######## design 1 ########
==> src/rtl/reg_file_sb.sv <==
// Register file with optional write-to-read forwarding and a shift-register
// hazard scoreboard that produces combinational pause/stall for dependent reads.
module reg_file_sb #(
  parameter int DATA_W    = 32,
  parameter int ADDR_W    = 5,
  parameter int HAZ_DEPTH = 3,
  parameter int BYPASS    = 1
) (
  input  logic              clk,
  input  logic              rst,
  input  logic [ADDR_W-1:0] read_addr1,
  input  logic [ADDR_W-1:0] read_addr2,
  input  logic              rs_used,
  input  logic              rt_used,
  input  logic              issue_valid,
  input  logic [ADDR_W-1:0] issue_addr,
  input  logic              RegWE,
  input  logic [ADDR_W-1:0] write_addr,
  input  logic [DATA_W-1:0] write_data,
  output logic [DATA_W-1:0] read_data1,
  output logic [DATA_W-1:0] read_data2,
  output logic [1:0]        pause,
  output logic              stall,
  output logic [3:0]        inflight
);

  localparam int NUM_REGS = 2 ** ADDR_W;
  // With forwarding, the oldest entry writes back in the same cycle it is read.
  localparam int WIN = (BYPASS != 0) ? (HAZ_DEPTH - 1) : HAZ_DEPTH;
  localparam logic [3:0] HAZ_DEPTH_W = 4'(HAZ_DEPTH);

  logic [DATA_W-1:0]    r_regs [NUM_REGS];
  logic [HAZ_DEPTH-1:0] r_sb_valid;
  logic [ADDR_W-1:0]    r_sb_addr [HAZ_DEPTH];
  logic [3:0]           r_inflight;

  logic [HAZ_DEPTH-1:0] w_sb_valid_nxt;
  logic                 w_issue_ok;
  logic                 w_pause_rs;
  logic                 w_pause_rt;
  logic [3:0]           w_cnt;
  logic [3:0]           w_inflight_nxt;
  logic [DATA_W-1:0]    w_rd1;
  logic [DATA_W-1:0]    w_rd2;

  // Register file storage: sync reset clears everything and wins over writes.
  always_ff @(posedge clk) begin
    if (!rst) begin
      for (int i = 0; i < NUM_REGS; i++) begin
        r_regs[i] <= '0;
      end
    end else if (RegWE && (write_addr != {ADDR_W{1'b0}})) begin
      r_regs[write_addr] <= write_data;
    end else begin
      r_regs[write_addr] <= r_regs[write_addr];
    end
  end

  // Combinational read ports with r0 hardwired to zero and optional forwarding.
  always_comb begin
    w_rd1 = r_regs[read_addr1];
    w_rd2 = r_regs[read_addr2];
    if (read_addr1 == {ADDR_W{1'b0}}) begin
      w_rd1 = '0;
    end else if ((BYPASS != 0) && RegWE && (write_addr == read_addr1)) begin
      w_rd1 = write_data;
    end else begin
      w_rd1 = r_regs[read_addr1];
    end
    if (read_addr2 == {ADDR_W{1'b0}}) begin
      w_rd2 = '0;
    end else if ((BYPASS != 0) && RegWE && (write_addr == read_addr2)) begin
      w_rd2 = write_data;
    end else begin
      w_rd2 = r_regs[read_addr2];
    end
  end

  // Hazard detection against the window of younger scoreboard entries.
  always_comb begin
    w_pause_rs = 1'b0;
    w_pause_rt = 1'b0;
    for (int k = 0; k < HAZ_DEPTH; k++) begin
      if ((k < WIN) && r_sb_valid[k]) begin
        if (rs_used && (read_addr1 != {ADDR_W{1'b0}}) && (r_sb_addr[k] == read_addr1)) begin
          w_pause_rs = 1'b1;
        end else begin
          w_pause_rs = w_pause_rs;
        end
        if (rt_used && (read_addr2 != {ADDR_W{1'b0}}) && (r_sb_addr[k] == read_addr2)) begin
          w_pause_rt = 1'b1;
        end else begin
          w_pause_rt = w_pause_rt;
        end
      end else begin
        w_pause_rs = w_pause_rs;
        w_pause_rt = w_pause_rt;
      end
    end
  end

  assign pause = {w_pause_rt, w_pause_rs};
  assign stall = w_pause_rt | w_pause_rs;
  // A stalled issue is dropped; the issuing stage re-presents it later.
  assign w_issue_ok = issue_valid && (issue_addr != {ADDR_W{1'b0}}) && !stall;

  // Next scoreboard valid vector and its population count for inflight.
  always_comb begin
    w_sb_valid_nxt    = '0;
    w_sb_valid_nxt[0] = w_issue_ok;
    for (int k = 1; k < HAZ_DEPTH; k++) begin
      w_sb_valid_nxt[k] = r_sb_valid[k-1];
    end
    w_cnt = 4'd0;
    for (int k = 0; k < HAZ_DEPTH; k++) begin
      w_cnt = w_cnt + {3'b000, w_sb_valid_nxt[k]};
    end
    if (w_cnt > HAZ_DEPTH_W) begin
      w_inflight_nxt = HAZ_DEPTH_W;
    end else begin
      w_inflight_nxt = w_cnt;
    end
  end

  // Scoreboard shift register (entry 0 youngest) and registered occupancy.
  always_ff @(posedge clk) begin
    if (!rst) begin
      r_sb_valid <= '0;
      r_inflight <= 4'd0;
      for (int k = 0; k < HAZ_DEPTH; k++) begin
        r_sb_addr[k] <= '0;
      end
    end else begin
      r_sb_valid   <= w_sb_valid_nxt;
      r_inflight   <= w_inflight_nxt;
      r_sb_addr[0] <= w_issue_ok ? issue_addr : {ADDR_W{1'b0}};
      for (int k = 1; k < HAZ_DEPTH; k++) begin
        r_sb_addr[k] <= r_sb_addr[k-1];
      end
    end
  end

  assign read_data1 = w_rd1;
  assign read_data2 = w_rd2;
  assign inflight   = r_inflight;

endmodule

==> config.mk <==
export PLATFORM = sky130hd
export DESIGN_NAME = reg_file_sb
export DESIGN_NICKNAME = d
export VERILOG_FILES = /design/src/rtl/reg_file_sb.sv
export SDC_FILE = /design/constraint.sdc
export NUM_CORES = 2
export LEC_CHECK = 0
export CORE_MARGIN = 4
export CORE_UTILIZATION = 57
export DETAILED_ROUTE_END_ITERATION = 10
export GPL_ROUTABILITY_DRIVEN = 0
export PLACE_DENSITY = 0.86
export SYNTH_ARGS = -nofsm -noshare
export SYNTH_HDL_FRONTEND = slang
export SYNTH_SLANG_ARGS = --single-unit
==> constraint.sdc <==
create_clock -name clk -period 3.75 [get_ports clk]
set_input_delay 0.375 -clock clk [delete_from_list [all_inputs] [get_ports clk]]
set_output_delay 0.375 -clock clk [all_outputs]
set_load 0.1 [all_outputs]
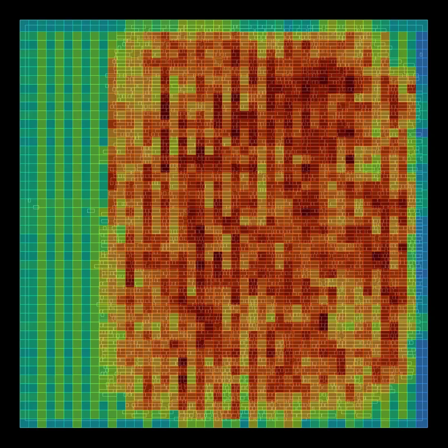
*Routing congestion, design 1*
met2 Use GR: 0.531
M3 GR Usage: 0.117
Post-Route Utilization: 0.654
GR Layer Usage met1: 0.415

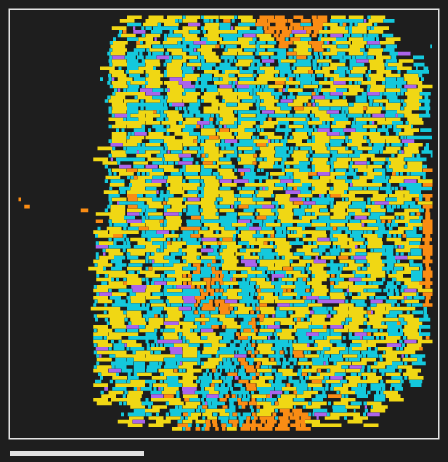
*Placed cells, one color a class, design 1*
Scale bar: 100 microns.
legend:
  clock drivers and dummy loads:
    color: purple
    cells: 178
    share_of_their_area: 5.2%
  combinational and other logic:
    color: cyan
    cells: 2154
    share_of_their_area: 38%
  remaining buffers and delay cells:
    color: orange
    cells: 332
    share_of_their_area: 6.5%
  sequential cells:
    color: yellow
    cells: 1038
    share_of_their_area: 50%

-- worst max-delay path, stage by stage --
cell	delay (ns)
buf_8	0.24
buf_12	0.36
mux4_2	0.55
nor2b_1	0.15
a211oi_1	0.58
a211oi_1	0.15
a211o_1	0.35
buf_12	0.20
-- kinds of logic after synthesis --
| group | synth area share |
|---|---|
| xor+xnor | 0.00475 |
| compound gates | 0.0398 |
| fa+ha+maj | 0.000226 |
| simple gates | 0.131 |
| buf+inv | 0.0301 |
| mux | 0.233 |
| other cells | 0.0000678 |
| flops | 0.561 |
-- state kept, by name (all words and copies together), names as in the netlist --
signal / flops
inflight: 2
r_regs: 1024
r_sb_addr: 10
r_sb_valid: 2
-- metal layers --
layer / up-vias / wire length, microns / track usage
met4: 12 / 13200 / 0.202
met5: - / 80 / 0
met2: 3905 / 81300 / 0.531
met1: 18300 / 52600 / 0.415
li1: 13900 / - / -
met3: 1007 / 28300 / 0.117
-- report_power, final --
| part | total (mW) | internal [mW] | switching, mW |
|---|---|---|---|
| Clock | 10.2 | 5.80 | 4.38 |
| Combinational | 4.89 | 1.96 | 2.93 |
| Sequential | 13.7 | 13.4 | 0.361 |
| Total | 28.8 | 21.1 | 7.67 |
==> impl_metrics.json <==
{
  "grt_max_degree": 67,
  "yosysMostFrequentCell": "edfxtp_1",
  "top_area_cell": "edfxtp_1",
  "die_area_sq_mm": 0.102,
  "max-cap-violations": 0,
  "rows": 114,
  "finalPower_mw": 28.8,
  "final_common_cell": "edfxtp_1",
  "cts_resized": 0,
  "clkCellAreaFrac": 0.0508,
  "die_w_microns": 320,
  "finClkSkew_ns": 0.00445,
  "n_all_buffers": 332,
  "clk_latency_ns": 0.66,
  "drt_wl_total_microns": 175000,
  "crit_path_end_kind": "primary output",
  "outcome": "completed",
  "synthToLayoutAreaGrowth_pct": 14.1,
  "worst_r2r_endpoint": "inflight[0]",
  "largest_class": "sequential cells",
  "syn_area_per_cell_sq_um": 15.6,
  "grt_pass1_wl_microns": 254000
}

######## design 2 ########
### config.mk
export PLATFORM = sky130hd
export DESIGN_NAME = multiplier_seq_flat
export DESIGN_NICKNAME = d
export VERILOG_FILES = /design/src/rtl/multiplier_seq_if.sv /design/src/rtl/multiplier_seq.sv /design/src/flat_wrapper.sv
export SDC_FILE = /design/constraint.sdc
export NUM_CORES = 1
export LEC_CHECK = 0
export ABC_CLOCK_PERIOD_IN_PS = 5000
export CAP_MARGIN = 15
export CORE_ASPECT_RATIO = 1.25
export CORE_MARGIN = 1
export CORE_UTILIZATION = 56
export DETAILED_ROUTE_END_ITERATION = 10
export GPL_TIMING_DRIVEN = 0
export PLACE_DENSITY = 0.79
export SKIP_CTS_REPAIR_TIMING = 1
export SLEW_MARGIN = 20
export SYNTH_ARGS = -nofsm -noshare
export SYNTH_HDL_FRONTEND = slang
export SYNTH_SLANG_ARGS = --single-unit
### constraint.sdc
create_clock -name clk -period 5 [get_ports clk]
set_input_delay 1 -clock clk [delete_from_list [all_inputs] [get_ports clk]]
set_output_delay 1 -clock clk [all_outputs]
set_load 0.02 [all_outputs]
### src/rtl/multiplier_seq_if.sv
// Handshake and operand/product bus between the execute control logic and the
// iterative multiplier.
interface multiplier_seq_if #(
  parameter int unsigned WIDTH = 32
);
  logic             start;
  logic             signedOp;
  logic             flush;
  logic [WIDTH-1:0] multiplicandIn;
  logic [WIDTH-1:0] multiplierIn;
  logic             busy;
  logic             done;
  logic [WIDTH-1:0] productHi;
  logic [WIDTH-1:0] productLo;

  modport master (
    output start, signedOp, flush, multiplicandIn, multiplierIn,
    input  busy, done, productHi, productLo
  );

  modport slave (
    input  start, signedOp, flush, multiplicandIn, multiplierIn,
    output busy, done, productHi, productLo
  );
endinterface

### src/rtl/multiplier_seq.sv
// Iterative shift-add multiplier: one partial-product step per cycle, signed
// operands handled by multiplying magnitudes and negating the result.
module multiplier_seq #(
  parameter int unsigned WIDTH = 32
) (
  input logic             clk,
  input logic             reset,
  multiplier_seq_if.slave bus
);

  localparam int unsigned    CntW    = (WIDTH > 1) ? $clog2(WIDTH) : 1;
  localparam logic [CntW-1:0] LastCnt = CntW'(WIDTH - 1);

  typedef enum logic [2:0] {
    StIdle,
    StSetup,
    StIterate,
    StFixup,
    StDone
  } state_e;

  state_e           state_q, state_d;
  logic [CntW-1:0]  cnt_q, cnt_d;
  logic [WIDTH-1:0] a_q, a_d;
  logic [WIDTH-1:0] b_q, b_d;
  logic [WIDTH-1:0] hi_q, hi_d;
  logic [WIDTH-1:0] lo_q, lo_d;
  logic [WIDTH-1:0] prod_hi_q, prod_hi_d;
  logic [WIDTH-1:0] prod_lo_q, prod_lo_d;
  logic             signed_q, signed_d;
  logic             neg_q, neg_d;

  logic [WIDTH:0]     sum;
  logic [2*WIDTH-1:0] acc;
  logic [2*WIDTH-1:0] acc_fix;

  // Datapath: add the multiplicand when the multiplier LSB (sitting in lo[0]) is set.
  always_comb begin
    sum     = {1'b0, hi_q} + (lo_q[0] ? {1'b0, a_q} : '0);
    acc     = {hi_q, lo_q};
    acc_fix = neg_q ? -acc : acc;
  end

  always_comb begin
    state_d   = state_q;
    cnt_d     = cnt_q;
    a_d       = a_q;
    b_d       = b_q;
    hi_d      = hi_q;
    lo_d      = lo_q;
    prod_hi_d = prod_hi_q;
    prod_lo_d = prod_lo_q;
    signed_d  = signed_q;
    neg_d     = neg_q;

    if (bus.flush && (state_q != StIdle)) begin
      // Abort: product outputs keep whatever the last completed multiply left.
      state_d = StIdle;
      cnt_d   = '0;
    end else begin
      unique case (state_q)
        StIdle: begin
          if (bus.start && !bus.flush) begin
            a_d      = bus.multiplicandIn;
            b_d      = bus.multiplierIn;
            signed_d = bus.signedOp;
            state_d  = StSetup;
          end
        end

        StSetup: begin
          if (signed_q) begin
            // -2^(WIDTH-1) negates to itself, which is the correct unsigned magnitude.
            a_d   = a_q[WIDTH-1] ? -a_q : a_q;
            lo_d  = b_q[WIDTH-1] ? -b_q : b_q;
            neg_d = a_q[WIDTH-1] ^ b_q[WIDTH-1];
          end else begin
            a_d   = a_q;
            lo_d  = b_q;
            neg_d = 1'b0;
          end
          hi_d    = '0;
          cnt_d   = '0;
          state_d = StIterate;
        end

        StIterate: begin
          hi_d  = sum[WIDTH:1];
          lo_d  = {sum[0], lo_q[WIDTH-1:1]};
          cnt_d = cnt_q + CntW'(1);
          if (cnt_q == LastCnt) begin
            state_d = StFixup;
          end
        end

        StFixup: begin
          {hi_d, lo_d}           = acc_fix;
          {prod_hi_d, prod_lo_d} = acc_fix;
          state_d                = StDone;
        end

        StDone: begin
          state_d = StIdle;
        end

        default: begin
          state_d = StIdle;
        end
      endcase
    end
  end

  always_ff @(posedge clk or negedge reset) begin
    if (!reset) begin
      state_q   <= StIdle;
      cnt_q     <= '0;
      a_q       <= '0;
      b_q       <= '0;
      hi_q      <= '0;
      lo_q      <= '0;
      prod_hi_q <= '0;
      prod_lo_q <= '0;
      signed_q  <= 1'b0;
      neg_q     <= 1'b0;
    end else begin
      state_q   <= state_d;
      cnt_q     <= cnt_d;
      a_q       <= a_d;
      b_q       <= b_d;
      hi_q      <= hi_d;
      lo_q      <= lo_d;
      prod_hi_q <= prod_hi_d;
      prod_lo_q <= prod_lo_d;
      signed_q  <= signed_d;
      neg_q     <= neg_d;
    end
  end

  assign bus.busy      = (state_q != StIdle);
  assign bus.done      = (state_q == StDone);
  assign bus.productHi = prod_hi_q;
  assign bus.productLo = prod_lo_q;

endmodule

### src/flat_wrapper.sv
// flat-port wrapper written by rule: the top's interface ports become plain ports
module multiplier_seq_flat 
#(
  parameter int unsigned WIDTH = 32
)
  (clk, reset, bus_start, bus_signedOp, bus_flush, bus_multiplicandIn, bus_multiplierIn, bus_busy, bus_done, bus_productHi, bus_productLo);
  multiplier_seq_if #(.WIDTH(WIDTH)) bus_i ();
  input logic clk;
  input logic reset;
  input wire logic [$bits(bus_i.start)-1:0] bus_start;
  input wire logic [$bits(bus_i.signedOp)-1:0] bus_signedOp;
  input wire logic [$bits(bus_i.flush)-1:0] bus_flush;
  input wire logic [$bits(bus_i.multiplicandIn)-1:0] bus_multiplicandIn;
  input wire logic [$bits(bus_i.multiplierIn)-1:0] bus_multiplierIn;
  output wire logic [$bits(bus_i.busy)-1:0] bus_busy;
  output wire logic [$bits(bus_i.done)-1:0] bus_done;
  output wire logic [$bits(bus_i.productHi)-1:0] bus_productHi;
  output wire logic [$bits(bus_i.productLo)-1:0] bus_productLo;
  assign bus_i.start = bus_start;
  assign bus_i.signedOp = bus_signedOp;
  assign bus_i.flush = bus_flush;
  assign bus_i.multiplicandIn = bus_multiplicandIn;
  assign bus_i.multiplierIn = bus_multiplierIn;
  assign bus_busy = bus_i.busy;
  assign bus_done = bus_i.done;
  assign bus_productHi = bus_i.productHi;
  assign bus_productLo = bus_i.productLo;
  multiplier_seq #(.WIDTH(WIDTH)) u_core (.clk(clk), .reset(reset), .bus(bus_i));
endmodule
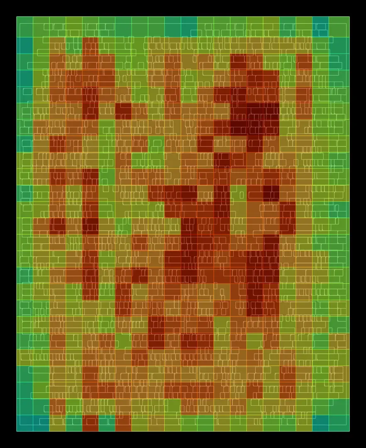
*Routing congestion, design 2*
GR Layer Usage met1: 0.515
Post-Route Utilization: 0.685
M3 GR Usage: 0.0493
busiest grt layer: met2

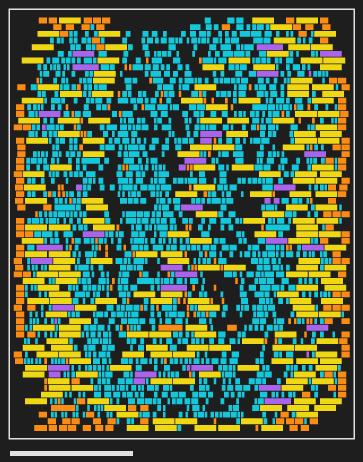
*Placed cells, one color a class, design 2*
Scale bar: 50 microns.
legend:
  sequential cells:
    color: yellow
    cells: 202
    share_of_their_area: 33%
  clock drivers and dummy loads:
    color: purple
    cells: 38
    share_of_their_area: 5.0%
  combinational and other logic:
    color: cyan
    cells: 1330
    share_of_their_area: 51%
  remaining buffers and delay cells:
    color: orange
    cells: 245
    share_of_their_area: 12%

==> impl_metrics.json <==
{
  "comb_cell_power_mw": 3.29,
  "synth_cells": 1642,
  "floorplan.core_util": 0.575,
  "rsz0062_at_grt": "no",
  "inv_count": 39,
  "clkCellAreaFrac": 0.0486,
  "p_leak_nw": 6.65,
  "seq_cells": 202,
  "max-slew-margin-rel": 0.442,
  "yosys_area_sq_mm": 0.0133,
  "clk_latency_ns": 0.52,
  "syn_area_sq_mm": 0.0133,
  "flop_cell": "dfrtp_1",
  "drc": 0,
  "syn_area_per_cell_sq_um": 8.10,
  "simple_gate_area_frac": 0.212,
  "synthToLayoutAreaGrowth_pct": 19.1,
  "numCtsBuffers": 21,
  "path_depth": 14,
  "cts_tree": "yes",
  "flop_area_sq_mm": 0.00505,
  "ys_sh_xor": 0.0771,
  "outcome": "completed",
  "n_fill_cell": 2004,
  "core_sq_mm": 0.0231,
  "met3WireLength_microns": 4150,
  "antenna_found_initial": 1,
  "path_cells": "clkinvlp_4 > nor2_1 > ha_1 > inv_1 > fa_1 > nor2b_1 > o211ai_1 > a31oi_1 > a21oi_1 > o41a_1 > o21ai_0 > a311o_1 > a211o_1 > a32o_1",
  "io_pins": 135,
  "period_used_share": 0.897,
  "max-cap-violations": 0,
  "r2r_cells": 14,
  "sw_frac_of_total": 0.417,
  "cp_num_buf_inv": 2,
  "clkTransAtPathRegs_ns": 0.06,
  "powerClk_mw": 1.77,
  "clock.fmax_ghz": 0.223,
  "hold_class": "in2async",
  "power.switching_mw": 3.23,
  "clock_path_buffers": 3,
  "clock_buffer_count": 27,
  "die_w_microns": 140
}
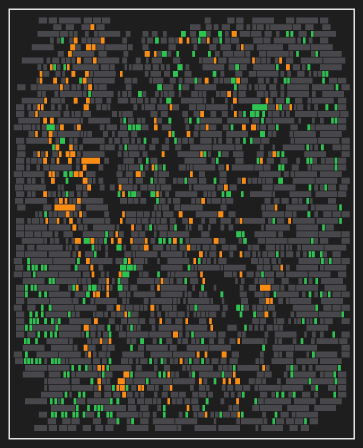
*Selected gate families, design 2*
legend:
  nor cells:
    color: orange
    cells: 196
  nand cells:
    color: green
    cells: 306
    where: all over the die

## cell usage after synthesis, drive strengths merged (4+ instances only)
cell type / instances / area (sq um)
and3: 7 / 43.8
nand4: 11 / 68.8
xor2: 66 / 578
dfrtp: 202 / 5050
o22ai: 15 / 93.8
nor4: 15 / 115
buf: 15 / 68.8
a221o: 7 / 70.1
nand2: 264 / 991
ha: 37 / 463
a31oi: 13 / 81.3
a211oi: 19 / 143
and2: 34 / 213
nor2b: 5 / 31.3
o41ai: 11 / 115
o21bai: 4 / 30.0
o211ai: 8 / 60.1
or4: 11 / 90.1
inv: 38 / 143
mux2: 4 / 45.0
o21ai: 219 / 1100
nand3: 18 / 108
xnor2: 51 / 447
o31a: 4 / 35.0
nor3: 66 / 330
clkbuf: 95 / 357
nand2b: 8 / 50.1
o21a: 6 / 45.0
o31ai: 24 / 190
nor2: 106 / 398
a21oi: 123 / 616
or3: 26 / 183
or2: 7 / 46.3
a21o: 24 / 180
mux2i: 8 / 80.1
a22oi: 21 / 168

######## design 3 ########
### Where the registers sit, design 3

Scale bar: 20 microns.
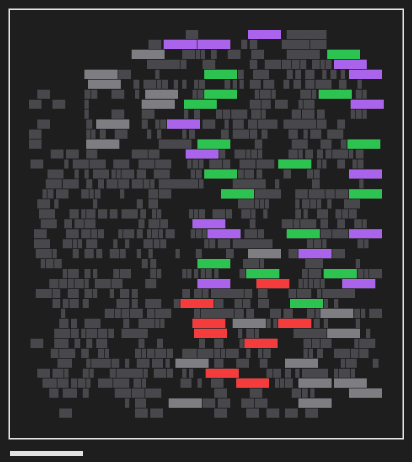
===== config.mk =====
export PLATFORM = sky130hd
export DESIGN_NAME = alu_multicycle_flat
export DESIGN_NICKNAME = d
export VERILOG_FILES = /design/src/rtl/alu_pkg.sv /design/src/rtl/alu_multicycle_if.sv /design/src/rtl/alu_mul_iter.sv /design/src/rtl/alu_multicycle.sv /design/src/flat_wrapper.sv
export SDC_FILE = /design/constraint.sdc
export NUM_CORES = 1
export LEC_CHECK = 0
export CAP_MARGIN = 40
export CORE_ASPECT_RATIO = 1.1
export CORE_MARGIN = 5
export CORE_UTILIZATION = 45
export CTS_CLUSTER_DIAMETER = 100
export DETAILED_ROUTE_END_ITERATION = 12
export GPL_TIMING_DRIVEN = 0
export SYNTH_ARGS = -nofsm -noshare
export SYNTH_HDL_FRONTEND = slang
export SYNTH_HIERARCHICAL = 1
export SYNTH_SLANG_ARGS = --single-unit

===== constraint.sdc =====
create_clock -name clk -period 3.5 [get_ports clk]
set_clock_uncertainty 0.05 [all_clocks]
set_input_delay 0.35 -clock clk [delete_from_list [all_inputs] [get_ports clk]]
set_output_delay 0.35 -clock clk [all_outputs]
set_load 0.01 [all_outputs]

===== src/rtl/alu_pkg.sv =====
// Shared definitions for the multicycle ALU: opcode encoding, FSM state
// encoding and the registered flag bundle.
package alu_pkg;

    localparam int unsigned OP_W = 3;

    typedef logic [OP_W-1:0] opcode_t;

    localparam opcode_t OP_PASSA = 3'b000;
    localparam opcode_t OP_SUB   = 3'b001;
    localparam opcode_t OP_ADD   = 3'b010;
    localparam opcode_t OP_AND   = 3'b011;
    localparam opcode_t OP_XOR   = 3'b100;
    localparam opcode_t OP_PASSB = 3'b101;
    localparam opcode_t OP_MUL   = 3'b110;
    localparam opcode_t OP_OR    = 3'b111;

    typedef enum logic {
        ST_IDLE = 1'b0,
        ST_MUL  = 1'b1
    } state_t;

    // Flags travel with alu_out and always describe the same operation.
    typedef struct packed {
        logic a_is_zero;
        logic res_zero;
        logic carry;
    } alu_flags_t;

endpackage


===== src/rtl/alu_multicycle_if.sv =====
// Request/response bundle of the multicycle ALU.
//   master: drives in_valid/opcode/in_a/in_b/out_ready, sees in_ready and results
//   slave : the ALU side of the same signals
interface alu_multicycle_if #(
    parameter int unsigned WIDTH = 8
);
    import alu_pkg::*;

    logic             in_valid;
    logic             in_ready;
    opcode_t          opcode;
    logic [WIDTH-1:0] in_a;
    logic [WIDTH-1:0] in_b;
    logic             out_valid;
    logic             out_ready;
    logic [WIDTH-1:0] alu_out;
    logic             a_is_zero;
    logic             res_zero;
    logic             carry;

    modport master (
        output in_valid, opcode, in_a, in_b, out_ready,
        input  in_ready, out_valid, alu_out, a_is_zero, res_zero, carry
    );

    modport slave (
        input  in_valid, opcode, in_a, in_b, out_ready,
        output in_ready, out_valid, alu_out, a_is_zero, res_zero, carry
    );

endinterface


===== src/rtl/alu_mul_iter.sv =====
// Iterative shift-add multiplier.
//   start   : load operands; the first partial product is folded in on this edge
//   a, b    : operands, sampled only when start is high
//   done    : product holds the full result (high for one cycle)
//   product : 2*WIDTH-bit unsigned product
module alu_mul_iter #(
    parameter int unsigned WIDTH = 8
) (
    input  logic               clk,
    input  logic               rst_n,
    input  logic               start,
    input  logic [WIDTH-1:0]   a,
    input  logic [WIDTH-1:0]   b,
    output logic               done,
    output logic [2*WIDTH-1:0] product
);

    localparam int unsigned PW    = 2 * WIDTH;
    localparam int unsigned CNT_W = $clog2(WIDTH + 1);

    logic [PW-1:0]    mcand_q;
    logic [PW-1:0]    acc_q;
    logic [WIDTH-1:0] mplr_q;
    logic [CNT_W-1:0] cnt_q;
    logic             busy_q;

    // cnt_q counts partial products already accumulated.
    assign done    = busy_q && (cnt_q == CNT_W'(WIDTH));
    assign product = acc_q;

    // Partial product i is added when multiplier bit i is set.
    always_ff @(posedge clk or negedge rst_n) begin
        if (!rst_n) begin
            mcand_q <= '0;
            acc_q   <= '0;
            mplr_q  <= '0;
            cnt_q   <= '0;
            busy_q  <= 1'b0;
        end else if (start) begin
            acc_q   <= b[0] ? PW'(a) : '0;
            mcand_q <= PW'(a) << 1;
            mplr_q  <= b >> 1;
            cnt_q   <= CNT_W'(1);
            busy_q  <= 1'b1;
        end else if (done) begin
            busy_q  <= 1'b0;
        end else if (busy_q) begin
            acc_q   <= acc_q + (mplr_q[0] ? mcand_q : '0);
            mcand_q <= mcand_q << 1;
            mplr_q  <= mplr_q >> 1;
            cnt_q   <= cnt_q + CNT_W'(1);
        end
    end

endmodule


===== src/rtl/alu_multicycle.sv =====
// Multicycle ALU: single-cycle logic/add/sub ops, WIDTH-cycle multiply.
//   clk, rst_n : clock, async active-low reset
//   bus        : alu_multicycle_if.slave (request handshake, result handshake)
module alu_multicycle #(
    parameter int unsigned WIDTH = 8
) (
    input  logic              clk,
    input  logic              rst_n,
    alu_multicycle_if.slave   bus
);

    import alu_pkg::*;

    state_t           state;
    state_t           next_state;
    logic             in_ready_c;
    logic             accept_c;
    logic             mul_start_c;
    logic             mul_done;
    logic [2*WIDTH-1:0] product;
    logic [WIDTH:0]   sum_c;
    logic [WIDTH-1:0] res_c;
    logic             carry_c;

    logic [WIDTH-1:0] alu_out_q;
    logic             out_valid_q;
    alu_flags_t       flags_q;
    logic             mul_a_zero_q;

    alu_mul_iter #(.WIDTH(WIDTH)) u_mul (
        .clk     (clk),
        .rst_n   (rst_n),
        .start   (mul_start_c),
        .a       (bus.in_a),
        .b       (bus.in_b),
        .done    (mul_done),
        .product (product)
    );

    // State register.
    always_ff @(posedge clk or negedge rst_n) begin
        if (!rst_n) begin
            state <= ST_IDLE;
        end else begin
            state <= next_state;
        end
    end

    // Handshake, next state and single-cycle result.
    always_comb begin
        next_state  = state;
        mul_start_c = 1'b0;
        res_c       = '0;
        carry_c     = 1'b0;
        sum_c       = {1'b0, bus.in_a} + {1'b0, bus.in_b};
        in_ready_c  = (state == ST_IDLE) && (!out_valid_q || bus.out_ready);
        accept_c    = bus.in_valid && in_ready_c;

        unique case (state)
            ST_IDLE: begin
                if (accept_c && (bus.opcode == OP_MUL)) begin
                    next_state  = ST_MUL;
                    mul_start_c = 1'b1;
                end
            end
            ST_MUL: begin
                if (mul_done) begin
                    next_state = ST_IDLE;
                end
            end
        endcase

        unique case (bus.opcode)
            OP_PASSA: res_c = bus.in_a;
            OP_SUB: begin
                res_c   = bus.in_a - bus.in_b;
                carry_c = bus.in_a < bus.in_b;
            end
            OP_ADD: begin
                res_c   = sum_c[WIDTH-1:0];
                carry_c = sum_c[WIDTH];
            end
            OP_AND:   res_c = bus.in_a & bus.in_b;
            OP_XOR:   res_c = bus.in_a ^ bus.in_b;
            OP_PASSB: res_c = bus.in_b;
            OP_MUL:   res_c = '0;
            OP_OR:    res_c = bus.in_a | bus.in_b;
        endcase
    end

    // Result registers: a finished multiply or a new single-cycle op loads,
    // otherwise a consumed result just drops out_valid.
    always_ff @(posedge clk or negedge rst_n) begin
        if (!rst_n) begin
            alu_out_q    <= '0;
            out_valid_q  <= 1'b0;
            flags_q      <= '0;
            mul_a_zero_q <= 1'b0;
        end else begin
            if ((state == ST_MUL) && mul_done) begin
                out_valid_q       <= 1'b1;
                alu_out_q         <= product[WIDTH-1:0];
                flags_q.carry     <= |product[2*WIDTH-1:WIDTH];
                flags_q.res_zero  <= (product[WIDTH-1:0] == '0);
                flags_q.a_is_zero <= mul_a_zero_q;
            end else if (accept_c && (bus.opcode != OP_MUL)) begin
                out_valid_q       <= 1'b1;
                alu_out_q         <= res_c;
                flags_q.carry     <= carry_c;
                flags_q.res_zero  <= (res_c == '0);
                flags_q.a_is_zero <= (bus.in_a == '0);
            end else if (out_valid_q && bus.out_ready) begin
                out_valid_q <= 1'b0;
            end

            // a_is_zero must describe the multiply's own operand.
            if (mul_start_c) begin
                mul_a_zero_q <= (bus.in_a == '0);
            end
        end
    end

    assign bus.in_ready  = in_ready_c;
    assign bus.out_valid = out_valid_q;
    assign bus.alu_out   = alu_out_q;
    assign bus.a_is_zero = flags_q.a_is_zero;
    assign bus.res_zero  = flags_q.res_zero;
    assign bus.carry     = flags_q.carry;

endmodule


===== src/flat_wrapper.sv =====
// flat-port wrapper written by rule: the top's interface ports become plain ports
module alu_multicycle_flat import alu_pkg::*;
#(
    parameter int unsigned WIDTH = 8
)
  (clk, rst_n, bus_in_valid, bus_opcode, bus_in_a, bus_in_b, bus_out_ready, bus_in_ready, bus_out_valid, bus_alu_out, bus_a_is_zero, bus_res_zero, bus_carry);
  alu_multicycle_if #(.WIDTH(WIDTH)) bus_i ();
  input  logic clk;
  input  logic rst_n;
  input wire logic [$bits(bus_i.in_valid)-1:0] bus_in_valid;
  input wire logic [$bits(bus_i.opcode)-1:0] bus_opcode;
  input wire logic [$bits(bus_i.in_a)-1:0] bus_in_a;
  input wire logic [$bits(bus_i.in_b)-1:0] bus_in_b;
  input wire logic [$bits(bus_i.out_ready)-1:0] bus_out_ready;
  output wire logic [$bits(bus_i.in_ready)-1:0] bus_in_ready;
  output wire logic [$bits(bus_i.out_valid)-1:0] bus_out_valid;
  output wire logic [$bits(bus_i.alu_out)-1:0] bus_alu_out;
  output wire logic [$bits(bus_i.a_is_zero)-1:0] bus_a_is_zero;
  output wire logic [$bits(bus_i.res_zero)-1:0] bus_res_zero;
  output wire logic [$bits(bus_i.carry)-1:0] bus_carry;
  assign bus_i.in_valid = bus_in_valid;
  assign bus_i.opcode = bus_opcode;
  assign bus_i.in_a = bus_in_a;
  assign bus_i.in_b = bus_in_b;
  assign bus_i.out_ready = bus_out_ready;
  assign bus_in_ready = bus_i.in_ready;
  assign bus_out_valid = bus_i.out_valid;
  assign bus_alu_out = bus_i.alu_out;
  assign bus_a_is_zero = bus_i.a_is_zero;
  assign bus_res_zero = bus_i.res_zero;
  assign bus_carry = bus_i.carry;
  alu_multicycle #(.WIDTH(WIDTH)) u_core (.clk(clk), .rst_n(rst_n), .bus(bus_i));
endmodule

==> impl_metrics.json <==
{
  "sw_frac_of_total": 0.242,
  "outcome": "finished, violations left",
  "inv_count": 36,
  "num_vias": 4274,
  "htree_levels": 3,
  "drt_wl_total_microns": 13500,
  "whs_ns": -0.00175,
  "netlist_logic_family_top": "AND-OR/OR-AND gates",
  "synth_stat.cells": 551,
  "num_tap_cells": 143,
  "final_area_sq_mm": 0.00556,
  "synthToLayoutAreaGrowth_pct": 19.1,
  "synth_cells": 551,
  "sh_seq_area": 0.257,
  "crit_required_ns": 3.66,
  "mux_area_frac": 0.0565,
  "violations": "hold timing",
  "fin_crit_ns": 3.04,
  "clock_buffer_count": 11,
  "path_cells": "clkbuf_1 > nand2_1 > fa_1 > nor2b_4 > o2111ai_2 > nand3_2 > nand3_2 > a31oi_2 > mux2i_1 > mux2_1",
  "hold_viol_final": 5,
  "rows": 39,
  "ys_sh_xor": 0.0188,
  "rsz0062_at_grt": "no",
  "setup_violations": 0
}
Notes on 'Where the registers sit' of design 3 above:
legend:
  u_core/u_mul/product:
    color: green
    placed_flops: 16
  u_core/u_mul/mcand_q:
    color: purple
    placed_flops: 15
  u_core/bus.alu_out:
    color: red
    placed_flops: 8
    where: bottom middle
not colored: 18

[worst max path at each step]
stage | startpoint | endpoint
CTS | u_core/u_mul/mplr_q[0] | u_core/u_mul/product[15]
global route | bus_in_a[5] | u_core/bus.res_zero
detailed placement | bus_in_a[0] | u_core/bus.res_zero
global placement | rst_n | u_core/u_mul/mplr_q[4]
floorplan | u_core/u_mul/mplr_q[0] | u_core/u_mul/product[15]
finish | u_core/u_mul/mplr_q[0] | u_core/u_mul/product[15]
[state kept, by name, summed over array words and instances, names as in the netlist]
name                  count
u_core/bus.carry          1
u_core/u_mul/cnt_q        4
u_core/state              1
u_core/bus.out_valid      1
u_core/bus.a_is_zero      1
u_core/u_mul/busy_q       1
u_core/u_mul/mcand_q     15
u_core/bus.alu_out        8
u_core/bus.res_zero       1
u_core/mul_a_zero_q       1
u_core/u_mul/product     16
u_core/u_mul/mplr_q       7
[power by group through the flow]
stage | sequential, mW | clock [mW] | combinational (mW)
2_1_floorplan | 0.671 | 0 | 0.149
3_3_place_gp | 0.671 | 0 | 0.248
3_5_place_dp | 0.671 | 0 | 0.253
4_1_cts | 0.660 | 1.04 | 0.254
5_1_grt | 0.659 | 1.07 | 0.280
6_report | 0.660 | 1.03 | 0.258

######## design 4 ########
==> src/rtl/instruction_fetch.sv <==
// instruction_fetch: PC register, next-PC select and IF/ID pipeline register with fetch counter
module instruction_fetch #(
    parameter logic [31:0] RESET_PC  = 32'd0,
    parameter int          MEM_DEPTH = 256,
    parameter logic [31:0] NOP_INSTR = 32'h00000000
) (
    input  logic        clk,
    input  logic        reset,
    input  logic        stall,
    input  logic        flush,
    input  logic        branch_taken,
    input  logic [15:0] branch_offset,
    input  logic        jump_taken,
    input  logic [25:0] jump_index,
    input  logic [31:0] redirect_pc_plus1,
    output logic [31:0] pc_out,
    input  logic [31:0] instr_in,
    output logic [31:0] ifid_instr,
    output logic [31:0] ifid_pc_plus1,
    output logic        ifid_valid,
    output logic [31:0] fetch_count
);
    localparam logic [31:0] PC_MASK = 32'(MEM_DEPTH - 1);
    logic        redirect;
    logic [31:0] pc_plus1;
    logic [31:0] branch_target;
    logic [31:0] jump_target;
    logic [31:0] next_pc;
    always_comb begin
        redirect      = jump_taken | branch_taken;
        pc_plus1      = (pc_out + 32'd1) & PC_MASK;
        branch_target = redirect_pc_plus1 + {{16{branch_offset[15]}}, branch_offset};
        jump_target   = {redirect_pc_plus1[31:26], jump_index};
        next_pc       = (jump_taken ? jump_target : branch_taken ? branch_target : stall ? pc_out : pc_plus1) & PC_MASK;
    end
    always_ff @(posedge clk) begin
        if (reset) begin
            pc_out        <= RESET_PC & PC_MASK;
            ifid_instr    <= NOP_INSTR;
            ifid_pc_plus1 <= 32'd0;
            ifid_valid    <= 1'b0;
            fetch_count   <= 32'd0;
        end else begin
            pc_out <= next_pc;
            if (redirect || flush) begin
                ifid_instr    <= NOP_INSTR;
                ifid_pc_plus1 <= 32'd0;
                ifid_valid    <= 1'b0;
            end else if (!stall) begin
                ifid_instr    <= instr_in;
                ifid_pc_plus1 <= pc_plus1;
                ifid_valid    <= 1'b1;
                fetch_count   <= fetch_count + 32'd1;
            end
        end
    end
endmodule

==> config.mk <==
export PLATFORM = sky130hd
export DESIGN_NAME = instruction_fetch
export DESIGN_NICKNAME = d
export VERILOG_FILES = /design/src/rtl/instruction_fetch.sv
export SDC_FILE = /design/constraint.sdc
export NUM_CORES = 1
export LEC_CHECK = 0
export CAP_MARGIN = 20
export CORE_MARGIN = 4
export CORE_UTILIZATION = 50
export CTS_BUF_LIST = sky130_fd_sc_hd__clkbuf_4
export DETAILED_ROUTE_END_ITERATION = 8
export DONT_BUFFER_PORTS = 1
export PLACE_DENSITY = 0.66
export SYNTH_ARGS = -nofsm -noshare
export SYNTH_HDL_FRONTEND = slang
export SYNTH_SLANG_ARGS = --single-unit
export TNS_END_PERCENT = 10
==> constraint.sdc <==
create_clock -name clk -period 4.47 [get_ports clk]
set_input_delay 0.894 -clock clk [delete_from_list [all_inputs] [get_ports clk]]
set_output_delay 0.894 -clock clk [all_outputs]
set_load 0.01 [all_outputs]
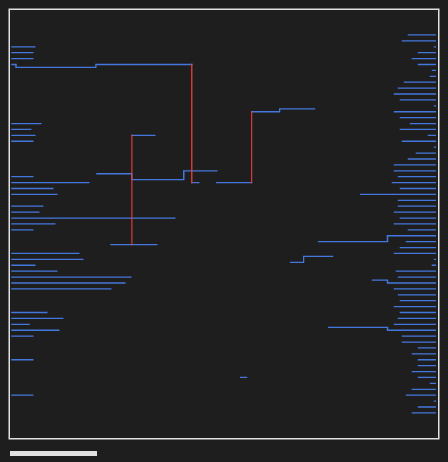
*Wiring by layer, design 4*
Scale bar: 20 microns. Only two layers are drawn.
legend:
  metal 3:
    color: blue
    wire_length: 906 microns
  metal 4:
    color: red
    wire_length: 68.7 microns

==> impl_metrics.json <==
{
  "holdPathStages": 2,
  "ys_sh_xor": 0.0876,
  "rsz0062_at_grt": "no",
  "finalPower_mw": 1.34,
  "slowest_delay_ns": 0.59,
  "final_area_sq_mm": 0.00412,
  "simple_gate_area_frac": 0.203,
  "overflow": 0,
  "numCtsBuffers": 9,
  "routedWlPerCell_microns": 15.5,
  "grt_pass1_wl_microns": 14000,
  "grt_max_degree": 59,
  "drt_wl_total_microns": 8680,
  "cp_num_buf_inv": 0,
  "fin_ws_ns": 2.38,
  "cts_resized": 0,
  "synthToLayoutAreaGrowth_pct": 0.427,
  "whs_ns": 0.525,
  "layout-drive-gt1-share": 0.0458,
  "critPathTopFamily": "simple AND/OR/NAND/NOR gates",
  "fin_crit_ns": 2.09,
  "synth_stat.cells": 465,
  "yosys_area_sq_mm": 0.00410,
  "flop_cell": "dfxtp_1",
  "crit_required_ns": 4.80,
  "floorplan.core_util": 0.523,
  "clkTransAtPathRegs_ns": 0.13,
  "outcome": "completed",
  "hold_class": "reg2reg",
  "yosys_warnings": 0,
  "syn_area_per_cell_sq_um": 8.82,
  "use_met1": 0.196,
  "cts.sinks": 81,
  "grt_use_met3": 0.0807,
  "final_layout_top_logic_cells": "nor2_1, dfxtp_1, conb_1, mux2i_1, xor2_1",
  "drt_pre_antenna_iters": 4,
  "fin_cells": 561,
  "cp_max_fo": 58,
  "core_sq_mm": 0.00785,
  "wl_met2_microns": 4230
}
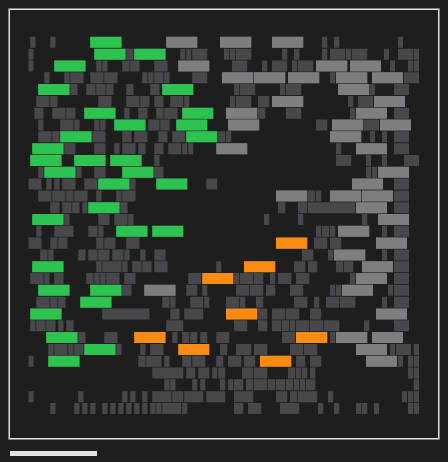
*Where the registers sit, design 4*
Scale bar: 20 microns.
legend:
  pc_out:
    color: orange
    placed_flops: 8
    where: bottom middle
  fetch_count:
    color: green
    placed_flops: 32

==> power breakdown <==
part | internal (mW) | total, mW | switching (mW)
Sequential | 0.732 | 0.753 | 0.0201
Combinational | 0.0510 | 0.116 | 0.0645
Clock | 0.231 | 0.475 | 0.244
Total | 1.01 | 1.34 | 0.329
==> layout make-up <==
cell class              instances  area [sq um]
fillers                       761          3730
clock inverters                 6          82.6
repair buffers                  2          15.0
flip-flops and latches         81          1620
multi-input cells             349          2160
inverters                      11          41.3
clock buffers                  10          75.1
well taps                     102           128
==> cell usage after synthesis (3+ instances only) <==
master    number
o21ai_0        7
xor2_1        29
nand2b_1       6
nor3_1         4
nand3b_1       3
dfxtp_1       81
nor4_1         4
nand3_1       15
clkbuf_1      16
or4_1          3
mux2i_1       36
buf_4         48
and3_1         6
nor2b_1        5
nor2_1        81
o32ai_1        3
a221oi_1       5
inv_1         11
and4_1         6
nand4_1       12
or3_1          4
xnor2_1       12
nand2_1       16
buf_2          4
a21oi_1       14
ha_1           9
==> sequential cells by signal, indices dropped and copies added (netlist names) <==
register       cells
fetch_count       32
ifid_instr        32
ifid_pc_plus1      8
pc_out             8
ifid_valid         1

######## design 5 ########
### Where the registers sit, design 5

Scale bar: 20 microns.
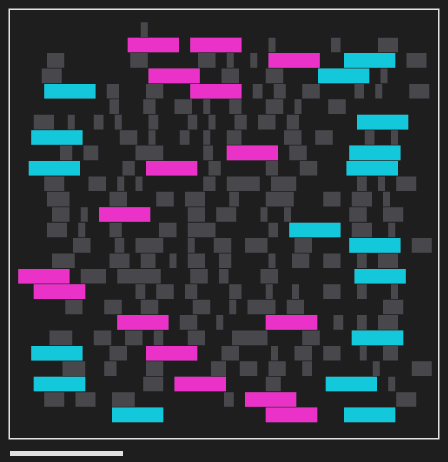
### Placed cells, one color a class, design 5

Scale bar: 20 microns.
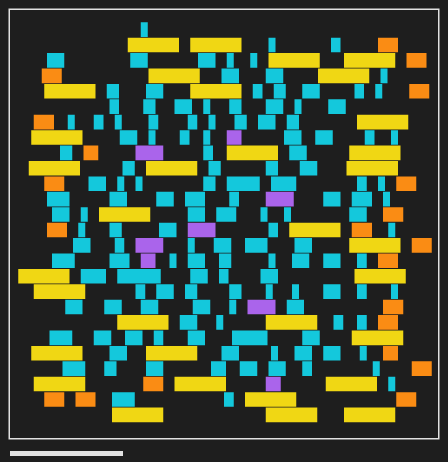
`src/rtl/gray_counter_pkg.sv`:
```
// Shared constants and Gray-code helpers for the gray_counter block and its consumers.
// Helpers work on GRAY_MAX_W-bit vectors; callers zero-extend and truncate.
`timescale 1ns/1ps
package gray_counter_pkg;

  localparam int GRAY_WIDTH = 17;
  localparam int GRAY_MAX_W = 64;

  function automatic logic [GRAY_MAX_W-1:0] bin2gray(input logic [GRAY_MAX_W-1:0] b);
    return b ^ (b >> 1);
  endfunction

  // Each binary bit is the XOR of all Gray bits at or above it. Doubling shifts build that prefix XOR.
  function automatic logic [GRAY_MAX_W-1:0] gray2bin(input logic [GRAY_MAX_W-1:0] g);
    logic [GRAY_MAX_W-1:0] b;
    b = g;
    for (int s = 1; s < GRAY_MAX_W; s = s * 2) b = b ^ (b >> s);
    return b;
  endfunction

endpackage

```
`src/rtl/gray_counter.sv`:
```
// Free-running WIDTH-bit Gray counter with enable and async active-low reset.
// The output is a register, so downstream logic can use its bits as divided clocks.
`timescale 1ns/1ps
module gray_counter
  import gray_counter_pkg::*;
#(
  parameter int WIDTH = GRAY_WIDTH
) (
  input  logic             clk,
  input  logic             reset,
  input  logic             enable,
  output logic [WIDTH-1:0] gray_count
);

  logic [WIDTH-1:0] r_bin;
  logic [WIDTH-1:0] r_gray;
  logic [WIDTH-1:0] w_next_bin;
  logic [WIDTH-1:0] w_next_gray;

  assign w_next_bin  = r_bin + WIDTH'(1);
  // Encode the next binary value so the Gray register changes on the same edge as the count.
  assign w_next_gray = WIDTH'(bin2gray(GRAY_MAX_W'(w_next_bin)));

  always_ff @(posedge clk or negedge reset) begin
    if (!reset) begin
      r_bin  <= '0;
      r_gray <= '0;
    end else if (enable) begin
      r_bin  <= w_next_bin;
      r_gray <= w_next_gray;
    end
  end

  assign gray_count = r_gray;

endmodule

```
`config.mk`:
```
export PLATFORM = sky130hd
export DESIGN_NAME = gray_counter
export DESIGN_NICKNAME = d
export VERILOG_FILES = /design/src/rtl/gray_counter_pkg.sv /design/src/rtl/gray_counter.sv
export SDC_FILE = /design/constraint.sdc
export NUM_CORES = 1
export LEC_CHECK = 0
export CELL_PAD_IN_SITES_DETAIL_PLACEMENT = 2
export CELL_PAD_IN_SITES_GLOBAL_PLACEMENT = 2
export CORE_UTILIZATION = 36
export CTS_BUF_LIST = sky130_fd_sc_hd__clkbuf_4 sky130_fd_sc_hd__clkbuf_8 sky130_fd_sc_hd__clkbuf_16
export CTS_CLUSTER_SIZE = 24
export DETAILED_ROUTE_END_ITERATION = 10
export PLACE_DENSITY_LB_ADDON = 0.1
export SLEW_MARGIN = 5
export SYNTH_ARGS = -nofsm -noshare
export SYNTH_HDL_FRONTEND = slang
export SYNTH_SLANG_ARGS = --single-unit
```
`constraint.sdc`:
```
create_clock -name clk -period 2.9 [get_ports clk]
set_clock_uncertainty 0.2 [all_clocks]
set_input_delay 0.29 -clock clk [delete_from_list [all_inputs] [get_ports clk]]
set_output_delay 0.29 -clock clk [all_outputs]
set_load 0.05 [all_outputs]
```
==> impl_metrics.json <==
{
  "sequentialPowerShare": 0.392,
  "slowest_delay_ns": 0.55,
  "clockRootBuffer": "clkbuf_8",
  "die_area_sq_mm": 0.00571,
  "cp_num_buf_inv": 0,
  "core_sq_mm": 0.00517,
  "routedWlPerCell_microns": 16.0,
  "io_pins": 20,
  "max-cap-violations": 0,
  "clk_latency_ns": 0.28,
  "cp_data_arrival_time_ns": 2.42,
  "cts_resized": 0,
  "critPathTopFamily": "simple AND/OR/NAND/NOR gates",
  "num_vias": 1378,
  "common_cells": "xnor2_1, dfrtp_1, nor2_1, a21oi_1",
  "grt_pass1_wl_microns": 7370,
  "die_h_microns": 75.5,
  "die_w_microns": 75.5,
  "finalWeightedCongestion": 0.773,
  "synth_top_area_share": 0.424,
  "ys_types": 36,
  "p_leak_nw": 0.870,
  "power.switching_mw": 0.762,
  "fin_ws_ns": 0.423,
  "cp_slowest_cell": "dfrtp_1",
  "track_usage": 0.176,
  "path_cells": "ha_1 > nand3_2 > nor4_1 > xnor2_1 > xnor2_1 > a21oi_1",
  "placed_area_sq_mm": 0.00211,
  "sw_frac_of_total": 0.409,
  "nets": 206,
  "outcome": "completed",
  "r2r_cells": 6,
  "drc": 0,
  "floorplan.core_util": 0.376,
  "async_flop_share": 1.00,
  "crit_required_ns": 2.84,
  "finalPower_mw": 1.86,
  "netlist_logic_family_top": "XOR/XNOR gates",
  "r2r-start": "r_bin[0]",
  "clkTransAtPathRegs_ns": 0.06,
  "path_depth": 6
}
About 'Where the registers sit' of design 5:
legend:
  gray_count:
    color: cyan
    placed_flops: 17
    where: all over the die
  r_bin:
    color: magenta
    placed_flops: 16

About 'Placed cells, one color a class' of design 5:
legend:
  sequential cells:
    color: yellow
    cells: 33
    share_of_their_area: 39%
  combinational and other logic:
    color: cyan
    cells: 141
    share_of_their_area: 47%
  remaining buffers and delay cells:
    color: orange
    cells: 21
    share_of_their_area: 9.7%
  clock drivers and dummy loads:
    color: purple
    cells: 8
    share_of_their_area: 4.3%

area by class of cell:
class                   count  area (sq um)  share of cell area
multi-input cells         137           973               0.443
clock buffers               8          91.3              0.0415
inverters                   4          15.0             0.00683
well taps                  70          87.6              0.0398
repair buffers             21           205              0.0933
flip-flops and latches     33           826               0.376
sequential cells by signal, summed over array words and instances, names as in the netlist:
signal	cells
r_bin	16
gray_count	17
cells in the final DEF (no fill, tap or decap), drive strengths merged:
cell type,n
nor2,21
clkbuf,8
nand4,8
ha,1
nor4,6
and4,2
or3,1
a21oi,12
o32ai,2
xor2,10
mux2,5
mux2i,2
dfrtp,33
nand2,11
clkdlybuf4s50,19
or2,1
inv,4
xnor2,36
and3,2
nor3,3
buf,2
and4b,1
a31oi,1
nand3,10
o21ai,2
metal layers:
metal | part of all wire | track usage | wire, microns | vias to the layer above
met5 | 0 | 0 | 0 | -
met4 | 0.0096 | 0.0494 | 42 | 0
met3 | 0.031 | 0.0423 | 135 | 5
met2 | 0.51 | 0.310 | 2240 | 25
met1 | 0.45 | 0.216 | 1950 | 682
li1 | - | - | - | 666

######## design 6 ########
### Where the registers sit, design 6

Scale bar: 20 microns.
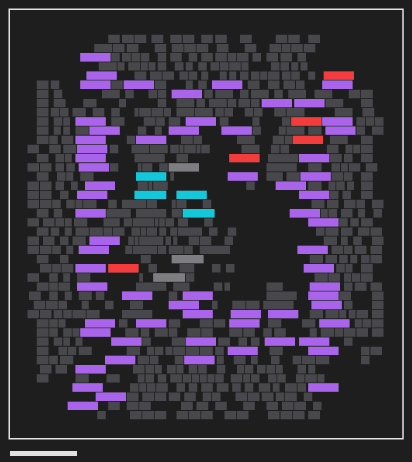
==> config.mk <==
export PLATFORM = sky130hd
export DESIGN_NAME = cx_mem_arbiter
export DESIGN_NICKNAME = d
export VERILOG_FILES = /design/src/rtl/cx_mem_arbiter.sv
export SDC_FILE = /design/constraint.sdc
export NUM_CORES = 1
export LEC_CHECK = 0
export ABC_CLOCK_PERIOD_IN_PS = 1830
export CORE_ASPECT_RATIO = 1.1
export CORE_MARGIN = 5
export CORE_UTILIZATION = 38
export DETAILED_ROUTE_END_ITERATION = 7
export PLACE_DENSITY = 0.8
export SLEW_MARGIN = 40
export SYNTH_ARGS = -nofsm -noshare
export SYNTH_HDL_FRONTEND = slang
export SYNTH_SLANG_ARGS = --single-unit
export TNS_END_PERCENT = 30
==> constraint.sdc <==
create_clock -name i_clk -period 1.83 [get_ports i_clk]
set_input_delay 0.2745 -clock i_clk [delete_from_list [all_inputs] [get_ports i_clk]]
set_output_delay 0.2745 -clock i_clk [all_outputs]
set_load 0.05 [all_outputs]
==> src/rtl/cx_mem_arbiter.sv <==
// Round-robin merge of NUM_REQS DMA request channels into one registered request port, with per-requester in-flight limits.
// Latency: 1 cycle from s_valid&s_ready to m_valid; one request per cycle sustained.
// Backpressure: output register refills only when empty or draining (m_ready); s_ready follows the grant combinationally.
module cx_mem_arbiter #(
    parameter int NUM_REQS      = 2,
    parameter int DATA_WIDTH    = 64,
    parameter int ID_WIDTH      = 4,
    parameter int MAX_IN_FLIGHT = 2,
    localparam int IDX_W        = (NUM_REQS > 1) ? $clog2(NUM_REQS) : 1
) (
    input  logic                           i_clk,
    input  logic                           i_rst_n,
    input  logic [NUM_REQS-1:0]            s_valid,
    output logic [NUM_REQS-1:0]            s_ready,
    input  logic [NUM_REQS*DATA_WIDTH-1:0] s_data,
    input  logic [NUM_REQS*ID_WIDTH-1:0]   s_id,
    output logic                           m_valid,
    input  logic                           m_ready,
    output logic [DATA_WIDTH-1:0]          m_data,
    output logic [IDX_W+ID_WIDTH-1:0]      m_id,
    input  logic                           i_done_valid,
    input  logic [IDX_W-1:0]               i_done_idx,
    output logic                           o_err
);

    localparam int CNT_W = $clog2(MAX_IN_FLIGHT + 1);

    typedef enum logic {EMPTY, FULL} state_t;

    state_t                state, state_nxt;
    logic [IDX_W-1:0]      last_grant, grant_idx;
    logic [NUM_REQS-1:0]   eligible, grant, done_hit, dec;
    logic [CNT_W-1:0]      cnt [NUM_REQS];
    logic                  can_grant, any_grant, err_set;
    logic [DATA_WIDTH-1:0] sel_data;
    logic [ID_WIDTH-1:0]   sel_id;

    always_comb begin
        for (int i = 0; i < NUM_REQS; i++) begin
            eligible[i] = s_valid[i] && (cnt[i] < CNT_W'(MAX_IN_FLIGHT));
        end
    end

    // Rotating priority search starting just after the previous winner.
    always_comb begin
        int j;
        j         = 0;
        grant     = '0;
        grant_idx = '0;
        any_grant = 1'b0;
        sel_data  = '0;
        sel_id    = '0;
        can_grant = (state == EMPTY) || m_ready;
        for (int k = 0; k < NUM_REQS; k++) begin
            j = int'(last_grant) + 1 + k;
            if (j >= NUM_REQS) begin
                j = j - NUM_REQS;
            end
            if (!any_grant && eligible[j]) begin
                grant[j]  = 1'b1;
                grant_idx = IDX_W'(j);
                any_grant = 1'b1;
                sel_data  = s_data[j*DATA_WIDTH +: DATA_WIDTH];
                sel_id    = s_id[j*ID_WIDTH +: ID_WIDTH];
            end
        end
        if (!can_grant || !i_rst_n) begin
            grant     = '0;
            any_grant = 1'b0;
        end
    end

    assign s_ready = grant;
    assign m_valid = (state == FULL);

    always_comb begin
        state_nxt = state;
        case (state)
            EMPTY:   if (any_grant) state_nxt = FULL;
            FULL:    if (m_ready && !any_grant) state_nxt = EMPTY;
            default: state_nxt = EMPTY;
        endcase
    end

    // Completions for idle or nonexistent requesters are dropped and flagged.
    always_comb begin
        for (int i = 0; i < NUM_REQS; i++) begin
            done_hit[i] = i_done_valid && (i_done_idx == IDX_W'(i));
            dec[i]      = done_hit[i] && (cnt[i] != '0);
        end
        err_set = i_done_valid && ((done_hit == '0) || ((done_hit & ~dec) != '0));
    end

    always_ff @(posedge i_clk or negedge i_rst_n) begin
        if (!i_rst_n) begin
            state      <= EMPTY;
            m_data     <= '0;
            m_id       <= '0;
            last_grant <= IDX_W'(NUM_REQS - 1);
            o_err      <= 1'b0;
        end else begin
            state <= state_nxt;
            o_err <= o_err | err_set;
            if (any_grant) begin
                m_data     <= sel_data;
                m_id       <= {grant_idx, sel_id};
                last_grant <= grant_idx;
            end
        end
    end

    always_ff @(posedge i_clk or negedge i_rst_n) begin
        if (!i_rst_n) begin
            for (int i = 0; i < NUM_REQS; i++) begin
                cnt[i] <= '0;
            end
        end else begin
            for (int i = 0; i < NUM_REQS; i++) begin
                case ({grant[i], dec[i]})
                    2'b10:   cnt[i] <= cnt[i] + 1'b1;
                    2'b01:   cnt[i] <= cnt[i] - 1'b1;
                    default: cnt[i] <= cnt[i];
                endcase
            end
        end
    end

endmodule

==> impl_metrics.json <==
{
  "outcome": "completed",
  "cp_data_arrival_time_ns": 1.55,
  "fin_tns_setup_ns": 0,
  "yosys_warnings": 0,
  "top_register": "m_data",
  "finalWeightedCongestion": 0.768,
  "fin_cells": 793,
  "finClkSkew_ns": 0.00485,
  "finish.utilization": 0.602,
  "cp_num_buf_inv": 2,
  "hold_viol_final": 0,
  "clk_latency_ns": 0.32,
  "clockRootBuffer": "clkbuf_16",
  "openroad.warnings": 28,
  "clock_path_buffers": 2,
  "rsz0062_at_grt": "yes",
  "whs_ns": 0.0558,
  "drt_wl_total_microns": 15000,
  "grt_use_met3": 0.0500,
  "maxSlewViolCount": 0,
  "die_h_microns": 127,
  "top_regs": "m_data (64), m_id (5), cnt (4)"
}
## Picture notes: 'Where the registers sit' of design 6
legend:
  m_data:
    color: purple
    placed_flops: 64
  m_id:
    color: red
    placed_flops: 5
  cnt:
    color: cyan
    placed_flops: 4
    where: middle
not colored: 3

cell families after synthesis:
kind of cell | synth area share
AND-OR/OR-AND | 0.103
XOR/XNOR | 0.0111
adder cells (fa/ha/maj) | 0.00530
buffers and inverters | 0.0602
flip-flops | 0.403
multiplexers | 0.178
AND/OR/NAND/NOR | 0.239
path summary, 6_finish.rpt:
check                        start          to  cells after the start
max                         cnt[1]  s_ready[0]                      4
min                        i_rst_n      cnt[0]                      2
max reg2reg                 cnt[1]  m_data[55]                      4
min reg2reg                  o_err       o_err                      2
max in group asynchronous  i_rst_n     m_id[4]                      2
min in group i_clk         i_rst_n  last_grant                      3
power groups by stage:
stage / registers (mW) / logic (mW) / clock network, mW
after floorplan: 5.35 / 2.76 / 0
after global placement: 2.93 / 7.51 / 0
after detailed placement: 2.95 / 7.65 / 0
after CTS: 2.95 / 7.70 / 1.65
after global routing: 3.04 / 8.03 / 1.72
final: 2.94 / 7.65 / 1.60
repair_timing:
action,4_1_cts,5_1_grt
endpoints found under the setup margin,2,3
gates resized,4,3
cloned,0,0
setup buffers,1,0
hold endpoints to repair,10,0
hold buffers,1,0

######## design 7 ########
--- src/rtl/text_vram_arbiter_if.sv ---
// rtl/text_vram_arbiter_if.sv - display, host and VRAM signals of the text VRAM arbiter
interface text_vram_arbiter_if #(
    parameter int ADDR_WIDTH = 13,
    parameter int DATA_WIDTH = 16
);
    logic                  in_disp_req;
    logic [ADDR_WIDTH-1:0] in_disp_address;
    logic [DATA_WIDTH-1:0] out_disp_data;
    logic                  out_disp_valid;
    logic                  in_host_wr_valid;
    logic [ADDR_WIDTH-1:0] in_host_wr_address;
    logic [DATA_WIDTH-1:0] in_host_wr_data;
    logic                  out_host_wr_ready;
    logic                  in_host_rd_req;
    logic [ADDR_WIDTH-1:0] in_host_rd_address;
    logic [DATA_WIDTH-1:0] out_host_rd_data;
    logic                  out_host_rd_ack;
    logic [ADDR_WIDTH-1:0] out_vmem_address;
    logic [DATA_WIDTH-1:0] out_vmem_wdata;
    logic                  out_vmem_we;
    logic [DATA_WIDTH-1:0] in_vmem_rdata;
    logic                  out_busy;

    modport slave (
        input  in_disp_req, in_disp_address,
        output out_disp_data, out_disp_valid,
        input  in_host_wr_valid, in_host_wr_address, in_host_wr_data,
        output out_host_wr_ready,
        input  in_host_rd_req, in_host_rd_address,
        output out_host_rd_data, out_host_rd_ack,
        output out_vmem_address, out_vmem_wdata, out_vmem_we,
        input  in_vmem_rdata,
        output out_busy
    );

    modport master (
        output in_disp_req, in_disp_address,
        input  out_disp_data, out_disp_valid,
        output in_host_wr_valid, in_host_wr_address, in_host_wr_data,
        input  out_host_wr_ready,
        output in_host_rd_req, in_host_rd_address,
        input  out_host_rd_data, out_host_rd_ack,
        input  out_vmem_address, out_vmem_wdata, out_vmem_we,
        output in_vmem_rdata,
        input  out_busy
    );
endinterface

--- src/rtl/text_vram_arbiter.sv ---
// rtl/text_vram_arbiter.sv - single-port text VRAM shared by display fetch and host port
module text_vram_arbiter #(
    parameter int ADDR_WIDTH  = 13,
    parameter int DATA_WIDTH  = 16,
    parameter int WFIFO_DEPTH = 4
) (
    input logic                 in_clock,
    input logic                 in_reset_n,
    text_vram_arbiter_if.slave  bus
);
    localparam int IDX_W = $clog2(WFIFO_DEPTH);
    localparam int PTR_W = IDX_W + 1;

    typedef enum logic [2:0] {
        RD_IDLE,
        RD_REQ,
        RD_ISSUED,
        RD_DATA,
        RD_ACK
    } rd_state_e;

    logic [ADDR_WIDTH-1:0] fifo_addr_q [WFIFO_DEPTH];
    logic [DATA_WIDTH-1:0] fifo_data_q [WFIFO_DEPTH];
    logic [PTR_W-1:0]      wr_ptr_q, wr_ptr_d;
    logic [PTR_W-1:0]      rd_ptr_q, rd_ptr_d;
    logic                  wr_ready_q, wr_ready_d;
    rd_state_e             rd_state_q, rd_state_d;
    logic [ADDR_WIDTH-1:0] vmem_addr_q, vmem_addr_d;
    logic [DATA_WIDTH-1:0] vmem_wdata_q, vmem_wdata_d;
    logic                  vmem_we_q, vmem_we_d;
    logic [1:0]            disp_pipe_q, disp_pipe_d;
    logic                  disp_valid_q, disp_valid_d;
    logic [DATA_WIDTH-1:0] disp_data_q, disp_data_d;
    logic [DATA_WIDTH-1:0] rd_data_q, rd_data_d;
    logic                  rd_ack_q, rd_ack_d;
    logic                  busy_q, busy_d;

    logic fifo_empty, full_d, push, pop;
    logic disp_gnt, wr_gnt, rd_gnt;

    assign fifo_empty = (wr_ptr_q == rd_ptr_q);
    assign push       = bus.in_host_wr_valid && wr_ready_q;

    // Display always wins; a read waits for an empty FIFO so it sees every accepted write.
    assign disp_gnt = bus.in_disp_req;
    assign wr_gnt   = !disp_gnt && !fifo_empty;
    assign rd_gnt   = !disp_gnt && fifo_empty && (rd_state_q == RD_REQ);
    assign pop      = wr_gnt;

    always_comb begin
        wr_ptr_d   = wr_ptr_q + {{IDX_W{1'b0}}, push};
        rd_ptr_d   = rd_ptr_q + {{IDX_W{1'b0}}, pop};
        full_d     = (wr_ptr_d[PTR_W-1] != rd_ptr_d[PTR_W-1]) &&
                     (wr_ptr_d[IDX_W-1:0] == rd_ptr_d[IDX_W-1:0]);
        wr_ready_d = !full_d;
    end

    always_comb begin
        vmem_addr_d  = vmem_addr_q;
        vmem_wdata_d = vmem_wdata_q;
        vmem_we_d    = 1'b0;
        if (disp_gnt) begin
            vmem_addr_d = bus.in_disp_address;
        end else if (wr_gnt) begin
            vmem_addr_d  = fifo_addr_q[rd_ptr_q[IDX_W-1:0]];
            vmem_wdata_d = fifo_data_q[rd_ptr_q[IDX_W-1:0]];
            vmem_we_d    = 1'b1;
        end else if (rd_gnt) begin
            vmem_addr_d = bus.in_host_rd_address;
        end
    end

    always_comb begin
        rd_state_d = rd_state_q;
        rd_data_d  = rd_data_q;
        rd_ack_d   = 1'b0;
        case (rd_state_q)
            RD_IDLE:   if (bus.in_host_rd_req) rd_state_d = RD_REQ;
            RD_REQ:    if (rd_gnt) rd_state_d = RD_ISSUED;
            RD_ISSUED: rd_state_d = RD_DATA;
            RD_DATA: begin
                rd_state_d = RD_ACK;
                rd_data_d  = bus.in_vmem_rdata;
                rd_ack_d   = 1'b1;
            end
            RD_ACK:    rd_state_d = RD_IDLE;
            default:   rd_state_d = RD_IDLE;
        endcase
    end

    // The RAM answers one edge after the address register, so data is captured two edges after grant.
    always_comb begin
        disp_pipe_d  = {disp_pipe_q[0], disp_gnt};
        disp_valid_d = disp_pipe_q[1];
        disp_data_d  = disp_pipe_q[1] ? bus.in_vmem_rdata : disp_data_q;
        busy_d       = (wr_ptr_d != rd_ptr_d) || (rd_state_d != RD_IDLE);
    end

    always_ff @(posedge in_clock or negedge in_reset_n) begin
        if (!in_reset_n) begin
            wr_ptr_q     <= '0;
            rd_ptr_q     <= '0;
            wr_ready_q   <= 1'b1;
            rd_state_q   <= RD_IDLE;
            vmem_addr_q  <= '0;
            vmem_wdata_q <= '0;
            vmem_we_q    <= 1'b0;
            disp_pipe_q  <= '0;
            disp_valid_q <= 1'b0;
            disp_data_q  <= '0;
            rd_data_q    <= '0;
            rd_ack_q     <= 1'b0;
            busy_q       <= 1'b0;
        end else begin
            wr_ptr_q     <= wr_ptr_d;
            rd_ptr_q     <= rd_ptr_d;
            wr_ready_q   <= wr_ready_d;
            rd_state_q   <= rd_state_d;
            vmem_addr_q  <= vmem_addr_d;
            vmem_wdata_q <= vmem_wdata_d;
            vmem_we_q    <= vmem_we_d;
            disp_pipe_q  <= disp_pipe_d;
            disp_valid_q <= disp_valid_d;
            disp_data_q  <= disp_data_d;
            rd_data_q    <= rd_data_d;
            rd_ack_q     <= rd_ack_d;
            busy_q       <= busy_d;
        end
    end

    always_ff @(posedge in_clock) begin
        if (push) begin
            fifo_addr_q[wr_ptr_q[IDX_W-1:0]] <= bus.in_host_wr_address;
            fifo_data_q[wr_ptr_q[IDX_W-1:0]] <= bus.in_host_wr_data;
        end
    end

    assign bus.out_disp_data     = disp_data_q;
    assign bus.out_disp_valid    = disp_valid_q;
    assign bus.out_host_wr_ready = wr_ready_q;
    assign bus.out_host_rd_data  = rd_data_q;
    assign bus.out_host_rd_ack   = rd_ack_q;
    assign bus.out_vmem_address  = vmem_addr_q;
    assign bus.out_vmem_wdata    = vmem_wdata_q;
    assign bus.out_vmem_we       = vmem_we_q;
    assign bus.out_busy          = busy_q;
endmodule
--- src/flat_wrapper.sv ---
// flat-port wrapper written by rule: the top's interface ports become plain ports
module text_vram_arbiter_flat 
#(
    parameter int ADDR_WIDTH  = 13,
    parameter int DATA_WIDTH  = 16,
    parameter int WFIFO_DEPTH = 4
)
  (in_clock, in_reset_n, bus_in_disp_req, bus_in_disp_address, bus_out_disp_data, bus_out_disp_valid, bus_in_host_wr_valid, bus_in_host_wr_address, bus_in_host_wr_data, bus_out_host_wr_ready, bus_in_host_rd_req, bus_in_host_rd_address, bus_out_host_rd_data, bus_out_host_rd_ack, bus_out_vmem_address, bus_out_vmem_wdata, bus_out_vmem_we, bus_in_vmem_rdata, bus_out_busy);
  text_vram_arbiter_if #(.ADDR_WIDTH(ADDR_WIDTH), .DATA_WIDTH(DATA_WIDTH)) bus_i ();
  input logic in_clock;
  input logic in_reset_n;
  input wire logic [$bits(bus_i.in_disp_req)-1:0] bus_in_disp_req;
  input wire logic [$bits(bus_i.in_disp_address)-1:0] bus_in_disp_address;
  output wire logic [$bits(bus_i.out_disp_data)-1:0] bus_out_disp_data;
  output wire logic [$bits(bus_i.out_disp_valid)-1:0] bus_out_disp_valid;
  input wire logic [$bits(bus_i.in_host_wr_valid)-1:0] bus_in_host_wr_valid;
  input wire logic [$bits(bus_i.in_host_wr_address)-1:0] bus_in_host_wr_address;
  input wire logic [$bits(bus_i.in_host_wr_data)-1:0] bus_in_host_wr_data;
  output wire logic [$bits(bus_i.out_host_wr_ready)-1:0] bus_out_host_wr_ready;
  input wire logic [$bits(bus_i.in_host_rd_req)-1:0] bus_in_host_rd_req;
  input wire logic [$bits(bus_i.in_host_rd_address)-1:0] bus_in_host_rd_address;
  output wire logic [$bits(bus_i.out_host_rd_data)-1:0] bus_out_host_rd_data;
  output wire logic [$bits(bus_i.out_host_rd_ack)-1:0] bus_out_host_rd_ack;
  output wire logic [$bits(bus_i.out_vmem_address)-1:0] bus_out_vmem_address;
  output wire logic [$bits(bus_i.out_vmem_wdata)-1:0] bus_out_vmem_wdata;
  output wire logic [$bits(bus_i.out_vmem_we)-1:0] bus_out_vmem_we;
  input wire logic [$bits(bus_i.in_vmem_rdata)-1:0] bus_in_vmem_rdata;
  output wire logic [$bits(bus_i.out_busy)-1:0] bus_out_busy;
  assign bus_i.in_disp_req = bus_in_disp_req;
  assign bus_i.in_disp_address = bus_in_disp_address;
  assign bus_out_disp_data = bus_i.out_disp_data;
  assign bus_out_disp_valid = bus_i.out_disp_valid;
  assign bus_i.in_host_wr_valid = bus_in_host_wr_valid;
  assign bus_i.in_host_wr_address = bus_in_host_wr_address;
  assign bus_i.in_host_wr_data = bus_in_host_wr_data;
  assign bus_out_host_wr_ready = bus_i.out_host_wr_ready;
  assign bus_i.in_host_rd_req = bus_in_host_rd_req;
  assign bus_i.in_host_rd_address = bus_in_host_rd_address;
  assign bus_out_host_rd_data = bus_i.out_host_rd_data;
  assign bus_out_host_rd_ack = bus_i.out_host_rd_ack;
  assign bus_out_vmem_address = bus_i.out_vmem_address;
  assign bus_out_vmem_wdata = bus_i.out_vmem_wdata;
  assign bus_out_vmem_we = bus_i.out_vmem_we;
  assign bus_i.in_vmem_rdata = bus_in_vmem_rdata;
  assign bus_out_busy = bus_i.out_busy;
  text_vram_arbiter #(.ADDR_WIDTH(ADDR_WIDTH), .DATA_WIDTH(DATA_WIDTH), .WFIFO_DEPTH(WFIFO_DEPTH)) u_core (.in_clock(in_clock), .in_reset_n(in_reset_n), .bus(bus_i));
endmodule
--- config.mk ---
export PLATFORM = sky130hd
export DESIGN_NAME = text_vram_arbiter_flat
export DESIGN_NICKNAME = d
export VERILOG_FILES = /design/src/rtl/text_vram_arbiter_if.sv /design/src/rtl/text_vram_arbiter.sv /design/src/flat_wrapper.sv
export SDC_FILE = /design/constraint.sdc
export NUM_CORES = 1
export LEC_CHECK = 0
export ABC_AREA = 1
export CAP_MARGIN = 30
export CELL_PAD_IN_SITES_DETAIL_PLACEMENT = 0
export CELL_PAD_IN_SITES_GLOBAL_PLACEMENT = 1
export CORE_MARGIN = 2
export CORE_UTILIZATION = 37
export CTS_CLUSTER_DIAMETER = 100
export DETAILED_ROUTE_END_ITERATION = 10
export PLACE_DENSITY_LB_ADDON = 0.1
export RECOVER_POWER = 50
export SLEW_MARGIN = 20
export SYNTH_ARGS = -nofsm -noshare
export SYNTH_HDL_FRONTEND = slang
export SYNTH_SLANG_ARGS = --single-unit
--- constraint.sdc ---
create_clock -name in_clock -period 3.35 [get_ports in_clock]
set_clock_uncertainty 0.05 [all_clocks]
set_input_delay 0.5025 -clock in_clock [delete_from_list [all_inputs] [get_ports in_clock]]
set_output_delay 0.5025 -clock in_clock [all_outputs]
set_load 0.02 [all_outputs]
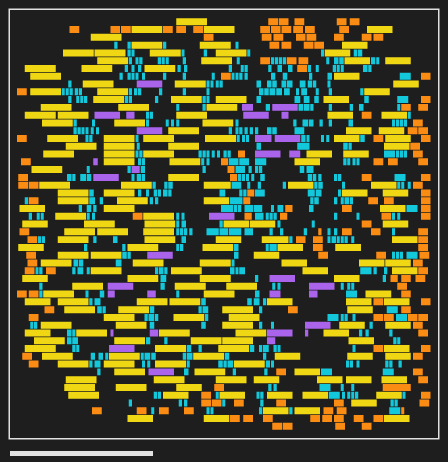
*Placed cells, one color a class, design 7*
Scale bar: 50 microns.
legend:
  clock drivers and dummy loads:
    color: purple
    cells: 32
    share_of_their_area: 5.7%
  remaining buffers and delay cells:
    color: orange
    cells: 154
    share_of_their_area: 16%
  sequential cells:
    color: yellow
    cells: 193
    share_of_their_area: 56%
  combinational and other logic:
    color: cyan
    cells: 483
    share_of_their_area: 23%

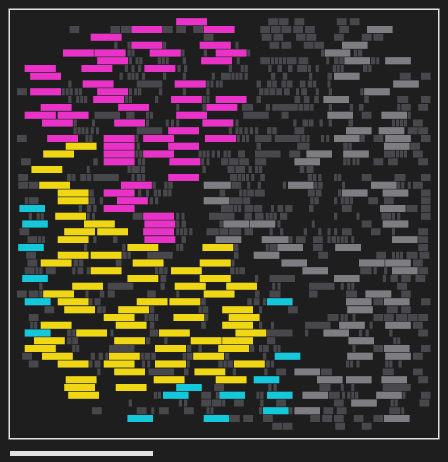
*Where the registers sit, design 7*
Scale bar: 50 microns.
legend:
  u_core.fifo_data_q:
    color: yellow
    placed_flops: 64
  u_core.fifo_addr_q:
    color: magenta
    placed_flops: 52
  u_core.bus.out_vmem_wdata:
    color: cyan
    placed_flops: 16
not colored: 61

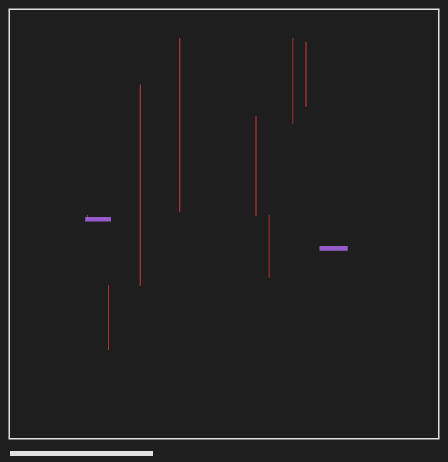
*Wiring by layer, design 7*
Scale bar: 50 microns. Only two layers are drawn.
legend:
  metal 4:
    color: red
    wire_length: 263 microns
  metal 5:
    color: purple
    wire_length: 15.6 microns

==> impl_metrics.json <==
{
  "outcome": "finished, violations left",
  "aoi_share": 0.0383,
  "finish.utilization": 0.482,
  "maxSlewViolCount": 25,
  "fin_crit_ns": 2.66,
  "worstMarginPinSlew_ns": 1.58,
  "hold_viol_final": 0,
  "buf_share": 0.151,
  "cts.hold.buffers_added": 1,
  "simple_gate_area_frac": 0.189,
  "n_fill_cell": 1899,
  "yosysSeqAreaShare": 0.689,
  "max-cap-violations": 1,
  "violations": "capacitance limit, slew limit",
  "clockRootBuffer": "clkbuf_16",
  "critical_path.endpoint": "u_core.bus.out_busy",
  "cp-startpoint": "u_core.wr_ptr_q[2]"
}
==> flip-flops by register name, summed over array words and instances (netlist names), 13 cells and up <==
register	flops
u_core.bus.out_vmem_address	13
u_core.fifo_addr_q	52
u_core.bus.out_host_rd_data	16
u_core.bus.out_disp_data	16
u_core.fifo_data_q	64
u_core.bus.out_vmem_wdata	16
==> routing by layer <==
| metal | track usage | vias up | share of wire |
|---|---|---|---|
| li1 | - | 2647 | - |
| met1 | 0.223 | 2573 | 0.46 |
| met2 | 0.273 | 124 | 0.47 |
| met3 | 0.0372 | 24 | 0.050 |
| met4 | 0.0529 | 4 | 0.014 |
| met5 | 0 | - | 0.00082 |
==> through the flow <==
step	area, sq um	total power [mW]	instances	hold slack [ns]
after floorplan	7850	5.67	712	0.157
after global placement	9490	6.90	1103	0.284
after detailed placement	9520	6.98	1104	0.286
after CTS	10100	8.91	1137	0.301
after global routing	10100	9.39	1137	0.313
final	10100	8.75	1137	0.298
==> where the power goes <==
part           internal, mW  switching (mW)  leakage (nW)
clock                 0.973           0.933         0.267
sequential             3.19           0.321          1.98
combinational          1.25            2.09          1.94

######## design 8 ########
$ cat config.mk
export PLATFORM = sky130hd
export DESIGN_NAME = muldiv_controller_flat
export DESIGN_NICKNAME = d
export VERILOG_FILES = /design/src/rtl/muldiv_controller_if.sv /design/src/rtl/muldiv_controller.sv /design/src/flat_wrapper.sv
export SDC_FILE = /design/constraint.sdc
export NUM_CORES = 1
export LEC_CHECK = 0
export ABC_AREA = 1
export CAP_MARGIN = 10
export CORE_AREA = 2 2 117 119
export CTS_CLUSTER_SIZE = 40
export DETAILED_ROUTE_END_ITERATION = 10
export DIE_AREA = 0 0 119 121
export HOLD_SLACK_MARGIN = 0.03
export PLACE_DENSITY = 0.82
export SYNTH_ARGS = -nofsm -noshare
export SYNTH_HDL_FRONTEND = slang
export SYNTH_SLANG_ARGS = --single-unit
$ cat constraint.sdc
create_clock -name clk -period 2.7 [get_ports clk]
set_input_delay 0.405 -clock clk [delete_from_list [all_inputs] [get_ports clk]]
set_output_delay 0.405 -clock clk [all_outputs]
set_load 0.02 [all_outputs]
$ cat src/rtl/muldiv_controller_if.sv
// Pipeline <-> muldiv_controller <-> shared mult/div unit signal bundle.
// div_zero exists only when MULDIV_DIV0_TRAP_EN is defined.
interface muldiv_controller_if #(
    parameter int WIDTH = 32
);
    logic             req_valid;
    logic [2:0]       req_op;
    logic [WIDTH-1:0] req_a;
    logic [WIDTH-1:0] req_b;
    logic             req_ready;
    logic [WIDTH-1:0] rd_data;
    logic             busy;
    logic [WIDTH-1:0] md_mult_a;
    logic [WIDTH-1:0] md_mult_b;
    logic             md_enable_mult;
    logic             md_signed_mult;
    logic [WIDTH-1:0] md_div_a;
    logic [WIDTH-1:0] md_div_b;
    logic             md_enable_div;
    logic             md_signed_div;
    logic [WIDTH-1:0] md_hi;
    logic [WIDTH-1:0] md_lo;
`ifdef MULDIV_DIV0_TRAP_EN
    logic             div_zero;
`endif

    modport master (
`ifdef MULDIV_DIV0_TRAP_EN
        input  div_zero,
`endif
        output req_valid, req_op, req_a, req_b, md_hi, md_lo,
        input  req_ready, rd_data, busy,
        input  md_mult_a, md_mult_b, md_enable_mult, md_signed_mult,
        input  md_div_a, md_div_b, md_enable_div, md_signed_div
    );

    modport slave (
`ifdef MULDIV_DIV0_TRAP_EN
        output div_zero,
`endif
        input  req_valid, req_op, req_a, req_b, md_hi, md_lo,
        output req_ready, rd_data, busy,
        output md_mult_a, md_mult_b, md_enable_mult, md_signed_mult,
        output md_div_a, md_div_b, md_enable_div, md_signed_div
    );
endinterface

$ cat src/rtl/muldiv_controller.sv
// HI/LO op sequencer for the shared mult/div unit; issue and reads are same-cycle, divides hold
// req_ready low for DIV_LATENCY cycles. Optional divide-by-zero trap under MULDIV_DIV0_TRAP_EN.
module muldiv_controller #(
    parameter int DIV_LATENCY = 11,
    parameter int WIDTH       = 32
) (
    input  logic               clk,
    input  logic               rst,
    muldiv_controller_if.slave bus
);
    localparam int            CW   = $clog2(DIV_LATENCY + 1);
    localparam logic [CW-1:0] LOAD = CW'(DIV_LATENCY);

    localparam logic [2:0] OP_MULT  = 3'd0;
    localparam logic [2:0] OP_DIV   = 3'd2;
    localparam logic [2:0] OP_MFHI  = 3'd4;
    localparam logic [2:0] OP_MFLO  = 3'd5;
    localparam logic [2:0] OP_MTHI  = 3'd6;
    localparam logic [2:0] OP_MTLO  = 3'd7;

    typedef enum logic {
        ST_IDLE,
        ST_DIV_BUSY
    } state_t;

    state_t           r_state;
    logic [CW-1:0]    r_cnt;
    logic [WIDTH-1:0] r_hi_ovr;
    logic [WIDTH-1:0] r_lo_ovr;
    logic             r_hi_ovr_v;
    logic             r_lo_ovr_v;

    logic w_busy;
    logic w_accept;
    logic w_is_mult;
    logic w_is_div;
    logic w_div0;
    logic w_div_issue;

    assign w_busy = (r_cnt != '0);

    // Nothing is accepted while reset is asserted, so every issue output reads 0 in reset.
    always_comb begin
        w_accept    = bus.req_valid && !w_busy && !rst;
        w_is_mult   = w_accept && (bus.req_op[2:1] == 2'b00);
        w_is_div    = w_accept && (bus.req_op[2:1] == 2'b01);
`ifdef MULDIV_DIV0_TRAP_EN
        w_div0      = w_is_div && (bus.req_b == '0);
`else
        w_div0      = 1'b0;
`endif
        w_div_issue = w_is_div && !w_div0;
    end

    assign bus.req_ready      = !w_busy && !rst;
    assign bus.busy           = w_busy;
    assign bus.md_mult_a      = bus.req_a;
    assign bus.md_mult_b      = bus.req_b;
    assign bus.md_div_a       = bus.req_a;
    assign bus.md_div_b       = bus.req_b;
    assign bus.md_enable_mult = w_is_mult;
    assign bus.md_signed_mult = w_is_mult && (bus.req_op == OP_MULT);
    assign bus.md_enable_div  = w_div_issue;
    assign bus.md_signed_div  = w_div_issue && (bus.req_op == OP_DIV);
`ifdef MULDIV_DIV0_TRAP_EN
    assign bus.div_zero       = w_div0;
`endif

    // The unit has no write port: MTHI/MTLO values shadow md_hi/md_lo until the next mult/div.
    always_comb begin
        bus.rd_data = '0;
        if (w_accept && bus.req_op == OP_MFHI) begin
            bus.rd_data = r_hi_ovr_v ? r_hi_ovr : bus.md_hi;
        end else if (w_accept && bus.req_op == OP_MFLO) begin
            bus.rd_data = r_lo_ovr_v ? r_lo_ovr : bus.md_lo;
        end
    end

    always_ff @(posedge clk) begin
        if (rst) begin
            r_state <= ST_IDLE;
            r_cnt   <= '0;
        end else begin
            case (r_state)
                ST_IDLE: begin
                    if (w_div_issue) begin
                        r_state <= ST_DIV_BUSY;
                        r_cnt   <= LOAD;
                    end
                end
                ST_DIV_BUSY: begin
                    r_cnt <= r_cnt - 1'b1;
                    if (r_cnt == CW'(1)) begin
                        r_state <= ST_IDLE;
                    end
                end
                default: begin
                    r_state <= ST_IDLE;
                    r_cnt   <= '0;
                end
            endcase
        end
    end

    always_ff @(posedge clk) begin
        if (rst) begin
            r_hi_ovr   <= '0;
            r_lo_ovr   <= '0;
            r_hi_ovr_v <= 1'b0;
            r_lo_ovr_v <= 1'b0;
        end else begin
            if (w_is_mult || w_div_issue) begin
                r_hi_ovr_v <= 1'b0;
                r_lo_ovr_v <= 1'b0;
            end
            if (w_accept && bus.req_op == OP_MTHI) begin
                r_hi_ovr   <= bus.req_a;
                r_hi_ovr_v <= 1'b1;
            end
            if (w_accept && bus.req_op == OP_MTLO) begin
                r_lo_ovr   <= bus.req_a;
                r_lo_ovr_v <= 1'b1;
            end
        end
    end
endmodule

$ cat src/flat_wrapper.sv
// flat-port wrapper written by rule: the top's interface ports become plain ports
module muldiv_controller_flat 
#(
    parameter int DIV_LATENCY = 11,
    parameter int WIDTH       = 32
)
  (clk, rst, bus_req_valid, bus_req_op, bus_req_a, bus_req_b, bus_md_hi, bus_md_lo, bus_req_ready, bus_rd_data, bus_busy, bus_md_mult_a, bus_md_mult_b, bus_md_enable_mult, bus_md_signed_mult, bus_md_div_a, bus_md_div_b, bus_md_enable_div, bus_md_signed_div);
  muldiv_controller_if #(.WIDTH(WIDTH)) bus_i ();
  input  logic clk;
  input  logic rst;
  input wire logic [$bits(bus_i.req_valid)-1:0] bus_req_valid;
  input wire logic [$bits(bus_i.req_op)-1:0] bus_req_op;
  input wire logic [$bits(bus_i.req_a)-1:0] bus_req_a;
  input wire logic [$bits(bus_i.req_b)-1:0] bus_req_b;
  input wire logic [$bits(bus_i.md_hi)-1:0] bus_md_hi;
  input wire logic [$bits(bus_i.md_lo)-1:0] bus_md_lo;
  output wire logic [$bits(bus_i.req_ready)-1:0] bus_req_ready;
  output wire logic [$bits(bus_i.rd_data)-1:0] bus_rd_data;
  output wire logic [$bits(bus_i.busy)-1:0] bus_busy;
  output wire logic [$bits(bus_i.md_mult_a)-1:0] bus_md_mult_a;
  output wire logic [$bits(bus_i.md_mult_b)-1:0] bus_md_mult_b;
  output wire logic [$bits(bus_i.md_enable_mult)-1:0] bus_md_enable_mult;
  output wire logic [$bits(bus_i.md_signed_mult)-1:0] bus_md_signed_mult;
  output wire logic [$bits(bus_i.md_div_a)-1:0] bus_md_div_a;
  output wire logic [$bits(bus_i.md_div_b)-1:0] bus_md_div_b;
  output wire logic [$bits(bus_i.md_enable_div)-1:0] bus_md_enable_div;
  output wire logic [$bits(bus_i.md_signed_div)-1:0] bus_md_signed_div;
  assign bus_i.req_valid = bus_req_valid;
  assign bus_i.req_op = bus_req_op;
  assign bus_i.req_a = bus_req_a;
  assign bus_i.req_b = bus_req_b;
  assign bus_i.md_hi = bus_md_hi;
  assign bus_i.md_lo = bus_md_lo;
  assign bus_req_ready = bus_i.req_ready;
  assign bus_rd_data = bus_i.rd_data;
  assign bus_busy = bus_i.busy;
  assign bus_md_mult_a = bus_i.md_mult_a;
  assign bus_md_mult_b = bus_i.md_mult_b;
  assign bus_md_enable_mult = bus_i.md_enable_mult;
  assign bus_md_signed_mult = bus_i.md_signed_mult;
  assign bus_md_div_a = bus_i.md_div_a;
  assign bus_md_div_b = bus_i.md_div_b;
  assign bus_md_enable_div = bus_i.md_enable_div;
  assign bus_md_signed_div = bus_i.md_signed_div;
  muldiv_controller #(.DIV_LATENCY(DIV_LATENCY), .WIDTH(WIDTH)) u_core (.clk(clk), .rst(rst), .bus(bus_i));
endmodule
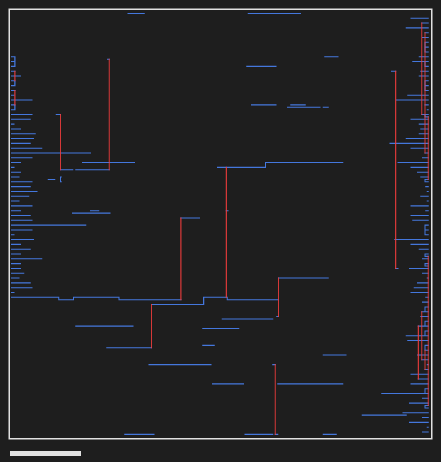
*Wiring by layer, design 8*
Scale bar: 20 microns. Only two layers are drawn.
legend:
  metal 4:
    color: red
    wire_length: 366 microns
  metal 3:
    color: blue
    wire_length: 877 microns

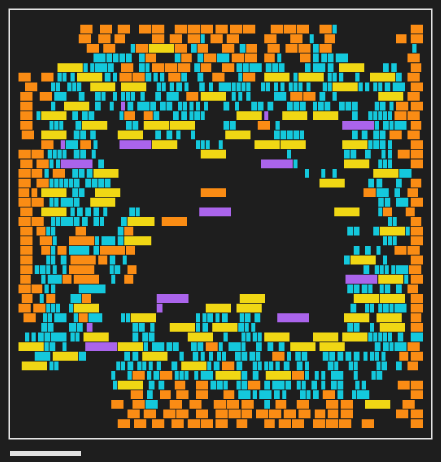
*Placed cells, one color a class, design 8*
Scale bar: 20 microns.
legend:
  combinational and other logic:
    color: cyan
    cells: 506
    share_of_their_area: 38%
  sequential cells:
    color: yellow
    cells: 71
    share_of_their_area: 22%
  clock drivers and dummy loads:
    color: purple
    cells: 14
    share_of_their_area: 3.9%
  remaining buffers and delay cells:
    color: orange
    cells: 226
    share_of_their_area: 35%

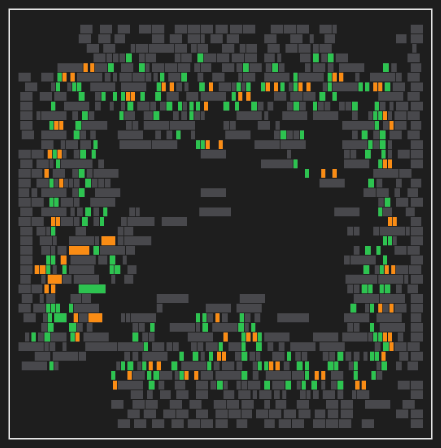
*Selected gate families, design 8*
legend:
  nand cells:
    color: green
    cells: 181
    where: all over the die
  nor cells:
    color: orange
    cells: 75
    where: all over the die

==> impl_metrics.json <==
{
  "antenna_found_initial": 0,
  "synth_top_area_share": 0.280,
  "finClkSkew_ns": 0.00476,
  "clock_power_share": 0.369,
  "ys_sh_adder": 0.00493,
  "r2r_setup_slack_ns": 0.79,
  "yosysSeqAreaShare": 0.280,
  "die_w_microns": 119,
  "ant_nets": 0,
  "nets": 950,
  "critPathKind": "reg2out",
  "top_layer": "met4",
  "p_leak_nw": 2.73,
  "wl_met1_microns": 5740,
  "track_usage": 0.196,
  "rsz0062_at_grt": "no",
  "n_fill_cell": 1305,
  "grt_pass1_wl_microns": 22600,
  "inv_count": 78,
  "finish.utilization": 0.503,
  "hpwl_microns": 9970,
  "period_used_share": 0.944,
  "flop_area_sq_mm": 0.00142,
  "clkCellAreaFrac": 0.0375,
  "p_comb_frac": 0.237,
  "ys_sh_xor": 0.00172,
  "outcome": "completed",
  "powerClk_mw": 1.02,
  "core_sq_mm": 0.0131,
  "htree_levels": 3,
  "routedWlPerCell_microns": 14.4
}
[stage by stage]
| step | total power, mW | TNS, ns | setup slack [ns] | hold WS, ns |
|---|---|---|---|---|
| after floorplan | 1.61 | 0 | 0.637 | 0.450 |
| after global placement | 1.77 | 0 | 0.0742 | 0.455 |
| after detailed placement | 1.78 | -0.0241 | -0.0241 | 0.465 |
| after CTS | 2.81 | 0 | 0.115 | 0.472 |
| after global routing | 2.91 | 0 | 0.0451 | 0.489 |
| final | 2.77 | 0 | 0.152 | 0.472 |
[final timing paths]
path / from / end / cells after the start
max reg2reg: u_core.r_cnt[0] / u_core.r_hi_ovr[8] / 10
min: u_core.r_lo_ovr[0] / u_core.r_lo_ovr[0] / 2
max: u_core.r_cnt[0] / bus_rd_data[24] / 8
min reg2reg: u_core.r_lo_ovr[0] / u_core.r_lo_ovr[0] / 2
[critical path: cells and delay by family, from the launching register on]
family / cells / cell delay, ns
DFF: 1 / 0.32
AOI/OAI and AO/OA: 1 / 0.18
and+or+nand+nor: 3 / 0.40
buffers and inverters: 3 / 0.69
adders and majority gates: 1 / 0.21

######## design 9 ########
## config.mk

```make
export PLATFORM = sky130hd
export DESIGN_NAME = stepdir_sched
export DESIGN_NICKNAME = d
export VERILOG_FILES = /design/src/rtl/stepdir_pkg.sv /design/src/rtl/stepdir_credit.sv /design/src/rtl/stepdir_sched.sv
export SDC_FILE = /design/constraint.sdc
export NUM_CORES = 1
export LEC_CHECK = 0
export CELL_PAD_IN_SITES_DETAIL_PLACEMENT = 0
export CELL_PAD_IN_SITES_GLOBAL_PLACEMENT = 1
export CORE_UTILIZATION = 25
export CTS_CLUSTER_DIAMETER = 60
export DETAILED_ROUTE_END_ITERATION = 16
export GPL_ROUTABILITY_DRIVEN = 0
export PLACE_DENSITY_LB_ADDON = 0.1
export SYNTH_ARGS = -nofsm -noshare
export SYNTH_HDL_FRONTEND = slang
export SYNTH_SLANG_ARGS = --single-unit
```

## constraint.sdc

```tcl
create_clock -name clk -period 3.9 [get_ports clk]
set_clock_uncertainty 0.1 [all_clocks]
set_input_delay 0.585 -clock clk [delete_from_list [all_inputs] [get_ports clk]]
set_output_delay 0.585 -clock clk [all_outputs]
set_load 0.02 [all_outputs]
```

## src/rtl/stepdir_pkg.sv

```systemverilog
// Shared definitions for the stepdir scheduler: move-word layout and FSM state encoding.
package stepdir_pkg;

  localparam int MOVE_WORD_W  = 72;

  localparam int ADD_LSB      = 0;
  localparam int ADD_W        = 20;
  localparam int COUNT_LSB    = ADD_LSB + ADD_W;
  localparam int COUNT_W      = 26;
  localparam int INTERVAL_LSB = COUNT_LSB + COUNT_W;
  localparam int INTERVAL_W   = 22;
  localparam int DIR_LSB      = INTERVAL_LSB + INTERVAL_W;
  localparam int DIR_W        = 1;
  localparam int TYPE_LSB     = DIR_LSB + DIR_W;
  localparam int TYPE_W       = 3;

  typedef struct packed {
    logic [TYPE_W-1:0]     mtype;
    logic                  dir;
    logic [INTERVAL_W-1:0] interval;
    logic [COUNT_W-1:0]    count;
    logic [ADD_W-1:0]      add;
  } move_word_t;

  typedef enum logic [1:0] {
    ST_IDLE  = 2'd0,
    ST_ARMED = 2'd1,
    ST_RUN   = 2'd2,
    ST_ABORT = 2'd3
  } state_t;

endpackage

```

## src/rtl/stepdir_credit.sv

```systemverilog
// Per-axis queue credit: saturating up/down count of words sitting in one stepdir queue.
module stepdir_credit #(
  parameter int MOVE_COUNT = 512,
  localparam int CW = $clog2(MOVE_COUNT + 1)
) (
  input  logic clk,
  input  logic reset_n,
  input  logic clr,
  input  logic inc,
  input  logic dec,
  output logic full,
  output logic empty
);

  logic [CW-1:0] credit_q;
  logic [CW-1:0] credit_d;

  assign full  = (credit_q == CW'(MOVE_COUNT));
  assign empty = (credit_q == '0);

  // Simultaneous push and pop cancel; a pop against an empty count is ignored.
  always_comb begin
    credit_d = credit_q;
    if (clr) begin
      credit_d = '0;
    end else if (inc && !dec && !full) begin
      credit_d = credit_q + CW'(1);
    end else if (dec && !inc && !empty) begin
      credit_d = credit_q - CW'(1);
    end
  end

  always_ff @(posedge clk or negedge reset_n) begin
    if (!reset_n) begin
      credit_q <= '0;
    end else begin
      credit_q <= credit_d;
    end
  end

endmodule

```

## src/rtl/stepdir_sched.sv

```systemverilog
// Steers host move words into per-axis stepdir queues, starts a set of axes together at a
// programmed timestamp, supervises the run and aborts on request.
module stepdir_sched
  import stepdir_pkg::*;
#(
  parameter int NUM_AXES   = 4,
  parameter int AXIS_W     = 2,
  parameter int MOVE_COUNT = 512,
  parameter int TIME_BITS  = 32
) (
  input  logic                   clk,
  input  logic                   reset_n,
  input  logic                   cmd_valid,
  output logic                   cmd_ready,
  input  logic [AXIS_W-1:0]      cmd_axis,
  input  logic [MOVE_WORD_W-1:0] cmd_data,
  input  logic                   arm_valid,
  output logic                   arm_ready,
  input  logic [TIME_BITS-1:0]   arm_time,
  input  logic [NUM_AXES-1:0]    arm_mask,
  input  logic                   abort,
  input  logic                   err_clr,
  output logic [TIME_BITS-1:0]   now,
  output logic [MOVE_WORD_W-1:0] sd_wr_data,
  output logic [NUM_AXES-1:0]    sd_wr_en,
  output logic [NUM_AXES-1:0]    sd_start,
  output logic [NUM_AXES-1:0]    sd_reset,
  input  logic [NUM_AXES-1:0]    sd_pop,
  input  logic [NUM_AXES-1:0]    sd_running,
  input  logic [NUM_AXES-1:0]    sd_empty,
  output logic [1:0]             state,
  output logic                   done,
  output logic                   err_late,
  output logic [NUM_AXES-1:0]    err_underrun
);

  state_t                 state_q, state_d;
  logic                   abort_cnt_q, abort_cnt_d;
  logic                   alive_q, alive_d;
  logic [TIME_BITS-1:0]   now_q, now_d;
  logic [TIME_BITS-1:0]   arm_time_q, arm_time_d;
  logic [NUM_AXES-1:0]    mask_q, mask_d;
  logic                   idle_seen_q, idle_seen_d;
  logic                   done_q, done_d;
  logic [MOVE_WORD_W-1:0] wr_data_q, wr_data_d;
  logic [NUM_AXES-1:0]    wr_en_q, wr_en_d;
  logic                   err_late_q, err_late_d;
  logic [NUM_AXES-1:0]    err_underrun_q, err_underrun_d;

  logic [NUM_AXES-1:0]    axis_sel;
  logic [NUM_AXES-1:0]    credit_full;
  logic [NUM_AXES-1:0]    credit_zero;
  logic [NUM_AXES-1:0]    credit_inc;
  logic [NUM_AXES-1:0]    axis_quiet;
  logic [NUM_AXES-1:0]    underrun_ev;
  logic                   credit_clr;
  logic                   cmd_acc;
  logic                   arm_fire;
  logic                   reached;
  logic                   late_on_arm;
  logic                   all_quiet;
  logic [TIME_BITS-1:0]   diff_armed;
  logic [TIME_BITS-1:0]   diff_arm;

  // Decoding the axis one-hot also rejects out-of-range axis numbers for free.
  assign cmd_ready  = alive_q && !abort && (state_q != ST_ABORT) &&
                      (|axis_sel) && !(|(axis_sel & credit_full));
  assign cmd_acc    = cmd_valid && cmd_ready;
  assign credit_clr = abort || (state_q == ST_ABORT);
  assign arm_fire   = arm_valid && arm_ready;

  // Sign of the difference makes the timestamp compare safe across timebase wrap.
  assign diff_armed  = now_q - arm_time_q;
  assign diff_arm    = now_q - arm_time;
  assign reached     = !diff_armed[TIME_BITS-1];
  assign late_on_arm = !diff_arm[TIME_BITS-1];
  assign all_quiet   = &axis_quiet;

  for (genvar gi = 0; gi < NUM_AXES; gi++) begin : g_axis
    assign axis_sel[gi]   = (cmd_axis == AXIS_W'(gi));
    assign credit_inc[gi] = cmd_acc && axis_sel[gi];
    assign axis_quiet[gi] = !mask_q[gi] ||
                            (!sd_running[gi] && sd_empty[gi] && credit_zero[gi]);
    assign underrun_ev[gi] = (state_q == ST_RUN) && mask_q[gi] && !sd_running[gi] &&
                             (|(mask_q & sd_running & ~(NUM_AXES'(1) << gi)));

    stepdir_credit #(
      .MOVE_COUNT (MOVE_COUNT)
    ) u_credit (
      .clk     (clk),
      .reset_n (reset_n),
      .clr     (credit_clr),
      .inc     (credit_inc[gi]),
      .dec     (sd_pop[gi]),
      .full    (credit_full[gi]),
      .empty   (credit_zero[gi])
    );
  end

  // Next-state logic; abort overrides every state.
  always_comb begin
    state_d     = state_q;
    abort_cnt_d = 1'b0;
    if (abort) begin
      state_d = ST_ABORT;
    end else begin
      unique case (state_q)
        ST_IDLE:  if (arm_fire && (arm_mask != '0)) state_d = ST_ARMED;
        ST_ARMED: if (reached) state_d = ST_RUN;
        ST_RUN:   if (all_quiet && idle_seen_q) state_d = ST_IDLE;
        ST_ABORT: begin
          abort_cnt_d = 1'b1;
          if (abort_cnt_q) state_d = ST_IDLE;
        end
        default:  state_d = ST_IDLE;
      endcase
    end
  end

  // FSM outputs.
  always_comb begin
    arm_ready = alive_q && (state_q == ST_IDLE);
    sd_start  = '0;
    sd_reset  = '0;
    if (state_q == ST_ARMED && reached && !abort) sd_start = mask_q;
    if (state_q == ST_ABORT) sd_reset = '1;
  end

  always_comb begin
    alive_d    = 1'b1;
    now_d      = now_q + TIME_BITS'(1);
    mask_d     = mask_q;
    arm_time_d = arm_time_q;
    if (abort) begin
      mask_d = '0;
    end else if (arm_fire) begin
      mask_d     = arm_mask;
      arm_time_d = arm_time;
    end

    // Completion must hold on two consecutive cycles to cover the stepdir pop latency.
    idle_seen_d = !abort && (state_q == ST_RUN) && all_quiet;
    done_d      = !abort && (state_q == ST_RUN) && all_quiet && idle_seen_q;

    wr_en_d   = cmd_acc ? axis_sel : '0;
    wr_data_d = cmd_acc ? cmd_data : wr_data_q;

    err_late_d     = (arm_fire && !abort && (arm_mask != '0) && late_on_arm) ||
                     (err_late_q && !err_clr);
    err_underrun_d = underrun_ev | (err_underrun_q & ~{NUM_AXES{err_clr}});
  end

  always_ff @(posedge clk or negedge reset_n) begin
    if (!reset_n) begin
      state_q        <= ST_IDLE;
      abort_cnt_q    <= 1'b0;
      alive_q        <= 1'b0;
      now_q          <= '0;
      arm_time_q     <= '0;
      mask_q         <= '0;
      idle_seen_q    <= 1'b0;
      done_q         <= 1'b0;
      wr_data_q      <= '0;
      wr_en_q        <= '0;
      err_late_q     <= 1'b0;
      err_underrun_q <= '0;
    end else begin
      state_q        <= state_d;
      abort_cnt_q    <= abort_cnt_d;
      alive_q        <= alive_d;
      now_q          <= now_d;
      arm_time_q     <= arm_time_d;
      mask_q         <= mask_d;
      idle_seen_q    <= idle_seen_d;
      done_q         <= done_d;
      wr_data_q      <= wr_data_d;
      wr_en_q        <= wr_en_d;
      err_late_q     <= err_late_d;
      err_underrun_q <= err_underrun_d;
    end
  end

  assign now          = now_q;
  assign sd_wr_data   = wr_data_q;
  assign sd_wr_en     = wr_en_q;
  assign state        = state_q;
  assign done         = done_q;
  assign err_late     = err_late_q;
  assign err_underrun = err_underrun_q;

endmodule
```

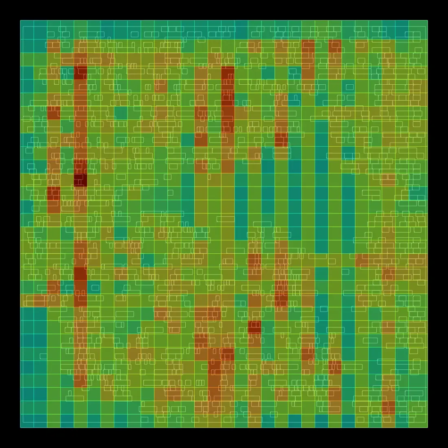
*Routing congestion, design 9*
Tot GR Track Use: 0.150
Routed WL per cell: 16.1 microns
met2 Use GR: 0.237

==> impl_metrics.json <==
{
  "outcome": "completed",
  "num_vias": 8534,
  "holdPathStages": 1,
  "syn_area_per_cell_sq_um": 10.4,
  "seq_cells": 195,
  "hold_viol_final": 0,
  "synth-seq-cells": 195,
  "io_buffers": 253,
  "floorplan.core_util": 0.255,
  "clock_path_buffers": 2,
  "yosys_warnings": 0,
  "maxSlewViolCount": 0,
  "yosysMostFrequentCell": "dfrtp_1",
  "finish.utilization": 0.362,
  "async_flop_share": 1.00,
  "crit_path_start_kind": "flip-flop",
  "setup_violations": 0,
  "internal_power_mw": 6.59,
  "dp.cells": 1921,
  "cts.hold.buffers_added": 1,
  "diodes": 0,
  "largest_class": "logic gates",
  "n_fill_cell": 4268,
  "sh_comb_area": 0.364,
  "r2r_setup_slack_ns": 0.47,
  "placed_area_sq_mm": 0.0146,
  "top_layer": "met4"
}
placed cells by master, fill, tap and decap left out, types with 5 or more instances in the layout:
cell type and n:
clkdlybuf4s50_1 248, dfrtp_1 195, ha_1 89, inv_1 86, nor2_1 84, buf_4 80, nand2_1 78, mux2_1 74
xnor2_1 50, a21oi_1 46, o21ai_0 46, nand3_1 38, mux2i_1 28, clkbuf_16 17, nand4_1 16, nor3_1 16
a21o_1 15, xor2_1 14, and3_1 9, nand3b_1 7, o21ai_1 7, o211ai_1 6, nor4_1 5, a211oi_1 5
o21bai_1 5, o41ai_1 5, mux2_2 5
critical path: cells and delay by family (launching register included):
kind / cells / cell delay [ns]
simple gates: 4 / 1.27
flops: 1 / 0.41
fa+ha+maj: 1 / 0.28
compound gates: 1 / 0.25
xor+xnor: 1 / 0.18
buf+inv: 1 / 0.18
sequential cells by signal, indices dropped and copies added, names as in the netlist:
name and cells:
err_underrun 4, sd_wr_data 72, state 2, g_axis.u_credit.credit_q 40, mask_q 4, err_late 1
sd_wr_en 4, abort_cnt_q 1, idle_seen_q 1, alive_q 1, now 32, done 1
arm_time_q 32

######## design 10 ########
### Selected gate families, design 10

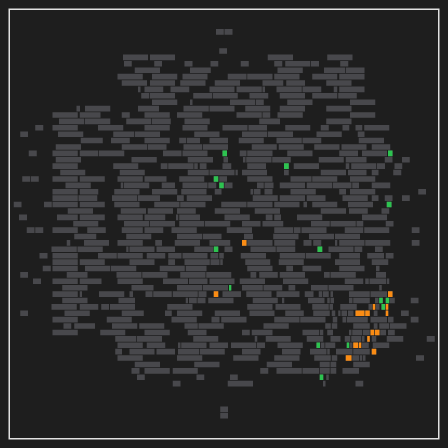
### Placed cells, one color a class, design 10

Scale bar: 50 microns.
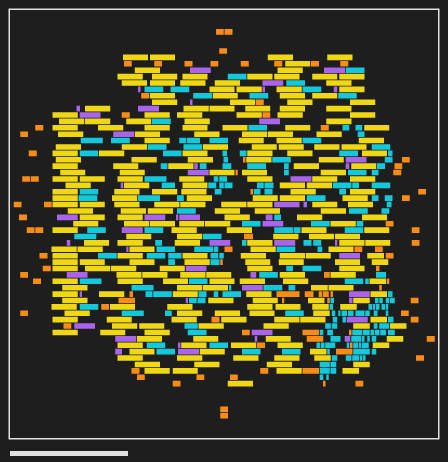
===== src/rtl/order_tx_framer_pkg.sv =====
// order_tx_pkg: shared types and constants for the order transmit framer.
//   FRAME_LEN : bytes per serialized order frame
//   CHK_IDX   : byte index of the trailing checksum
//   order_t   : 48-bit order record {addr, buysell, timestamp}
//   state_t   : framer FSM states
//   frame_chk : XOR checksum over the six payload bytes of an order
package order_tx_pkg;

  localparam int FRAME_LEN = 8;
  localparam int CHK_IDX   = 7;

  typedef struct packed {
    logic [7:0]  addr;
    logic [7:0]  buysell;
    logic [31:0] timestamp;
  } order_t;

  typedef enum logic {
    IDLE = 1'b0,
    SEND = 1'b1
  } state_t;

  // Payload bytes only; the sync byte is deliberately excluded.
  function automatic logic [7:0] frame_chk(input order_t o);
    return o.addr ^ o.buysell ^
           o.timestamp[31:24] ^ o.timestamp[23:16] ^
           o.timestamp[15:8]  ^ o.timestamp[7:0];
  endfunction

endpackage


===== src/rtl/order_tx_framer_if.sv =====
// order_tx_framer_if: byte-stream link between the framer and the transmit MAC.
//   byte_data  : current frame byte
//   byte_valid : byte_data is valid
//   byte_ready : sink accepts on byte_valid & byte_ready
//   byte_last  : final (checksum) byte of a frame
// Modports: master = framer side, slave = sink side.
interface order_tx_framer_if;

  logic [7:0] byte_data;
  logic       byte_valid;
  logic       byte_ready;
  logic       byte_last;

  modport master (
    output byte_data,
    output byte_valid,
    output byte_last,
    input  byte_ready
  );

  modport slave (
    input  byte_data,
    input  byte_valid,
    input  byte_last,
    output byte_ready
  );

endinterface


===== src/rtl/order_tx_framer_fifo.sv =====
// order_fifo: synchronous DEPTH x 48-bit order FIFO with first-word fall-through read.
//   clk, reset : clock, synchronous active-high reset (pointers and count only)
//   push, wr_data : write an order; ignored when full
//   pop, rd_data  : rd_data is the head entry; pop ignored when empty
//   full, empty, count : occupancy status
module order_fifo
  import order_tx_pkg::*;
#(
  parameter int DEPTH = 4,
  localparam int CW   = $clog2(DEPTH) + 1
) (
  input  logic          clk,
  input  logic          reset,
  input  logic          push,
  input  order_t        wr_data,
  input  logic          pop,
  output order_t        rd_data,
  output logic          full,
  output logic          empty,
  output logic [CW-1:0] count
);

  localparam int AW = $clog2(DEPTH);

  order_t        mem [DEPTH];
  logic [AW-1:0] wr_ptr;
  logic [AW-1:0] rd_ptr;
  logic          do_push;
  logic          do_pop;

  assign full    = (count == CW'(DEPTH));
  assign empty   = (count == '0);
  assign do_push = push & ~full;
  assign do_pop  = pop & ~empty;
  assign rd_data = mem[rd_ptr];

  always_ff @(posedge clk) begin
    if (reset) begin
      wr_ptr <= '0;
      rd_ptr <= '0;
      count  <= '0;
    end else begin
      // DEPTH is a power of two, so pointers wrap naturally.
      if (do_push) wr_ptr <= wr_ptr + 1'b1;
      if (do_pop)  rd_ptr <= rd_ptr + 1'b1;
      count <= count + CW'(do_push) - CW'(do_pop);
    end
  end

  always_ff @(posedge clk) begin
    if (do_push) mem[wr_ptr] <= wr_data;
  end

endmodule


===== src/rtl/order_tx_framer.sv =====
// order_tx_framer: buffers trade orders and serializes each into an 8-byte frame
//   {SYNC_BYTE, addr, buysell, ts[31:24], ts[23:16], ts[15:8], ts[7:0], CHK}.
//   clk, reset     : clock, synchronous active-high reset
//   ord_addr/ord_buysell/ord_timestamp/ord_dv : order strobe, no backpressure
//   tx (master)    : byte stream out with valid/ready/last
//   ord_overflow   : one-cycle pulse, an order was dropped on a full FIFO
//   busy           : FIFO non-empty or a frame in progress (post-edge state)
module order_tx_framer
  import order_tx_pkg::*;
#(
  parameter int         DEPTH     = 4,
  parameter logic [7:0] SYNC_BYTE = 8'hA5
) (
  input  logic                clk,
  input  logic                reset,
  input  logic [7:0]          ord_addr,
  input  logic [7:0]          ord_buysell,
  input  logic [31:0]         ord_timestamp,
  input  logic                ord_dv,
  order_tx_framer_if.master   tx,
  output logic                ord_overflow,
  output logic                busy
);

  localparam int CW = $clog2(DEPTH) + 1;
  localparam int IW = $clog2(FRAME_LEN);

  state_t        state;
  logic [IW-1:0] idx;
  logic [7:0]    frame_b [FRAME_LEN];

  order_t        in_ord;
  order_t        head;
  logic          full;
  logic          empty;
  logic [CW-1:0] count;
  logic [CW-1:0] count_n;
  logic          push;
  logic          pop;
  logic          hs;
  logic          at_chk;
  logic          send_n;

  assign in_ord = '{addr: ord_addr, buysell: ord_buysell, timestamp: ord_timestamp};

  // A push on a full FIFO is dropped even when a pop frees a slot this cycle.
  assign push   = ord_dv & ~full;
  assign hs     = (state == SEND) & tx.byte_ready;
  assign at_chk = (idx == IW'(CHK_IDX));
  // Pop either starts a frame from IDLE or chains the next one on the checksum handshake.
  assign pop    = ~empty & ((state == IDLE) | (hs & at_chk));

  assign count_n = count + CW'(push) - CW'(pop);
  assign send_n  = (state == IDLE) ? ~empty : ~(hs & at_chk & empty);

  order_fifo #(
    .DEPTH (DEPTH)
  ) u_fifo (
    .clk     (clk),
    .reset   (reset),
    .push    (push),
    .wr_data (in_ord),
    .pop     (pop),
    .rd_data (head),
    .full    (full),
    .empty   (empty),
    .count   (count)
  );

  // Control: FSM, byte index and registered status outputs.
  always_ff @(posedge clk) begin
    if (reset) begin
      state         <= IDLE;
      idx           <= '0;
      tx.byte_valid <= 1'b0;
      ord_overflow  <= 1'b0;
      busy          <= 1'b0;
    end else begin
      ord_overflow <= ord_dv & full;
      busy         <= send_n | (count_n != '0);
      case (state)
        IDLE: begin
          if (!empty) begin
            state         <= SEND;
            idx           <= '0;
            tx.byte_valid <= 1'b1;
          end
        end
        SEND: begin
          if (tx.byte_ready) begin
            if (at_chk) begin
              idx <= '0;
              if (empty) begin
                state         <= IDLE;
                tx.byte_valid <= 1'b0;
              end
            end else begin
              idx <= idx + 1'b1;
            end
          end
        end
        default: begin
          state         <= IDLE;
          tx.byte_valid <= 1'b0;
        end
      endcase
    end
  end

  // Data: frame register loads on every pop, checksum computed at load time.
  always_ff @(posedge clk) begin
    if (pop) begin
      frame_b[0] <= SYNC_BYTE;
      frame_b[1] <= head.addr;
      frame_b[2] <= head.buysell;
      frame_b[3] <= head.timestamp[31:24];
      frame_b[4] <= head.timestamp[23:16];
      frame_b[5] <= head.timestamp[15:8];
      frame_b[6] <= head.timestamp[7:0];
      frame_b[7] <= frame_chk(head);
    end
  end

  // Decoded from registered state/index only, so both hold steady under a stall.
  assign tx.byte_data = (state == SEND) ? frame_b[idx] : 8'h00;
  assign tx.byte_last = (state == SEND) & at_chk;

endmodule


===== src/flat_wrapper.sv =====
// flat-port wrapper written by rule: the top's interface ports become plain ports
module order_tx_framer_flat import order_tx_pkg::*;
#(
  parameter int         DEPTH     = 4,
  parameter logic [7:0] SYNC_BYTE = 8'hA5
)
  (clk, reset, ord_addr, ord_buysell, ord_timestamp, ord_dv, ord_overflow, busy, tx_byte_data, tx_byte_valid, tx_byte_last, tx_byte_ready);
  order_tx_framer_if tx_i ();
  input  logic clk;
  input  logic reset;
  input  logic [7:0] ord_addr;
  input  logic [7:0] ord_buysell;
  input  logic [31:0] ord_timestamp;
  input  logic ord_dv;
  output logic ord_overflow;
  output logic busy;
  output wire logic [$bits(tx_i.byte_data)-1:0] tx_byte_data;
  output wire logic [$bits(tx_i.byte_valid)-1:0] tx_byte_valid;
  output wire logic [$bits(tx_i.byte_last)-1:0] tx_byte_last;
  input wire logic [$bits(tx_i.byte_ready)-1:0] tx_byte_ready;
  assign tx_byte_data = tx_i.byte_data;
  assign tx_byte_valid = tx_i.byte_valid;
  assign tx_byte_last = tx_i.byte_last;
  assign tx_i.byte_ready = tx_byte_ready;
  order_tx_framer #(.DEPTH(DEPTH), .SYNC_BYTE(SYNC_BYTE)) u_core (.clk(clk), .reset(reset), .ord_addr(ord_addr), .ord_buysell(ord_buysell), .ord_timestamp(ord_timestamp), .ord_dv(ord_dv), .tx(tx_i), .ord_overflow(ord_overflow), .busy(busy));
endmodule

===== config.mk =====
export PLATFORM = sky130hd
export DESIGN_NAME = order_tx_framer_flat
export DESIGN_NICKNAME = d
export VERILOG_FILES = /design/src/rtl/order_tx_framer_pkg.sv /design/src/rtl/order_tx_framer_if.sv /design/src/rtl/order_tx_framer_fifo.sv /design/src/rtl/order_tx_framer.sv /design/src/flat_wrapper.sv
export SDC_FILE = /design/constraint.sdc
export NUM_CORES = 1
export LEC_CHECK = 0
export CORE_UTILIZATION = 32
export DETAILED_ROUTE_END_ITERATION = 10
export GPL_TIMING_DRIVEN = 0
export SYNTH_ARGS = -nofsm -noshare
export SYNTH_HDL_FRONTEND = slang
export SYNTH_SLANG_ARGS = --single-unit

===== constraint.sdc =====
create_clock -name clk -period 5.5 [get_ports clk]
set_input_delay 1.1 -clock clk [delete_from_list [all_inputs] [get_ports clk]]
set_output_delay 1.1 -clock clk [all_outputs]
set_load 0.02 [all_outputs]

==> impl_metrics.json <==
{
  "outcome": "completed",
  "dp_slack_ns": 1.33,
  "fin_ws_ns": 1.17,
  "crit_path_start_kind": "flip-flop",
  "largest_class": "sequential cells",
  "synth-seq-cells": 267,
  "finalWeightedCongestion": 0.714,
  "synth_nets": 534,
  "sh_seq_area": 0.630,
  "synth_cells": 473,
  "syn_area_sq_mm": 0.0104,
  "cts_tree": "yes",
  "hold_end": "u_core.tx.byte_valid",
  "ant_nets": 0,
  "buf_share": 0.0681,
  "hold_viol_final": 0,
  "grt_pass1_wl_microns": 30300,
  "track_usage": 0.123,
  "cp_data_arrival_time_ns": 3.23,
  "fin_cells": 992,
  "cpMostUsedCell": "clkbuf_1",
  "io_buffers": 62,
  "clkTransAtPathRegs_ns": 0.06,
  "numCtsBuffers": 27,
  "finClkSkew_ns": 0.0174,
  "grt_max_degree": 33
}
About 'Selected gate families' of design 10:
legend:
  nor cells:
    color: orange
    cells: 15
  nand cells:
    color: green
    cells: 15

About 'Placed cells, one color a class' of design 10:
legend:
  combinational and other logic:
    color: cyan
    cells: 186
    share_of_their_area: 20%
  sequential cells:
    color: yellow
    cells: 267
    share_of_their_area: 66%
  remaining buffers and delay cells:
    color: orange
    cells: 87
    share_of_their_area: 7.1%
  clock drivers and dummy loads:
    color: purple
    cells: 50
    share_of_their_area: 6.8%

-- sequential cells by signal, indices dropped and copies added (netlist names), named ones only --
register,count
u_core.idx,3
u_core.frame_b,56
u_core.busy,1
u_core.state,1
u_core.tx.byte_valid,1
u_core.ord_overflow,1
u_core.u_fifo.mem,192
u_core.u_fifo.count,3
u_core.u_fifo.rd_ptr,2
u_core.u_fifo.wr_ptr,2
-- through the flow --
stage / cell area, sq um / utilization
3_3_place_gp: 11500 / 0.362
3_5_place_dp: 11600 / 0.366
5_1_grt: 12400 / 0.392
2_1_floorplan: 10400 / -
6_report: 12400 / 0.392
4_1_cts: 12400 / 0.392
-- where the power goes --
group | internal, mW | total, mW | switching, mW
logic | 0.908 | 1.71 | 0.799
registers | 2.75 | 2.84 | 0.0975
clock network | 0.952 | 1.68 | 0.724
-- routing by layer --
layer | routed length (microns) | track usage | up-vias
li1 | - | - | 2136
met1 | 7890 | 0.152 | 2464
met2 | 10400 | 0.221 | 113
met3 | 1310 | 0.0233 | 31
met4 | 461 | 0.0329 | 0
met5 | 0 | 0 | -

######## design 11 ########
--- config.mk ---
export PLATFORM = sky130hd
export DESIGN_NAME = femto_bus_fabric
export DESIGN_NICKNAME = d
export VERILOG_FILES = /design/src/rtl/femto_bus_fabric.sv
export SDC_FILE = /design/constraint.sdc
export NUM_CORES = 1
export LEC_CHECK = 0
export CAP_MARGIN = 20
export CORE_MARGIN = 10
export CORE_UTILIZATION = 35
export DETAILED_ROUTE_END_ITERATION = 16
export DONT_BUFFER_PORTS = 1
export PLACE_DENSITY = 0.53
export SYNTH_ARGS = -nofsm -noshare
export SYNTH_HDL_FRONTEND = slang
export SYNTH_SLANG_ARGS = --single-unit
--- constraint.sdc ---
create_clock -name clk -period 4.3 [get_ports clk]
set_input_delay 0.645 -clock clk [delete_from_list [all_inputs] [get_ports clk]]
set_output_delay 0.645 -clock clk [all_outputs]
set_load 0.02 [all_outputs]
--- src/rtl/femto_bus_fabric.sv ---
// femto_bus_fabric: memory-mapped interconnect between the FemtoRV32 memory
// port and up to N_SLAVES peripherals.
//
// A request seen in IDLE is decoded against a table of 64 KiB windows
// (mem_addr[31:16]), the chosen slave is latched for the whole transaction
// and gets a single-cycle s_rd/s_wr strobe. Slave busy is merged back to the
// CPU, read data is registered, and a watchdog aborts slaves that stall for
// TIMEOUT_CYCLES wait cycles. Unmapped and timed-out accesses set sticky
// flags plus an error address, readable through the fabric status block.
//
// Ports:
//   clk, resetn         system clock, synchronous active-low reset
//   mem_addr            CPU address
//   mem_rstrb           CPU read strobe
//   mem_wdata           CPU write data
//   mem_wmask           CPU byte write mask (any bit set = write)
//   mem_rdata           registered read data
//   mem_rbusy/wbusy     read/write stall to the CPU
//   s_rd/s_wr           per-slave one-cycle read/write strobes
//   s_wdata             write data to all slaves (mem_wdata unchanged)
//   s_rdata             slave i read data at [32i+:32]
//   s_rbusy/s_wbusy     per-slave read/write busy
module femto_bus_fabric #(
    parameter int unsigned                N_SLAVES       = 4,
    parameter logic [N_SLAVES*16-1:0]     SLAVE_BASE     = {16'h0043, 16'h0042, 16'h0040, 16'h0000},
    parameter bit                         DEFAULT_EN     = 1'b1,
    parameter int unsigned                DEFAULT_SLAVE  = 0,
    parameter logic [15:0]                STATUS_BASE    = 16'h00FF,
    parameter int unsigned                TIMEOUT_CYCLES = 1024,
    parameter logic [31:0]                ERR_DATA       = 32'hDEADBEEF
) (
    input  logic                  clk,
    input  logic                  resetn,
    input  logic [31:0]           mem_addr,
    input  logic                  mem_rstrb,
    input  logic [31:0]           mem_wdata,
    input  logic [3:0]            mem_wmask,
    output logic [31:0]           mem_rdata,
    output logic                  mem_rbusy,
    output logic                  mem_wbusy,
    output logic [N_SLAVES-1:0]   s_rd,
    output logic [N_SLAVES-1:0]   s_wr,
    output logic [31:0]           s_wdata,
    input  logic [N_SLAVES*32-1:0] s_rdata,
    input  logic [N_SLAVES-1:0]   s_rbusy,
    input  logic [N_SLAVES-1:0]   s_wbusy
);

    localparam int unsigned IdxW = (N_SLAVES > 1) ? $clog2(N_SLAVES) : 1;
    localparam int unsigned CntW = (TIMEOUT_CYCLES > 0) ? $clog2(TIMEOUT_CYCLES + 1) : 1;

    typedef enum logic [1:0] {StIdle, StRdWait, StWrWait, StErrResp} state_e;

    state_e            state_q, state_d;
    logic [IdxW-1:0]   idx_q, idx_d;
    logic [31:0]       addr_q, addr_d;
    logic              is_rd_q, is_rd_d;
    logic [31:0]       rdata_q, rdata_d;
    logic              unmapped_q, unmapped_d;
    logic              timeout_q, timeout_d;
    logic [31:0]       err_addr_q, err_addr_d;
    logic [CntW-1:0]   cnt_q, cnt_d;

    logic              wr_req, rd_req;
    logic              sel_status, hit;
    logic [IdxW-1:0]   hit_idx;
    logic [31:0]       status_word;
    logic              wd_expire;

    assign s_wdata   = mem_wdata;
    assign mem_rdata = rdata_q;

    // A write wins over a simultaneous read strobe; that read is dropped.
    assign wr_req = |mem_wmask;
    assign rd_req = mem_rstrb & ~wr_req;

    // Address decode: status block first, then lowest matching slot, then default.
    always_comb begin
        sel_status = (mem_addr[31:16] == STATUS_BASE);
        hit        = 1'b0;
        hit_idx    = '0;
        // Walk downwards so the lowest matching index is the last assignment.
        for (int i = int'(N_SLAVES) - 1; i >= 0; i--) begin
            if (mem_addr[31:16] == SLAVE_BASE[16*i +: 16]) begin
                hit     = 1'b1;
                hit_idx = IdxW'(i);
            end
        end
        if (!hit && DEFAULT_EN) begin
            hit     = 1'b1;
            hit_idx = IdxW'(DEFAULT_SLAVE);
        end
    end

    // Status block, word addressed within its window.
    always_comb begin
        case (mem_addr[15:2])
            14'd0:   status_word = {30'b0, timeout_q, unmapped_q};
            14'd1:   status_word = err_addr_q;
            default: status_word = '0;
        endcase
    end

    // Fires on the wait cycle that brings the counter up to TIMEOUT_CYCLES.
    assign wd_expire = (TIMEOUT_CYCLES != 0) && ((32'(cnt_q) + 32'd1) == TIMEOUT_CYCLES);

    always_comb begin
        state_d    = state_q;
        idx_d      = idx_q;
        addr_d     = addr_q;
        is_rd_d    = is_rd_q;
        rdata_d    = rdata_q;
        unmapped_d = unmapped_q;
        timeout_d  = timeout_q;
        err_addr_d = err_addr_q;
        cnt_d      = cnt_q;
        s_rd       = '0;
        s_wr       = '0;
        mem_rbusy  = 1'b0;
        mem_wbusy  = 1'b0;

        unique case (state_q)
            StIdle: begin
                cnt_d = '0;
                if (wr_req || rd_req) begin
                    addr_d    = mem_addr;
                    is_rd_d   = rd_req;
                    mem_rbusy = rd_req;
                    mem_wbusy = wr_req;
                    if (sel_status) begin
                        state_d = StErrResp;
                        if (rd_req) begin
                            rdata_d = status_word;
                        end else begin
                            unmapped_d = 1'b0;
                            timeout_d  = 1'b0;
                        end
                    end else if (hit) begin
                        idx_d = hit_idx;
                        if (rd_req) begin
                            s_rd[hit_idx] = 1'b1;
                            state_d       = StRdWait;
                        end else begin
                            s_wr[hit_idx] = 1'b1;
                            state_d       = StWrWait;
                        end
                    end else begin
                        unmapped_d = 1'b1;
                        err_addr_d = mem_addr;
                        if (rd_req) begin
                            rdata_d = ERR_DATA;
                        end
                        state_d = StErrResp;
                    end
                end
            end

            StRdWait: begin
                mem_rbusy = 1'b1;
                if (!s_rbusy[idx_q]) begin
                    rdata_d = s_rdata[32*int'(idx_q) +: 32];
                    state_d = StIdle;
                end else begin
                    cnt_d = cnt_q + CntW'(1);
                    if (wd_expire) begin
                        timeout_d  = 1'b1;
                        err_addr_d = addr_q;
                        rdata_d    = ERR_DATA;
                        state_d    = StIdle;
                    end
                end
            end

            StWrWait: begin
                mem_wbusy = 1'b1;
                if (!s_wbusy[idx_q]) begin
                    state_d = StIdle;
                end else begin
                    cnt_d = cnt_q + CntW'(1);
                    if (wd_expire) begin
                        timeout_d  = 1'b1;
                        err_addr_d = addr_q;
                        state_d    = StIdle;
                    end
                end
            end

            StErrResp: begin
                mem_rbusy = is_rd_q;
                mem_wbusy = ~is_rd_q;
                state_d   = StIdle;
            end

            default: state_d = StIdle;
        endcase

        // No strobes or stalls while reset is held.
        if (!resetn) begin
            s_rd      = '0;
            s_wr      = '0;
            mem_rbusy = 1'b0;
            mem_wbusy = 1'b0;
        end
    end

    always_ff @(posedge clk) begin
        if (!resetn) begin
            state_q    <= StIdle;
            idx_q      <= '0;
            addr_q     <= '0;
            is_rd_q    <= 1'b0;
            rdata_q    <= '0;
            unmapped_q <= 1'b0;
            timeout_q  <= 1'b0;
            err_addr_q <= '0;
            cnt_q      <= '0;
        end else begin
            state_q    <= state_d;
            idx_q      <= idx_d;
            addr_q     <= addr_d;
            is_rd_q    <= is_rd_d;
            rdata_q    <= rdata_d;
            unmapped_q <= unmapped_d;
            timeout_q  <= timeout_d;
            err_addr_q <= err_addr_d;
            cnt_q      <= cnt_d;
        end
    end

endmodule

==> impl_metrics.json <==
{
  "clock.fmax_ghz": 0.305,
  "mux_area_frac": 0.166,
  "seq_power_mw": 1.09,
  "fin_crit_ns": 3.28,
  "critical_path.endpoint": "s_rd[0]",
  "fin_cells": 917,
  "die_area_sq_mm": 0.0237,
  "dp_slack_ns": 1.06,
  "aoi_share": 0.141,
  "critPathTopFamily": "simple AND/OR/NAND/NOR gates",
  "fin_ws_ns": 1.02,
  "cts_tree": "yes",
  "openroad.warnings": 32,
  "outcome": "completed",
  "cellPowerDensity_mw_per_mm2": 411,
  "flop_cell": "dfxtp_1",
  "clkTransAtPathRegs_ns": 0.05
}
==> per-stage QoR <==
stage | utilization | hold slack [ns]
after floorplan | - | 0.436
after global placement | 0.350 | 0.444
after detailed placement | 0.350 | 0.448
after CTS | 0.387 | 0.348
after global routing | 0.387 | 0.352
final | 0.387 | 0.365
==> registers in the layout, summed over array words and instances, names as in the netlist <==
register / cells
addr_q: 32
timeout_q: 1
state_q: 2
cnt_q: 11
idx_q: 2
mem_rdata: 32
is_rd_q: 1
err_addr_q: 32
==> Yosys cell counts, drive strengths merged, types with 15 or more instances <==
cell type | count | area [sq um]
or3 | 32 | 200
buf | 49 | 370
dfxtp | 113 | 2260
mux2i | 28 | 280
nor2 | 37 | 139
nand2 | 142 | 533
clkbuf | 43 | 161
nand3 | 39 | 195
a21oi | 75 | 375
o21ai | 51 | 255
nand4 | 15 | 93.8
mux4 | 33 | 743
==> layout make-up <==
type / count / area [sq um]
Timing Repair Buffer: 10 / 75.1
Inverter: 8 / 30.0
Fill cell: 1736 / 10700
Tap cell: 225 / 282
Clock buffer: 20 / 457
Multi-Input combinational cell: 530 / 3470
Clock inverter: 11 / 185
Sequential cell: 113 / 2260
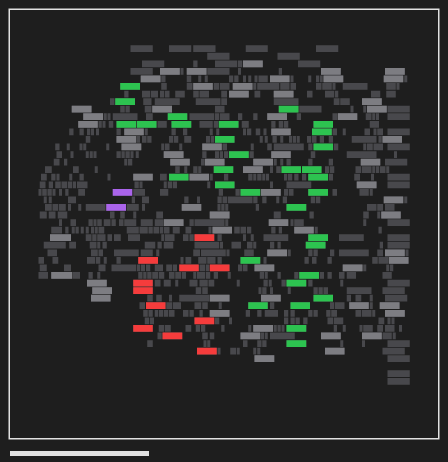
*Where the registers sit, design 11*
Scale bar: 50 microns.
legend:
  err_addr_q:
    color: green
    placed_flops: 32
  cnt_q:
    color: red
    placed_flops: 11
  state_q:
    color: purple
    placed_flops: 2

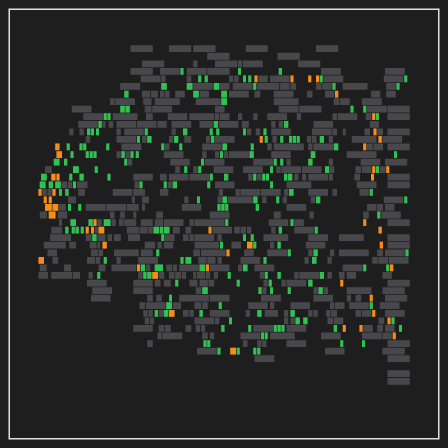
*Selected gate families, design 11*
legend:
  nand cells:
    color: green
    cells: 201
  nor cells:
    color: orange
    cells: 49


######## design 12 ########
--- config.mk ---
export PLATFORM = sky130hd
export DESIGN_NAME = pipe_reg_stage
export DESIGN_NICKNAME = d
export VERILOG_FILES = /design/src/rtl/pipe_reg_stage.sv
export SDC_FILE = /design/constraint.sdc
export NUM_CORES = 1
export LEC_CHECK = 0
export ABC_AREA = 1
export CAP_MARGIN = 20
export CORE_ASPECT_RATIO = 0.9
export CORE_MARGIN = 2
export CORE_UTILIZATION = 40
export DETAILED_ROUTE_END_ITERATION = 12
export PLACE_DENSITY = 0.84
export SLEW_MARGIN = 20
export SYNTH_ARGS = -nofsm -noshare
export SYNTH_HDL_FRONTEND = slang
export SYNTH_SLANG_ARGS = --single-unit
--- constraint.sdc ---
create_clock -name clk -period 2.3 [get_ports clk]
set_clock_uncertainty 0.15 [all_clocks]
set_input_delay 0.23 -clock clk [delete_from_list [all_inputs] [get_ports clk]]
set_output_delay 0.23 -clock clk [all_outputs]
set_load 0.02 [all_outputs]
--- src/rtl/pipe_reg_stage.sv ---
// Pipeline register stage with valid/ready handshake, flush, bubble control-kill and stall counter.
// Define PIPE_REG_STAGE_SKID_EN to add a skid entry and drive in_ready from a flop.
module pipe_reg_stage #(
  parameter int unsigned DATA_W = 32,
  parameter int unsigned CTRL_W = 8,
  parameter int unsigned CNT_W  = 16
) (
  input  logic              clk,
  input  logic              rst,
  input  logic              flush,
  input  logic              in_valid,
  output logic              in_ready,
  input  logic [CTRL_W-1:0] in_ctrl,
  input  logic [DATA_W-1:0] in_data,
  output logic              out_valid,
  input  logic              out_ready,
  output logic [CTRL_W-1:0] out_ctrl,
  output logic [DATA_W-1:0] out_data,
  output logic [CNT_W-1:0]  stall_cnt
);

  logic              out_valid_q, out_valid_d;
  logic [CTRL_W-1:0] out_ctrl_q, out_ctrl_d;
  logic [DATA_W-1:0] out_data_q, out_data_d;
  logic [CNT_W-1:0]  stall_cnt_q, stall_cnt_d;
  logic              accept, consume;

  assign accept  = in_valid & in_ready & ~flush;
  assign consume = out_valid_q & out_ready;

  always_comb begin
    stall_cnt_d = stall_cnt_q;
    if (out_valid_q && !out_ready && (stall_cnt_q != {CNT_W{1'b1}})) begin
      stall_cnt_d = stall_cnt_q + CNT_W'(1);
    end
  end

`ifdef PIPE_REG_STAGE_SKID_EN
  logic              skid_valid_q, skid_valid_d;
  logic [CTRL_W-1:0] skid_ctrl_q, skid_ctrl_d;
  logic [DATA_W-1:0] skid_data_q, skid_data_d;
  logic              in_ready_q, in_ready_d;

  always_comb begin
    out_valid_d  = out_valid_q;
    out_ctrl_d   = out_ctrl_q;
    out_data_d   = out_data_q;
    skid_valid_d = skid_valid_q;
    skid_ctrl_d  = skid_ctrl_q;
    skid_data_d  = skid_data_q;
    if (flush) begin
      out_valid_d  = 1'b0;
      out_ctrl_d   = '0;
      skid_valid_d = 1'b0;
      skid_ctrl_d  = '0;
    end else if (skid_valid_q) begin
      // in_ready is low here, so only the skid-to-output move can happen
      if (consume) begin
        out_valid_d  = 1'b1;
        out_ctrl_d   = skid_ctrl_q;
        out_data_d   = skid_data_q;
        skid_valid_d = 1'b0;
        skid_ctrl_d  = '0;
      end
    end else if (accept) begin
      if (!out_valid_q || out_ready) begin
        out_valid_d = 1'b1;
        out_ctrl_d  = in_ctrl;
        out_data_d  = in_data;
      end else begin
        skid_valid_d = 1'b1;
        skid_ctrl_d  = in_ctrl;
        skid_data_d  = in_data;
      end
    end else if (consume) begin
      out_valid_d = 1'b0;
      out_ctrl_d  = '0;
    end
    in_ready_d = ~skid_valid_d;
  end

  always_ff @(posedge clk or posedge rst) begin
    if (rst) begin
      skid_valid_q <= 1'b0;
      skid_ctrl_q  <= '0;
      skid_data_q  <= '0;
      in_ready_q   <= 1'b1;
    end else begin
      skid_valid_q <= skid_valid_d;
      skid_ctrl_q  <= skid_ctrl_d;
      skid_data_q  <= skid_data_d;
      in_ready_q   <= in_ready_d;
    end
  end

  assign in_ready = in_ready_q;
`else
  always_comb begin
    out_valid_d = out_valid_q;
    out_ctrl_d  = out_ctrl_q;
    out_data_d  = out_data_q;
    if (flush) begin
      out_valid_d = 1'b0;
      out_ctrl_d  = '0;
    end else if (accept) begin
      out_valid_d = 1'b1;
      out_ctrl_d  = in_ctrl;
      out_data_d  = in_data;
    end else if (consume) begin
      out_valid_d = 1'b0;
      out_ctrl_d  = '0;
    end
  end

  assign in_ready = ~out_valid_q | out_ready;
`endif

  always_ff @(posedge clk or posedge rst) begin
    if (rst) begin
      out_valid_q <= 1'b0;
      out_ctrl_q  <= '0;
      out_data_q  <= '0;
      stall_cnt_q <= '0;
    end else begin
      out_valid_q <= out_valid_d;
      out_ctrl_q  <= out_ctrl_d;
      out_data_q  <= out_data_d;
      stall_cnt_q <= stall_cnt_d;
    end
  end

  assign out_valid = out_valid_q;
  assign out_ctrl  = out_ctrl_q;
  assign out_data  = out_data_q;
  assign stall_cnt = stall_cnt_q;

endmodule

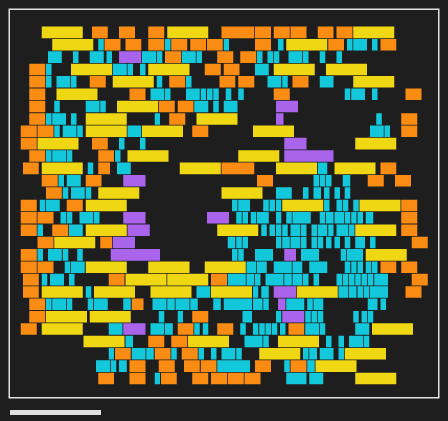
*Placed cells, one color a class, design 12*
Scale bar: 20 microns.
legend:
  sequential cells:
    color: yellow
    cells: 57
    share_of_their_area: 34%
  combinational and other logic:
    color: cyan
    cells: 263
    share_of_their_area: 34%
  clock drivers and dummy loads:
    color: purple
    cells: 16
    share_of_their_area: 5.5%
  remaining buffers and delay cells:
    color: orange
    cells: 107
    share_of_their_area: 26%

==> impl_metrics.json <==
{
  "outcome": "completed",
  "track_usage": 0.177,
  "p_leak_nw": 2.05,
  "final_common_cell": "clkdlybuf4s50_1",
  "placed_area_sq_mm": 0.00405,
  "hold_viol_final": 0,
  "finish.utilization": 0.605,
  "cts.sinks": 57,
  "openroad.warnings": 26,
  "n_fill_cell": 631,
  "clk_latency_ns": 0.33,
  "ys_types": 23,
  "inv_count": 64,
  "syn_area_per_cell_sq_um": 8.95,
  "drt_wl_total_microns": 6550,
  "crit_path_end_kind": "primary output",
  "max-slew-margin-rel": 0.767,
  "syn_area_sq_mm": 0.00293,
  "overflow": 0,
  "fin_tns_setup_ns": 0,
  "die_area_sq_mm": 0.00802,
  "critPathKind": "reg2out",
  "ys_sh_adder": 0.00427,
  "hold_class": "in2async",
  "logic_area_sq_mm": 0.00118,
  "cellPowerDensity_mw_per_mm2": 738,
  "cp-startpoint": "out_valid",
  "clock_path_buffers": 2,
  "netlist_logic_family_top": "simple AND/OR/NAND/NOR gates",
  "dp_slack_ns": 0.322,
  "drtIter0Drc": 65,
  "synth-seq-cells": 57,
  "drc": 0,
  "die_w_microns": 94.2,
  "num_vias": 2438
}
[routing by layer]
layer / vias up / wire length [microns] / GRT usage
li1: 1228 / - / -
met4: 0 / 94 / 0.0672
met5: - / 0 / 0
met1: 1131 / 2710 / 0.214
met3: 7 / 361 / 0.0453
met2: 72 / 3380 / 0.304
[state kept, by name (all words and copies together), names as in the netlist]
register,cells
out_ctrl,8
out_data,32
out_valid,1
stall_cnt,16
[synth_stat cells]
library cell  instances  area [sq um]
nand2_1              90           338
inv_1                58           218
dfrtp_1              57          1430
o21ai_2              44           385
nand3_1              19          95.1
nor2_1               10          37.5
buf_6                 7          78.8
nor2_4                6          67.6
nand4_1               5          31.3
nor2_2                5          31.3
inv_2                 4          15.0
nand2_2               4          25.0
nand2_4               4          45.0
nand3b_1              3          22.5
nand3_2               2          20.0
xnor2_1               2          17.5
clkinv_1              1          3.75
ha_1                  1          12.5
inv_4                 1          6.26
nand3_4               1          17.5
nor2_8                1          20.0
o21ai_0               1          5.00
xor2_1                1          8.76
[power breakdown]
group	leakage [nW]	switching, mW	internal (mW)
clock network	0.115	0.408	0.665
logic	1.20	0.428	0.412
registers	0.734	0.114	1.13
total	2.05	0.950	2.21

######## design 13 ########
### Routing congestion, design 13

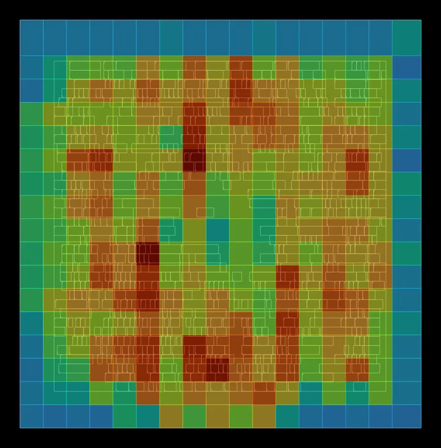
### Wiring by layer, design 13

Scale bar: 20 microns. Only two layers are drawn.
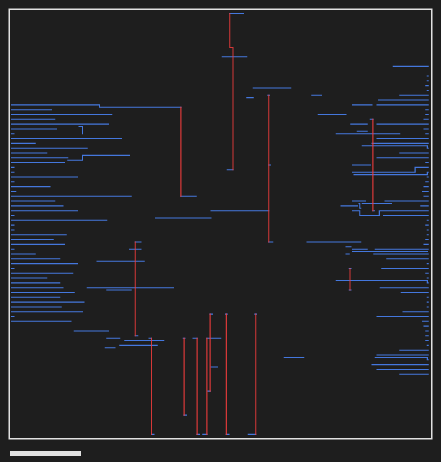
### Where the registers sit, design 13

Scale bar: 20 microns.
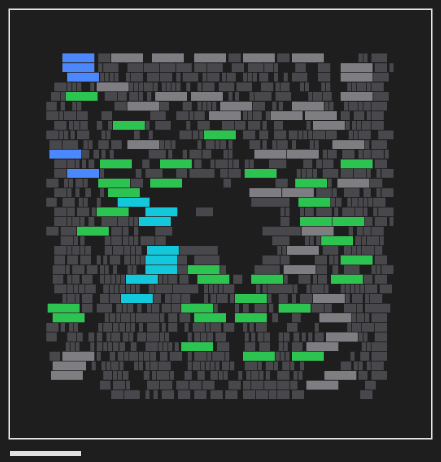
<file path="src/rtl/alu_issue_stage_if.sv">
// ----------------------------------------------------------------------------
// alu_issue_stage_if
// Groups the signals of the decode/issue stage.
//   Upstream side : in_valid, in_ready, opcode, funct3, funct7_5, rs1_data,
//                   rs2_data, imm, rd_in, flush
//   EX side       : out_valid, out_ready, ALU_Cntrl, In1, In2, rd_out,
//                   illegal, illegal_cnt
// Modports:
//   master : the issue stage itself (it masters the registered bus into EX)
//   slave  : the surrounding pipeline (decoder feed and EX consumer)
// ----------------------------------------------------------------------------
interface alu_issue_stage_if #(
  parameter int WIDTH = 32,
  parameter int CNT_W = 8
);
  logic             in_valid;
  logic             in_ready;
  logic [6:0]       opcode;
  logic [2:0]       funct3;
  logic             funct7_5;
  logic [WIDTH-1:0] rs1_data;
  logic [WIDTH-1:0] rs2_data;
  logic [WIDTH-1:0] imm;
  logic [4:0]       rd_in;
  logic             flush;
  logic             out_valid;
  logic             out_ready;
  logic [3:0]       ALU_Cntrl;
  logic [WIDTH-1:0] In1;
  logic [WIDTH-1:0] In2;
  logic [4:0]       rd_out;
  logic             illegal;
  logic [CNT_W-1:0] illegal_cnt;

  modport master (
    input  in_valid, opcode, funct3, funct7_5, rs1_data, rs2_data, imm,
           rd_in, flush, out_ready,
    output in_ready, out_valid, ALU_Cntrl, In1, In2, rd_out, illegal,
           illegal_cnt
  );

  modport slave (
    output in_valid, opcode, funct3, funct7_5, rs1_data, rs2_data, imm,
           rd_in, flush, out_ready,
    input  in_ready, out_valid, ALU_Cntrl, In1, In2, rd_out, illegal,
           illegal_cnt
  );
endinterface

</file>
<file path="src/rtl/alu_issue_stage.sv">
// ----------------------------------------------------------------------------
// alu_issue_stage
// Decodes RV32 opcode/funct fields into the 4-bit ALU control code, selects
// operands In1/In2 and registers the result in a one-entry valid/ready stage
// (ID/EX boundary). Unsupported encodings are flagged and counted
// (saturating).
// Ports:
//   clk    : clock, rising edge
//   rst_n  : asynchronous active-low reset
//   bus    : alu_issue_stage_if.master (upstream handshake + EX outputs)
// ----------------------------------------------------------------------------
module alu_issue_stage #(
  parameter int WIDTH = 32,
  parameter int CNT_W = 8
) (
  input  logic               clk,
  input  logic               rst_n,
  alu_issue_stage_if.master  bus
);

  localparam logic [3:0] ALU_AND = 4'b0000;
  localparam logic [3:0] ALU_OR  = 4'b0001;
  localparam logic [3:0] ALU_ADD = 4'b0010;
  localparam logic [3:0] ALU_XOR = 4'b0011;
  localparam logic [3:0] ALU_SUB = 4'b0110;
  localparam logic [3:0] ALU_SLT = 4'b0111;

  localparam logic [6:0] OP_R    = 7'b0110011;
  localparam logic [6:0] OP_I    = 7'b0010011;
  localparam logic [6:0] OP_LOAD = 7'b0000011;
  localparam logic [6:0] OP_STORE= 7'b0100011;
  localparam logic [6:0] OP_BR   = 7'b1100011;
  localparam logic [6:0] OP_LUI  = 7'b0110111;

  function automatic logic [CNT_W-1:0] sat_inc(input logic [CNT_W-1:0] v);
    return (&v) ? v : v + CNT_W'(1);
  endfunction

  logic [3:0]       w_ctl_p0;
  logic [WIDTH-1:0] w_in1_p0;
  logic [WIDTH-1:0] w_in2_p0;
  logic             w_ill_p0;
  logic             w_accept;

  logic             r_vld_p1;
  logic [3:0]       r_ctl_p1;
  logic [WIDTH-1:0] r_in1_p1;
  logic [WIDTH-1:0] r_in2_p1;
  logic [4:0]       r_rd_p1;
  logic             r_ill_p1;
  logic [CNT_W-1:0] r_ill_cnt;

  // ---- p0: combinational decode -------------------------------------------
  always_comb begin
    w_ctl_p0 = ALU_ADD;
    w_in1_p0 = bus.rs1_data;
    w_in2_p0 = bus.rs2_data;
    w_ill_p0 = 1'b0;
    unique case (bus.opcode)
      OP_R: begin
        unique case (bus.funct3)
          3'b000:  w_ctl_p0 = bus.funct7_5 ? ALU_SUB : ALU_ADD;
          3'b111:  begin w_ctl_p0 = ALU_AND; w_ill_p0 = bus.funct7_5; end
          3'b110:  begin w_ctl_p0 = ALU_OR;  w_ill_p0 = bus.funct7_5; end
          3'b100:  begin w_ctl_p0 = ALU_XOR; w_ill_p0 = bus.funct7_5; end
          3'b010:  begin w_ctl_p0 = ALU_SLT; w_ill_p0 = bus.funct7_5; end
          default: w_ill_p0 = 1'b1;
        endcase
      end
      OP_I: begin
        w_in2_p0 = bus.imm;
        unique case (bus.funct3)
          3'b000:  w_ctl_p0 = ALU_ADD;
          3'b111:  w_ctl_p0 = ALU_AND;
          3'b110:  w_ctl_p0 = ALU_OR;
          3'b100:  w_ctl_p0 = ALU_XOR;
          3'b010:  w_ctl_p0 = ALU_SLT;
          default: w_ill_p0 = 1'b1;
        endcase
      end
      OP_LOAD, OP_STORE: w_in2_p0 = bus.imm;
      OP_BR: begin
        // EQ/NE compare via SUB and Zero; LT/GE via SLT.
        unique case (bus.funct3)
          3'b000, 3'b001: w_ctl_p0 = ALU_SUB;
          3'b100, 3'b101: w_ctl_p0 = ALU_SLT;
          default:        w_ill_p0 = 1'b1;
        endcase
      end
      OP_LUI: begin
        w_in1_p0 = '0;
        w_in2_p0 = bus.imm;
      end
      default: w_ill_p0 = 1'b1;
    endcase
    // Illegal entries travel as a harmless ADD of zeros.
    if (w_ill_p0) begin
      w_ctl_p0 = ALU_ADD;
      w_in1_p0 = '0;
      w_in2_p0 = '0;
    end
  end

  // Flush blocks acceptance so a killed cycle never loads a new entry.
  assign bus.in_ready = (!r_vld_p1 || bus.out_ready) && !bus.flush;
  assign w_accept     = bus.in_valid && bus.in_ready;

  // ---- p1: ID/EX register ---------------------------------------------------
  always_ff @(posedge clk or negedge rst_n) begin
    if (!rst_n) begin
      r_vld_p1  <= 1'b0;
      r_ctl_p1  <= ALU_ADD;
      r_in1_p1  <= '0;
      r_in2_p1  <= '0;
      r_rd_p1   <= '0;
      r_ill_p1  <= 1'b0;
      r_ill_cnt <= '0;
    end else if (w_accept) begin
      r_vld_p1 <= 1'b1;
      r_ctl_p1 <= w_ctl_p0;
      r_in1_p1 <= w_in1_p0;
      r_in2_p1 <= w_in2_p0;
      r_rd_p1  <= bus.rd_in;
      r_ill_p1 <= w_ill_p0;
      if (w_ill_p0) r_ill_cnt <= sat_inc(r_ill_cnt);
    end else if (bus.flush || bus.out_ready) begin
      r_vld_p1 <= 1'b0;
    end
  end

  assign bus.out_valid   = r_vld_p1;
  assign bus.ALU_Cntrl   = r_ctl_p1;
  assign bus.In1         = r_in1_p1;
  assign bus.In2         = r_in2_p1;
  assign bus.rd_out      = r_rd_p1;
  assign bus.illegal     = r_ill_p1;
  assign bus.illegal_cnt = r_ill_cnt;

endmodule
</file>
<file path="src/flat_wrapper.sv">
// flat-port wrapper written by rule: the top's interface ports become plain ports
module alu_issue_stage_flat 
#(
  parameter int WIDTH = 32,
  parameter int CNT_W = 8
)
  (clk, rst_n, bus_in_valid, bus_opcode, bus_funct3, bus_funct7_5, bus_rs1_data, bus_rs2_data, bus_imm, bus_rd_in, bus_flush, bus_out_ready, bus_in_ready, bus_out_valid, bus_ALU_Cntrl, bus_In1, bus_In2, bus_rd_out, bus_illegal, bus_illegal_cnt);
  alu_issue_stage_if #(.WIDTH(WIDTH), .CNT_W(CNT_W)) bus_i ();
  input  logic clk;
  input  logic rst_n;
  input wire logic [$bits(bus_i.in_valid)-1:0] bus_in_valid;
  input wire logic [$bits(bus_i.opcode)-1:0] bus_opcode;
  input wire logic [$bits(bus_i.funct3)-1:0] bus_funct3;
  input wire logic [$bits(bus_i.funct7_5)-1:0] bus_funct7_5;
  input wire logic [$bits(bus_i.rs1_data)-1:0] bus_rs1_data;
  input wire logic [$bits(bus_i.rs2_data)-1:0] bus_rs2_data;
  input wire logic [$bits(bus_i.imm)-1:0] bus_imm;
  input wire logic [$bits(bus_i.rd_in)-1:0] bus_rd_in;
  input wire logic [$bits(bus_i.flush)-1:0] bus_flush;
  input wire logic [$bits(bus_i.out_ready)-1:0] bus_out_ready;
  output wire logic [$bits(bus_i.in_ready)-1:0] bus_in_ready;
  output wire logic [$bits(bus_i.out_valid)-1:0] bus_out_valid;
  output wire logic [$bits(bus_i.ALU_Cntrl)-1:0] bus_ALU_Cntrl;
  output wire logic [$bits(bus_i.In1)-1:0] bus_In1;
  output wire logic [$bits(bus_i.In2)-1:0] bus_In2;
  output wire logic [$bits(bus_i.rd_out)-1:0] bus_rd_out;
  output wire logic [$bits(bus_i.illegal)-1:0] bus_illegal;
  output wire logic [$bits(bus_i.illegal_cnt)-1:0] bus_illegal_cnt;
  assign bus_i.in_valid = bus_in_valid;
  assign bus_i.opcode = bus_opcode;
  assign bus_i.funct3 = bus_funct3;
  assign bus_i.funct7_5 = bus_funct7_5;
  assign bus_i.rs1_data = bus_rs1_data;
  assign bus_i.rs2_data = bus_rs2_data;
  assign bus_i.imm = bus_imm;
  assign bus_i.rd_in = bus_rd_in;
  assign bus_i.flush = bus_flush;
  assign bus_i.out_ready = bus_out_ready;
  assign bus_in_ready = bus_i.in_ready;
  assign bus_out_valid = bus_i.out_valid;
  assign bus_ALU_Cntrl = bus_i.ALU_Cntrl;
  assign bus_In1 = bus_i.In1;
  assign bus_In2 = bus_i.In2;
  assign bus_rd_out = bus_i.rd_out;
  assign bus_illegal = bus_i.illegal;
  assign bus_illegal_cnt = bus_i.illegal_cnt;
  alu_issue_stage #(.WIDTH(WIDTH), .CNT_W(CNT_W)) u_core (.clk(clk), .rst_n(rst_n), .bus(bus_i));
endmodule
</file>
<file path="config.mk">
export PLATFORM = sky130hd
export DESIGN_NAME = alu_issue_stage_flat
export DESIGN_NICKNAME = d
export VERILOG_FILES = /design/src/rtl/alu_issue_stage_if.sv /design/src/rtl/alu_issue_stage.sv /design/src/flat_wrapper.sv
export SDC_FILE = /design/constraint.sdc
export NUM_CORES = 1
export LEC_CHECK = 0
export ABC_AREA = 1
export ABC_CLOCK_PERIOD_IN_PS = 2250
export CAP_MARGIN = 15
export CORE_AREA = 10 10 109 111
export CTS_BUF_LIST = sky130_fd_sc_hd__clkbuf_8
export DETAILED_ROUTE_END_ITERATION = 16
export DIE_AREA = 0 0 119 121
export PLACE_DENSITY = 0.86
export REMOVE_ABC_BUFFERS = 1
export SETUP_SLACK_MARGIN = 0.15
export SLEW_MARGIN = 0
export SYNTH_ARGS = -nofsm -noshare
export SYNTH_HDL_FRONTEND = slang
export SYNTH_SLANG_ARGS = --single-unit
</file>
<file path="constraint.sdc">
create_clock -name clk -period 2.25 [get_ports clk]
set_input_delay 0.5625 -clock clk [delete_from_list [all_inputs] [get_ports clk]]
set_output_delay 0.5625 -clock clk [all_outputs]
set_load 0.05 [all_outputs]
</file>
==> impl_metrics.json <==
{
  "met3WireLength_microns": 1380,
  "yosysMostFrequentCell": "nand2_1",
  "grt_pass1_vias": 4900,
  "wl_met2_microns": 7770,
  "max-cap-violations": 0,
  "yosys_area_sq_mm": 0.00435,
  "drt_pre_antenna_iters": 5,
  "clock_path_buffers": 2,
  "final_area_sq_mm": 0.00683,
  "clock_buffer_count": 9,
  "outcome": "completed",
  "p_leak_nw": 4.25,
  "syn_area_per_cell_sq_um": 7.45,
  "clkTransAtPathRegs_ns": 0.09,
  "clk_latency_ns": 0.33,
  "antenna_found_initial": 0,
  "clkCellAreaFrac": 0.0339,
  "inv_count": 21,
  "rsz0062_at_grt": "no",
  "die_w_microns": 119,
  "io_pins": 201,
  "crit_path_end_kind": "primary output",
  "cp-startpoint": "bus_out_ready",
  "cellPowerDensity_mw_per_mm2": 564,
  "final_layout_top_logic_cells": "nand2_1, clkdlybuf4s50_1, dfrtp_1, nand3_1, dlygate4sd2_1",
  "grt_pass1_wl_microns": 24900,
  "hpwl_microns": 11900,
  "sh_comb_area": 0.298,
  "synth_top_area_share": 0.466,
  "synthToLayoutAreaGrowth_pct": 57.1,
  "n_fill_cell": 769,
  "crit_path_start_kind": "input port",
  "path_cells": "clkdlybuf4s50_1 > nor2_1 > nor2_2 > buf_4 > buf_12",
  "edf_count": 0,
  "cp_data_arrival_time_ns": 1.50,
  "topCellsByArea": "dfrtp_1, nand2_1, nand3_1",
  "critPathTopFamily": "buffers and inverters",
  "sh_seq_area": 0.301,
  "grt_busiest_layer": "met2",
  "drt_wl_total_microns": 15600,
  "simple_gate_area_frac": 0.434,
  "top_layer": "met4",
  "die_area_sq_mm": 0.0144,
  "synth-seq-cells": 82
}
## Picture notes: 'Routing congestion' of design 13
Tot GR Track Use: 0.208
met2 Use GR: 0.358
GR Layer Usage met1: 0.238
Post-Route Utilization: 0.709

## Picture notes: 'Wiring by layer' of design 13
legend:
  metal 3:
    color: blue
    wire_length: 1380 microns
  metal 4:
    color: red
    wire_length: 363 microns

## Picture notes: 'Where the registers sit' of design 13
legend:
  u_core.bus.In2:
    color: green
    placed_flops: 32
  u_core.bus.illegal_cnt:
    color: cyan
    placed_flops: 8
  u_core.bus.rd_out:
    color: blue
    placed_flops: 5
    where: top left
not colored: 37

[worst reg2reg max path: stages, from the launching register on]
cell and delay, ns:
dfrtp_1 0.38, inv_1 0.05, nor2_1 0.05, nor2_2 0.13, nand2_2 0.11, inv_2 0.14, buf_12 0.23, nand2_1 0.09
nand3b_1 0.15, nand2_1 0.07
[flip-flops by register name (all words and copies together) (netlist names)]
name / count
u_core.bus.In1: 32
u_core.bus.out_valid: 1
u_core.bus.In2: 32
u_core.bus.illegal_cnt: 8
u_core.bus.illegal: 1
u_core.bus.ALU_Cntrl: 3
u_core.bus.rd_out: 5
[through the flow]
step           instances  TNS, ns   util
3_3_place_gp         900        0  0.679
5_1_grt              915        0  0.709
6_report             915        0  0.709
3_5_place_dp         900    -1.77  0.679
2_1_floorplan        545  -138.69      -
4_1_cts              915        0  0.698
[repair_timing]
item,in CTS,in global routing
pin swaps,0,1
resized,43,38
setup endpoints to repair,43,86
[report_power, final]
group,total (mW),internal (mW),switching [mW]
clock network,1.24,0.728,0.515
registers,1.62,1.55,0.0725
logic,0.988,0.400,0.588

######## design 14 ########
==> src/rtl/tapsig_logger.sv <==
// JTAG TAP signal-change logger: synchronizes the TAP byte, detects changes and
// streams {timestamp, tapsigs} records to a RAM. Optional ring-buffer mode via LOGGER_WRAP_EN.
module tapsig_logger #(
  parameter int ADDR_W = 14,
  parameter int TS_W   = 24
) (
  input  logic              clk,
  input  logic              rst,
  input  logic [7:0]        tapsigs_in,
  input  logic              arm,
  input  logic [7:0]        trig_mask,
  output logic              wr_en,
  output logic [ADDR_W-1:0] wr_addr,
  output logic [31:0]       wr_data,
  output logic [1:0]        state_out,
  output logic [ADDR_W:0]   count,
  output logic              full,
  output logic              overflow
);

  typedef enum logic [1:0] {
    IDLE    = 2'd0,
    ARMED   = 2'd1,
    LOGGING = 2'd2,
    DONE    = 2'd3
  } state_t;

  localparam logic [ADDR_W:0] CNT_MAX = {1'b1, {ADDR_W{1'b0}}};

  state_t              r_state;
  logic [7:0]          r_sync_p0;
  logic [7:0]          r_sync_p1;
  logic [7:0]          r_prev;
  logic [TS_W-1:0]     r_ts;
  logic                r_wr_en;
  logic [ADDR_W-1:0]   r_addr;
  logic [31:0]         r_data;
  logic [ADDR_W:0]     r_count;
  logic                r_full;
  logic                r_ovf;

  logic w_chg;
  logic w_trig;
  logic w_last;

  function automatic logic [ADDR_W:0] sat_inc(input logic [ADDR_W:0] c);
    return (c == CNT_MAX) ? c : c + 1'b1;
  endfunction

  function automatic logic [31:0] pack_rec(input logic [TS_W-1:0] ts, input logic [7:0] sig);
    return {24'(ts), sig};
  endfunction

  assign w_chg  = (r_sync_p1 != r_prev);
  assign w_trig = |((r_sync_p1 ^ r_prev) & trig_mask);

`ifdef LOGGER_WRAP_EN
  assign w_last = 1'b0;
`else
  localparam logic [ADDR_W:0] CNT_LAST = {1'b0, {ADDR_W{1'b1}}};
  // The write committing the final slot closes the buffer on the following edge
  assign w_last = r_wr_en && (r_count == CNT_LAST);
`endif

  always_ff @(posedge clk) begin
    if (rst) begin
      r_state   <= IDLE;
      r_sync_p0 <= '0;
      r_sync_p1 <= '0;
      r_prev    <= '0;
      r_ts      <= '0;
      r_wr_en   <= 1'b0;
      r_addr    <= '0;
      r_data    <= '0;
      r_count   <= '0;
      r_full    <= 1'b0;
      r_ovf     <= 1'b0;
    end else begin
      // stage p0/p1: two-flop synchronizer for the asynchronous TAP byte
      r_sync_p0 <= tapsigs_in;
      r_sync_p1 <= r_sync_p0;
      r_wr_en   <= 1'b0;

      // address/count advance the cycle after each strobe
      if (r_wr_en) begin
        r_addr  <= r_addr + 1'b1;
        r_count <= sat_inc(r_count);
`ifdef LOGGER_WRAP_EN
        if (r_addr == {ADDR_W{1'b1}}) r_full <= 1'b1;
`endif
      end

      if (!arm) begin
        r_state <= IDLE;
        r_prev  <= r_sync_p1;
        r_addr  <= '0;
        r_count <= '0;
        r_full  <= 1'b0;
        r_ts    <= '0;
      end else begin
        case (r_state)
          IDLE: begin
            r_prev  <= r_sync_p1;
            r_addr  <= '0;
            r_count <= '0;
            r_full  <= 1'b0;
            r_ts    <= '0;
            r_ovf   <= 1'b0;
            r_state <= ARMED;
          end
          ARMED: begin
            r_prev <= r_sync_p1;
            if (w_trig) begin
              r_wr_en <= 1'b1;
              r_data  <= pack_rec('0, r_sync_p1);
              r_ts    <= {{(TS_W-1){1'b0}}, 1'b1};
              r_state <= LOGGING;
            end
          end
          LOGGING: begin
            r_ts <= r_ts + 1'b1;
            if (w_last) begin
              r_state <= DONE;
              r_full  <= 1'b1;
              if (w_chg) begin
                r_ovf  <= 1'b1;
                r_prev <= r_sync_p1;
              end
            end else if (w_chg) begin
              r_wr_en <= 1'b1;
              r_data  <= pack_rec(r_ts, r_sync_p1);
              r_prev  <= r_sync_p1;
            end
          end
          DONE: begin
            if (w_chg) begin
              r_ovf  <= 1'b1;
              r_prev <= r_sync_p1;
            end
          end
          default: r_state <= IDLE;
        endcase
      end
    end
  end

  assign wr_en     = r_wr_en;
  assign wr_addr   = r_addr;
  assign wr_data   = r_data;
  assign state_out = r_state;
  assign count     = r_count;
  assign full      = r_full;
  assign overflow  = r_ovf;

endmodule
==> config.mk <==
export PLATFORM = sky130hd
export DESIGN_NAME = tapsig_logger
export DESIGN_NICKNAME = d
export VERILOG_FILES = /design/src/rtl/tapsig_logger.sv
export SDC_FILE = /design/constraint.sdc
export NUM_CORES = 1
export LEC_CHECK = 0
export ABC_AREA = 1
export CAP_MARGIN = 20
export CORE_MARGIN = 4
export CORE_UTILIZATION = 45
export DETAILED_ROUTE_END_ITERATION = 16
export PLACE_DENSITY_LB_ADDON = 0.08
export SYNTH_ARGS = -nofsm -noshare
export SYNTH_HDL_FRONTEND = slang
export SYNTH_SLANG_ARGS = --single-unit
==> constraint.sdc <==
create_clock -name clk -period 1.5 [get_ports clk]
set_input_delay 0.3 -clock clk [delete_from_list [all_inputs] [get_ports clk]]
set_output_delay 0.3 -clock clk [all_outputs]
set_load 0.1 [all_outputs]
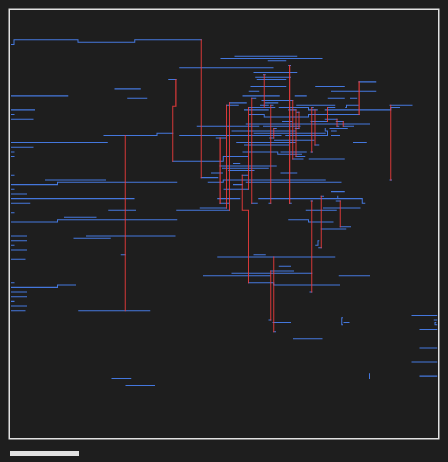
*Wiring by layer, design 14*
Scale bar: 20 microns. Only two layers are drawn.
legend:
  metal 4:
    color: red
    wire_length: 547 microns
  metal 3:
    color: blue
    wire_length: 1480 microns

==> impl_metrics.json <==
{
  "outcome": "finished, violations left",
  "violations": "setup timing",
  "finish.utilization": 0.782,
  "sh_comb_area": 0.367,
  "slowest_delay_ns": 0.37,
  "synth_stat.cells": 905,
  "yosysMostFrequentCell": "nand2_1",
  "path_cells": "inv_4 > ha_4 > inv_4 > a21oi_4 > nand2_4 > nor2_8 > buf_16 > nand3_2 > nand2_2 > nor2_2",
  "openroad.warnings": 35,
  "dp_slack_ns": -0.449,
  "routedWlPerCell_microns": 15.8,
  "core_sq_mm": 0.0133,
  "finalPower_mw": 9.67,
  "yosysSeqAreaShare": 0.373,
  "cpMostUsedCell": "inv_4",
  "die_w_microns": 125,
  "setup_violations": 52,
  "crit_path_end_kind": "flip-flop",
  "cts_tree": "yes",
  "numCtsBuffers": 17,
  "logic_area_sq_mm": 0.00381,
  "sh_seq_area": 0.231,
  "die_h_microns": 125,
  "fin_ws_ns": -0.126
}
[worst reg2reg max path: stages (launching register included)]
cell and delay [ns]:
dfxtp_4 0.37, inv_4 0.07, ha_4 0.19, inv_4 0.06, a21oi_4 0.17, nand2_4 0.09
nor2_8 0.21, buf_16 0.19, nand3_2 0.07, nand2_2 0.08, nor2_2 0.04
[metal layers]
metal  GRT usage  vias to the layer above  share of wire
met4      0.0729                        0          0.026
met5           0                        -              0
met2       0.397                      259           0.49
met3      0.0626                       62          0.072
met1       0.317                     3124           0.41
li1            -                     3288              -
[flip-flops by register name (all words and copies together) (netlist names)]
| register | cells |
|---|---|
| count | 15 |
| full | 1 |
| overflow | 1 |
| r_prev | 8 |
| r_sync_p0 | 8 |
| r_sync_p1 | 8 |
| r_ts | 24 |
| state_out | 2 |
| wr_addr | 14 |
| wr_data | 32 |
| wr_en | 1 |
[cells by family after synthesis]
group	synth area share
DFF	0.373
and+or+nand+nor	0.394
buffers and inverters	0.116
xor gates and xnor gates	0.0100
AOI/OAI and AO/OA	0.0867
adders and majority gates	0.0204
[power breakdown]
group	switching [mW]	internal (mW)
clock network	1.55	2.47
registers	0.134	3.12
logic	1.43	0.977
total	3.11	6.56

######## design 15 ########
### Where the registers sit, design 15

Scale bar: 20 microns.
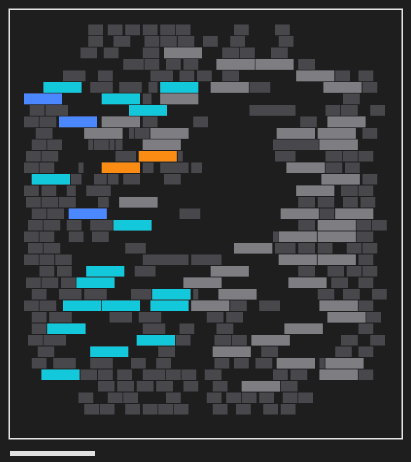
### Selected gate families, design 15

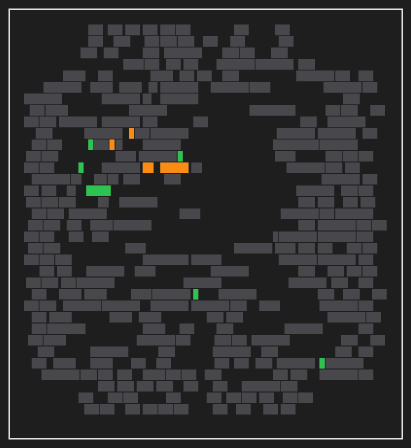
## src/rtl/ram_arb_pkg.sv

```systemverilog
// ============================================================================
// Module      : ram_arb_pkg
// Description : Shared encodings and default widths for the RAM arbiter.
// Revision    : 1.0 - initial release
// ============================================================================
`default_nettype none

package ram_arb_pkg;

    localparam int c_DEF_ADDRESS = 3;
    localparam int c_DEF_WIDTH   = 16;

    typedef enum logic [1:0] {
        IDLE      = 2'd0,
        ISSUE     = 2'd1,
        READ_WAIT = 2'd2
    } state_t;

    localparam logic SIDE_A = 1'b0;
    localparam logic SIDE_B = 1'b1;

endpackage

`default_nettype wire

```

## src/rtl/rr_arb2.sv

```systemverilog
// ============================================================================
// Module      : rr_arb2
// Description : Two-requester pick logic. Round-robin on ties by default;
//               `RAM_ARB_FIXED_PRIO_EN makes A win every tie.
// Revision    : 1.0 - initial release
// ============================================================================
`default_nettype none

module rr_arb2
    import ram_arb_pkg::*;
(
    input  logic req_a,
    input  logic req_b,
    input  logic ptr,
    output logic sel,
    output logic any
);

    assign any = req_a | req_b;

`ifdef RAM_ARB_FIXED_PRIO_EN
    // Pointer is ignored: B only wins when A is idle.
    logic w_unused_ptr;
    assign w_unused_ptr = ptr;
    assign sel          = (req_a) ? SIDE_A : (req_b ? SIDE_B : SIDE_A);
`else
    assign sel = (req_a & req_b) ? ptr : (req_b ? SIDE_B : SIDE_A);
`endif

endmodule

`default_nettype wire

```

## src/rtl/ram_arbiter.sv

```systemverilog
// ============================================================================
// Module      : ram_arbiter
// Description : Shares one single-port RAM (1-cycle registered read) between
//               requesters A and B; all outputs registered.
//               Option macro: RAM_ARB_FIXED_PRIO_EN (A always wins ties).
// Revision    : 1.0 - initial release
// ============================================================================
`default_nettype none

module ram_arbiter
    import ram_arb_pkg::*;
#(
    parameter int ADDRESS = c_DEF_ADDRESS,
    parameter int WIDTH   = c_DEF_WIDTH
) (
    input  logic               clk,
    input  logic               rst,
    input  logic               a_req,
    input  logic               a_we,
    input  logic [ADDRESS-1:0] a_addr,
    input  logic [WIDTH-1:0]   a_wdata,
    output logic               a_gnt,
    output logic               a_rvalid,
    output logic [WIDTH-1:0]   a_rdata,
    input  logic               b_req,
    input  logic               b_we,
    input  logic [ADDRESS-1:0] b_addr,
    input  logic [WIDTH-1:0]   b_wdata,
    output logic               b_gnt,
    output logic               b_rvalid,
    output logic [WIDTH-1:0]   b_rdata,
    output logic [ADDRESS-1:0] ram_Address,
    output logic [WIDTH-1:0]   ram_WrData,
    output logic               ram_WrEn,
    output logic               ram_RdEn,
    input  logic [WIDTH-1:0]   ram_RdData
);

    state_t r_state;
    logic   r_ptr;
    logic   r_owner;
    logic   r_is_read;

    logic   w_sel;
    logic   w_any;
    logic   w_we;

    rr_arb2 u_pick (
        .req_a (a_req),
        .req_b (b_req),
        .ptr   (r_ptr),
        .sel   (w_sel),
        .any   (w_any)
    );

    assign w_we = (w_sel == SIDE_B) ? b_we : a_we;

    always_ff @(posedge clk or posedge rst) begin
        if (rst) begin
            r_state     <= IDLE;
            r_ptr       <= SIDE_A;
            r_owner     <= SIDE_A;
            r_is_read   <= 1'b0;
            a_gnt       <= 1'b0;
            b_gnt       <= 1'b0;
            a_rvalid    <= 1'b0;
            b_rvalid    <= 1'b0;
            a_rdata     <= '0;
            b_rdata     <= '0;
            ram_Address <= '0;
            ram_WrData  <= '0;
            ram_WrEn    <= 1'b0;
            ram_RdEn    <= 1'b0;
        end else begin
            // Strobes are single-cycle pulses; address/data hold their last value.
            a_gnt    <= 1'b0;
            b_gnt    <= 1'b0;
            a_rvalid <= 1'b0;
            b_rvalid <= 1'b0;
            ram_WrEn <= 1'b0;
            ram_RdEn <= 1'b0;

            case (r_state)
                IDLE: begin
                    if (w_any) begin
                        r_ptr       <= ~w_sel;
                        r_owner     <= w_sel;
                        r_is_read   <= ~w_we;
                        ram_Address <= (w_sel == SIDE_B) ? b_addr : a_addr;
                        ram_WrData  <= (w_sel == SIDE_B) ? b_wdata : a_wdata;
                        ram_WrEn    <= w_we;
                        ram_RdEn    <= ~w_we;
                        a_gnt       <= (w_sel == SIDE_A);
                        b_gnt       <= (w_sel == SIDE_B);
                        r_state     <= ISSUE;
                    end
                end

                ISSUE: begin
                    r_state <= r_is_read ? READ_WAIT : IDLE;
                end

                READ_WAIT: begin
                    if (r_owner == SIDE_B) begin
                        b_rdata  <= ram_RdData;
                        b_rvalid <= 1'b1;
                    end else begin
                        a_rdata  <= ram_RdData;
                        a_rvalid <= 1'b1;
                    end
                    r_state <= IDLE;
                end

                default: r_state <= IDLE;
            endcase
        end
    end

endmodule

`default_nettype wire
```

## config.mk

```make
export PLATFORM = sky130hd
export DESIGN_NAME = ram_arbiter
export DESIGN_NICKNAME = d
export VERILOG_FILES = /design/src/rtl/ram_arb_pkg.sv /design/src/rtl/rr_arb2.sv /design/src/rtl/ram_arbiter.sv
export SDC_FILE = /design/constraint.sdc
export NUM_CORES = 1
export LEC_CHECK = 0
export ABC_AREA = 0
export CAP_MARGIN = 20
export CORE_ASPECT_RATIO = 1.1
export CORE_MARGIN = 3
export CORE_UTILIZATION = 32
export DETAILED_ROUTE_END_ITERATION = 10
export PLACE_DENSITY = 0.74
export SYNTH_ARGS = -nofsm -noshare
export SYNTH_HDL_FRONTEND = slang
export SYNTH_HIERARCHICAL = 1
export SYNTH_SLANG_ARGS = --single-unit
export TNS_END_PERCENT = 30
```

## constraint.sdc

```tcl
create_clock -name clk -period 2.2 [get_ports clk]
set_input_delay 0.33 -clock clk [delete_from_list [all_inputs] [get_ports clk]]
set_output_delay 0.33 -clock clk [all_outputs]
set_load 0.05 [all_outputs]
```

==> impl_metrics.json <==
{
  "outcome": "completed",
  "hold_class": "in2async",
  "power.switching_mw": 3.21,
  "clock_power_share": 0.160,
  "cp_slowest_cell": "clkdlybuf4s50_1",
  "yosysMostFrequentCell": "dfrtp_1",
  "slowest_delay_ns": 0.82,
  "syn_area_sq_mm": 0.00264,
  "diodes": 0,
  "clkTransAtPathRegs_ns": 0.07,
  "cp_data_arrival_time_ns": 1.51,
  "grt_max_degree": 63,
  "rsz0062_at_grt": "no",
  "topCellsByArea": "dfrtp_1, mux2_2, mux2_4",
  "p_comb_frac": 0.568,
  "drt_pre_antenna_iters": 4,
  "htree_levels": 3,
  "async_flop_share": 1.00,
  "routedWlPerCell_microns": 14.3,
  "internal_power_mw": 4.18
}
## Picture notes: 'Where the registers sit' of design 15
legend:
  ram_WrData:
    color: cyan
    placed_flops: 16
  r_state:
    color: orange
    placed_flops: 2
  ram_Address:
    color: blue
    placed_flops: 3
not colored: 41

## Picture notes: 'Selected gate families' of design 15
legend:
  inv cells:
    color: green
    cells: 6
  nor cells:
    color: orange
    cells: 4

worst paths after layout:
check	slack [ns]	from	cells after the start	to
setup / recovery	0.36	b_rdata[7]	1	b_rdata[7]
hold / removal	0.42	rst	3	a_rdata[4]
setup reg to reg	0.63	r_state[0]	3	ram_Address[0]
hold reg to reg	0.51	a_rdata[13]	1	a_rdata[13]
max in group asynchronous	1.51	rst	3	a_rdata[10]
min in group clk	0.51	a_rdata[13]	1	a_rdata[13]
flip-flops by register name, indices dropped and copies added (netlist names):
signal       count
a_gnt            1
a_rdata         16
a_rvalid         1
b_gnt            1
b_rdata         16
b_rvalid         1
r_is_read        1
r_owner          1
r_ptr            1
r_state          2
ram_Address      3
ram_RdEn         1
ram_WrData      16
ram_WrEn         1
metal layers:
layer,vias up,part of all wire,GRT usage,routed length [microns]
met5,-,0,0,0
met4,0,0.015,0.0686,86
met3,11,0.070,0.0401,396
met2,67,0.52,0.219,2950
met1,842,0.39,0.150,2220
li1,801,-,-,-
area by class of cell:
cell class | count | area [sq um]
repair buffers | 121 | 1210
flip-flops and latches | 62 | 1550
well taps | 108 | 135
clock inverters | 4 | 95.1
clock buffers | 11 | 141
multi-input cells | 84 | 975
fillers | 713 | 3810
inverters | 6 | 35.0

######## design 16 ########
### Wiring heat map, design 16

Scale bar: 10 microns. 8 x 9 tiles, from black (low) to pale yellow (high), scaled to the fullest tile. Values are wire area over tile area, all layers added.
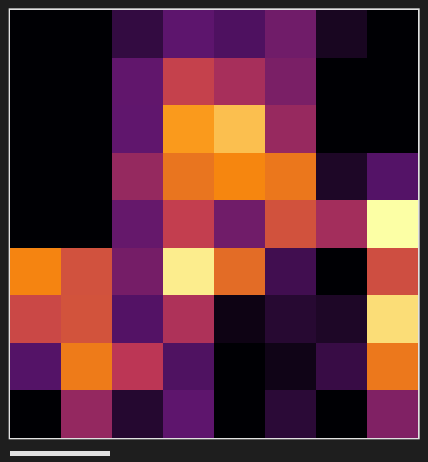
### Placed cells, one color a class, design 16

Scale bar: 10 microns.
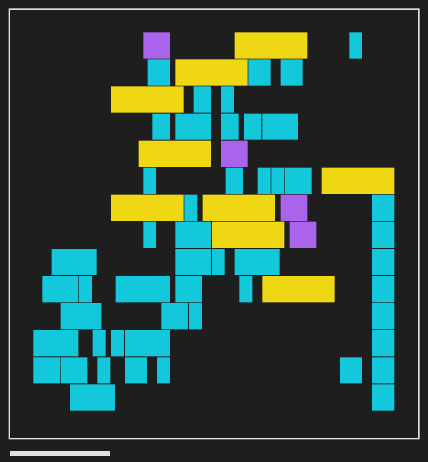
### Wiring by layer, design 16

Scale bar: 10 microns. Only two layers are drawn.
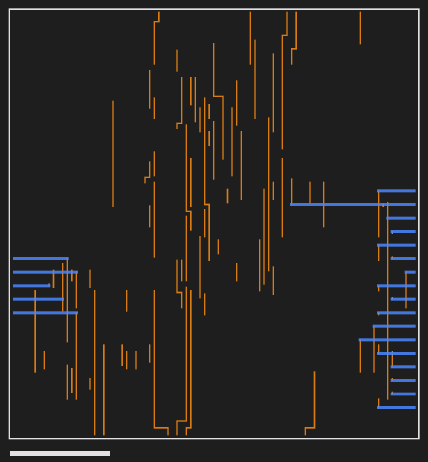
File: src/rtl/uart_rx_sched_pkg.sv
// uart_rx_sched_pkg: FSM state encodings, threshold constants and threshold lookup
package uart_rx_sched_pkg;
    typedef enum logic [1:0] {IDLE = 2'd0, POP = 2'd1, DATA = 2'd2} state_t;
    localparam logic [4:0] THR_1 = 5'd1;
    localparam logic [4:0] THR_4 = 5'd4;
    localparam logic [4:0] THR_8 = 5'd8;
    localparam logic [4:0] THR_14 = 5'd14;
    function automatic logic [4:0] thr_of(input logic [1:0] lvl);
        return lvl == 2'b00 ? THR_1 : lvl == 2'b01 ? THR_4 : lvl == 2'b10 ? THR_8 : THR_14;
    endfunction
endpackage

File: src/rtl/uart_rx_sched_if.sv
// uart_rx_sched_if: receive-FIFO, requester and interrupt signals of the scheduler
//   master: scheduler side (drives fifo_pop, gnt, rd_data, rd_valid, thr_irq, to_irq)
//   slave:  FIFO/requester/baud side (drives fifo_count, fifo_data, fifo_push, req, trig_lvl, char_tick)
interface uart_rx_sched_if #(parameter int CNT_W = 5);
    logic [CNT_W-1:0] fifo_count;
    logic [10:0] fifo_data;
    logic fifo_push;
    logic fifo_pop;
    logic [1:0] req;
    logic [1:0] gnt;
    logic [7:0] rd_data;
    logic rd_valid;
    logic [1:0] trig_lvl;
    logic char_tick;
    logic thr_irq;
    logic to_irq;
    modport master (
        input fifo_count, fifo_data, fifo_push, req, trig_lvl, char_tick,
        output fifo_pop, gnt, rd_data, rd_valid, thr_irq, to_irq
    );
    modport slave (
        output fifo_count, fifo_data, fifo_push, req, trig_lvl, char_tick,
        input fifo_pop, gnt, rd_data, rd_valid, thr_irq, to_irq
    );
endinterface

File: src/rtl/uart_rx_sched_rrarb.sv
// uart_rx_rrarb: two-requester round-robin arbiter with one-hot grant
//   clk, rst: clock and sync active-high reset
//   req: request levels; gnt: one-hot combinational winner
//   adv: advance the pointer away from last_id (index of the requester just served)
module uart_rx_rrarb (
    input  logic       clk,
    input  logic       rst,
    input  logic [1:0] req,
    input  logic       adv,
    input  logic       last_id,
    output logic [1:0] gnt
);
    logic ptr;
    always_ff @(posedge clk)
        if (rst) ptr <= 1'b0;
        else if (adv) ptr <= ~last_id;
    always_comb gnt = req == 2'b11 ? (ptr ? 2'b10 : 2'b01) : req;
endmodule

File: src/rtl/uart_rx_sched.sv
// uart_rx_sched: receive-FIFO read scheduler with round-robin grant, threshold and timeout interrupts
//   clk, rst: clock and sync active-high reset
//   bus (uart_rx_sched_if.master): FIFO pop/data, req/gnt/rd_data/rd_valid, trig_lvl, char_tick, thr_irq, to_irq
//   Define UART_RX_TIMEOUT_EN to build the receive-timeout counter; otherwise to_irq is tied low.
module uart_rx_sched
    import uart_rx_sched_pkg::*;
#(
    parameter int CNT_W = 5,
    parameter int TO_CHARS = 4
) (
    input logic clk,
    input logic rst,
    uart_rx_sched_if.master bus
);
    state_t state;
    logic [1:0] win, arb_gnt, gnt_q;
    logic pop_q, valid_q;
    uart_rx_rrarb u_arb (
        .clk(clk),
        .rst(rst),
        .req(bus.req),
        .adv(state == DATA),
        .last_id(win[1]),
        .gnt(arb_gnt)
    );
    always_ff @(posedge clk)
        if (rst) begin
            state <= IDLE;
            win <= 2'b00;
            gnt_q <= 2'b00;
            pop_q <= 1'b0;
            valid_q <= 1'b0;
        end else begin
            case (state)
                IDLE: if (|bus.fifo_count && |bus.req) begin
                    state <= POP;
                    win <= arb_gnt;
                    pop_q <= 1'b1;
                end
                POP: begin
                    state <= DATA;
                    pop_q <= 1'b0;
                    valid_q <= 1'b1;
                    gnt_q <= win;
                end
                default: begin
                    state <= IDLE;
                    valid_q <= 1'b0;
                    gnt_q <= 2'b00;
                end
            endcase
        end
    // Outputs are forced low during reset so a transaction caught by reset never completes
    assign bus.fifo_pop = pop_q & ~rst;
    assign bus.rd_valid = valid_q & ~rst;
    assign bus.gnt = rst ? 2'b00 : gnt_q;
    // FIFO word arrives the cycle after the pop, i.e. while in DATA
    assign bus.rd_data = (valid_q && !rst) ? bus.fifo_data[10:3] : 8'h00;
    // Smallest threshold is 1, so an empty FIFO never raises thr_irq
    assign bus.thr_irq = 32'(bus.fifo_count) >= 32'(thr_of(bus.trig_lvl));
`ifdef UART_RX_TIMEOUT_EN
    localparam int TW = $clog2(TO_CHARS + 1);
    logic [TW-1:0] to_cnt;
    always_ff @(posedge clk)
        if (rst || bus.fifo_push || pop_q || !(|bus.fifo_count)) to_cnt <= '0;
        else if (bus.char_tick && to_cnt != TW'(TO_CHARS)) to_cnt <= to_cnt + 1'b1;
    assign bus.to_irq = !rst && to_cnt == TW'(TO_CHARS);
`else
    assign bus.to_irq = 1'b0;
`endif
endmodule

File: src/flat_wrapper.sv
// flat-port wrapper written by rule: the top's interface ports become plain ports
module uart_rx_sched_flat import uart_rx_sched_pkg::*;
#(
    parameter int CNT_W = 5,
    parameter int TO_CHARS = 4
)
  (clk, rst, bus_fifo_count, bus_fifo_data, bus_fifo_push, bus_req, bus_trig_lvl, bus_char_tick, bus_fifo_pop, bus_gnt, bus_rd_data, bus_rd_valid, bus_thr_irq, bus_to_irq);
  uart_rx_sched_if #(.CNT_W(CNT_W)) bus_i ();
  input logic clk;
  input logic rst;
  input wire logic [$bits(bus_i.fifo_count)-1:0] bus_fifo_count;
  input wire logic [$bits(bus_i.fifo_data)-1:0] bus_fifo_data;
  input wire logic [$bits(bus_i.fifo_push)-1:0] bus_fifo_push;
  input wire logic [$bits(bus_i.req)-1:0] bus_req;
  input wire logic [$bits(bus_i.trig_lvl)-1:0] bus_trig_lvl;
  input wire logic [$bits(bus_i.char_tick)-1:0] bus_char_tick;
  output wire logic [$bits(bus_i.fifo_pop)-1:0] bus_fifo_pop;
  output wire logic [$bits(bus_i.gnt)-1:0] bus_gnt;
  output wire logic [$bits(bus_i.rd_data)-1:0] bus_rd_data;
  output wire logic [$bits(bus_i.rd_valid)-1:0] bus_rd_valid;
  output wire logic [$bits(bus_i.thr_irq)-1:0] bus_thr_irq;
  output wire logic [$bits(bus_i.to_irq)-1:0] bus_to_irq;
  assign bus_i.fifo_count = bus_fifo_count;
  assign bus_i.fifo_data = bus_fifo_data;
  assign bus_i.fifo_push = bus_fifo_push;
  assign bus_i.req = bus_req;
  assign bus_i.trig_lvl = bus_trig_lvl;
  assign bus_i.char_tick = bus_char_tick;
  assign bus_fifo_pop = bus_i.fifo_pop;
  assign bus_gnt = bus_i.gnt;
  assign bus_rd_data = bus_i.rd_data;
  assign bus_rd_valid = bus_i.rd_valid;
  assign bus_thr_irq = bus_i.thr_irq;
  assign bus_to_irq = bus_i.to_irq;
  uart_rx_sched #(.CNT_W(CNT_W), .TO_CHARS(TO_CHARS)) u_core (.clk(clk), .rst(rst), .bus(bus_i));
endmodule
File: config.mk
export PLATFORM = sky130hd
export DESIGN_NAME = uart_rx_sched_flat
export DESIGN_NICKNAME = d
export VERILOG_FILES = /design/src/rtl/uart_rx_sched_pkg.sv /design/src/rtl/uart_rx_sched_if.sv /design/src/rtl/uart_rx_sched_rrarb.sv /design/src/rtl/uart_rx_sched.sv /design/src/flat_wrapper.sv
export SDC_FILE = /design/constraint.sdc
export NUM_CORES = 1
export LEC_CHECK = 0
export CAP_MARGIN = 10
export CORE_AREA = 2 2 39 41
export CTS_BUF_LIST = sky130_fd_sc_hd__clkbuf_4 sky130_fd_sc_hd__clkbuf_8
export CTS_CLUSTER_DIAMETER = 150
export CTS_CLUSTER_SIZE = 40
export DETAILED_ROUTE_END_ITERATION = 12
export DIE_AREA = 0 0 41 43
export DONT_BUFFER_PORTS = 1
export GPL_ROUTABILITY_DRIVEN = 0
export SLEW_MARGIN = 20
export SYNTH_ARGS = -nofsm -noshare
export SYNTH_HDL_FRONTEND = slang
export SYNTH_HIERARCHICAL = 1
export SYNTH_SLANG_ARGS = --single-unit
File: constraint.sdc
create_clock -name clk -period 1.92 [get_ports clk]
set_input_delay 0.288 -clock clk [delete_from_list [all_inputs] [get_ports clk]]
set_output_delay 0.288 -clock clk [all_outputs]
set_load 0.005 [all_outputs]
==> impl_metrics.json <==
{
  "outcome": "completed",
  "floorplan.core_util": 0.386,
  "fin_crit_ns": 1.68,
  "finClkSkew_ns": 0.000358,
  "netlist_logic_family_top": "simple AND/OR/NAND/NOR gates",
  "cellPowerDensity_mw_per_mm2": 748,
  "clock_path_buffers": 2,
  "period_used_share": 0.877,
  "sh_seq_area": 0.316,
  "rows": 14,
  "comb_cells": 44,
  "openroad.warnings": 31,
  "nets": 92,
  "inv_count": 6,
  "hpwl_microns": 711,
  "clk_latency_ns": 0.25,
  "crit_path_start_kind": "input port",
  "logic_area_sq_um": 317,
  "antenna_found_initial": 0,
  "ys_sh_xor": 0,
  "layout-drive-gt1-share": 0.127,
  "core_sq_mm": 0.00138,
  "cp_max_fo": 3,
  "flop_area_sq_um": 180,
  "topCellsByArea": "dfxtp_1, and2_1, ha_1",
  "n_fill_cell": 139,
  "drt_pre_antenna_iters": 3,
  "buf_share": 0,
  "cp_data_arrival_time_ns": 1.40
}
## Picture notes: 'Wiring heat map' of design 16
tiles over half the peak: 26%
emptiest ninth of the die: top left
mean over tiles: 0.081
densest ninth of the die: middle
fullest tile: 0.27

## Picture notes: 'Placed cells, one color a class' of design 16
legend:
  sequential cells:
    color: yellow
    cells: 9
    share_of_their_area: 33%
  clock drivers and dummy loads:
    color: purple
    cells: 4
    share_of_their_area: 5.5%
  combinational and other logic:
    color: cyan
    cells: 50
    share_of_their_area: 62%

## Picture notes: 'Wiring by layer' of design 16
legend:
  metal 3:
    color: blue
    wire_length: 85.8 microns
  metal 2:
    color: orange
    wire_length: 424 microns

## power by group
group | switching [mW] | internal [mW]
registers | 0.00998 | 0.201
logic | 0.0286 | 0.0322
clock network | 0.0606 | 0.0938
## worst max-delay path: stages
cell and delay (ns):
nor2_1 0.08, ha_1 0.22, nand2b_1 0.14, a21o_1 0.17
a21o_1 0.17, a211o_2 0.33
## path summary, 6_finish.rpt
| path | from | to | slack (ns) | depth (start not counted) |
|---|---|---|---|---|
| worst max-delay path | bus_trig_lvl[1] | bus_thr_irq | 0.24 | 6 |
| worst min-delay path | rst | u_core/pop_q | 0.1 | 1 |
| worst max register to register | u_core/state[0] | u_core/win[1] | 0.89 | 4 |
| worst min register to register | u_core/pop_q | u_core/pop_q | 0.47 | 2 |
## metal layers
| layer | track usage | wire (microns) | up-vias |
|---|---|---|---|
| met5 | 0 | 0 | - |
| met4 | 0.0800 | 0 | 0 |
| met3 | 0.0471 | 85 | 0 |
| met2 | 0.178 | 424 | 23 |
| met1 | 0.124 | 355 | 174 |
| li1 | - | - | 206 |
## state kept, by name, summed over array words and instances (netlist names)
signal and cells:
u_core/gnt_q 2, u_core/valid_q 1, u_core/state 2, u_core/pop_q 1
u_core/u_arb/ptr 1, u_core/win 2

######## design 17 ########
### Placed cells, one color a class, design 17

Scale bar: 20 microns.
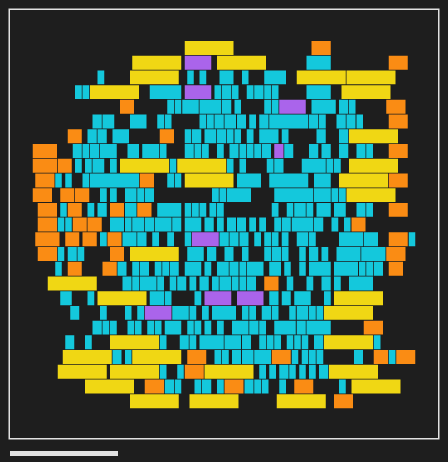
### Wiring by layer, design 17

Scale bar: 20 microns. Only two layers are drawn.
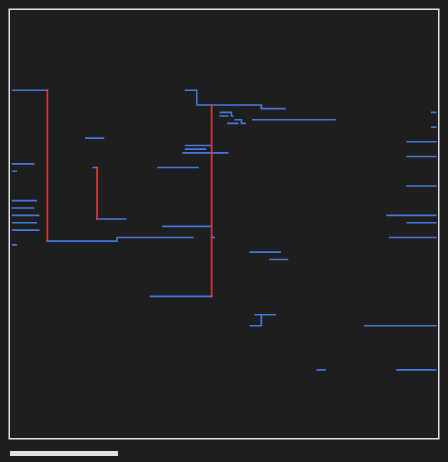
File: config.mk
export PLATFORM = sky130hd
export DESIGN_NAME = layer_clk_gate_sched
export DESIGN_NICKNAME = d
export VERILOG_FILES = /design/src/rtl/layer_clk_gate_sched.sv
export SDC_FILE = /design/constraint.sdc
export NUM_CORES = 1
export LEC_CHECK = 0
export ABC_AREA = 1
export CAP_MARGIN = 5
export CORE_MARGIN = 4
export CORE_UTILIZATION = 50
export DETAILED_ROUTE_END_ITERATION = 6
export PLACE_DENSITY = 0.83
export SYNTH_ARGS = -nofsm -noshare
export SYNTH_HDL_FRONTEND = slang
export SYNTH_SLANG_ARGS = --single-unit
File: constraint.sdc
create_clock -name clk -period 2.2 [get_ports clk]
set_input_delay 0.55 -clock clk [delete_from_list [all_inputs] [get_ports clk]]
set_output_delay 0.55 -clock clk [all_outputs]
set_load 0.02 [all_outputs]
File: src/rtl/layer_clk_gate_sched.sv
// Sequences one-hot clock-gate enables through the MLP layers, with programmable on-time and gaps.
// Start is accepted at the sampling edge (latency 1); all outputs are flops; start outside IDLE is dropped.
module layer_clk_gate_sched #(
    parameter  int NUM_LAYERS = 3,
    parameter  int CNT_W      = 8,
    localparam int CL_W       = (NUM_LAYERS > 1) ? $clog2(NUM_LAYERS) : 1
) (
    input  logic                  clk,
    input  logic                  rst,
    input  logic                  start,
    input  logic                  abort,
    input  logic [CNT_W-1:0]      cycles_per_layer,
    input  logic [CNT_W-1:0]      gap_cycles,
    output logic [NUM_LAYERS-1:0] layer_en,
    output logic [CL_W-1:0]       cur_layer,
    output logic                  busy,
    output logic                  done
);

    typedef enum logic [1:0] {IDLE, RUN, GAP, DONE} state_t;

    state_t                state_q, state_d;
    logic [CNT_W-1:0]      cnt_q, cnt_d;
    logic [CNT_W-1:0]      n_lat_q, n_lat_d;
    logic [CNT_W-1:0]      g_lat_q, g_lat_d;
    logic [NUM_LAYERS-1:0] layer_en_q, layer_en_d;
    logic [CL_W-1:0]       cur_layer_q, cur_layer_d;
    logic                  busy_q, busy_d;
    logic                  done_q, done_d;

    logic [CNT_W-1:0]      n_eff;
    logic [CL_W-1:0]       next_layer;
    logic [NUM_LAYERS-1:0] next_en;
    logic                  last_layer;

    // A zero length would leave a layer with no enable cycle at all, so it is promoted to one.
    assign n_eff      = (cycles_per_layer == '0) ? CNT_W'(1) : cycles_per_layer;
    assign next_layer = cur_layer_q + CL_W'(1);
    assign next_en    = NUM_LAYERS'(1) << next_layer;
    assign last_layer = (cur_layer_q == CL_W'(NUM_LAYERS - 1));

    always_comb begin
        state_d     = state_q;
        cnt_d       = cnt_q;
        n_lat_d     = n_lat_q;
        g_lat_d     = g_lat_q;
        layer_en_d  = layer_en_q;
        cur_layer_d = cur_layer_q;
        busy_d      = busy_q;
        done_d      = 1'b0;
        case (state_q)
            IDLE: begin
                if (start && !abort) begin
                    state_d     = RUN;
                    n_lat_d     = n_eff;
                    g_lat_d     = gap_cycles;
                    cnt_d       = n_eff - CNT_W'(1);
                    layer_en_d  = NUM_LAYERS'(1);
                    cur_layer_d = '0;
                    busy_d      = 1'b1;
                end
            end
            RUN: begin
                if (abort) begin
                    state_d    = IDLE;
                    cnt_d      = '0;
                    layer_en_d = '0;
                    busy_d     = 1'b0;
                end else if (cnt_q != '0) begin
                    cnt_d = cnt_q - CNT_W'(1);
                end else if (last_layer) begin
                    state_d    = DONE;
                    layer_en_d = '0;
                    busy_d     = 1'b0;
                    done_d     = 1'b1;
                end else if (g_lat_q != '0) begin
                    state_d    = GAP;
                    cnt_d      = g_lat_q - CNT_W'(1);
                    layer_en_d = '0;
                end else begin
                    // Hand the enable straight to the next layer so no cycle is two-hot or empty.
                    cnt_d       = n_lat_q - CNT_W'(1);
                    cur_layer_d = next_layer;
                    layer_en_d  = next_en;
                end
            end
            GAP: begin
                if (abort) begin
                    state_d = IDLE;
                    cnt_d   = '0;
                    busy_d  = 1'b0;
                end else if (cnt_q != '0) begin
                    cnt_d = cnt_q - CNT_W'(1);
                end else begin
                    state_d     = RUN;
                    cnt_d       = n_lat_q - CNT_W'(1);
                    cur_layer_d = next_layer;
                    layer_en_d  = next_en;
                end
            end
            DONE: begin
                state_d = IDLE;
            end
            default: begin
                state_d    = IDLE;
                layer_en_d = '0;
                busy_d     = 1'b0;
            end
        endcase
    end

    always_ff @(posedge clk or posedge rst) begin
        if (rst) begin
            state_q     <= IDLE;
            cnt_q       <= '0;
            n_lat_q     <= '0;
            g_lat_q     <= '0;
            layer_en_q  <= '0;
            cur_layer_q <= '0;
            busy_q      <= 1'b0;
            done_q      <= 1'b0;
        end else begin
            state_q     <= state_d;
            cnt_q       <= cnt_d;
            n_lat_q     <= n_lat_d;
            g_lat_q     <= g_lat_d;
            layer_en_q  <= layer_en_d;
            cur_layer_q <= cur_layer_d;
            busy_q      <= busy_d;
            done_q      <= done_d;
        end
    end

    assign layer_en  = layer_en_q;
    assign cur_layer = cur_layer_q;
    assign busy      = busy_q;
    assign done      = done_q;

endmodule
==> impl_metrics.json <==
{
  "numCtsBuffers": 5,
  "synth_cells": 355,
  "outcome": "completed",
  "finClkSkew_ns": 0.00790,
  "worst_r2r_endpoint": "cnt_q[7]",
  "aoi_share": 0.140,
  "nets": 441,
  "yosys_area_sq_mm": 0.00253,
  "maxSlewViolCount": 0,
  "io_buffers": 26,
  "edf_count": 0,
  "cts_tree": "yes",
  "grt_pass1_wl_microns": 10400,
  "crit_required_ns": 2.42,
  "cp-startpoint": "cycles_per_layer[2]",
  "clock.fmax_ghz": 0.486,
  "holdPathStages": 2,
  "cellPowerDensity_mw_per_mm2": 1260,
  "drtIter0Drc": 139,
  "n_fill_cell": 444,
  "critPathKind": "in2reg",
  "r2r_setup_slack_ns": 0.41,
  "whs_ns": 0.492,
  "drc": 0,
  "clockRootBuffer": "clkbuf_8",
  "synth_top_area_share": 0.327,
  "path_cells": "clkdlybuf4s50_1 > inv_1 > nand2_1 > nor2_2 > nand2_1 > o21ai_1 > inv_1 > ha_4 > or2_4 > a21oi_2 > nor2_2 > a21oi_2",
  "grt_max_degree": 34,
  "clkTransAtPathRegs_ns": 0.06,
  "finalPower_mw": 3.96,
  "yosys_warnings": 0,
  "ys_types": 34,
  "fin_crit_ns": 2.06,
  "final_area_sq_mm": 0.00315,
  "topCellsByArea": "dfrtp_1, nand2_1, ha_1",
  "power.switching_mw": 1.91,
  "drt_wl_total_microns": 5960,
  "num_vias": 2418
}
Notes on 'Placed cells, one color a class' of design 17 above:
legend:
  clock drivers and dummy loads:
    color: purple
    cells: 8
    share_of_their_area: 3.3%
  sequential cells:
    color: yellow
    cells: 33
    share_of_their_area: 27%
  remaining buffers and delay cells:
    color: orange
    cells: 48
    share_of_their_area: 14%
  combinational and other logic:
    color: cyan
    cells: 318
    share_of_their_area: 56%

Notes on 'Wiring by layer' of design 17 above:
legend:
  metal 4:
    color: red
    wire_length: 72.8 microns
  metal 3:
    color: blue
    wire_length: 239 microns

## layer usage
metal / routed length, microns / vias to the layer above
met4: 72 / 0
met5: 0 / -
li1: - / 1244
met1: 2680 / 1110
met2: 2970 / 57
met3: 238 / 7
## power groups by stage
stage               sequential [mW]  combinational (mW)  clock (mW)
floorplan                      1.12                1.69           0
global placement               1.13                2.22           0
detailed placement             1.15                2.28           0
CTS                            1.14                2.31       0.511
global route                   1.17                2.63       0.550
finish                         1.14                2.32       0.506
## area by class of cell
type	count	area [sq um]	share of cell area
clock buffers	7	96.3	0.0306
clock inverters	1	5.00	0.00159
inverters	55	221	0.0703
multi-input cells	263	1490	0.471
flip-flops and latches	33	826	0.262
well taps	67	83.8	0.0266
repair buffers	48	433	0.137
## flip-flops by register name, summed over array words and instances, names as in the netlist
name	cells
busy	1
layer_en	3
state_q	2
g_lat_q	8
cnt_q	8
done	1
n_lat_q	8
cur_layer	2
## what timing repair did
action	in CTS	in global routing
pin swaps	0	5
setup buffers	0	2
setup endpoints to repair	1	3
resized	3	7
hold buffers	0	0

######## design 18 ########
### Where the registers sit, design 18

Scale bar: 50 microns.
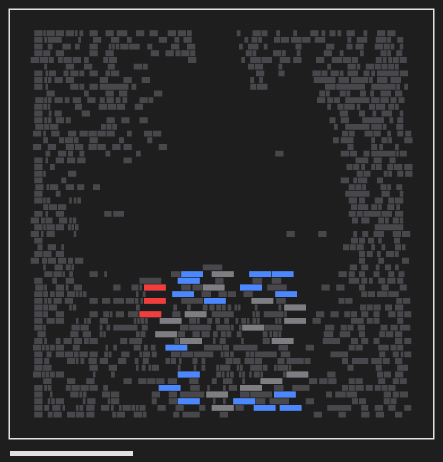
### Selected gate families, design 18

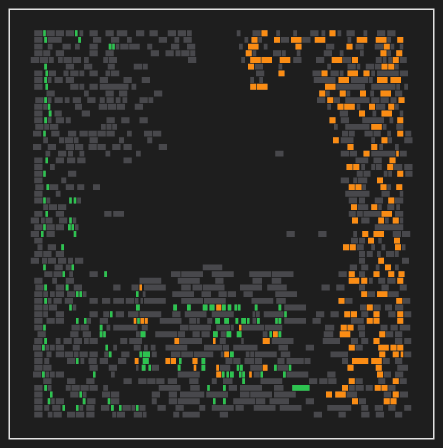
===== src/rtl/mem_bus_arbiter.sv =====
// Arbiter sharing one tagged 64-bit memory port between instruction fetch and the data path.
// Optional performance counters are built when MEM_ARB_PERF_EN is defined.
`ifndef XLEN
`define XLEN 32
`endif

module mem_bus_arbiter #(
  parameter int NUM_TAGS     = 16,
  parameter int STARVE_LIMIT = 4,
  parameter int DATA_W       = 64
) (
  input  logic                        clk,
  input  logic                        reset,
  input  logic                        if_req_i,
  input  logic [`XLEN-1:0]            if_addr_i,
  output logic                        if_grant_o,
  output logic                        if_rsp_valid_o,
  output logic [DATA_W-1:0]           if_rsp_data_o,
  input  logic                        d_req_i,
  input  logic [1:0]                  d_cmd_i,
  input  logic [`XLEN-1:0]            d_addr_i,
  input  logic [DATA_W-1:0]           d_wdata_i,
  output logic                        d_grant_o,
  output logic                        d_rsp_valid_o,
  output logic [DATA_W-1:0]           d_rsp_data_o,
  output logic [1:0]                  proc2mem_command_o,
  output logic [`XLEN-1:0]            proc2mem_addr_o,
  output logic [DATA_W-1:0]           proc2mem_data_o,
  input  logic [$clog2(NUM_TAGS)-1:0] mem2proc_response_i,
  input  logic [$clog2(NUM_TAGS)-1:0] mem2proc_tag_i,
  input  logic [DATA_W-1:0]           mem2proc_data_i,
  output logic                        spurious_tag_o
`ifdef MEM_ARB_PERF_EN
  ,
  output logic [31:0]                 if_grant_cnt_o,
  output logic [31:0]                 d_grant_cnt_o,
  output logic [31:0]                 stall_cnt_o,
  output logic [31:0]                 starve_force_cnt_o
`endif
);

  localparam int CNT_W = $clog2(STARVE_LIMIT + 1);
  localparam logic [1:0] CMD_NONE  = 2'd0;
  localparam logic [1:0] CMD_LOAD  = 2'd1;

  logic [CNT_W-1:0]    starve_cnt;
  logic                force_if;
  logic                sel_d;
  logic                sel_if;
  logic                accept;
  logic                alloc;
  logic                ret_hit;
  logic                ret_owner;
  logic [NUM_TAGS-1:0] tag_valid;
  logic [NUM_TAGS-1:0] tag_owner;

  function automatic logic [CNT_W-1:0] starve_sat_inc(input logic [CNT_W-1:0] c);
    return (c == CNT_W'(STARVE_LIMIT)) ? c : c + 1'b1;
  endfunction

  // Selection and grant are purely combinational so an accepted request costs no cycles
  always_comb begin
    force_if   = (starve_cnt == CNT_W'(STARVE_LIMIT));
    sel_d      = d_req_i && !(force_if && if_req_i);
    sel_if     = if_req_i && !sel_d;
    accept     = (mem2proc_response_i != '0);
    if_grant_o = sel_if && accept;
    d_grant_o  = sel_d && accept;
  end

  always_comb begin
    proc2mem_command_o = CMD_NONE;
    proc2mem_addr_o    = '0;
    proc2mem_data_o    = '0;
    if (sel_d) begin
      proc2mem_command_o = d_cmd_i;
      proc2mem_addr_o    = d_addr_i;
      proc2mem_data_o    = d_wdata_i;
    end else if (sel_if) begin
      proc2mem_command_o = CMD_LOAD;
      proc2mem_addr_o    = if_addr_i;
    end
  end

  always_ff @(posedge clk or negedge reset) begin
    if (!reset) begin
      starve_cnt <= '0;
    end else if (!if_req_i || if_grant_o) begin
      starve_cnt <= '0;
    end else begin
      starve_cnt <= starve_sat_inc(starve_cnt);
    end
  end

  // Returns are routed with the owner read before this edge's allocation takes effect
  always_comb begin
    alloc          = (if_grant_o || d_grant_o) && (proc2mem_command_o == CMD_LOAD);
    ret_hit        = (mem2proc_tag_i != '0) && tag_valid[mem2proc_tag_i];
    ret_owner      = tag_owner[mem2proc_tag_i];
    spurious_tag_o = (mem2proc_tag_i != '0) && !tag_valid[mem2proc_tag_i];
    if_rsp_valid_o = ret_hit && !ret_owner;
    d_rsp_valid_o  = ret_hit && ret_owner;
    if_rsp_data_o  = if_rsp_valid_o ? mem2proc_data_i : '0;
    d_rsp_data_o   = d_rsp_valid_o ? mem2proc_data_i : '0;
  end

  // Allocation is written last so it overrides a same-tag clear in the same cycle
  always_ff @(posedge clk or negedge reset) begin
    if (!reset) begin
      tag_valid <= '0;
      tag_owner <= '0;
    end else begin
      if (ret_hit) begin
        tag_valid[mem2proc_tag_i] <= 1'b0;
      end
      if (alloc) begin
        tag_valid[mem2proc_response_i] <= 1'b1;
        tag_owner[mem2proc_response_i] <= d_grant_o;
      end
    end
  end

`ifdef MEM_ARB_PERF_EN
  function automatic logic [31:0] perf_sat_inc(input logic [31:0] v, input logic en);
    return (en && (v != 32'hFFFF_FFFF)) ? v + 32'd1 : v;
  endfunction

  always_ff @(posedge clk or negedge reset) begin
    if (!reset) begin
      if_grant_cnt_o     <= '0;
      d_grant_cnt_o      <= '0;
      stall_cnt_o        <= '0;
      starve_force_cnt_o <= '0;
    end else begin
      if_grant_cnt_o     <= perf_sat_inc(if_grant_cnt_o, if_grant_o);
      d_grant_cnt_o      <= perf_sat_inc(d_grant_cnt_o, d_grant_o);
      stall_cnt_o        <= perf_sat_inc(stall_cnt_o,
                              (if_req_i || d_req_i) && !(if_grant_o || d_grant_o));
      starve_force_cnt_o <= perf_sat_inc(starve_force_cnt_o, force_if);
    end
  end
`endif

endmodule


===== config.mk =====
export PLATFORM = sky130hd
export DESIGN_NAME = mem_bus_arbiter
export DESIGN_NICKNAME = d
export VERILOG_FILES = /design/src/rtl/mem_bus_arbiter.sv
export SDC_FILE = /design/constraint.sdc
export NUM_CORES = 1
export LEC_CHECK = 0
export ABC_AREA = 0
export CORE_AREA = 8 8 164 166
export CTS_CLUSTER_SIZE = 8
export DETAILED_ROUTE_END_ITERATION = 7
export DIE_AREA = 0 0 172 174
export GPL_TIMING_DRIVEN = 0
export PLACE_DENSITY = 0.55
export REMOVE_ABC_BUFFERS = 1
export SLEW_MARGIN = 20
export SYNTH_ARGS = -nofsm -noshare
export SYNTH_HDL_FRONTEND = slang
export SYNTH_SLANG_ARGS = --single-unit

===== constraint.sdc =====
create_clock -name clk -period 2.9 [get_ports clk]
set_input_delay 0.435 -clock clk [delete_from_list [all_inputs] [get_ports clk]]
set_output_delay 0.435 -clock clk [all_outputs]
set_load 0.005 [all_outputs]

==> impl_metrics.json <==
{
  "comb_cells": 433,
  "crit_path_end_kind": "primary output",
  "yosysMostFrequentCell": "nor3b_1",
  "critPathKind": "reg2out",
  "edf_count": 0,
  "violations": "setup timing",
  "yosysSeqAreaShare": 0.216,
  "synth_top_area_share": 0.216,
  "cp_slowest_cell": "mux4_2",
  "grt_busiest_layer": "met2",
  "rsz0062_at_grt": "yes",
  "hpwl_microns": 21600,
  "clock_buffer_count": 8,
  "rows": 58,
  "top_layer": "met5",
  "crit_required_ns": 2.47,
  "diodes": 2,
  "fin_ws_ns": -0.0413,
  "setup_violations": 13,
  "finalWeightedCongestion": 0.817,
  "drt_wl_total_microns": 27400,
  "clock.fmax_ghz": 0.340,
  "num_vias": 5640,
  "cp-startpoint": "tag_valid[11]",
  "topCellsByArea": "dfrtp_1, nor3b_1, and2_1",
  "hold_viol_final": 0,
  "flop_area_sq_um": 876,
  "max-slew-margin-rel": 0.313,
  "clock_path_buffers": 2,
  "htree_levels": 2,
  "fin_tns_setup_ns": -0.253,
  "io_pins": 437,
  "drtIter0Drc": 272,
  "outcome": "finished, violations left",
  "n_all_buffers": 488,
  "vdd_drop_max_mv": 0.231,
  "inv_count": 7,
  "cp_max_fo": 7
}
## Picture notes: 'Where the registers sit' of design 18
legend:
  starve_cnt:
    color: red
    placed_flops: 3
  tag_owner:
    color: blue
    placed_flops: 16

## Picture notes: 'Selected gate families' of design 18
legend:
  nand cells:
    color: green
    cells: 119
  nor cells:
    color: orange
    cells: 150

cells by family after synthesis:
kind of cell,synth area share
DFF,0.216
xor gates and xnor gates,0.00216
adders and majority gates,0.00616
buffers and inverters,0.0791
and+or+nand+nor,0.515
AOI/OAI and AO/OA,0.0973
muxes,0.0847
where the power goes:
group	internal (mW)	switching (mW)	total, mW	leakage [nW]
combinational	1.17	0.889	2.06	3.53
sequential	0.590	0.0519	0.642	0.446
clock	0.366	0.196	0.561	0.0772
total	2.13	1.14	3.26	4.05
worst max-delay path, delay by kind of cell (launching register included):
| family | cells | cell delay, ns |
|---|---|---|
| AOI/OAI and AO/OA | 2 | 0.52 |
| muxes | 1 | 0.48 |
| and+or+nand+nor | 1 | 0.04 |
| buffers and inverters | 6 | 0.80 |
| DFF | 1 | 0.37 |
through the flow:
step	area [sq um]	util	instances
floorplan	3770	-	470
global placement	8540	0.348	1236
detailed placement	8770	0.358	1245
CTS	9280	0.378	1286
global route	9270	0.378	1303
finish	9270	0.378	1303
flip-flops by register name, indices dropped and copies added (netlist names):
name,cells
starve_cnt,3
tag_owner,16
tag_valid,16

######## design 19 ########
### Placed cells, one color a class, design 19

Scale bar: 20 microns.
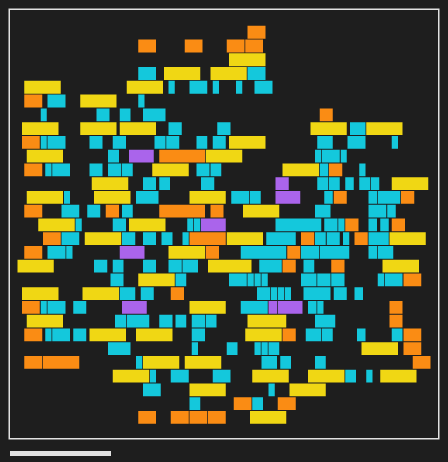
### Routing congestion, design 19

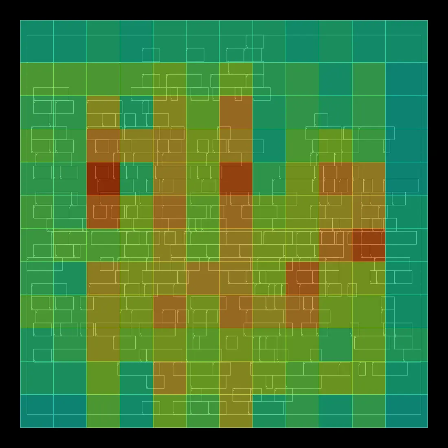
**src/rtl/spi_adc_responder.sv**
```systemverilog
// SPI responder emulating the 16-bit ADC: serves a snapshotted sample MSB-first per CNV frame.
// Optional sticky frame error output enabled by defining SPI_ADC_RESP_FRAME_CHECK_EN.
`timescale 1ns/1ps
module spi_adc_responder #(
  parameter int WIDTH       = 16,
  parameter int SYNC_STAGES = 2
) (
  input  logic             clk_i,
  input  logic             rst_i,
  input  logic [WIDTH-1:0] data_i,
  input  logic             data_valid_i,
  input  logic             spi_clk_i,
  input  logic             spi_cnv_i,
  input  logic             spi_mosi_i,
  output logic             spi_miso_o,
  output logic             sample_taken_o,
  output logic             busy_o,
  output logic             underrun_o
`ifdef SPI_ADC_RESP_FRAME_CHECK_EN
  ,
  output logic             frame_err_o
`endif
);

  localparam int CW = $clog2(WIDTH + 1);

  typedef enum logic [1:0] {IDLE, CONVERT, SHIFT} state_t;

  state_t                 state_q, state_d;
  logic [SYNC_STAGES-1:0] sck_sync_q, sck_sync_d;
  logic [SYNC_STAGES-1:0] cnv_sync_q, cnv_sync_d;
  logic [SYNC_STAGES-1:0] mosi_sync_q, mosi_sync_d;
  logic                   sck_dly_q, sck_dly_d;
  logic                   cnv_dly_q, cnv_dly_d;
  logic [WIDTH-1:0]       hold_q, hold_d;
  logic [WIDTH-1:0]       shift_q, shift_d;
  logic [CW-1:0]          bit_cnt_q, bit_cnt_d;
  logic                   fresh_q, fresh_d;
  logic                   miso_q, miso_d;
  logic                   taken_q, taken_d;
  logic                   busy_q, busy_d;
  logic                   underrun_q, underrun_d;
  logic                   frame_err_q, frame_err_d;

  logic          sck_rise, sck_fall, cnv_rise, cnv_fall;
  logic [CW-1:0] cnt_inc;
  logic          unused_mosi;

  // MOSI is carried through the synchronizer for symmetry only; its value is never used.
  assign unused_mosi = mosi_sync_q[SYNC_STAGES-1];

  assign sck_rise = sck_sync_q[SYNC_STAGES-1] & ~sck_dly_q;
  assign sck_fall = ~sck_sync_q[SYNC_STAGES-1] & sck_dly_q;
  assign cnv_rise = cnv_sync_q[SYNC_STAGES-1] & ~cnv_dly_q;
  assign cnv_fall = ~cnv_sync_q[SYNC_STAGES-1] & cnv_dly_q;
  assign cnt_inc  = bit_cnt_q + CW'(1);

  always_comb begin
    sck_sync_d  = {sck_sync_q[SYNC_STAGES-2:0], spi_clk_i};
    cnv_sync_d  = {cnv_sync_q[SYNC_STAGES-2:0], spi_cnv_i};
    mosi_sync_d = {mosi_sync_q[SYNC_STAGES-2:0], spi_mosi_i};
    sck_dly_d   = sck_sync_q[SYNC_STAGES-1];
    cnv_dly_d   = cnv_sync_q[SYNC_STAGES-1];
    state_d     = state_q;
    hold_d      = hold_q;
    shift_d     = shift_q;
    bit_cnt_d   = bit_cnt_q;
    fresh_d     = fresh_q;
    miso_d      = miso_q;
    taken_d     = 1'b0;
    busy_d      = busy_q;
    underrun_d  = underrun_q;
    frame_err_d = frame_err_q;

    if (data_valid_i) begin
      hold_d  = data_i;
      fresh_d = 1'b1;
    end

    // CNV rising edge wins over any SCK edge and restarts the frame from any state.
    if (cnv_rise) begin
      shift_d = data_valid_i ? data_i : hold_q;
      taken_d = 1'b1;
      busy_d  = 1'b1;
      miso_d  = 1'b0;
      state_d = CONVERT;
      fresh_d = data_valid_i;
      if (!fresh_q && !data_valid_i)
        underrun_d = 1'b1;
      if (state_q != IDLE)
        frame_err_d = 1'b1;
    end else begin
      unique case (state_q)
        IDLE: miso_d = 1'b0;
        CONVERT: begin
          miso_d = 1'b0;
          if (cnv_fall) begin
            miso_d    = shift_q[WIDTH-1];
            bit_cnt_d = '0;
            state_d   = SHIFT;
          end
        end
        SHIFT: begin
          if (sck_rise) begin
            bit_cnt_d = cnt_inc;
            if (cnt_inc == CW'(WIDTH)) begin
              state_d = IDLE;
              busy_d  = 1'b0;
              miso_d  = 1'b0;
            end
          end else if (sck_fall && (bit_cnt_q < CW'(WIDTH))) begin
            shift_d = {shift_q[WIDTH-2:0], 1'b0};
            miso_d  = shift_q[WIDTH-2];
          end
        end
        default: state_d = IDLE;
      endcase
    end
  end

  always_ff @(posedge clk_i) begin
    if (rst_i) begin
      state_q     <= IDLE;
      sck_sync_q  <= '0;
      cnv_sync_q  <= '0;
      mosi_sync_q <= '0;
      sck_dly_q   <= 1'b0;
      cnv_dly_q   <= 1'b0;
      hold_q      <= '0;
      shift_q     <= '0;
      bit_cnt_q   <= '0;
      fresh_q     <= 1'b0;
      miso_q      <= 1'b0;
      taken_q     <= 1'b0;
      busy_q      <= 1'b0;
      underrun_q  <= 1'b0;
      frame_err_q <= 1'b0;
    end else begin
      state_q     <= state_d;
      sck_sync_q  <= sck_sync_d;
      cnv_sync_q  <= cnv_sync_d;
      mosi_sync_q <= mosi_sync_d;
      sck_dly_q   <= sck_dly_d;
      cnv_dly_q   <= cnv_dly_d;
      hold_q      <= hold_d;
      shift_q     <= shift_d;
      bit_cnt_q   <= bit_cnt_d;
      fresh_q     <= fresh_d;
      miso_q      <= miso_d;
      taken_q     <= taken_d;
      busy_q      <= busy_d;
      underrun_q  <= underrun_d;
      frame_err_q <= frame_err_d;
    end
  end

  assign spi_miso_o     = miso_q;
  assign sample_taken_o = taken_q;
  assign busy_o         = busy_q;
  assign underrun_o     = underrun_q;

`ifdef SPI_ADC_RESP_FRAME_CHECK_EN
  assign frame_err_o = frame_err_q;
`else
  logic unused_frame_err;
  assign unused_frame_err = frame_err_q;
`endif

endmodule

```
**config.mk**
```make
export PLATFORM = sky130hd
export DESIGN_NAME = spi_adc_responder
export DESIGN_NICKNAME = d
export VERILOG_FILES = /design/src/rtl/spi_adc_responder.sv
export SDC_FILE = /design/constraint.sdc
export NUM_CORES = 1
export LEC_CHECK = 0
export CAP_MARGIN = 20
export CELL_PAD_IN_SITES_DETAIL_PLACEMENT = 0
export CELL_PAD_IN_SITES_GLOBAL_PLACEMENT = 2
export CORE_UTILIZATION = 31
export CTS_BUF_LIST = sky130_fd_sc_hd__clkbuf_4 sky130_fd_sc_hd__clkbuf_8 sky130_fd_sc_hd__clkbuf_16
export DETAILED_ROUTE_END_ITERATION = 16
export PLACE_DENSITY = 0.83
export SKIP_LAST_GASP = 1
export SLEW_MARGIN = 20
export SYNTH_ARGS = -nofsm -noshare
export SYNTH_HDL_FRONTEND = slang
export SYNTH_SLANG_ARGS = --single-unit
```
**constraint.sdc**
```tcl
create_clock -name clk_i -period 1.6 [get_ports clk_i]
set_input_delay 0.32 -clock clk_i [delete_from_list [all_inputs] [get_ports clk_i]]
set_output_delay 0.32 -clock clk_i [all_outputs]
set_load 0.01 [all_outputs]
```
==> impl_metrics.json <==
{
  "outcome": "completed",
  "powerClk_mw": 0.775,
  "fin_cells": 335,
  "p_leak_nw": 1.07,
  "comb_cell_power_mw": 0.283,
  "setup_violations": 0,
  "hold_end": "cnv_sync_q[1]",
  "top_area_cell": "dfxtp_1",
  "path_depth": 6,
  "p_comb_frac": 0.119,
  "logic_area_sq_mm": 0.00110,
  "r2r_setup_slack_ns": 0.06,
  "grt_pass1_wl_microns": 7360,
  "edf_count": 0,
  "ant_nets": 0,
  "cts.sinks": 50,
  "clock_buffer_count": 6,
  "critPathTopFamily": "simple AND/OR/NAND/NOR gates",
  "whs_ns": 0.459,
  "buf_share": 0.167,
  "grt_pass1_vias": 1534,
  "antenna_found_initial": 0,
  "synth_top_area_share": 0.473,
  "drt_pre_antenna_iters": 10,
  "synth_stat.cells": 219,
  "layout-drive-gt1-share": 0.194,
  "clock_power_share": 0.325,
  "cts.hold.buffers_added": 0,
  "critPathKind": "reg2reg",
  "comb_cells": 146,
  "grt_max_degree": 32,
  "io_buffers": 24,
  "cp_max_fo": 4,
  "clkCellAreaFrac": 0.0341,
  "seq_cells": 50,
  "clock.fmax_ghz": 0.650,
  "flop_cell": "dfxtp_1",
  "final_layout_top_logic_cells": "dfxtp_1, a211oi_1, clkdlybuf4s50_1, nor2b_1, nor2_1",
  "via_per_inst": 4.95,
  "mux_area_frac": 0.0851,
  "finClkSkew_ns": 0.00221
}
Notes on 'Placed cells, one color a class' of design 19 above:
legend:
  clock drivers and dummy loads:
    color: purple
    cells: 8
    share_of_their_area: 3.5%
  remaining buffers and delay cells:
    color: orange
    cells: 46
    share_of_their_area: 17%
  sequential cells:
    color: yellow
    cells: 50
    share_of_their_area: 37%
  combinational and other logic:
    color: cyan
    cells: 154
    share_of_their_area: 42%

Notes on 'Routing congestion' of design 19 above:
M3 GR Usage: 0.0383
Routed WL per cell: 13.2 microns
Tot GR Track Use: 0.130

cells in the mapped netlist (3+ instances only):
cell type / n
a211oi_1: 30
a21oi_1: 6
buf_2: 4
clkbuf_1: 8
dfxtp_1: 50
ha_1: 5
inv_1: 8
mux2i_1: 18
nand2_1: 7
nand2b_1: 4
nand3_1: 3
nor2_1: 21
nor2b_1: 24
o31ai_1: 3
o41ai_1: 3
flip-flops by register name, indices dropped and copies added (netlist names), 2 cells and up:
name and count:
bit_cnt_q 5, cnv_sync_q 2, hold_q 16, sck_sync_q 2, shift_q 16, state_q 2
metrics by stage:
stage	setup WS, ns	cell area, sq um
6_report	0.0622	2790
5_1_grt	0.00834	2790
4_1_cts	0.000398	2650
3_5_place_dp	-0.0175	2550
3_3_place_gp	-0.00118	2550
2_1_floorplan	0.0125	2120
metal layers:
layer | global-route usage | vias to the layer above | part of all wire
li1 | - | 861 | -
met1 | 0.172 | 770 | 0.49
met2 | 0.205 | 21 | 0.47
met3 | 0.0383 | 5 | 0.025
met4 | 0.0416 | 0 | 0.012
met5 | 0 | - | 0

######## design 20 ########
### Placed cells, one color a class, design 20

Scale bar: 50 microns.
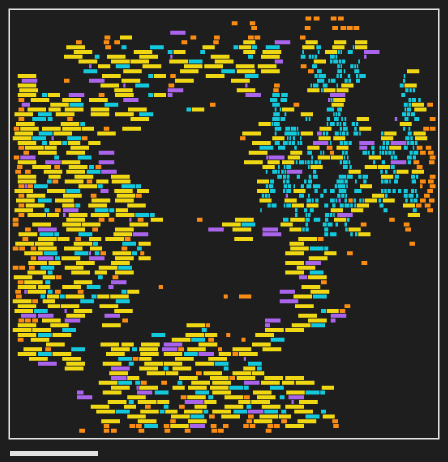
### Selected gate families, design 20

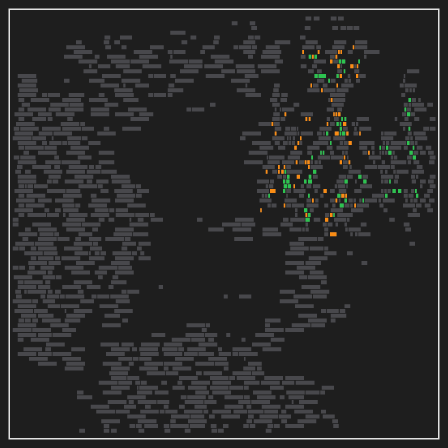
### Where the registers sit, design 20

Scale bar: 50 microns.
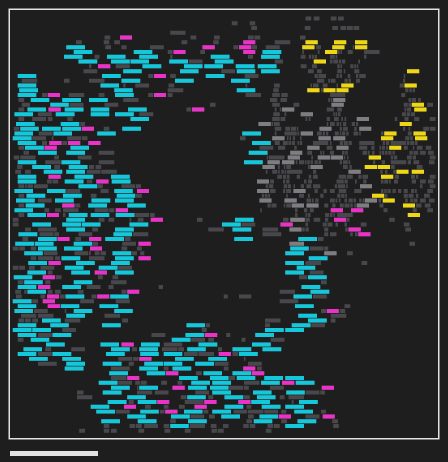
==> config.mk <==
export PLATFORM = sky130hd
export DESIGN_NAME = aurora_tx_block_gen
export DESIGN_NICKNAME = d
export VERILOG_FILES = /design/src/rtl/aurora_tx_pkg.sv /design/src/rtl/aurora_tx_fifo.sv /design/src/rtl/aurora_tx_block_gen.sv
export SDC_FILE = /design/constraint.sdc
export NUM_CORES = 1
export LEC_CHECK = 0
export ABC_AREA = 0
export CAP_MARGIN = 5
export CORE_UTILIZATION = 25
export CTS_CLUSTER_SIZE = 40
export DETAILED_ROUTE_END_ITERATION = 6
export SLEW_MARGIN = 20
export SYNTH_ARGS = -nofsm -noshare
export SYNTH_HDL_FRONTEND = slang
export SYNTH_SLANG_ARGS = --single-unit
export TNS_END_PERCENT = 5
==> constraint.sdc <==
create_clock -name clk40 -period 5.5 [get_ports clk40]
set_clock_uncertainty 0.15 [all_clocks]
set_input_delay 0.825 -clock clk40 [delete_from_list [all_inputs] [get_ports clk40]]
set_output_delay 0.825 -clock clk40 [all_outputs]
set_load 0.01 [all_outputs]
==> src/rtl/aurora_tx_pkg.sv <==
// Shared constants and types for the Aurora 64b/66b transmit block source.
package aurora_tx_pkg;

  localparam logic [1:0]  SYNC_DATA  = 2'b01;
  localparam logic [1:0]  SYNC_CTRL  = 2'b10;
  localparam logic [7:0]  BTF_IDLE   = 8'h78;
  localparam logic [63:0] IDLE_BLOCK = {BTF_IDLE, 56'h0};
  localparam logic [63:0] CC_BLOCK   = 64'h7880_0000_0000_0000;

  typedef enum logic [1:0] {
    StInit,
    StRun,
    StCc
  } tx_state_e;

endpackage

==> src/rtl/aurora_tx_fifo.sv <==
// Synchronous 64-bit user-word FIFO; head word is read from registered storage (no fall-through).
module aurora_tx_fifo
  import aurora_tx_pkg::*;
#(
  parameter int unsigned DEPTH = 4
) (
  input  logic        clk40,
  input  logic        rst,
  input  logic        push,
  input  logic        pop,
  input  logic [63:0] din,
  output logic [63:0] dout,
  output logic        full,
  output logic        empty
);

  localparam int unsigned AW = $clog2(DEPTH);

  logic [63:0]   mem_q [DEPTH];
  logic [AW-1:0] wr_ptr_q, wr_ptr_d;
  logic [AW-1:0] rd_ptr_q, rd_ptr_d;
  logic [AW:0]   cnt_q, cnt_d;
  logic          do_push, do_pop;

  assign full    = (cnt_q == (AW+1)'(DEPTH));
  assign empty   = (cnt_q == '0);
  assign dout    = mem_q[rd_ptr_q];
  assign do_push = push & ~full;
  assign do_pop  = pop & ~empty;

  always_comb begin
    wr_ptr_d = wr_ptr_q;
    rd_ptr_d = rd_ptr_q;
    cnt_d    = cnt_q;
    if (do_push) wr_ptr_d = wr_ptr_q + AW'(1);
    if (do_pop)  rd_ptr_d = rd_ptr_q + AW'(1);
    unique case ({do_push, do_pop})
      2'b10:   cnt_d = cnt_q + (AW+1)'(1);
      2'b01:   cnt_d = cnt_q - (AW+1)'(1);
      default: cnt_d = cnt_q;
    endcase
  end

  always_ff @(posedge clk40) begin
    if (rst) begin
      wr_ptr_q <= '0;
      rd_ptr_q <= '0;
      cnt_q    <= '0;
    end else begin
      wr_ptr_q <= wr_ptr_d;
      rd_ptr_q <= rd_ptr_d;
      cnt_q    <= cnt_d;
    end
  end

  // Storage needs no reset: pointers and count define validity.
  always_ff @(posedge clk40) begin
    if (do_push) mem_q[wr_ptr_q] <= din;
  end

endmodule

==> src/rtl/aurora_tx_block_gen.sv <==
// Aurora TX block source: init idles, user data from a FIFO, idle fill and periodic CC bursts.
module aurora_tx_block_gen
  import aurora_tx_pkg::*;
#(
  parameter int unsigned INIT_IDLES = 64,
  parameter int unsigned CC_PERIOD  = 5000,
  parameter int unsigned CC_LEN     = 3,
  parameter int unsigned FIFO_DEPTH = 4
) (
  input  logic        clk40,
  input  logic        rst,
  input  logic [63:0] s_data,
  input  logic        s_valid,
  output logic        s_ready,
  input  logic        enable,
  output logic [63:0] data_out,
  output logic [1:0]  sync_out,
  output logic        channel_up,
  output logic        cc_active,
  output logic [31:0] blocks_sent
);

  localparam int unsigned InitW  = $clog2(INIT_IDLES + 1);
  localparam int unsigned CcW    = $clog2(CC_PERIOD);
  localparam int unsigned BurstW = $clog2(CC_LEN + 1);

  tx_state_e         state_q, state_d;
  logic [InitW-1:0]  init_cnt_q, init_cnt_d;
  logic [CcW-1:0]    cc_cnt_q, cc_cnt_d;
  logic [BurstW-1:0] burst_q, burst_d;
  logic [63:0]       data_q, data_d;
  logic [1:0]        sync_q, sync_d;
  logic              cc_active_q, cc_active_d;
  logic              channel_up_q, channel_up_d;
  logic [31:0]       blocks_sent_q, blocks_sent_d;

  logic        fifo_full, fifo_empty, fifo_pop;
  logic [63:0] fifo_dout;

  // Registered-state only: no combinational path from s_valid.
  assign s_ready = channel_up_q & ~fifo_full;

  aurora_tx_fifo #(
    .DEPTH (FIFO_DEPTH)
  ) u_fifo (
    .clk40 (clk40),
    .rst   (rst),
    .push  (s_valid & s_ready),
    .pop   (fifo_pop),
    .din   (s_data),
    .dout  (fifo_dout),
    .full  (fifo_full),
    .empty (fifo_empty)
  );

  always_comb begin
    state_d       = state_q;
    init_cnt_d    = init_cnt_q;
    cc_cnt_d      = cc_cnt_q;
    burst_d       = burst_q;
    data_d        = data_q;
    sync_d        = sync_q;
    cc_active_d   = cc_active_q;
    channel_up_d  = channel_up_q;
    blocks_sent_d = blocks_sent_q;
    fifo_pop      = 1'b0;
    if (enable) begin
      blocks_sent_d = blocks_sent_q + 32'd1;
      unique case (state_q)
        StInit: begin
          data_d      = IDLE_BLOCK;
          sync_d      = SYNC_CTRL;
          cc_active_d = 1'b0;
          if (init_cnt_q == InitW'(INIT_IDLES - 1)) begin
            state_d      = StRun;
            channel_up_d = 1'b1;
            init_cnt_d   = '0;
          end else begin
            init_cnt_d = init_cnt_q + InitW'(1);
          end
        end
        StRun: begin
          if (cc_cnt_q == CcW'(CC_PERIOD - 1)) begin
            data_d      = CC_BLOCK;
            sync_d      = SYNC_CTRL;
            cc_active_d = 1'b1;
            cc_cnt_d    = '0;
            burst_d     = BurstW'(1);
            // A one-block burst is already complete.
            state_d     = (CC_LEN > 1) ? StCc : StRun;
          end else begin
            cc_cnt_d    = cc_cnt_q + CcW'(1);
            cc_active_d = 1'b0;
            if (!fifo_empty) begin
              data_d   = fifo_dout;
              sync_d   = SYNC_DATA;
              fifo_pop = 1'b1;
            end else begin
              data_d = IDLE_BLOCK;
              sync_d = SYNC_CTRL;
            end
          end
        end
        StCc: begin
          data_d      = CC_BLOCK;
          sync_d      = SYNC_CTRL;
          cc_active_d = 1'b1;
          if (burst_q == BurstW'(CC_LEN - 1)) begin
            state_d = StRun;
            burst_d = '0;
          end else begin
            burst_d = burst_q + BurstW'(1);
          end
        end
        default: state_d = StInit;
      endcase
    end
  end

  always_ff @(posedge clk40) begin
    if (rst) begin
      state_q       <= StInit;
      init_cnt_q    <= '0;
      cc_cnt_q      <= '0;
      burst_q       <= '0;
      data_q        <= '0;
      sync_q        <= 2'b00;
      cc_active_q   <= 1'b0;
      channel_up_q  <= 1'b0;
      blocks_sent_q <= '0;
    end else begin
      state_q       <= state_d;
      init_cnt_q    <= init_cnt_d;
      cc_cnt_q      <= cc_cnt_d;
      burst_q       <= burst_d;
      data_q        <= data_d;
      sync_q        <= sync_d;
      cc_active_q   <= cc_active_d;
      channel_up_q  <= channel_up_d;
      blocks_sent_q <= blocks_sent_d;
    end
  end

  assign data_out    = data_q;
  assign sync_out    = sync_q;
  assign cc_active   = cc_active_q;
  assign channel_up  = channel_up_q;
  assign blocks_sent = blocks_sent_q;

endmodule

==> impl_metrics.json <==
{
  "period_used_share": 0.575,
  "outcome": "completed",
  "placed_area_sq_mm": 0.0170,
  "holdPathStages": 1,
  "antenna_found_initial": 5,
  "finish.utilization": 0.328,
  "topCellsByArea": "edfxtp_1, dfxtp_1, mux4_2",
  "n_fill_cell": 5529,
  "clock_path_buffers": 3,
  "aoi_share": 0.0712,
  "fin_cells": 1851,
  "finalPower_mw": 6.37,
  "r2r_cells": 10,
  "hp-start": "cc_active",
  "largest_reg_flops": 256,
  "cellPowerDensity_mw_per_mm2": 342,
  "logic_area_sq_mm": 0.00393
}
About 'Placed cells, one color a class' of design 20:
legend:
  combinational and other logic:
    color: cyan
    cells: 443
    share_of_their_area: 23%
  sequential cells:
    color: yellow
    cells: 389
    share_of_their_area: 59%
  clock drivers and dummy loads:
    color: purple
    cells: 84
    share_of_their_area: 8.9%
  remaining buffers and delay cells:
    color: orange
    cells: 178
    share_of_their_area: 10%

About 'Selected gate families' of design 20:
legend:
  nand cells:
    color: green
    cells: 63
  nor cells:
    color: orange
    cells: 62

About 'Where the registers sit' of design 20:
legend:
  blocks_sent:
    color: yellow
    placed_flops: 32
  u_fifo.mem_q:
    color: cyan
    placed_flops: 256
  data_out:
    color: magenta
    placed_flops: 64
    where: all over the die
not colored: 37

==> logic make-up (layout without fill, tap and decap cells) <==
logic type               after synthesis  after routing
AND/OR/NAND/NOR                      176            176
adder cells (fa/ha/maj)               14             14
XOR/XNOR                              27             27
flip-flops                           389            389
buffers and inverters                 60            275
other                                  0              1
AND-OR/OR-AND                        145            145
multiplexers                          68             68
==> worst max-delay path: stages (launching register included) <==
cell	delay, ns
dfxtp_1	0.35
ha_1	0.24
and4_1	0.27
and3_1	0.32
nor3_1	0.46
ha_1	0.27
inv_1	0.06
fa_1	0.37
xor2_1	0.15
or3_1	0.30
a21oi_1	0.14
==> layout make-up <==
type                       count  area share
inverter                      13     0.00262
multi-input combinational    430       0.211
antenna                        1    0.000134
clock buffer                  59      0.0671
tap                          756      0.0508
sequential                   389       0.556
clock inverter                25      0.0171
timing repair buffer         178      0.0948
==> where the power goes <==
group / total (mW) / internal [mW] / switching, mW
clock network: 3.14 / 1.90 / 1.23
registers: 3.12 / 3.11 / 0.00545
logic: 0.115 / 0.0573 / 0.0574
total: 6.37 / 5.07 / 1.30

######## design 21 ########
### Routing congestion, design 21

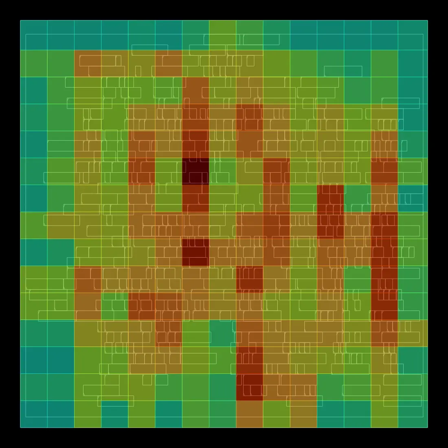
### Where the registers sit, design 21

Scale bar: 20 microns.
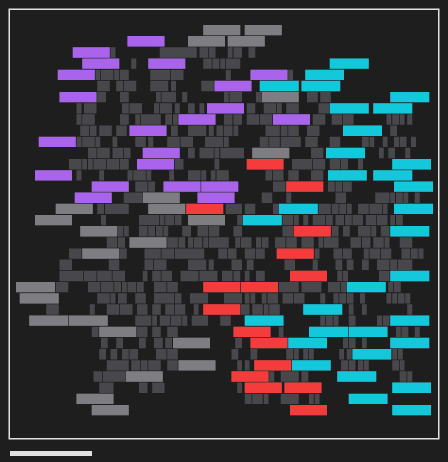
### Wiring by layer, design 21

Scale bar: 20 microns. Only two layers are drawn.
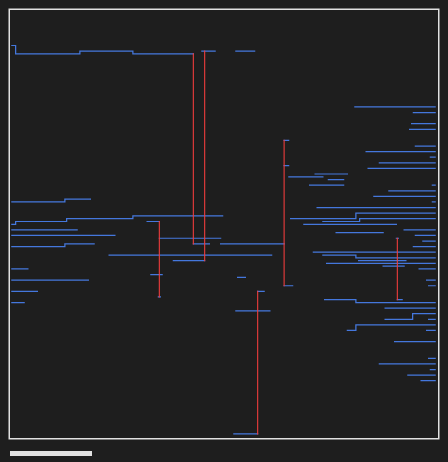
### config.mk
export PLATFORM = sky130hd
export DESIGN_NAME = seg_scan_capture
export DESIGN_NICKNAME = d
export VERILOG_FILES = /design/src/rtl/seg_scan_capture.sv
export SDC_FILE = /design/constraint.sdc
export NUM_CORES = 1
export LEC_CHECK = 0
export CAP_MARGIN = 25
export CORE_UTILIZATION = 45
export CTS_CLUSTER_SIZE = 20
export DETAILED_ROUTE_END_ITERATION = 10
export DONT_BUFFER_PORTS = 1
export GPL_TIMING_DRIVEN = 1
export PLACE_DENSITY = 0.7
export SLEW_MARGIN = 20
export SYNTH_ARGS = -nofsm -noshare
export SYNTH_HDL_FRONTEND = slang
export SYNTH_SLANG_ARGS = --single-unit
### constraint.sdc
create_clock -name clk -period 2 [get_ports clk]
set_input_delay 0.4 -clock clk [delete_from_list [all_inputs] [get_ports clk]]
set_output_delay 0.4 -clock clk [all_outputs]
set_load 0.05 [all_outputs]
### src/rtl/seg_scan_capture.sv
// seg_scan_capture: receive-side monitor for a multiplexed 4-digit seven-segment bus.
// Waits for each active-low anode to settle, latches that digit's segment
// pattern, decodes it back to a hex nibble, and flags each complete frame.
// Optional feature macro: SEG_CAPTURE_SYNC_EN adds a two-flop synchronizer on
// an/segment for inputs arriving from package pins (adds 2 cycles of latency).
module seg_scan_capture #(
    parameter int SETTLE_CYCLES  = 4,
    parameter int TIMEOUT_CYCLES = 1048576
) (
    input  logic        clk,
    input  logic        reset_n,
    input  logic [3:0]  an,
    input  logic [7:0]  segment,
    output logic [31:0] digit_seg,
    output logic [15:0] hex,
    output logic [3:0]  dp_out,
    output logic [3:0]  digit_valid,
    output logic        frame_valid,
    output logic        scan_error,
    output logic        stale
);

    localparam int CW = $clog2(SETTLE_CYCLES + 1);
    localparam int TW = $clog2(TIMEOUT_CYCLES + 1);
    localparam logic [CW-1:0] SETTLE_LAST = CW'(SETTLE_CYCLES);
    localparam logic [TW-1:0] TIMEOUT_MAX = TW'(TIMEOUT_CYCLES);

    typedef enum logic [1:0] {
        ST_WAIT,
        ST_SETTLE,
        ST_HELD
    } state_t;

    // Glyph table lookup; dp is not part of the glyph. Returns {valid, nibble}.
    function automatic logic [4:0] decode(input logic [6:0] pattern);
        case (pattern)
            7'h40:   return 5'h10;
            7'h79:   return 5'h11;
            7'h24:   return 5'h12;
            7'h30:   return 5'h13;
            7'h19:   return 5'h14;
            7'h12:   return 5'h15;
            7'h02:   return 5'h16;
            7'h78:   return 5'h17;
            7'h00:   return 5'h18;
            7'h10:   return 5'h19;
            7'h08:   return 5'h1A;
            7'h03:   return 5'h1B;
            7'h46:   return 5'h1C;
            7'h21:   return 5'h1D;
            7'h06:   return 5'h1E;
            7'h0E:   return 5'h1F;
            default: return 5'h00;
        endcase
    endfunction

    logic [3:0] an_s;
    logic [7:0] seg_s;

`ifdef SEG_CAPTURE_SYNC_EN
    logic [3:0] an_meta;
    logic [7:0] seg_meta;

    // Two-flop synchronizer; idles at all-ones so reset looks like blanking.
    always_ff @(posedge clk or negedge reset_n) begin
        if (!reset_n) begin
            an_meta  <= '1;
            an_s     <= '1;
            seg_meta <= '1;
            seg_s    <= '1;
        end else begin
            // NOTE: non-blocking assignments make every flop sample the
            // pre-edge value, so the two stages really form a pipeline.
            an_meta  <= an;
            an_s     <= an_meta;
            seg_meta <= segment;
            seg_s    <= seg_meta;
        end
    end
`else
    assign an_s  = an;
    assign seg_s = segment;
`endif

    state_t          state, state_next;
    logic [CW-1:0]   count, count_next;
    logic [3:0]      an_prev;
    logic [TW-1:0]   idle_count;
    logic [3:0]      seen;

    logic            changed;
    logic            one_hot;
    logic            sample;
    logic            capture;
    logic            multi_low;
    logic            timeout_hit;
    logic [1:0]      digit_idx;
    logic [4:0]      decoded;
    logic [3:0]      seen_set;

    // Anode classification and the slot the current anode addresses.
    always_comb begin
        changed   = (an_s != an_prev);
        one_hot   = 1'b1;
        digit_idx = 2'd0;
        case (an_s)
            4'b1110: digit_idx = 2'd0;
            4'b1101: digit_idx = 2'd1;
            4'b1011: digit_idx = 2'd2;
            4'b0111: digit_idx = 2'd3;
            default: one_hot   = 1'b0;
        endcase
        decoded  = decode(seg_s[6:0]);
        seen_set = seen | (4'b0001 << digit_idx);
    end

    // Settle FSM next state. A change is evaluated on the very edge it is
    // seen, so the first edge showing a new anode counts as settle cycle 1.
    always_comb begin
        // NOTE: every signal gets a default first so no path leaves it
        // unassigned, which would otherwise infer a latch.
        state_next = state;
        count_next = count;
        sample     = 1'b0;
        if (state == ST_WAIT || changed) begin
            if (an_s == 4'hF) begin
                state_next = ST_WAIT;
                count_next = '0;
            end else if (SETTLE_CYCLES == 1) begin
                sample     = 1'b1;
                state_next = ST_HELD;
                count_next = '0;
            end else begin
                state_next = ST_SETTLE;
                count_next = CW'(1);
            end
        end else if (state == ST_SETTLE) begin
            if (count + CW'(1) == SETTLE_LAST) begin
                sample     = 1'b1;
                state_next = ST_HELD;
                count_next = '0;
            end else begin
                count_next = count + CW'(1);
            end
        end
        // A multi-low pattern also parks in HELD, so it reports once and then
        // waits for the next anode change like a captured digit does.
        capture     = sample && one_hot;
        multi_low   = sample && !one_hot;
        timeout_hit = !capture && (idle_count == TIMEOUT_MAX - TW'(1));
    end

    // FSM state, settle counter and previous-anode register.
    always_ff @(posedge clk or negedge reset_n) begin
        if (!reset_n) begin
            state   <= ST_WAIT;
            count   <= '0;
            an_prev <= 4'hF;
        end else begin
            state   <= state_next;
            count   <= count_next;
            an_prev <= an_s;
        end
    end

    // Idle counter: cleared by every capture, saturates at the timeout.
    always_ff @(posedge clk or negedge reset_n) begin
        if (!reset_n) begin
            idle_count <= '0;
        end else if (capture) begin
            idle_count <= '0;
        end else if (idle_count != TIMEOUT_MAX) begin
            idle_count <= idle_count + TW'(1);
        end
    end

    // Captured slots, frame tracking and status pulses.
    always_ff @(posedge clk or negedge reset_n) begin
        if (!reset_n) begin
            digit_seg   <= '1;
            hex         <= '0;
            dp_out      <= '0;
            digit_valid <= '0;
            frame_valid <= 1'b0;
            scan_error  <= 1'b0;
            stale       <= 1'b0;
            seen        <= '0;
        end else begin
            frame_valid <= 1'b0;
            scan_error  <= multi_low;
            if (capture) begin
                digit_seg[{digit_idx, 3'b000} +: 8] <= seg_s;
                hex[{digit_idx, 2'b00} +: 4]        <= decoded[3:0];
                digit_valid[digit_idx]              <= decoded[4];
                dp_out[digit_idx]                   <= ~seg_s[7];
                if (seen_set == 4'hF) begin
                    frame_valid <= 1'b1;
                    seen        <= '0;
                    stale       <= 1'b0;
                end else begin
                    seen <= seen_set;
                end
            end else if (timeout_hit) begin
                stale <= 1'b1;
                seen  <= '0;
            end
        end
    end

endmodule

==> impl_metrics.json <==
{
  "nets": 516,
  "clock_power_share": 0.356,
  "violations": "hold timing",
  "whs_ns": -0.274,
  "drt_pre_antenna_iters": 5,
  "io_pins": 73,
  "max-cap-violations": 0,
  "critPathKind": "reg2reg",
  "die_area_sq_mm": 0.0109,
  "finalWeightedCongestion": 0.836,
  "numCtsBuffers": 9,
  "fin_crit_ns": 1.94,
  "crit_required_ns": 2.27,
  "outcome": "finished, violations left",
  "final_area_sq_mm": 0.00515,
  "p_comb_frac": 0.078,
  "largest_reg_flops": 32,
  "drc": 0,
  "max-slew-margin-rel": 0.648,
  "synthToLayoutAreaGrowth_pct": 9.59,
  "synth_top_area_share": 0.304,
  "hold_viol_final": 93,
  "crit_path_start_kind": "flip-flop",
  "edf_count": 0
}
Notes on 'Routing congestion' of design 21 above:
GR Layer Usage met1: 0.269
busiest grt layer: met2
Post-Route Utilization: 0.517
met2 Use GR: 0.322

Notes on 'Where the registers sit' of design 21 above:
legend:
  hex:
    color: red
    placed_flops: 16
  digit_seg:
    color: cyan
    placed_flops: 32
  idle_count:
    color: purple
    placed_flops: 21

Notes on 'Wiring by layer' of design 21 above:
legend:
  metal 3:
    color: blue
    wire_length: 850 microns
  metal 4:
    color: red
    wire_length: 201 microns

worst max-delay path: cells and delay by family (launching register included):
family / cells / cell delay [ns]
buffers and inverters: 2 / 0.36
and+or+nand+nor: 2 / 0.43
AOI/OAI and AO/OA: 1 / 0.26
DFF: 1 / 0.43
xor gates and xnor gates: 1 / 0.15
adders and majority gates: 1 / 0.22
cell usage after synthesis (all sizes together) (7+ instances only):
cell type and n:
inv 14, nor4 8, a21oi 16, and4 10
o21ai 38, dfstp 36, nor2b 7, nor2 38
clkbuf 17, ha 8, nor3 10, xnor2 8
a21o 9, o31ai 17, nand2 78, dfrtp 57
nand4 8, nor3b 7, nand3 16, a31oi 7
xor2 22, buf 14
area by class of cell:
type	count	area, sq um
fill	891	4810
sequential	93	2370
multi-input combinational	349	2140
timing repair buffer	27	219
tap	133	166
clock buffer	10	149
inverter	14	52.6
clock inverter	6	51.3
cell families after synthesis:
kind of cell	after synthesis	synth area share
muxes	5	0.0109
AOI/OAI and AO/OA	98	0.128
xor gates and xnor gates	30	0.0559
DFF	93	0.505
and+or+nand+nor	208	0.231
buffers and inverters	45	0.0479
adders and majority gates	8	0.0213

######## design 22 ########
### Where the registers sit, design 22

Scale bar: 20 microns.
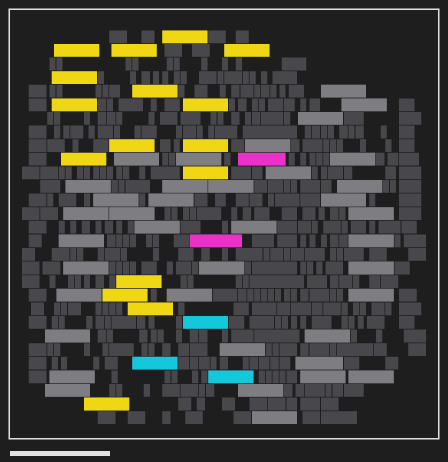
### Wiring by layer, design 22

Scale bar: 20 microns. Only two layers are drawn.
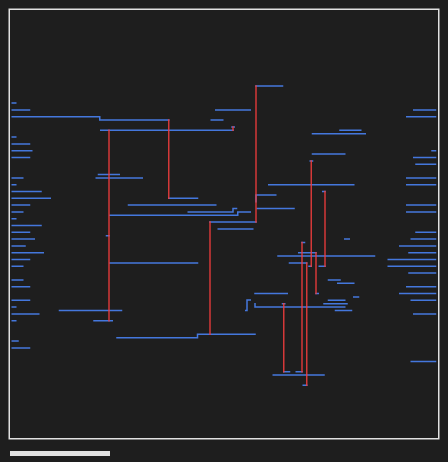
`src/rtl/alu_nibble_seq_ctrl.sv`:
```
// Nibble-serial WIDTH-bit ALU sequencer driving one shared 4-bit ALU slice, LSB nibble first.
// Optional ALU_SEQ_ABORT_EN adds an abort input and a shadow result register committed at completion.
module alu_nibble_seq_ctrl #(
    parameter int WIDTH = 16
) (
    input  logic             clk,
    input  logic             rst_n,
    input  logic             start,
    output logic             ready,
    input  logic [WIDTH-1:0] a_in,
    input  logic [WIDTH-1:0] b_in,
    input  logic [2:0]       op_in,
`ifdef ALU_SEQ_ABORT_EN
    input  logic             abort,
`endif
    output logic             done,
    output logic [WIDTH-1:0] result,
    output logic             carry_out,
    output logic             overflow,
    output logic             zero,
    output logic [3:0]       alu_a,
    output logic [3:0]       alu_b,
    output logic [2:0]       alu_op,
    output logic             alu_cin,
    input  logic [3:0]       alu_result,
    input  logic             alu_cout,
    input  logic             alu_overflow
);
    localparam int NIB = WIDTH / 4;
    localparam int KW  = (NIB > 1) ? $clog2(NIB) : 1;

    typedef enum logic [1:0] {IDLE, RUN, FIN} state_t;

    state_t           r_state, w_next;
    logic [WIDTH-1:0] r_a, r_b, r_result;
    logic [2:0]       r_op;
    logic             r_slt, r_carry, r_carry_out, r_overflow;
    logic [KW-1:0]    r_k;
    logic [2:0]       w_op_map;
    logic             w_run, w_last, w_arith, w_cin, w_lt, w_abort;
    logic [WIDTH-1:0] w_acc, w_final;
`ifdef ALU_SEQ_ABORT_EN
    logic [WIDTH-1:0] r_shadow;
`endif

    assign w_run   = (r_state == RUN);
    assign w_last  = (r_k == KW'(NIB - 1));
    assign w_arith = r_op[1];
    assign w_cin   = (r_k == '0) ? r_op[2] : r_carry;
    assign w_lt    = alu_result[3] ^ alu_overflow;
`ifdef ALU_SEQ_ABORT_EN
    assign w_abort = abort & w_run;
`else
    assign w_abort = 1'b0;
`endif

    // SLT runs as SUB on the ALU; undefined codes collapse to AND.
    always_comb begin
        w_op_map = 3'b000;
        case (op_in)
            3'b001:         w_op_map = 3'b001;
            3'b010:         w_op_map = 3'b010;
            3'b110, 3'b111: w_op_map = 3'b110;
            default:        w_op_map = 3'b000;
        endcase
    end

    always_comb begin
`ifdef ALU_SEQ_ABORT_EN
        w_acc = r_shadow;
`else
        w_acc = r_result;
`endif
        w_acc[{r_k, 2'b00} +: 4] = alu_result;
        w_final = r_slt ? {{(WIDTH-1){1'b0}}, w_lt} : w_acc;
    end

    always_ff @(posedge clk or negedge rst_n) begin
        if (!rst_n) r_state <= IDLE;
        else        r_state <= w_next;
    end

    always_comb begin
        w_next = r_state;
        case (r_state)
            IDLE:    if (start) w_next = RUN;
            RUN:     if (w_abort) w_next = IDLE;
                     else if (w_last) w_next = FIN;
            FIN:     w_next = IDLE;
            default: w_next = IDLE;
        endcase
    end

    always_ff @(posedge clk or negedge rst_n) begin
        if (!rst_n) begin
            r_a         <= '0;
            r_b         <= '0;
            r_op        <= '0;
            r_slt       <= 1'b0;
            r_k         <= '0;
            r_carry     <= 1'b0;
            r_result    <= '0;
            r_carry_out <= 1'b0;
            r_overflow  <= 1'b0;
`ifdef ALU_SEQ_ABORT_EN
            r_shadow    <= '0;
`endif
        end else begin
            case (r_state)
                IDLE: if (start) begin
                    r_a   <= a_in;
                    r_b   <= b_in;
                    r_op  <= w_op_map;
                    r_slt <= (op_in == 3'b111);
                    r_k   <= '0;
                end
                RUN: if (!w_abort) begin
                    r_carry <= alu_cout;
                    r_k     <= r_k + 1'b1;
`ifdef ALU_SEQ_ABORT_EN
                    r_shadow <= w_acc;
                    if (w_last) r_result <= w_final;
`else
                    r_result <= w_last ? w_final : w_acc;
`endif
                    if (w_last) begin
                        r_carry_out <= w_arith & alu_cout;
                        r_overflow  <= w_arith & ~r_slt & alu_overflow;
                    end
                end
                default: ;
            endcase
        end
    end

    assign ready     = (r_state == IDLE);
    assign done      = (r_state == FIN);
    assign result    = r_result;
    assign carry_out = r_carry_out;
    assign overflow  = r_overflow;
    assign zero      = (r_result == '0);
    assign alu_a     = w_run ? r_a[{r_k, 2'b00} +: 4] : 4'h0;
    assign alu_b     = w_run ? r_b[{r_k, 2'b00} +: 4] : 4'h0;
    assign alu_op    = w_run ? r_op : 3'b000;
    assign alu_cin   = w_run & w_cin;
endmodule

```
`config.mk`:
```
export PLATFORM = sky130hd
export DESIGN_NAME = alu_nibble_seq_ctrl
export DESIGN_NICKNAME = d
export VERILOG_FILES = /design/src/rtl/alu_nibble_seq_ctrl.sv
export SDC_FILE = /design/constraint.sdc
export NUM_CORES = 1
export LEC_CHECK = 0
export ABC_AREA = 1
export CORE_MARGIN = 2
export CORE_UTILIZATION = 44
export DETAILED_ROUTE_END_ITERATION = 8
export GPL_TIMING_DRIVEN = 0
export PLACE_DENSITY = 0.76
export REMOVE_ABC_BUFFERS = 1
export SLEW_MARGIN = 25
export SYNTH_ARGS = -nofsm -noshare
export SYNTH_HDL_FRONTEND = slang
export SYNTH_SLANG_ARGS = --single-unit
```
`constraint.sdc`:
```
create_clock -name clk -period 1.8 [get_ports clk]
set_clock_uncertainty 0.1 [all_clocks]
set_input_delay 0.36 -clock clk [delete_from_list [all_inputs] [get_ports clk]]
set_output_delay 0.36 -clock clk [all_outputs]
set_load 0.02 [all_outputs]
```
==> impl_metrics.json <==
{
  "outcome": "finished, violations left",
  "violations": "setup timing",
  "flop_area_sq_mm": 0.00148,
  "worst_r2r_endpoint": "result[11]",
  "rows": 29,
  "critPathTopFamily": "flip-flops",
  "worstMarginPinSlew_ns": 0.410,
  "hpwl_microns": 4800,
  "htree_levels": 3,
  "power-top-group": "combinational logic",
  "yosys_warnings": 0,
  "grt_pass1_vias": 2848,
  "fin_ws_ns": -0.288,
  "setup_violations": 21,
  "drt_wl_total_microns": 8640,
  "drt_pre_antenna_iters": 8,
  "sh_comb_area": 0.338,
  "drc": 0,
  "overflow": 0,
  "numCtsBuffers": 9,
  "power.switching_mw": 3.88,
  "ys_types": 18,
  "logic_area_sq_mm": 0.00148,
  "crit_path_start_kind": "flip-flop",
  "cts.sinks": 59,
  "crit_required_ns": 1.34,
  "gr-usage-met2": 0.372,
  "finish.utilization": 0.688,
  "critPathKind": "reg2out",
  "met3WireLength_microns": 566,
  "slowest_delay_ns": 0.54,
  "fin_crit_ns": 2.09
}
## Picture notes: 'Where the registers sit' of design 22
legend:
  r_a:
    color: yellow
    placed_flops: 16
  r_k:
    color: magenta
    placed_flops: 2
  r_op:
    color: cyan
    placed_flops: 3
not colored: 38

## Picture notes: 'Wiring by layer' of design 22
legend:
  metal 4:
    color: red
    wire_length: 212 microns
  metal 3:
    color: blue
    wire_length: 567 microns

metrics by stage:
step	area (sq um)	TNS, ns	setup slack [ns]	instances	power, mW
2_1_floorplan	2850	-6.67	-0.385	381	4.56
3_3_place_gp	3710	-131.29	-1.51	534	5.91
4_1_cts	4140	-2.08	-0.261	565	7.89
6_report	4390	-2.67	-0.288	572	8.61
3_5_place_dp	3720	-45.63	-1.39	535	6.03
5_1_grt	4390	-4.12	-0.338	572	9.17
timing repair:
action	CTS	global route
hold endpoints to repair	23	0
resized	119	68
gates cloned	2	0
buffers inserted	11	7
pin swaps	8	20
setup endpoints to repair	76	38
hold buffers	1	0
synthesized netlist by cell type, drive strengths merged:
library cell | number | area share
a21oi | 18 | 0.031
buf | 13 | 0.026
clkbuf | 1 | 0.0013
clkinv | 1 | 0.0013
dfrtp | 59 | 0.50
ha | 6 | 0.026
inv | 34 | 0.044
nand2 | 142 | 0.18
nand3 | 8 | 0.014
nand3b | 1 | 0.0026
nand4 | 4 | 0.0085
nor2 | 70 | 0.093
nor3 | 1 | 0.0017
o21ai | 37 | 0.063
cells by family after synthesis:
family                     Yosys count
adders and majority gates            6
DFF                                 59
and+or+nand+nor                    226
buffers and inverters               49
AOI/OAI and AO/OA                   55

######## design 23 ########
`src/rtl/oflow_mem_buffer_line_fetcher.sv`:
```
// Read-side client of the history memory buffer: issues line reads, holds each
// returned bbox pair and hands it to the similarity-metric stage with position tags.
module oflow_mem_buffer_line_fetcher #(
  parameter int DATA_WIDTH                  = 32,
  parameter int NUM_OF_HISTORY_FRAMES_WIDTH = 3,
  parameter int NUM_OF_BBOX_IN_FRAME_WIDTH  = 6,
  parameter int RD_LATENCY                  = 1
) (
  input  logic                                   clk,
  input  logic                                   reset_N,
  input  logic                                   fetch_start,
  input  logic [NUM_OF_HISTORY_FRAMES_WIDTH-1:0] num_of_history_frames,
  input  logic [NUM_OF_BBOX_IN_FRAME_WIDTH-1:0]  num_of_bbox_in_frame,
  output logic                                   start_read,
  output logic                                   read_new_line,
  input  logic [DATA_WIDTH-1:0]                  data_out_0,
  input  logic [DATA_WIDTH-1:0]                  data_out_1,
  output logic [DATA_WIDTH-1:0]                  line_data_0,
  output logic [DATA_WIDTH-1:0]                  line_data_1,
  output logic                                   line_valid,
  input  logic                                   line_ready,
  output logic                                   slot1_valid,
  output logic [NUM_OF_HISTORY_FRAMES_WIDTH-1:0] line_frame_idx,
  output logic [NUM_OF_BBOX_IN_FRAME_WIDTH-1:0]  line_bbox_idx,
  output logic                                   last_line,
  output logic                                   busy,
  output logic                                   fetch_done
);

  localparam int FW    = NUM_OF_HISTORY_FRAMES_WIDTH;
  localparam int BW    = NUM_OF_BBOX_IN_FRAME_WIDTH;
  localparam int LW    = BW + 1;
  localparam int LAT_W = (RD_LATENCY < 2) ? 1 : $clog2(RD_LATENCY + 1);

  typedef enum logic [2:0] {
    IDLE      = 3'd0,
    ISSUE     = 3'd1,
    WAIT_DATA = 3'd2,
    PRESENT   = 3'd3,
    DONE      = 3'd4
  } state_t;

  state_t           state;
  state_t           state_nxt;

  logic [FW-1:0]    frames_q;
  logic [BW-1:0]    bbox_q;
  logic [LW-1:0]    lpf_q;
  logic [LW-1:0]    lpf_nxt;
  logic [LW-1:0]    line_in_frame;
  logic [LAT_W-1:0] lat_cnt;

  logic             accept;
  logic             counts_ok;
  logic             handshake;
  logic             lat_done;
  logic             frame_end;
  logic             last_frame;
  logic             tail_odd;

  logic             start_read_nxt;
  logic             read_new_line_nxt;
  logic             fetch_done_nxt;
  logic             busy_nxt;

  assign accept     = (state == IDLE) && fetch_start;
  assign counts_ok  = (|num_of_history_frames) && (|num_of_bbox_in_frame);
  assign handshake  = line_valid && line_ready;
  assign lat_done   = (lat_cnt == LAT_W'(1));
  assign lpf_nxt    = (LW'(num_of_bbox_in_frame) + LW'(1)) >> 1;
  // Each line covers two bboxes, so line_in_frame tracks line_bbox_idx / 2.
  assign frame_end  = (line_in_frame == lpf_q - LW'(1));
  assign last_frame = (line_frame_idx == frames_q - FW'(1));
  assign tail_odd   = bbox_q[0] && (line_bbox_idx == bbox_q - BW'(1));

  // State register
  always_ff @(posedge clk or negedge reset_N) begin
    if (!reset_N) begin
      state <= IDLE;
    end else begin
      state <= state_nxt;
    end
  end

  // Next-state logic
  always_comb begin
    state_nxt = state;
    case (state)
      IDLE: begin
        if (fetch_start) begin
          state_nxt = counts_ok ? ISSUE : DONE;
        end
      end
      ISSUE:     state_nxt = WAIT_DATA;
      WAIT_DATA: begin
        if (lat_done) begin
          state_nxt = PRESENT;
        end
      end
      PRESENT: begin
        if (handshake) begin
          state_nxt = last_line ? DONE : ISSUE;
        end
      end
      DONE:      state_nxt = IDLE;
      default:   state_nxt = IDLE;
    endcase
  end

  // Output decode: next values of the registered control outputs
  always_comb begin
    start_read_nxt    = (state == IDLE) && (state_nxt == ISSUE);
    read_new_line_nxt = (state == PRESENT) && (state_nxt == ISSUE);
    fetch_done_nxt    = (state_nxt == DONE);
    busy_nxt          = (state_nxt != IDLE);
  end

  always_ff @(posedge clk or negedge reset_N) begin
    if (!reset_N) begin
      start_read    <= 1'b0;
      read_new_line <= 1'b0;
      fetch_done    <= 1'b0;
      busy          <= 1'b0;
    end else begin
      start_read    <= start_read_nxt;
      read_new_line <= read_new_line_nxt;
      fetch_done    <= fetch_done_nxt;
      busy          <= busy_nxt;
    end
  end

  // Fetch geometry, position indices and read-latency counter
  always_ff @(posedge clk or negedge reset_N) begin
    if (!reset_N) begin
      frames_q       <= '0;
      bbox_q         <= '0;
      lpf_q          <= '0;
      line_frame_idx <= '0;
      line_bbox_idx  <= '0;
      line_in_frame  <= '0;
      lat_cnt        <= '0;
    end else begin
      if (accept) begin
        frames_q       <= num_of_history_frames;
        bbox_q         <= num_of_bbox_in_frame;
        lpf_q          <= lpf_nxt;
        line_frame_idx <= '0;
        line_bbox_idx  <= '0;
        line_in_frame  <= '0;
      end else if ((state == PRESENT) && handshake && !last_line) begin
        if (frame_end) begin
          line_bbox_idx  <= '0;
          line_in_frame  <= '0;
          line_frame_idx <= line_frame_idx + FW'(1);
        end else begin
          line_bbox_idx  <= line_bbox_idx + BW'(2);
          line_in_frame  <= line_in_frame + LW'(1);
        end
      end

      if (state == ISSUE) begin
        lat_cnt <= LAT_W'(RD_LATENCY);
      end else if (state == WAIT_DATA) begin
        lat_cnt <= lat_cnt - LAT_W'(1);
      end
    end
  end

  // Holding register for the returned pair and its line tags
  always_ff @(posedge clk or negedge reset_N) begin
    if (!reset_N) begin
      line_data_0 <= '0;
      line_data_1 <= '0;
      line_valid  <= 1'b0;
      slot1_valid <= 1'b0;
      last_line   <= 1'b0;
    end else begin
      if ((state == WAIT_DATA) && lat_done) begin
        line_data_0 <= data_out_0;
        line_data_1 <= data_out_1;
        line_valid  <= 1'b1;
        slot1_valid <= !tail_odd;
        last_line   <= last_frame && frame_end;
      end else if ((state == PRESENT) && handshake) begin
        line_valid  <= 1'b0;
        slot1_valid <= 1'b0;
        last_line   <= 1'b0;
      end
    end
  end

endmodule
```
`config.mk`:
```
export PLATFORM = sky130hd
export DESIGN_NAME = oflow_mem_buffer_line_fetcher
export DESIGN_NICKNAME = d
export VERILOG_FILES = /design/src/rtl/oflow_mem_buffer_line_fetcher.sv
export SDC_FILE = /design/constraint.sdc
export NUM_CORES = 1
export LEC_CHECK = 0
export CAP_MARGIN = 15
export CORE_MARGIN = 2
export CORE_UTILIZATION = 40
export DETAILED_ROUTE_END_ITERATION = 16
export PLACE_DENSITY = 0.72
export SYNTH_ARGS = -nofsm -noshare
export SYNTH_HDL_FRONTEND = slang
export SYNTH_SLANG_ARGS = --single-unit
```
`constraint.sdc`:
```
create_clock -name clk -period 2.6 [get_ports clk]
set_input_delay 0.39 -clock clk [delete_from_list [all_inputs] [get_ports clk]]
set_output_delay 0.39 -clock clk [all_outputs]
set_load 0.03 [all_outputs]
```
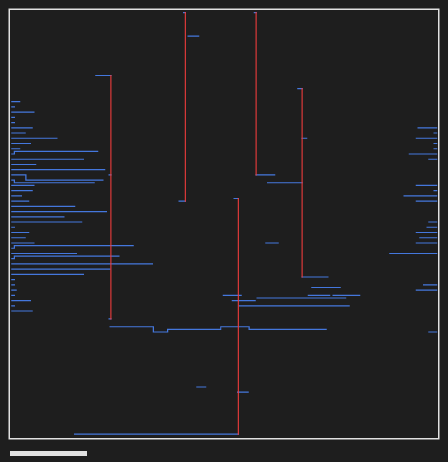
*Wiring by layer, design 23*
Scale bar: 20 microns. Only two layers are drawn.
legend:
  metal 4:
    color: red
    wire_length: 265 microns
  metal 3:
    color: blue
    wire_length: 743 microns

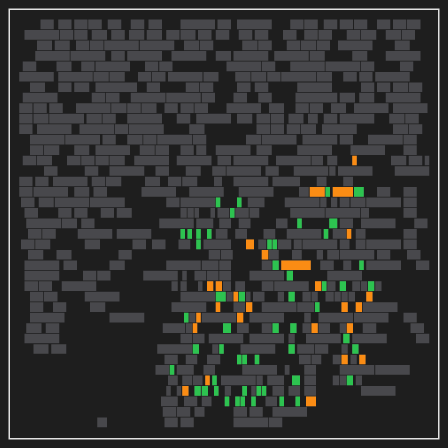
*Selected gate families, design 23*
legend:
  nand cells:
    color: green
    cells: 53
  nor cells:
    color: orange
    cells: 26

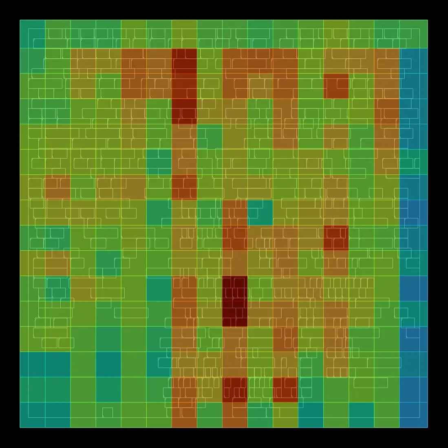
*Routing congestion, design 23*
GR Layer Usage met1: 0.228
Post-Route Utilization: 0.595

## registers in the layout, indices dropped and copies added (netlist names)
signal,count
last_line,1
bbox_q,6
line_frame_idx,3
line_bbox_idx,5
lat_cnt,1
lpf_q,6
busy,1
read_new_line,1
slot1_valid,1
start_read,1
state,3
fetch_done,1
line_valid,1
line_in_frame,7
line_data_0,32
line_data_1,32
frames_q,3
## per-layer routing
layer,part of all wire,global-route usage,vias up
met5,0,0,-
met4,0.023,0.0807,0
met3,0.065,0.0541,13
met2,0.50,0.320,101
met1,0.41,0.228,1721
li1,-,-,1642
## power by group
part | internal (mW) | leakage, nW | switching, mW
clock | 0.865 | 0.161 | 0.658
combinational | 2.04 | 1.39 | 2.32
sequential | 2.36 | 1.28 | 0.473
total | 5.27 | 2.82 | 3.45
## kinds of logic after synthesis
| group | synth area share |
|---|---|
| AOI/OAI and AO/OA | 0.0572 |
| xor gates and xnor gates | 0.0438 |
| adders and majority gates | 0.0218 |
| buffers and inverters | 0.0248 |
| DFF | 0.572 |
| muxes | 0.170 |
| other | 0.000816 |
| and+or+nand+nor | 0.110 |
==> impl_metrics.json <==
{
  "yosysSeqAreaShare": 0.572,
  "yosys_area_sq_mm": 0.00460,
  "ys_types": 45,
  "drc": 0,
  "num_vias": 3477,
  "critPathKind": "in2reg",
  "synth_nets": 456,
  "buf_share": 0.249,
  "fin_cells": 685,
  "track_usage": 0.190,
  "io_pins": 157,
  "numCtsBuffers": 9,
  "sh_seq_area": 0.390,
  "core_sq_mm": 0.0113,
  "synth_stat.cells": 371,
  "crit_path_end_kind": "flip-flop",
  "synth_top_area_share": 0.572,
  "whs_ns": 0.00735,
  "cp_data_arrival_time_ns": 2.53,
  "overflow": 0,
  "common_cells": "dfrtp_1, mux2_2, nand2_1, o21ai_0, nand3_1",
  "cellPowerDensity_mw_per_mm2": 1290,
  "die_area_sq_mm": 0.0124,
  "flop_area_sq_mm": 0.00263,
  "critical_path.endpoint": "busy",
  "worst_r2r_endpoint": "line_bbox_idx[2]",
  "max-slew-margin-rel": 0.564,
  "clock_path_buffers": 2,
  "hold_viol_final": 0,
  "outcome": "completed",
  "yosys_warnings": 0,
  "r2r-start": "lpf_q[0]"
}


## Gallery

Routing congestion.
(a)
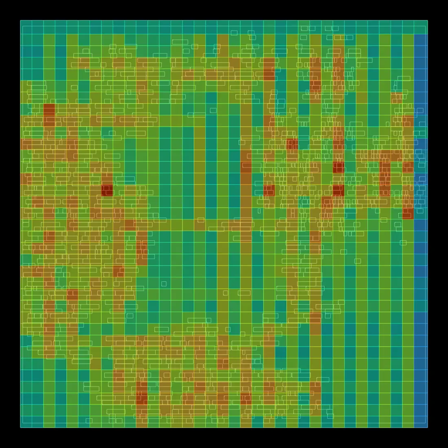
(b)
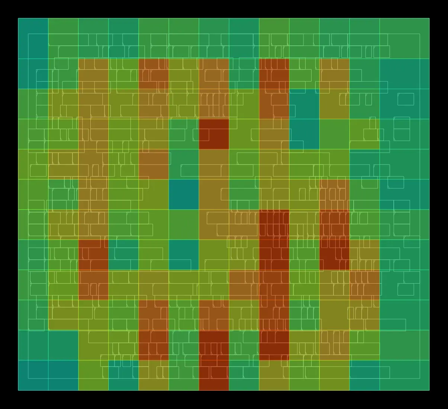
(c)
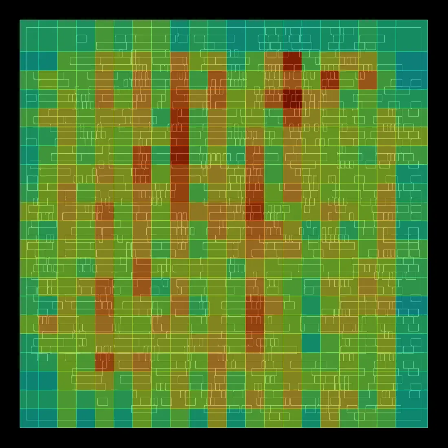
(d)
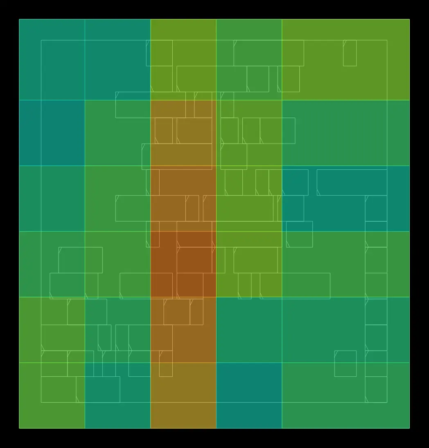
(e)
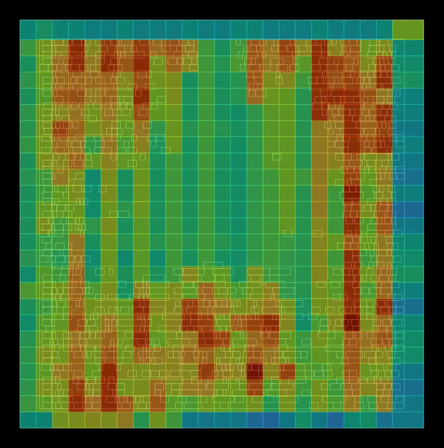
(f)
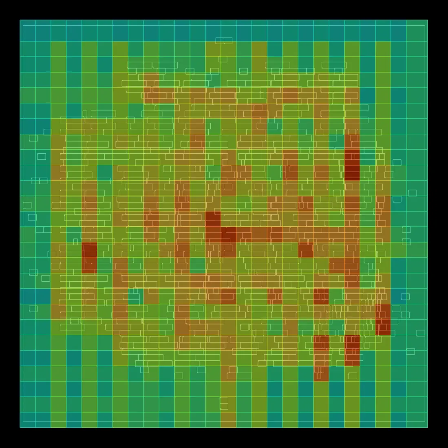
(b): design 12
(a): design 20
(f): design 10
(c): design 7
(d): design 16
(e): design 18
The one with the lowest utilization is (a).
The one with the highest utilization is (b).


## Gallery

Wiring by layer.
image #1
Scale bar: 50 microns. Only two layers are drawn.
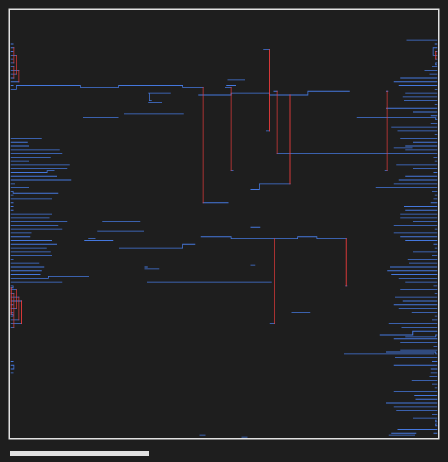
image #2
Scale bar: 100 microns. Only two layers are drawn.
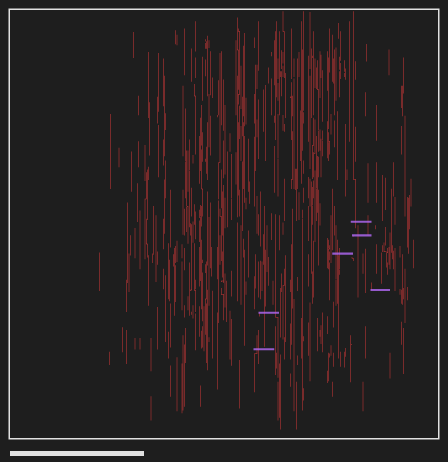
image #3
Scale bar: 20 microns. Only two layers are drawn.
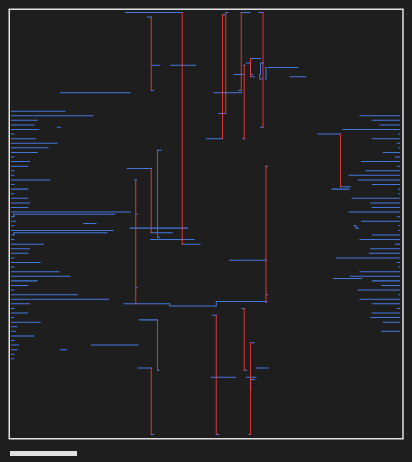
image #4
Scale bar: 20 microns. Only two layers are drawn.
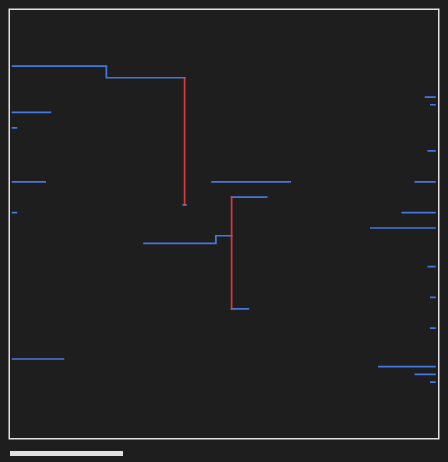
image #5
Scale bar: 50 microns. Only two layers are drawn.
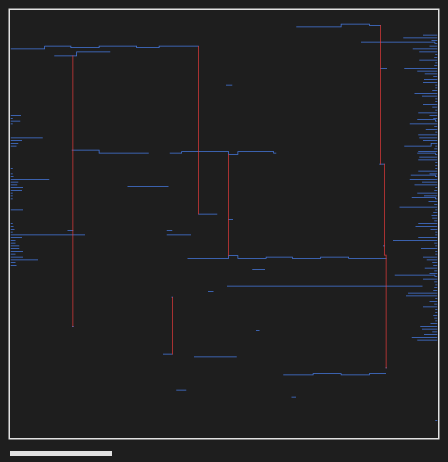
image #6
Scale bar: 50 microns. Only two layers are drawn.
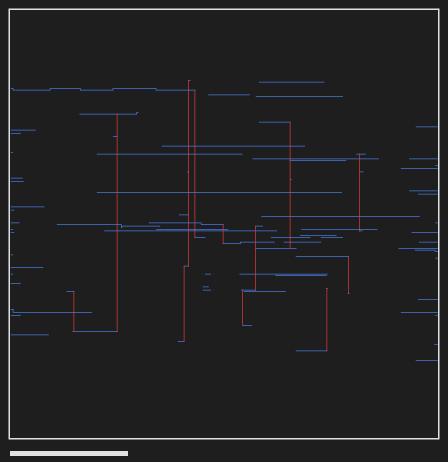
| picture | from |
|---|---|
| image #6 | design 10 |
| image #3 | design 6 |
| image #4 | design 5 |
| image #5 | design 9 |
| image #2 | design 1 |
| image #1 | design 11 |

Key to image #5:
legend:
  metal 3:
    color: blue
    wire_length: 1420 microns
  metal 4:
    color: red
    wire_length: 461 microns

Power and IR drop assume default switching activity.
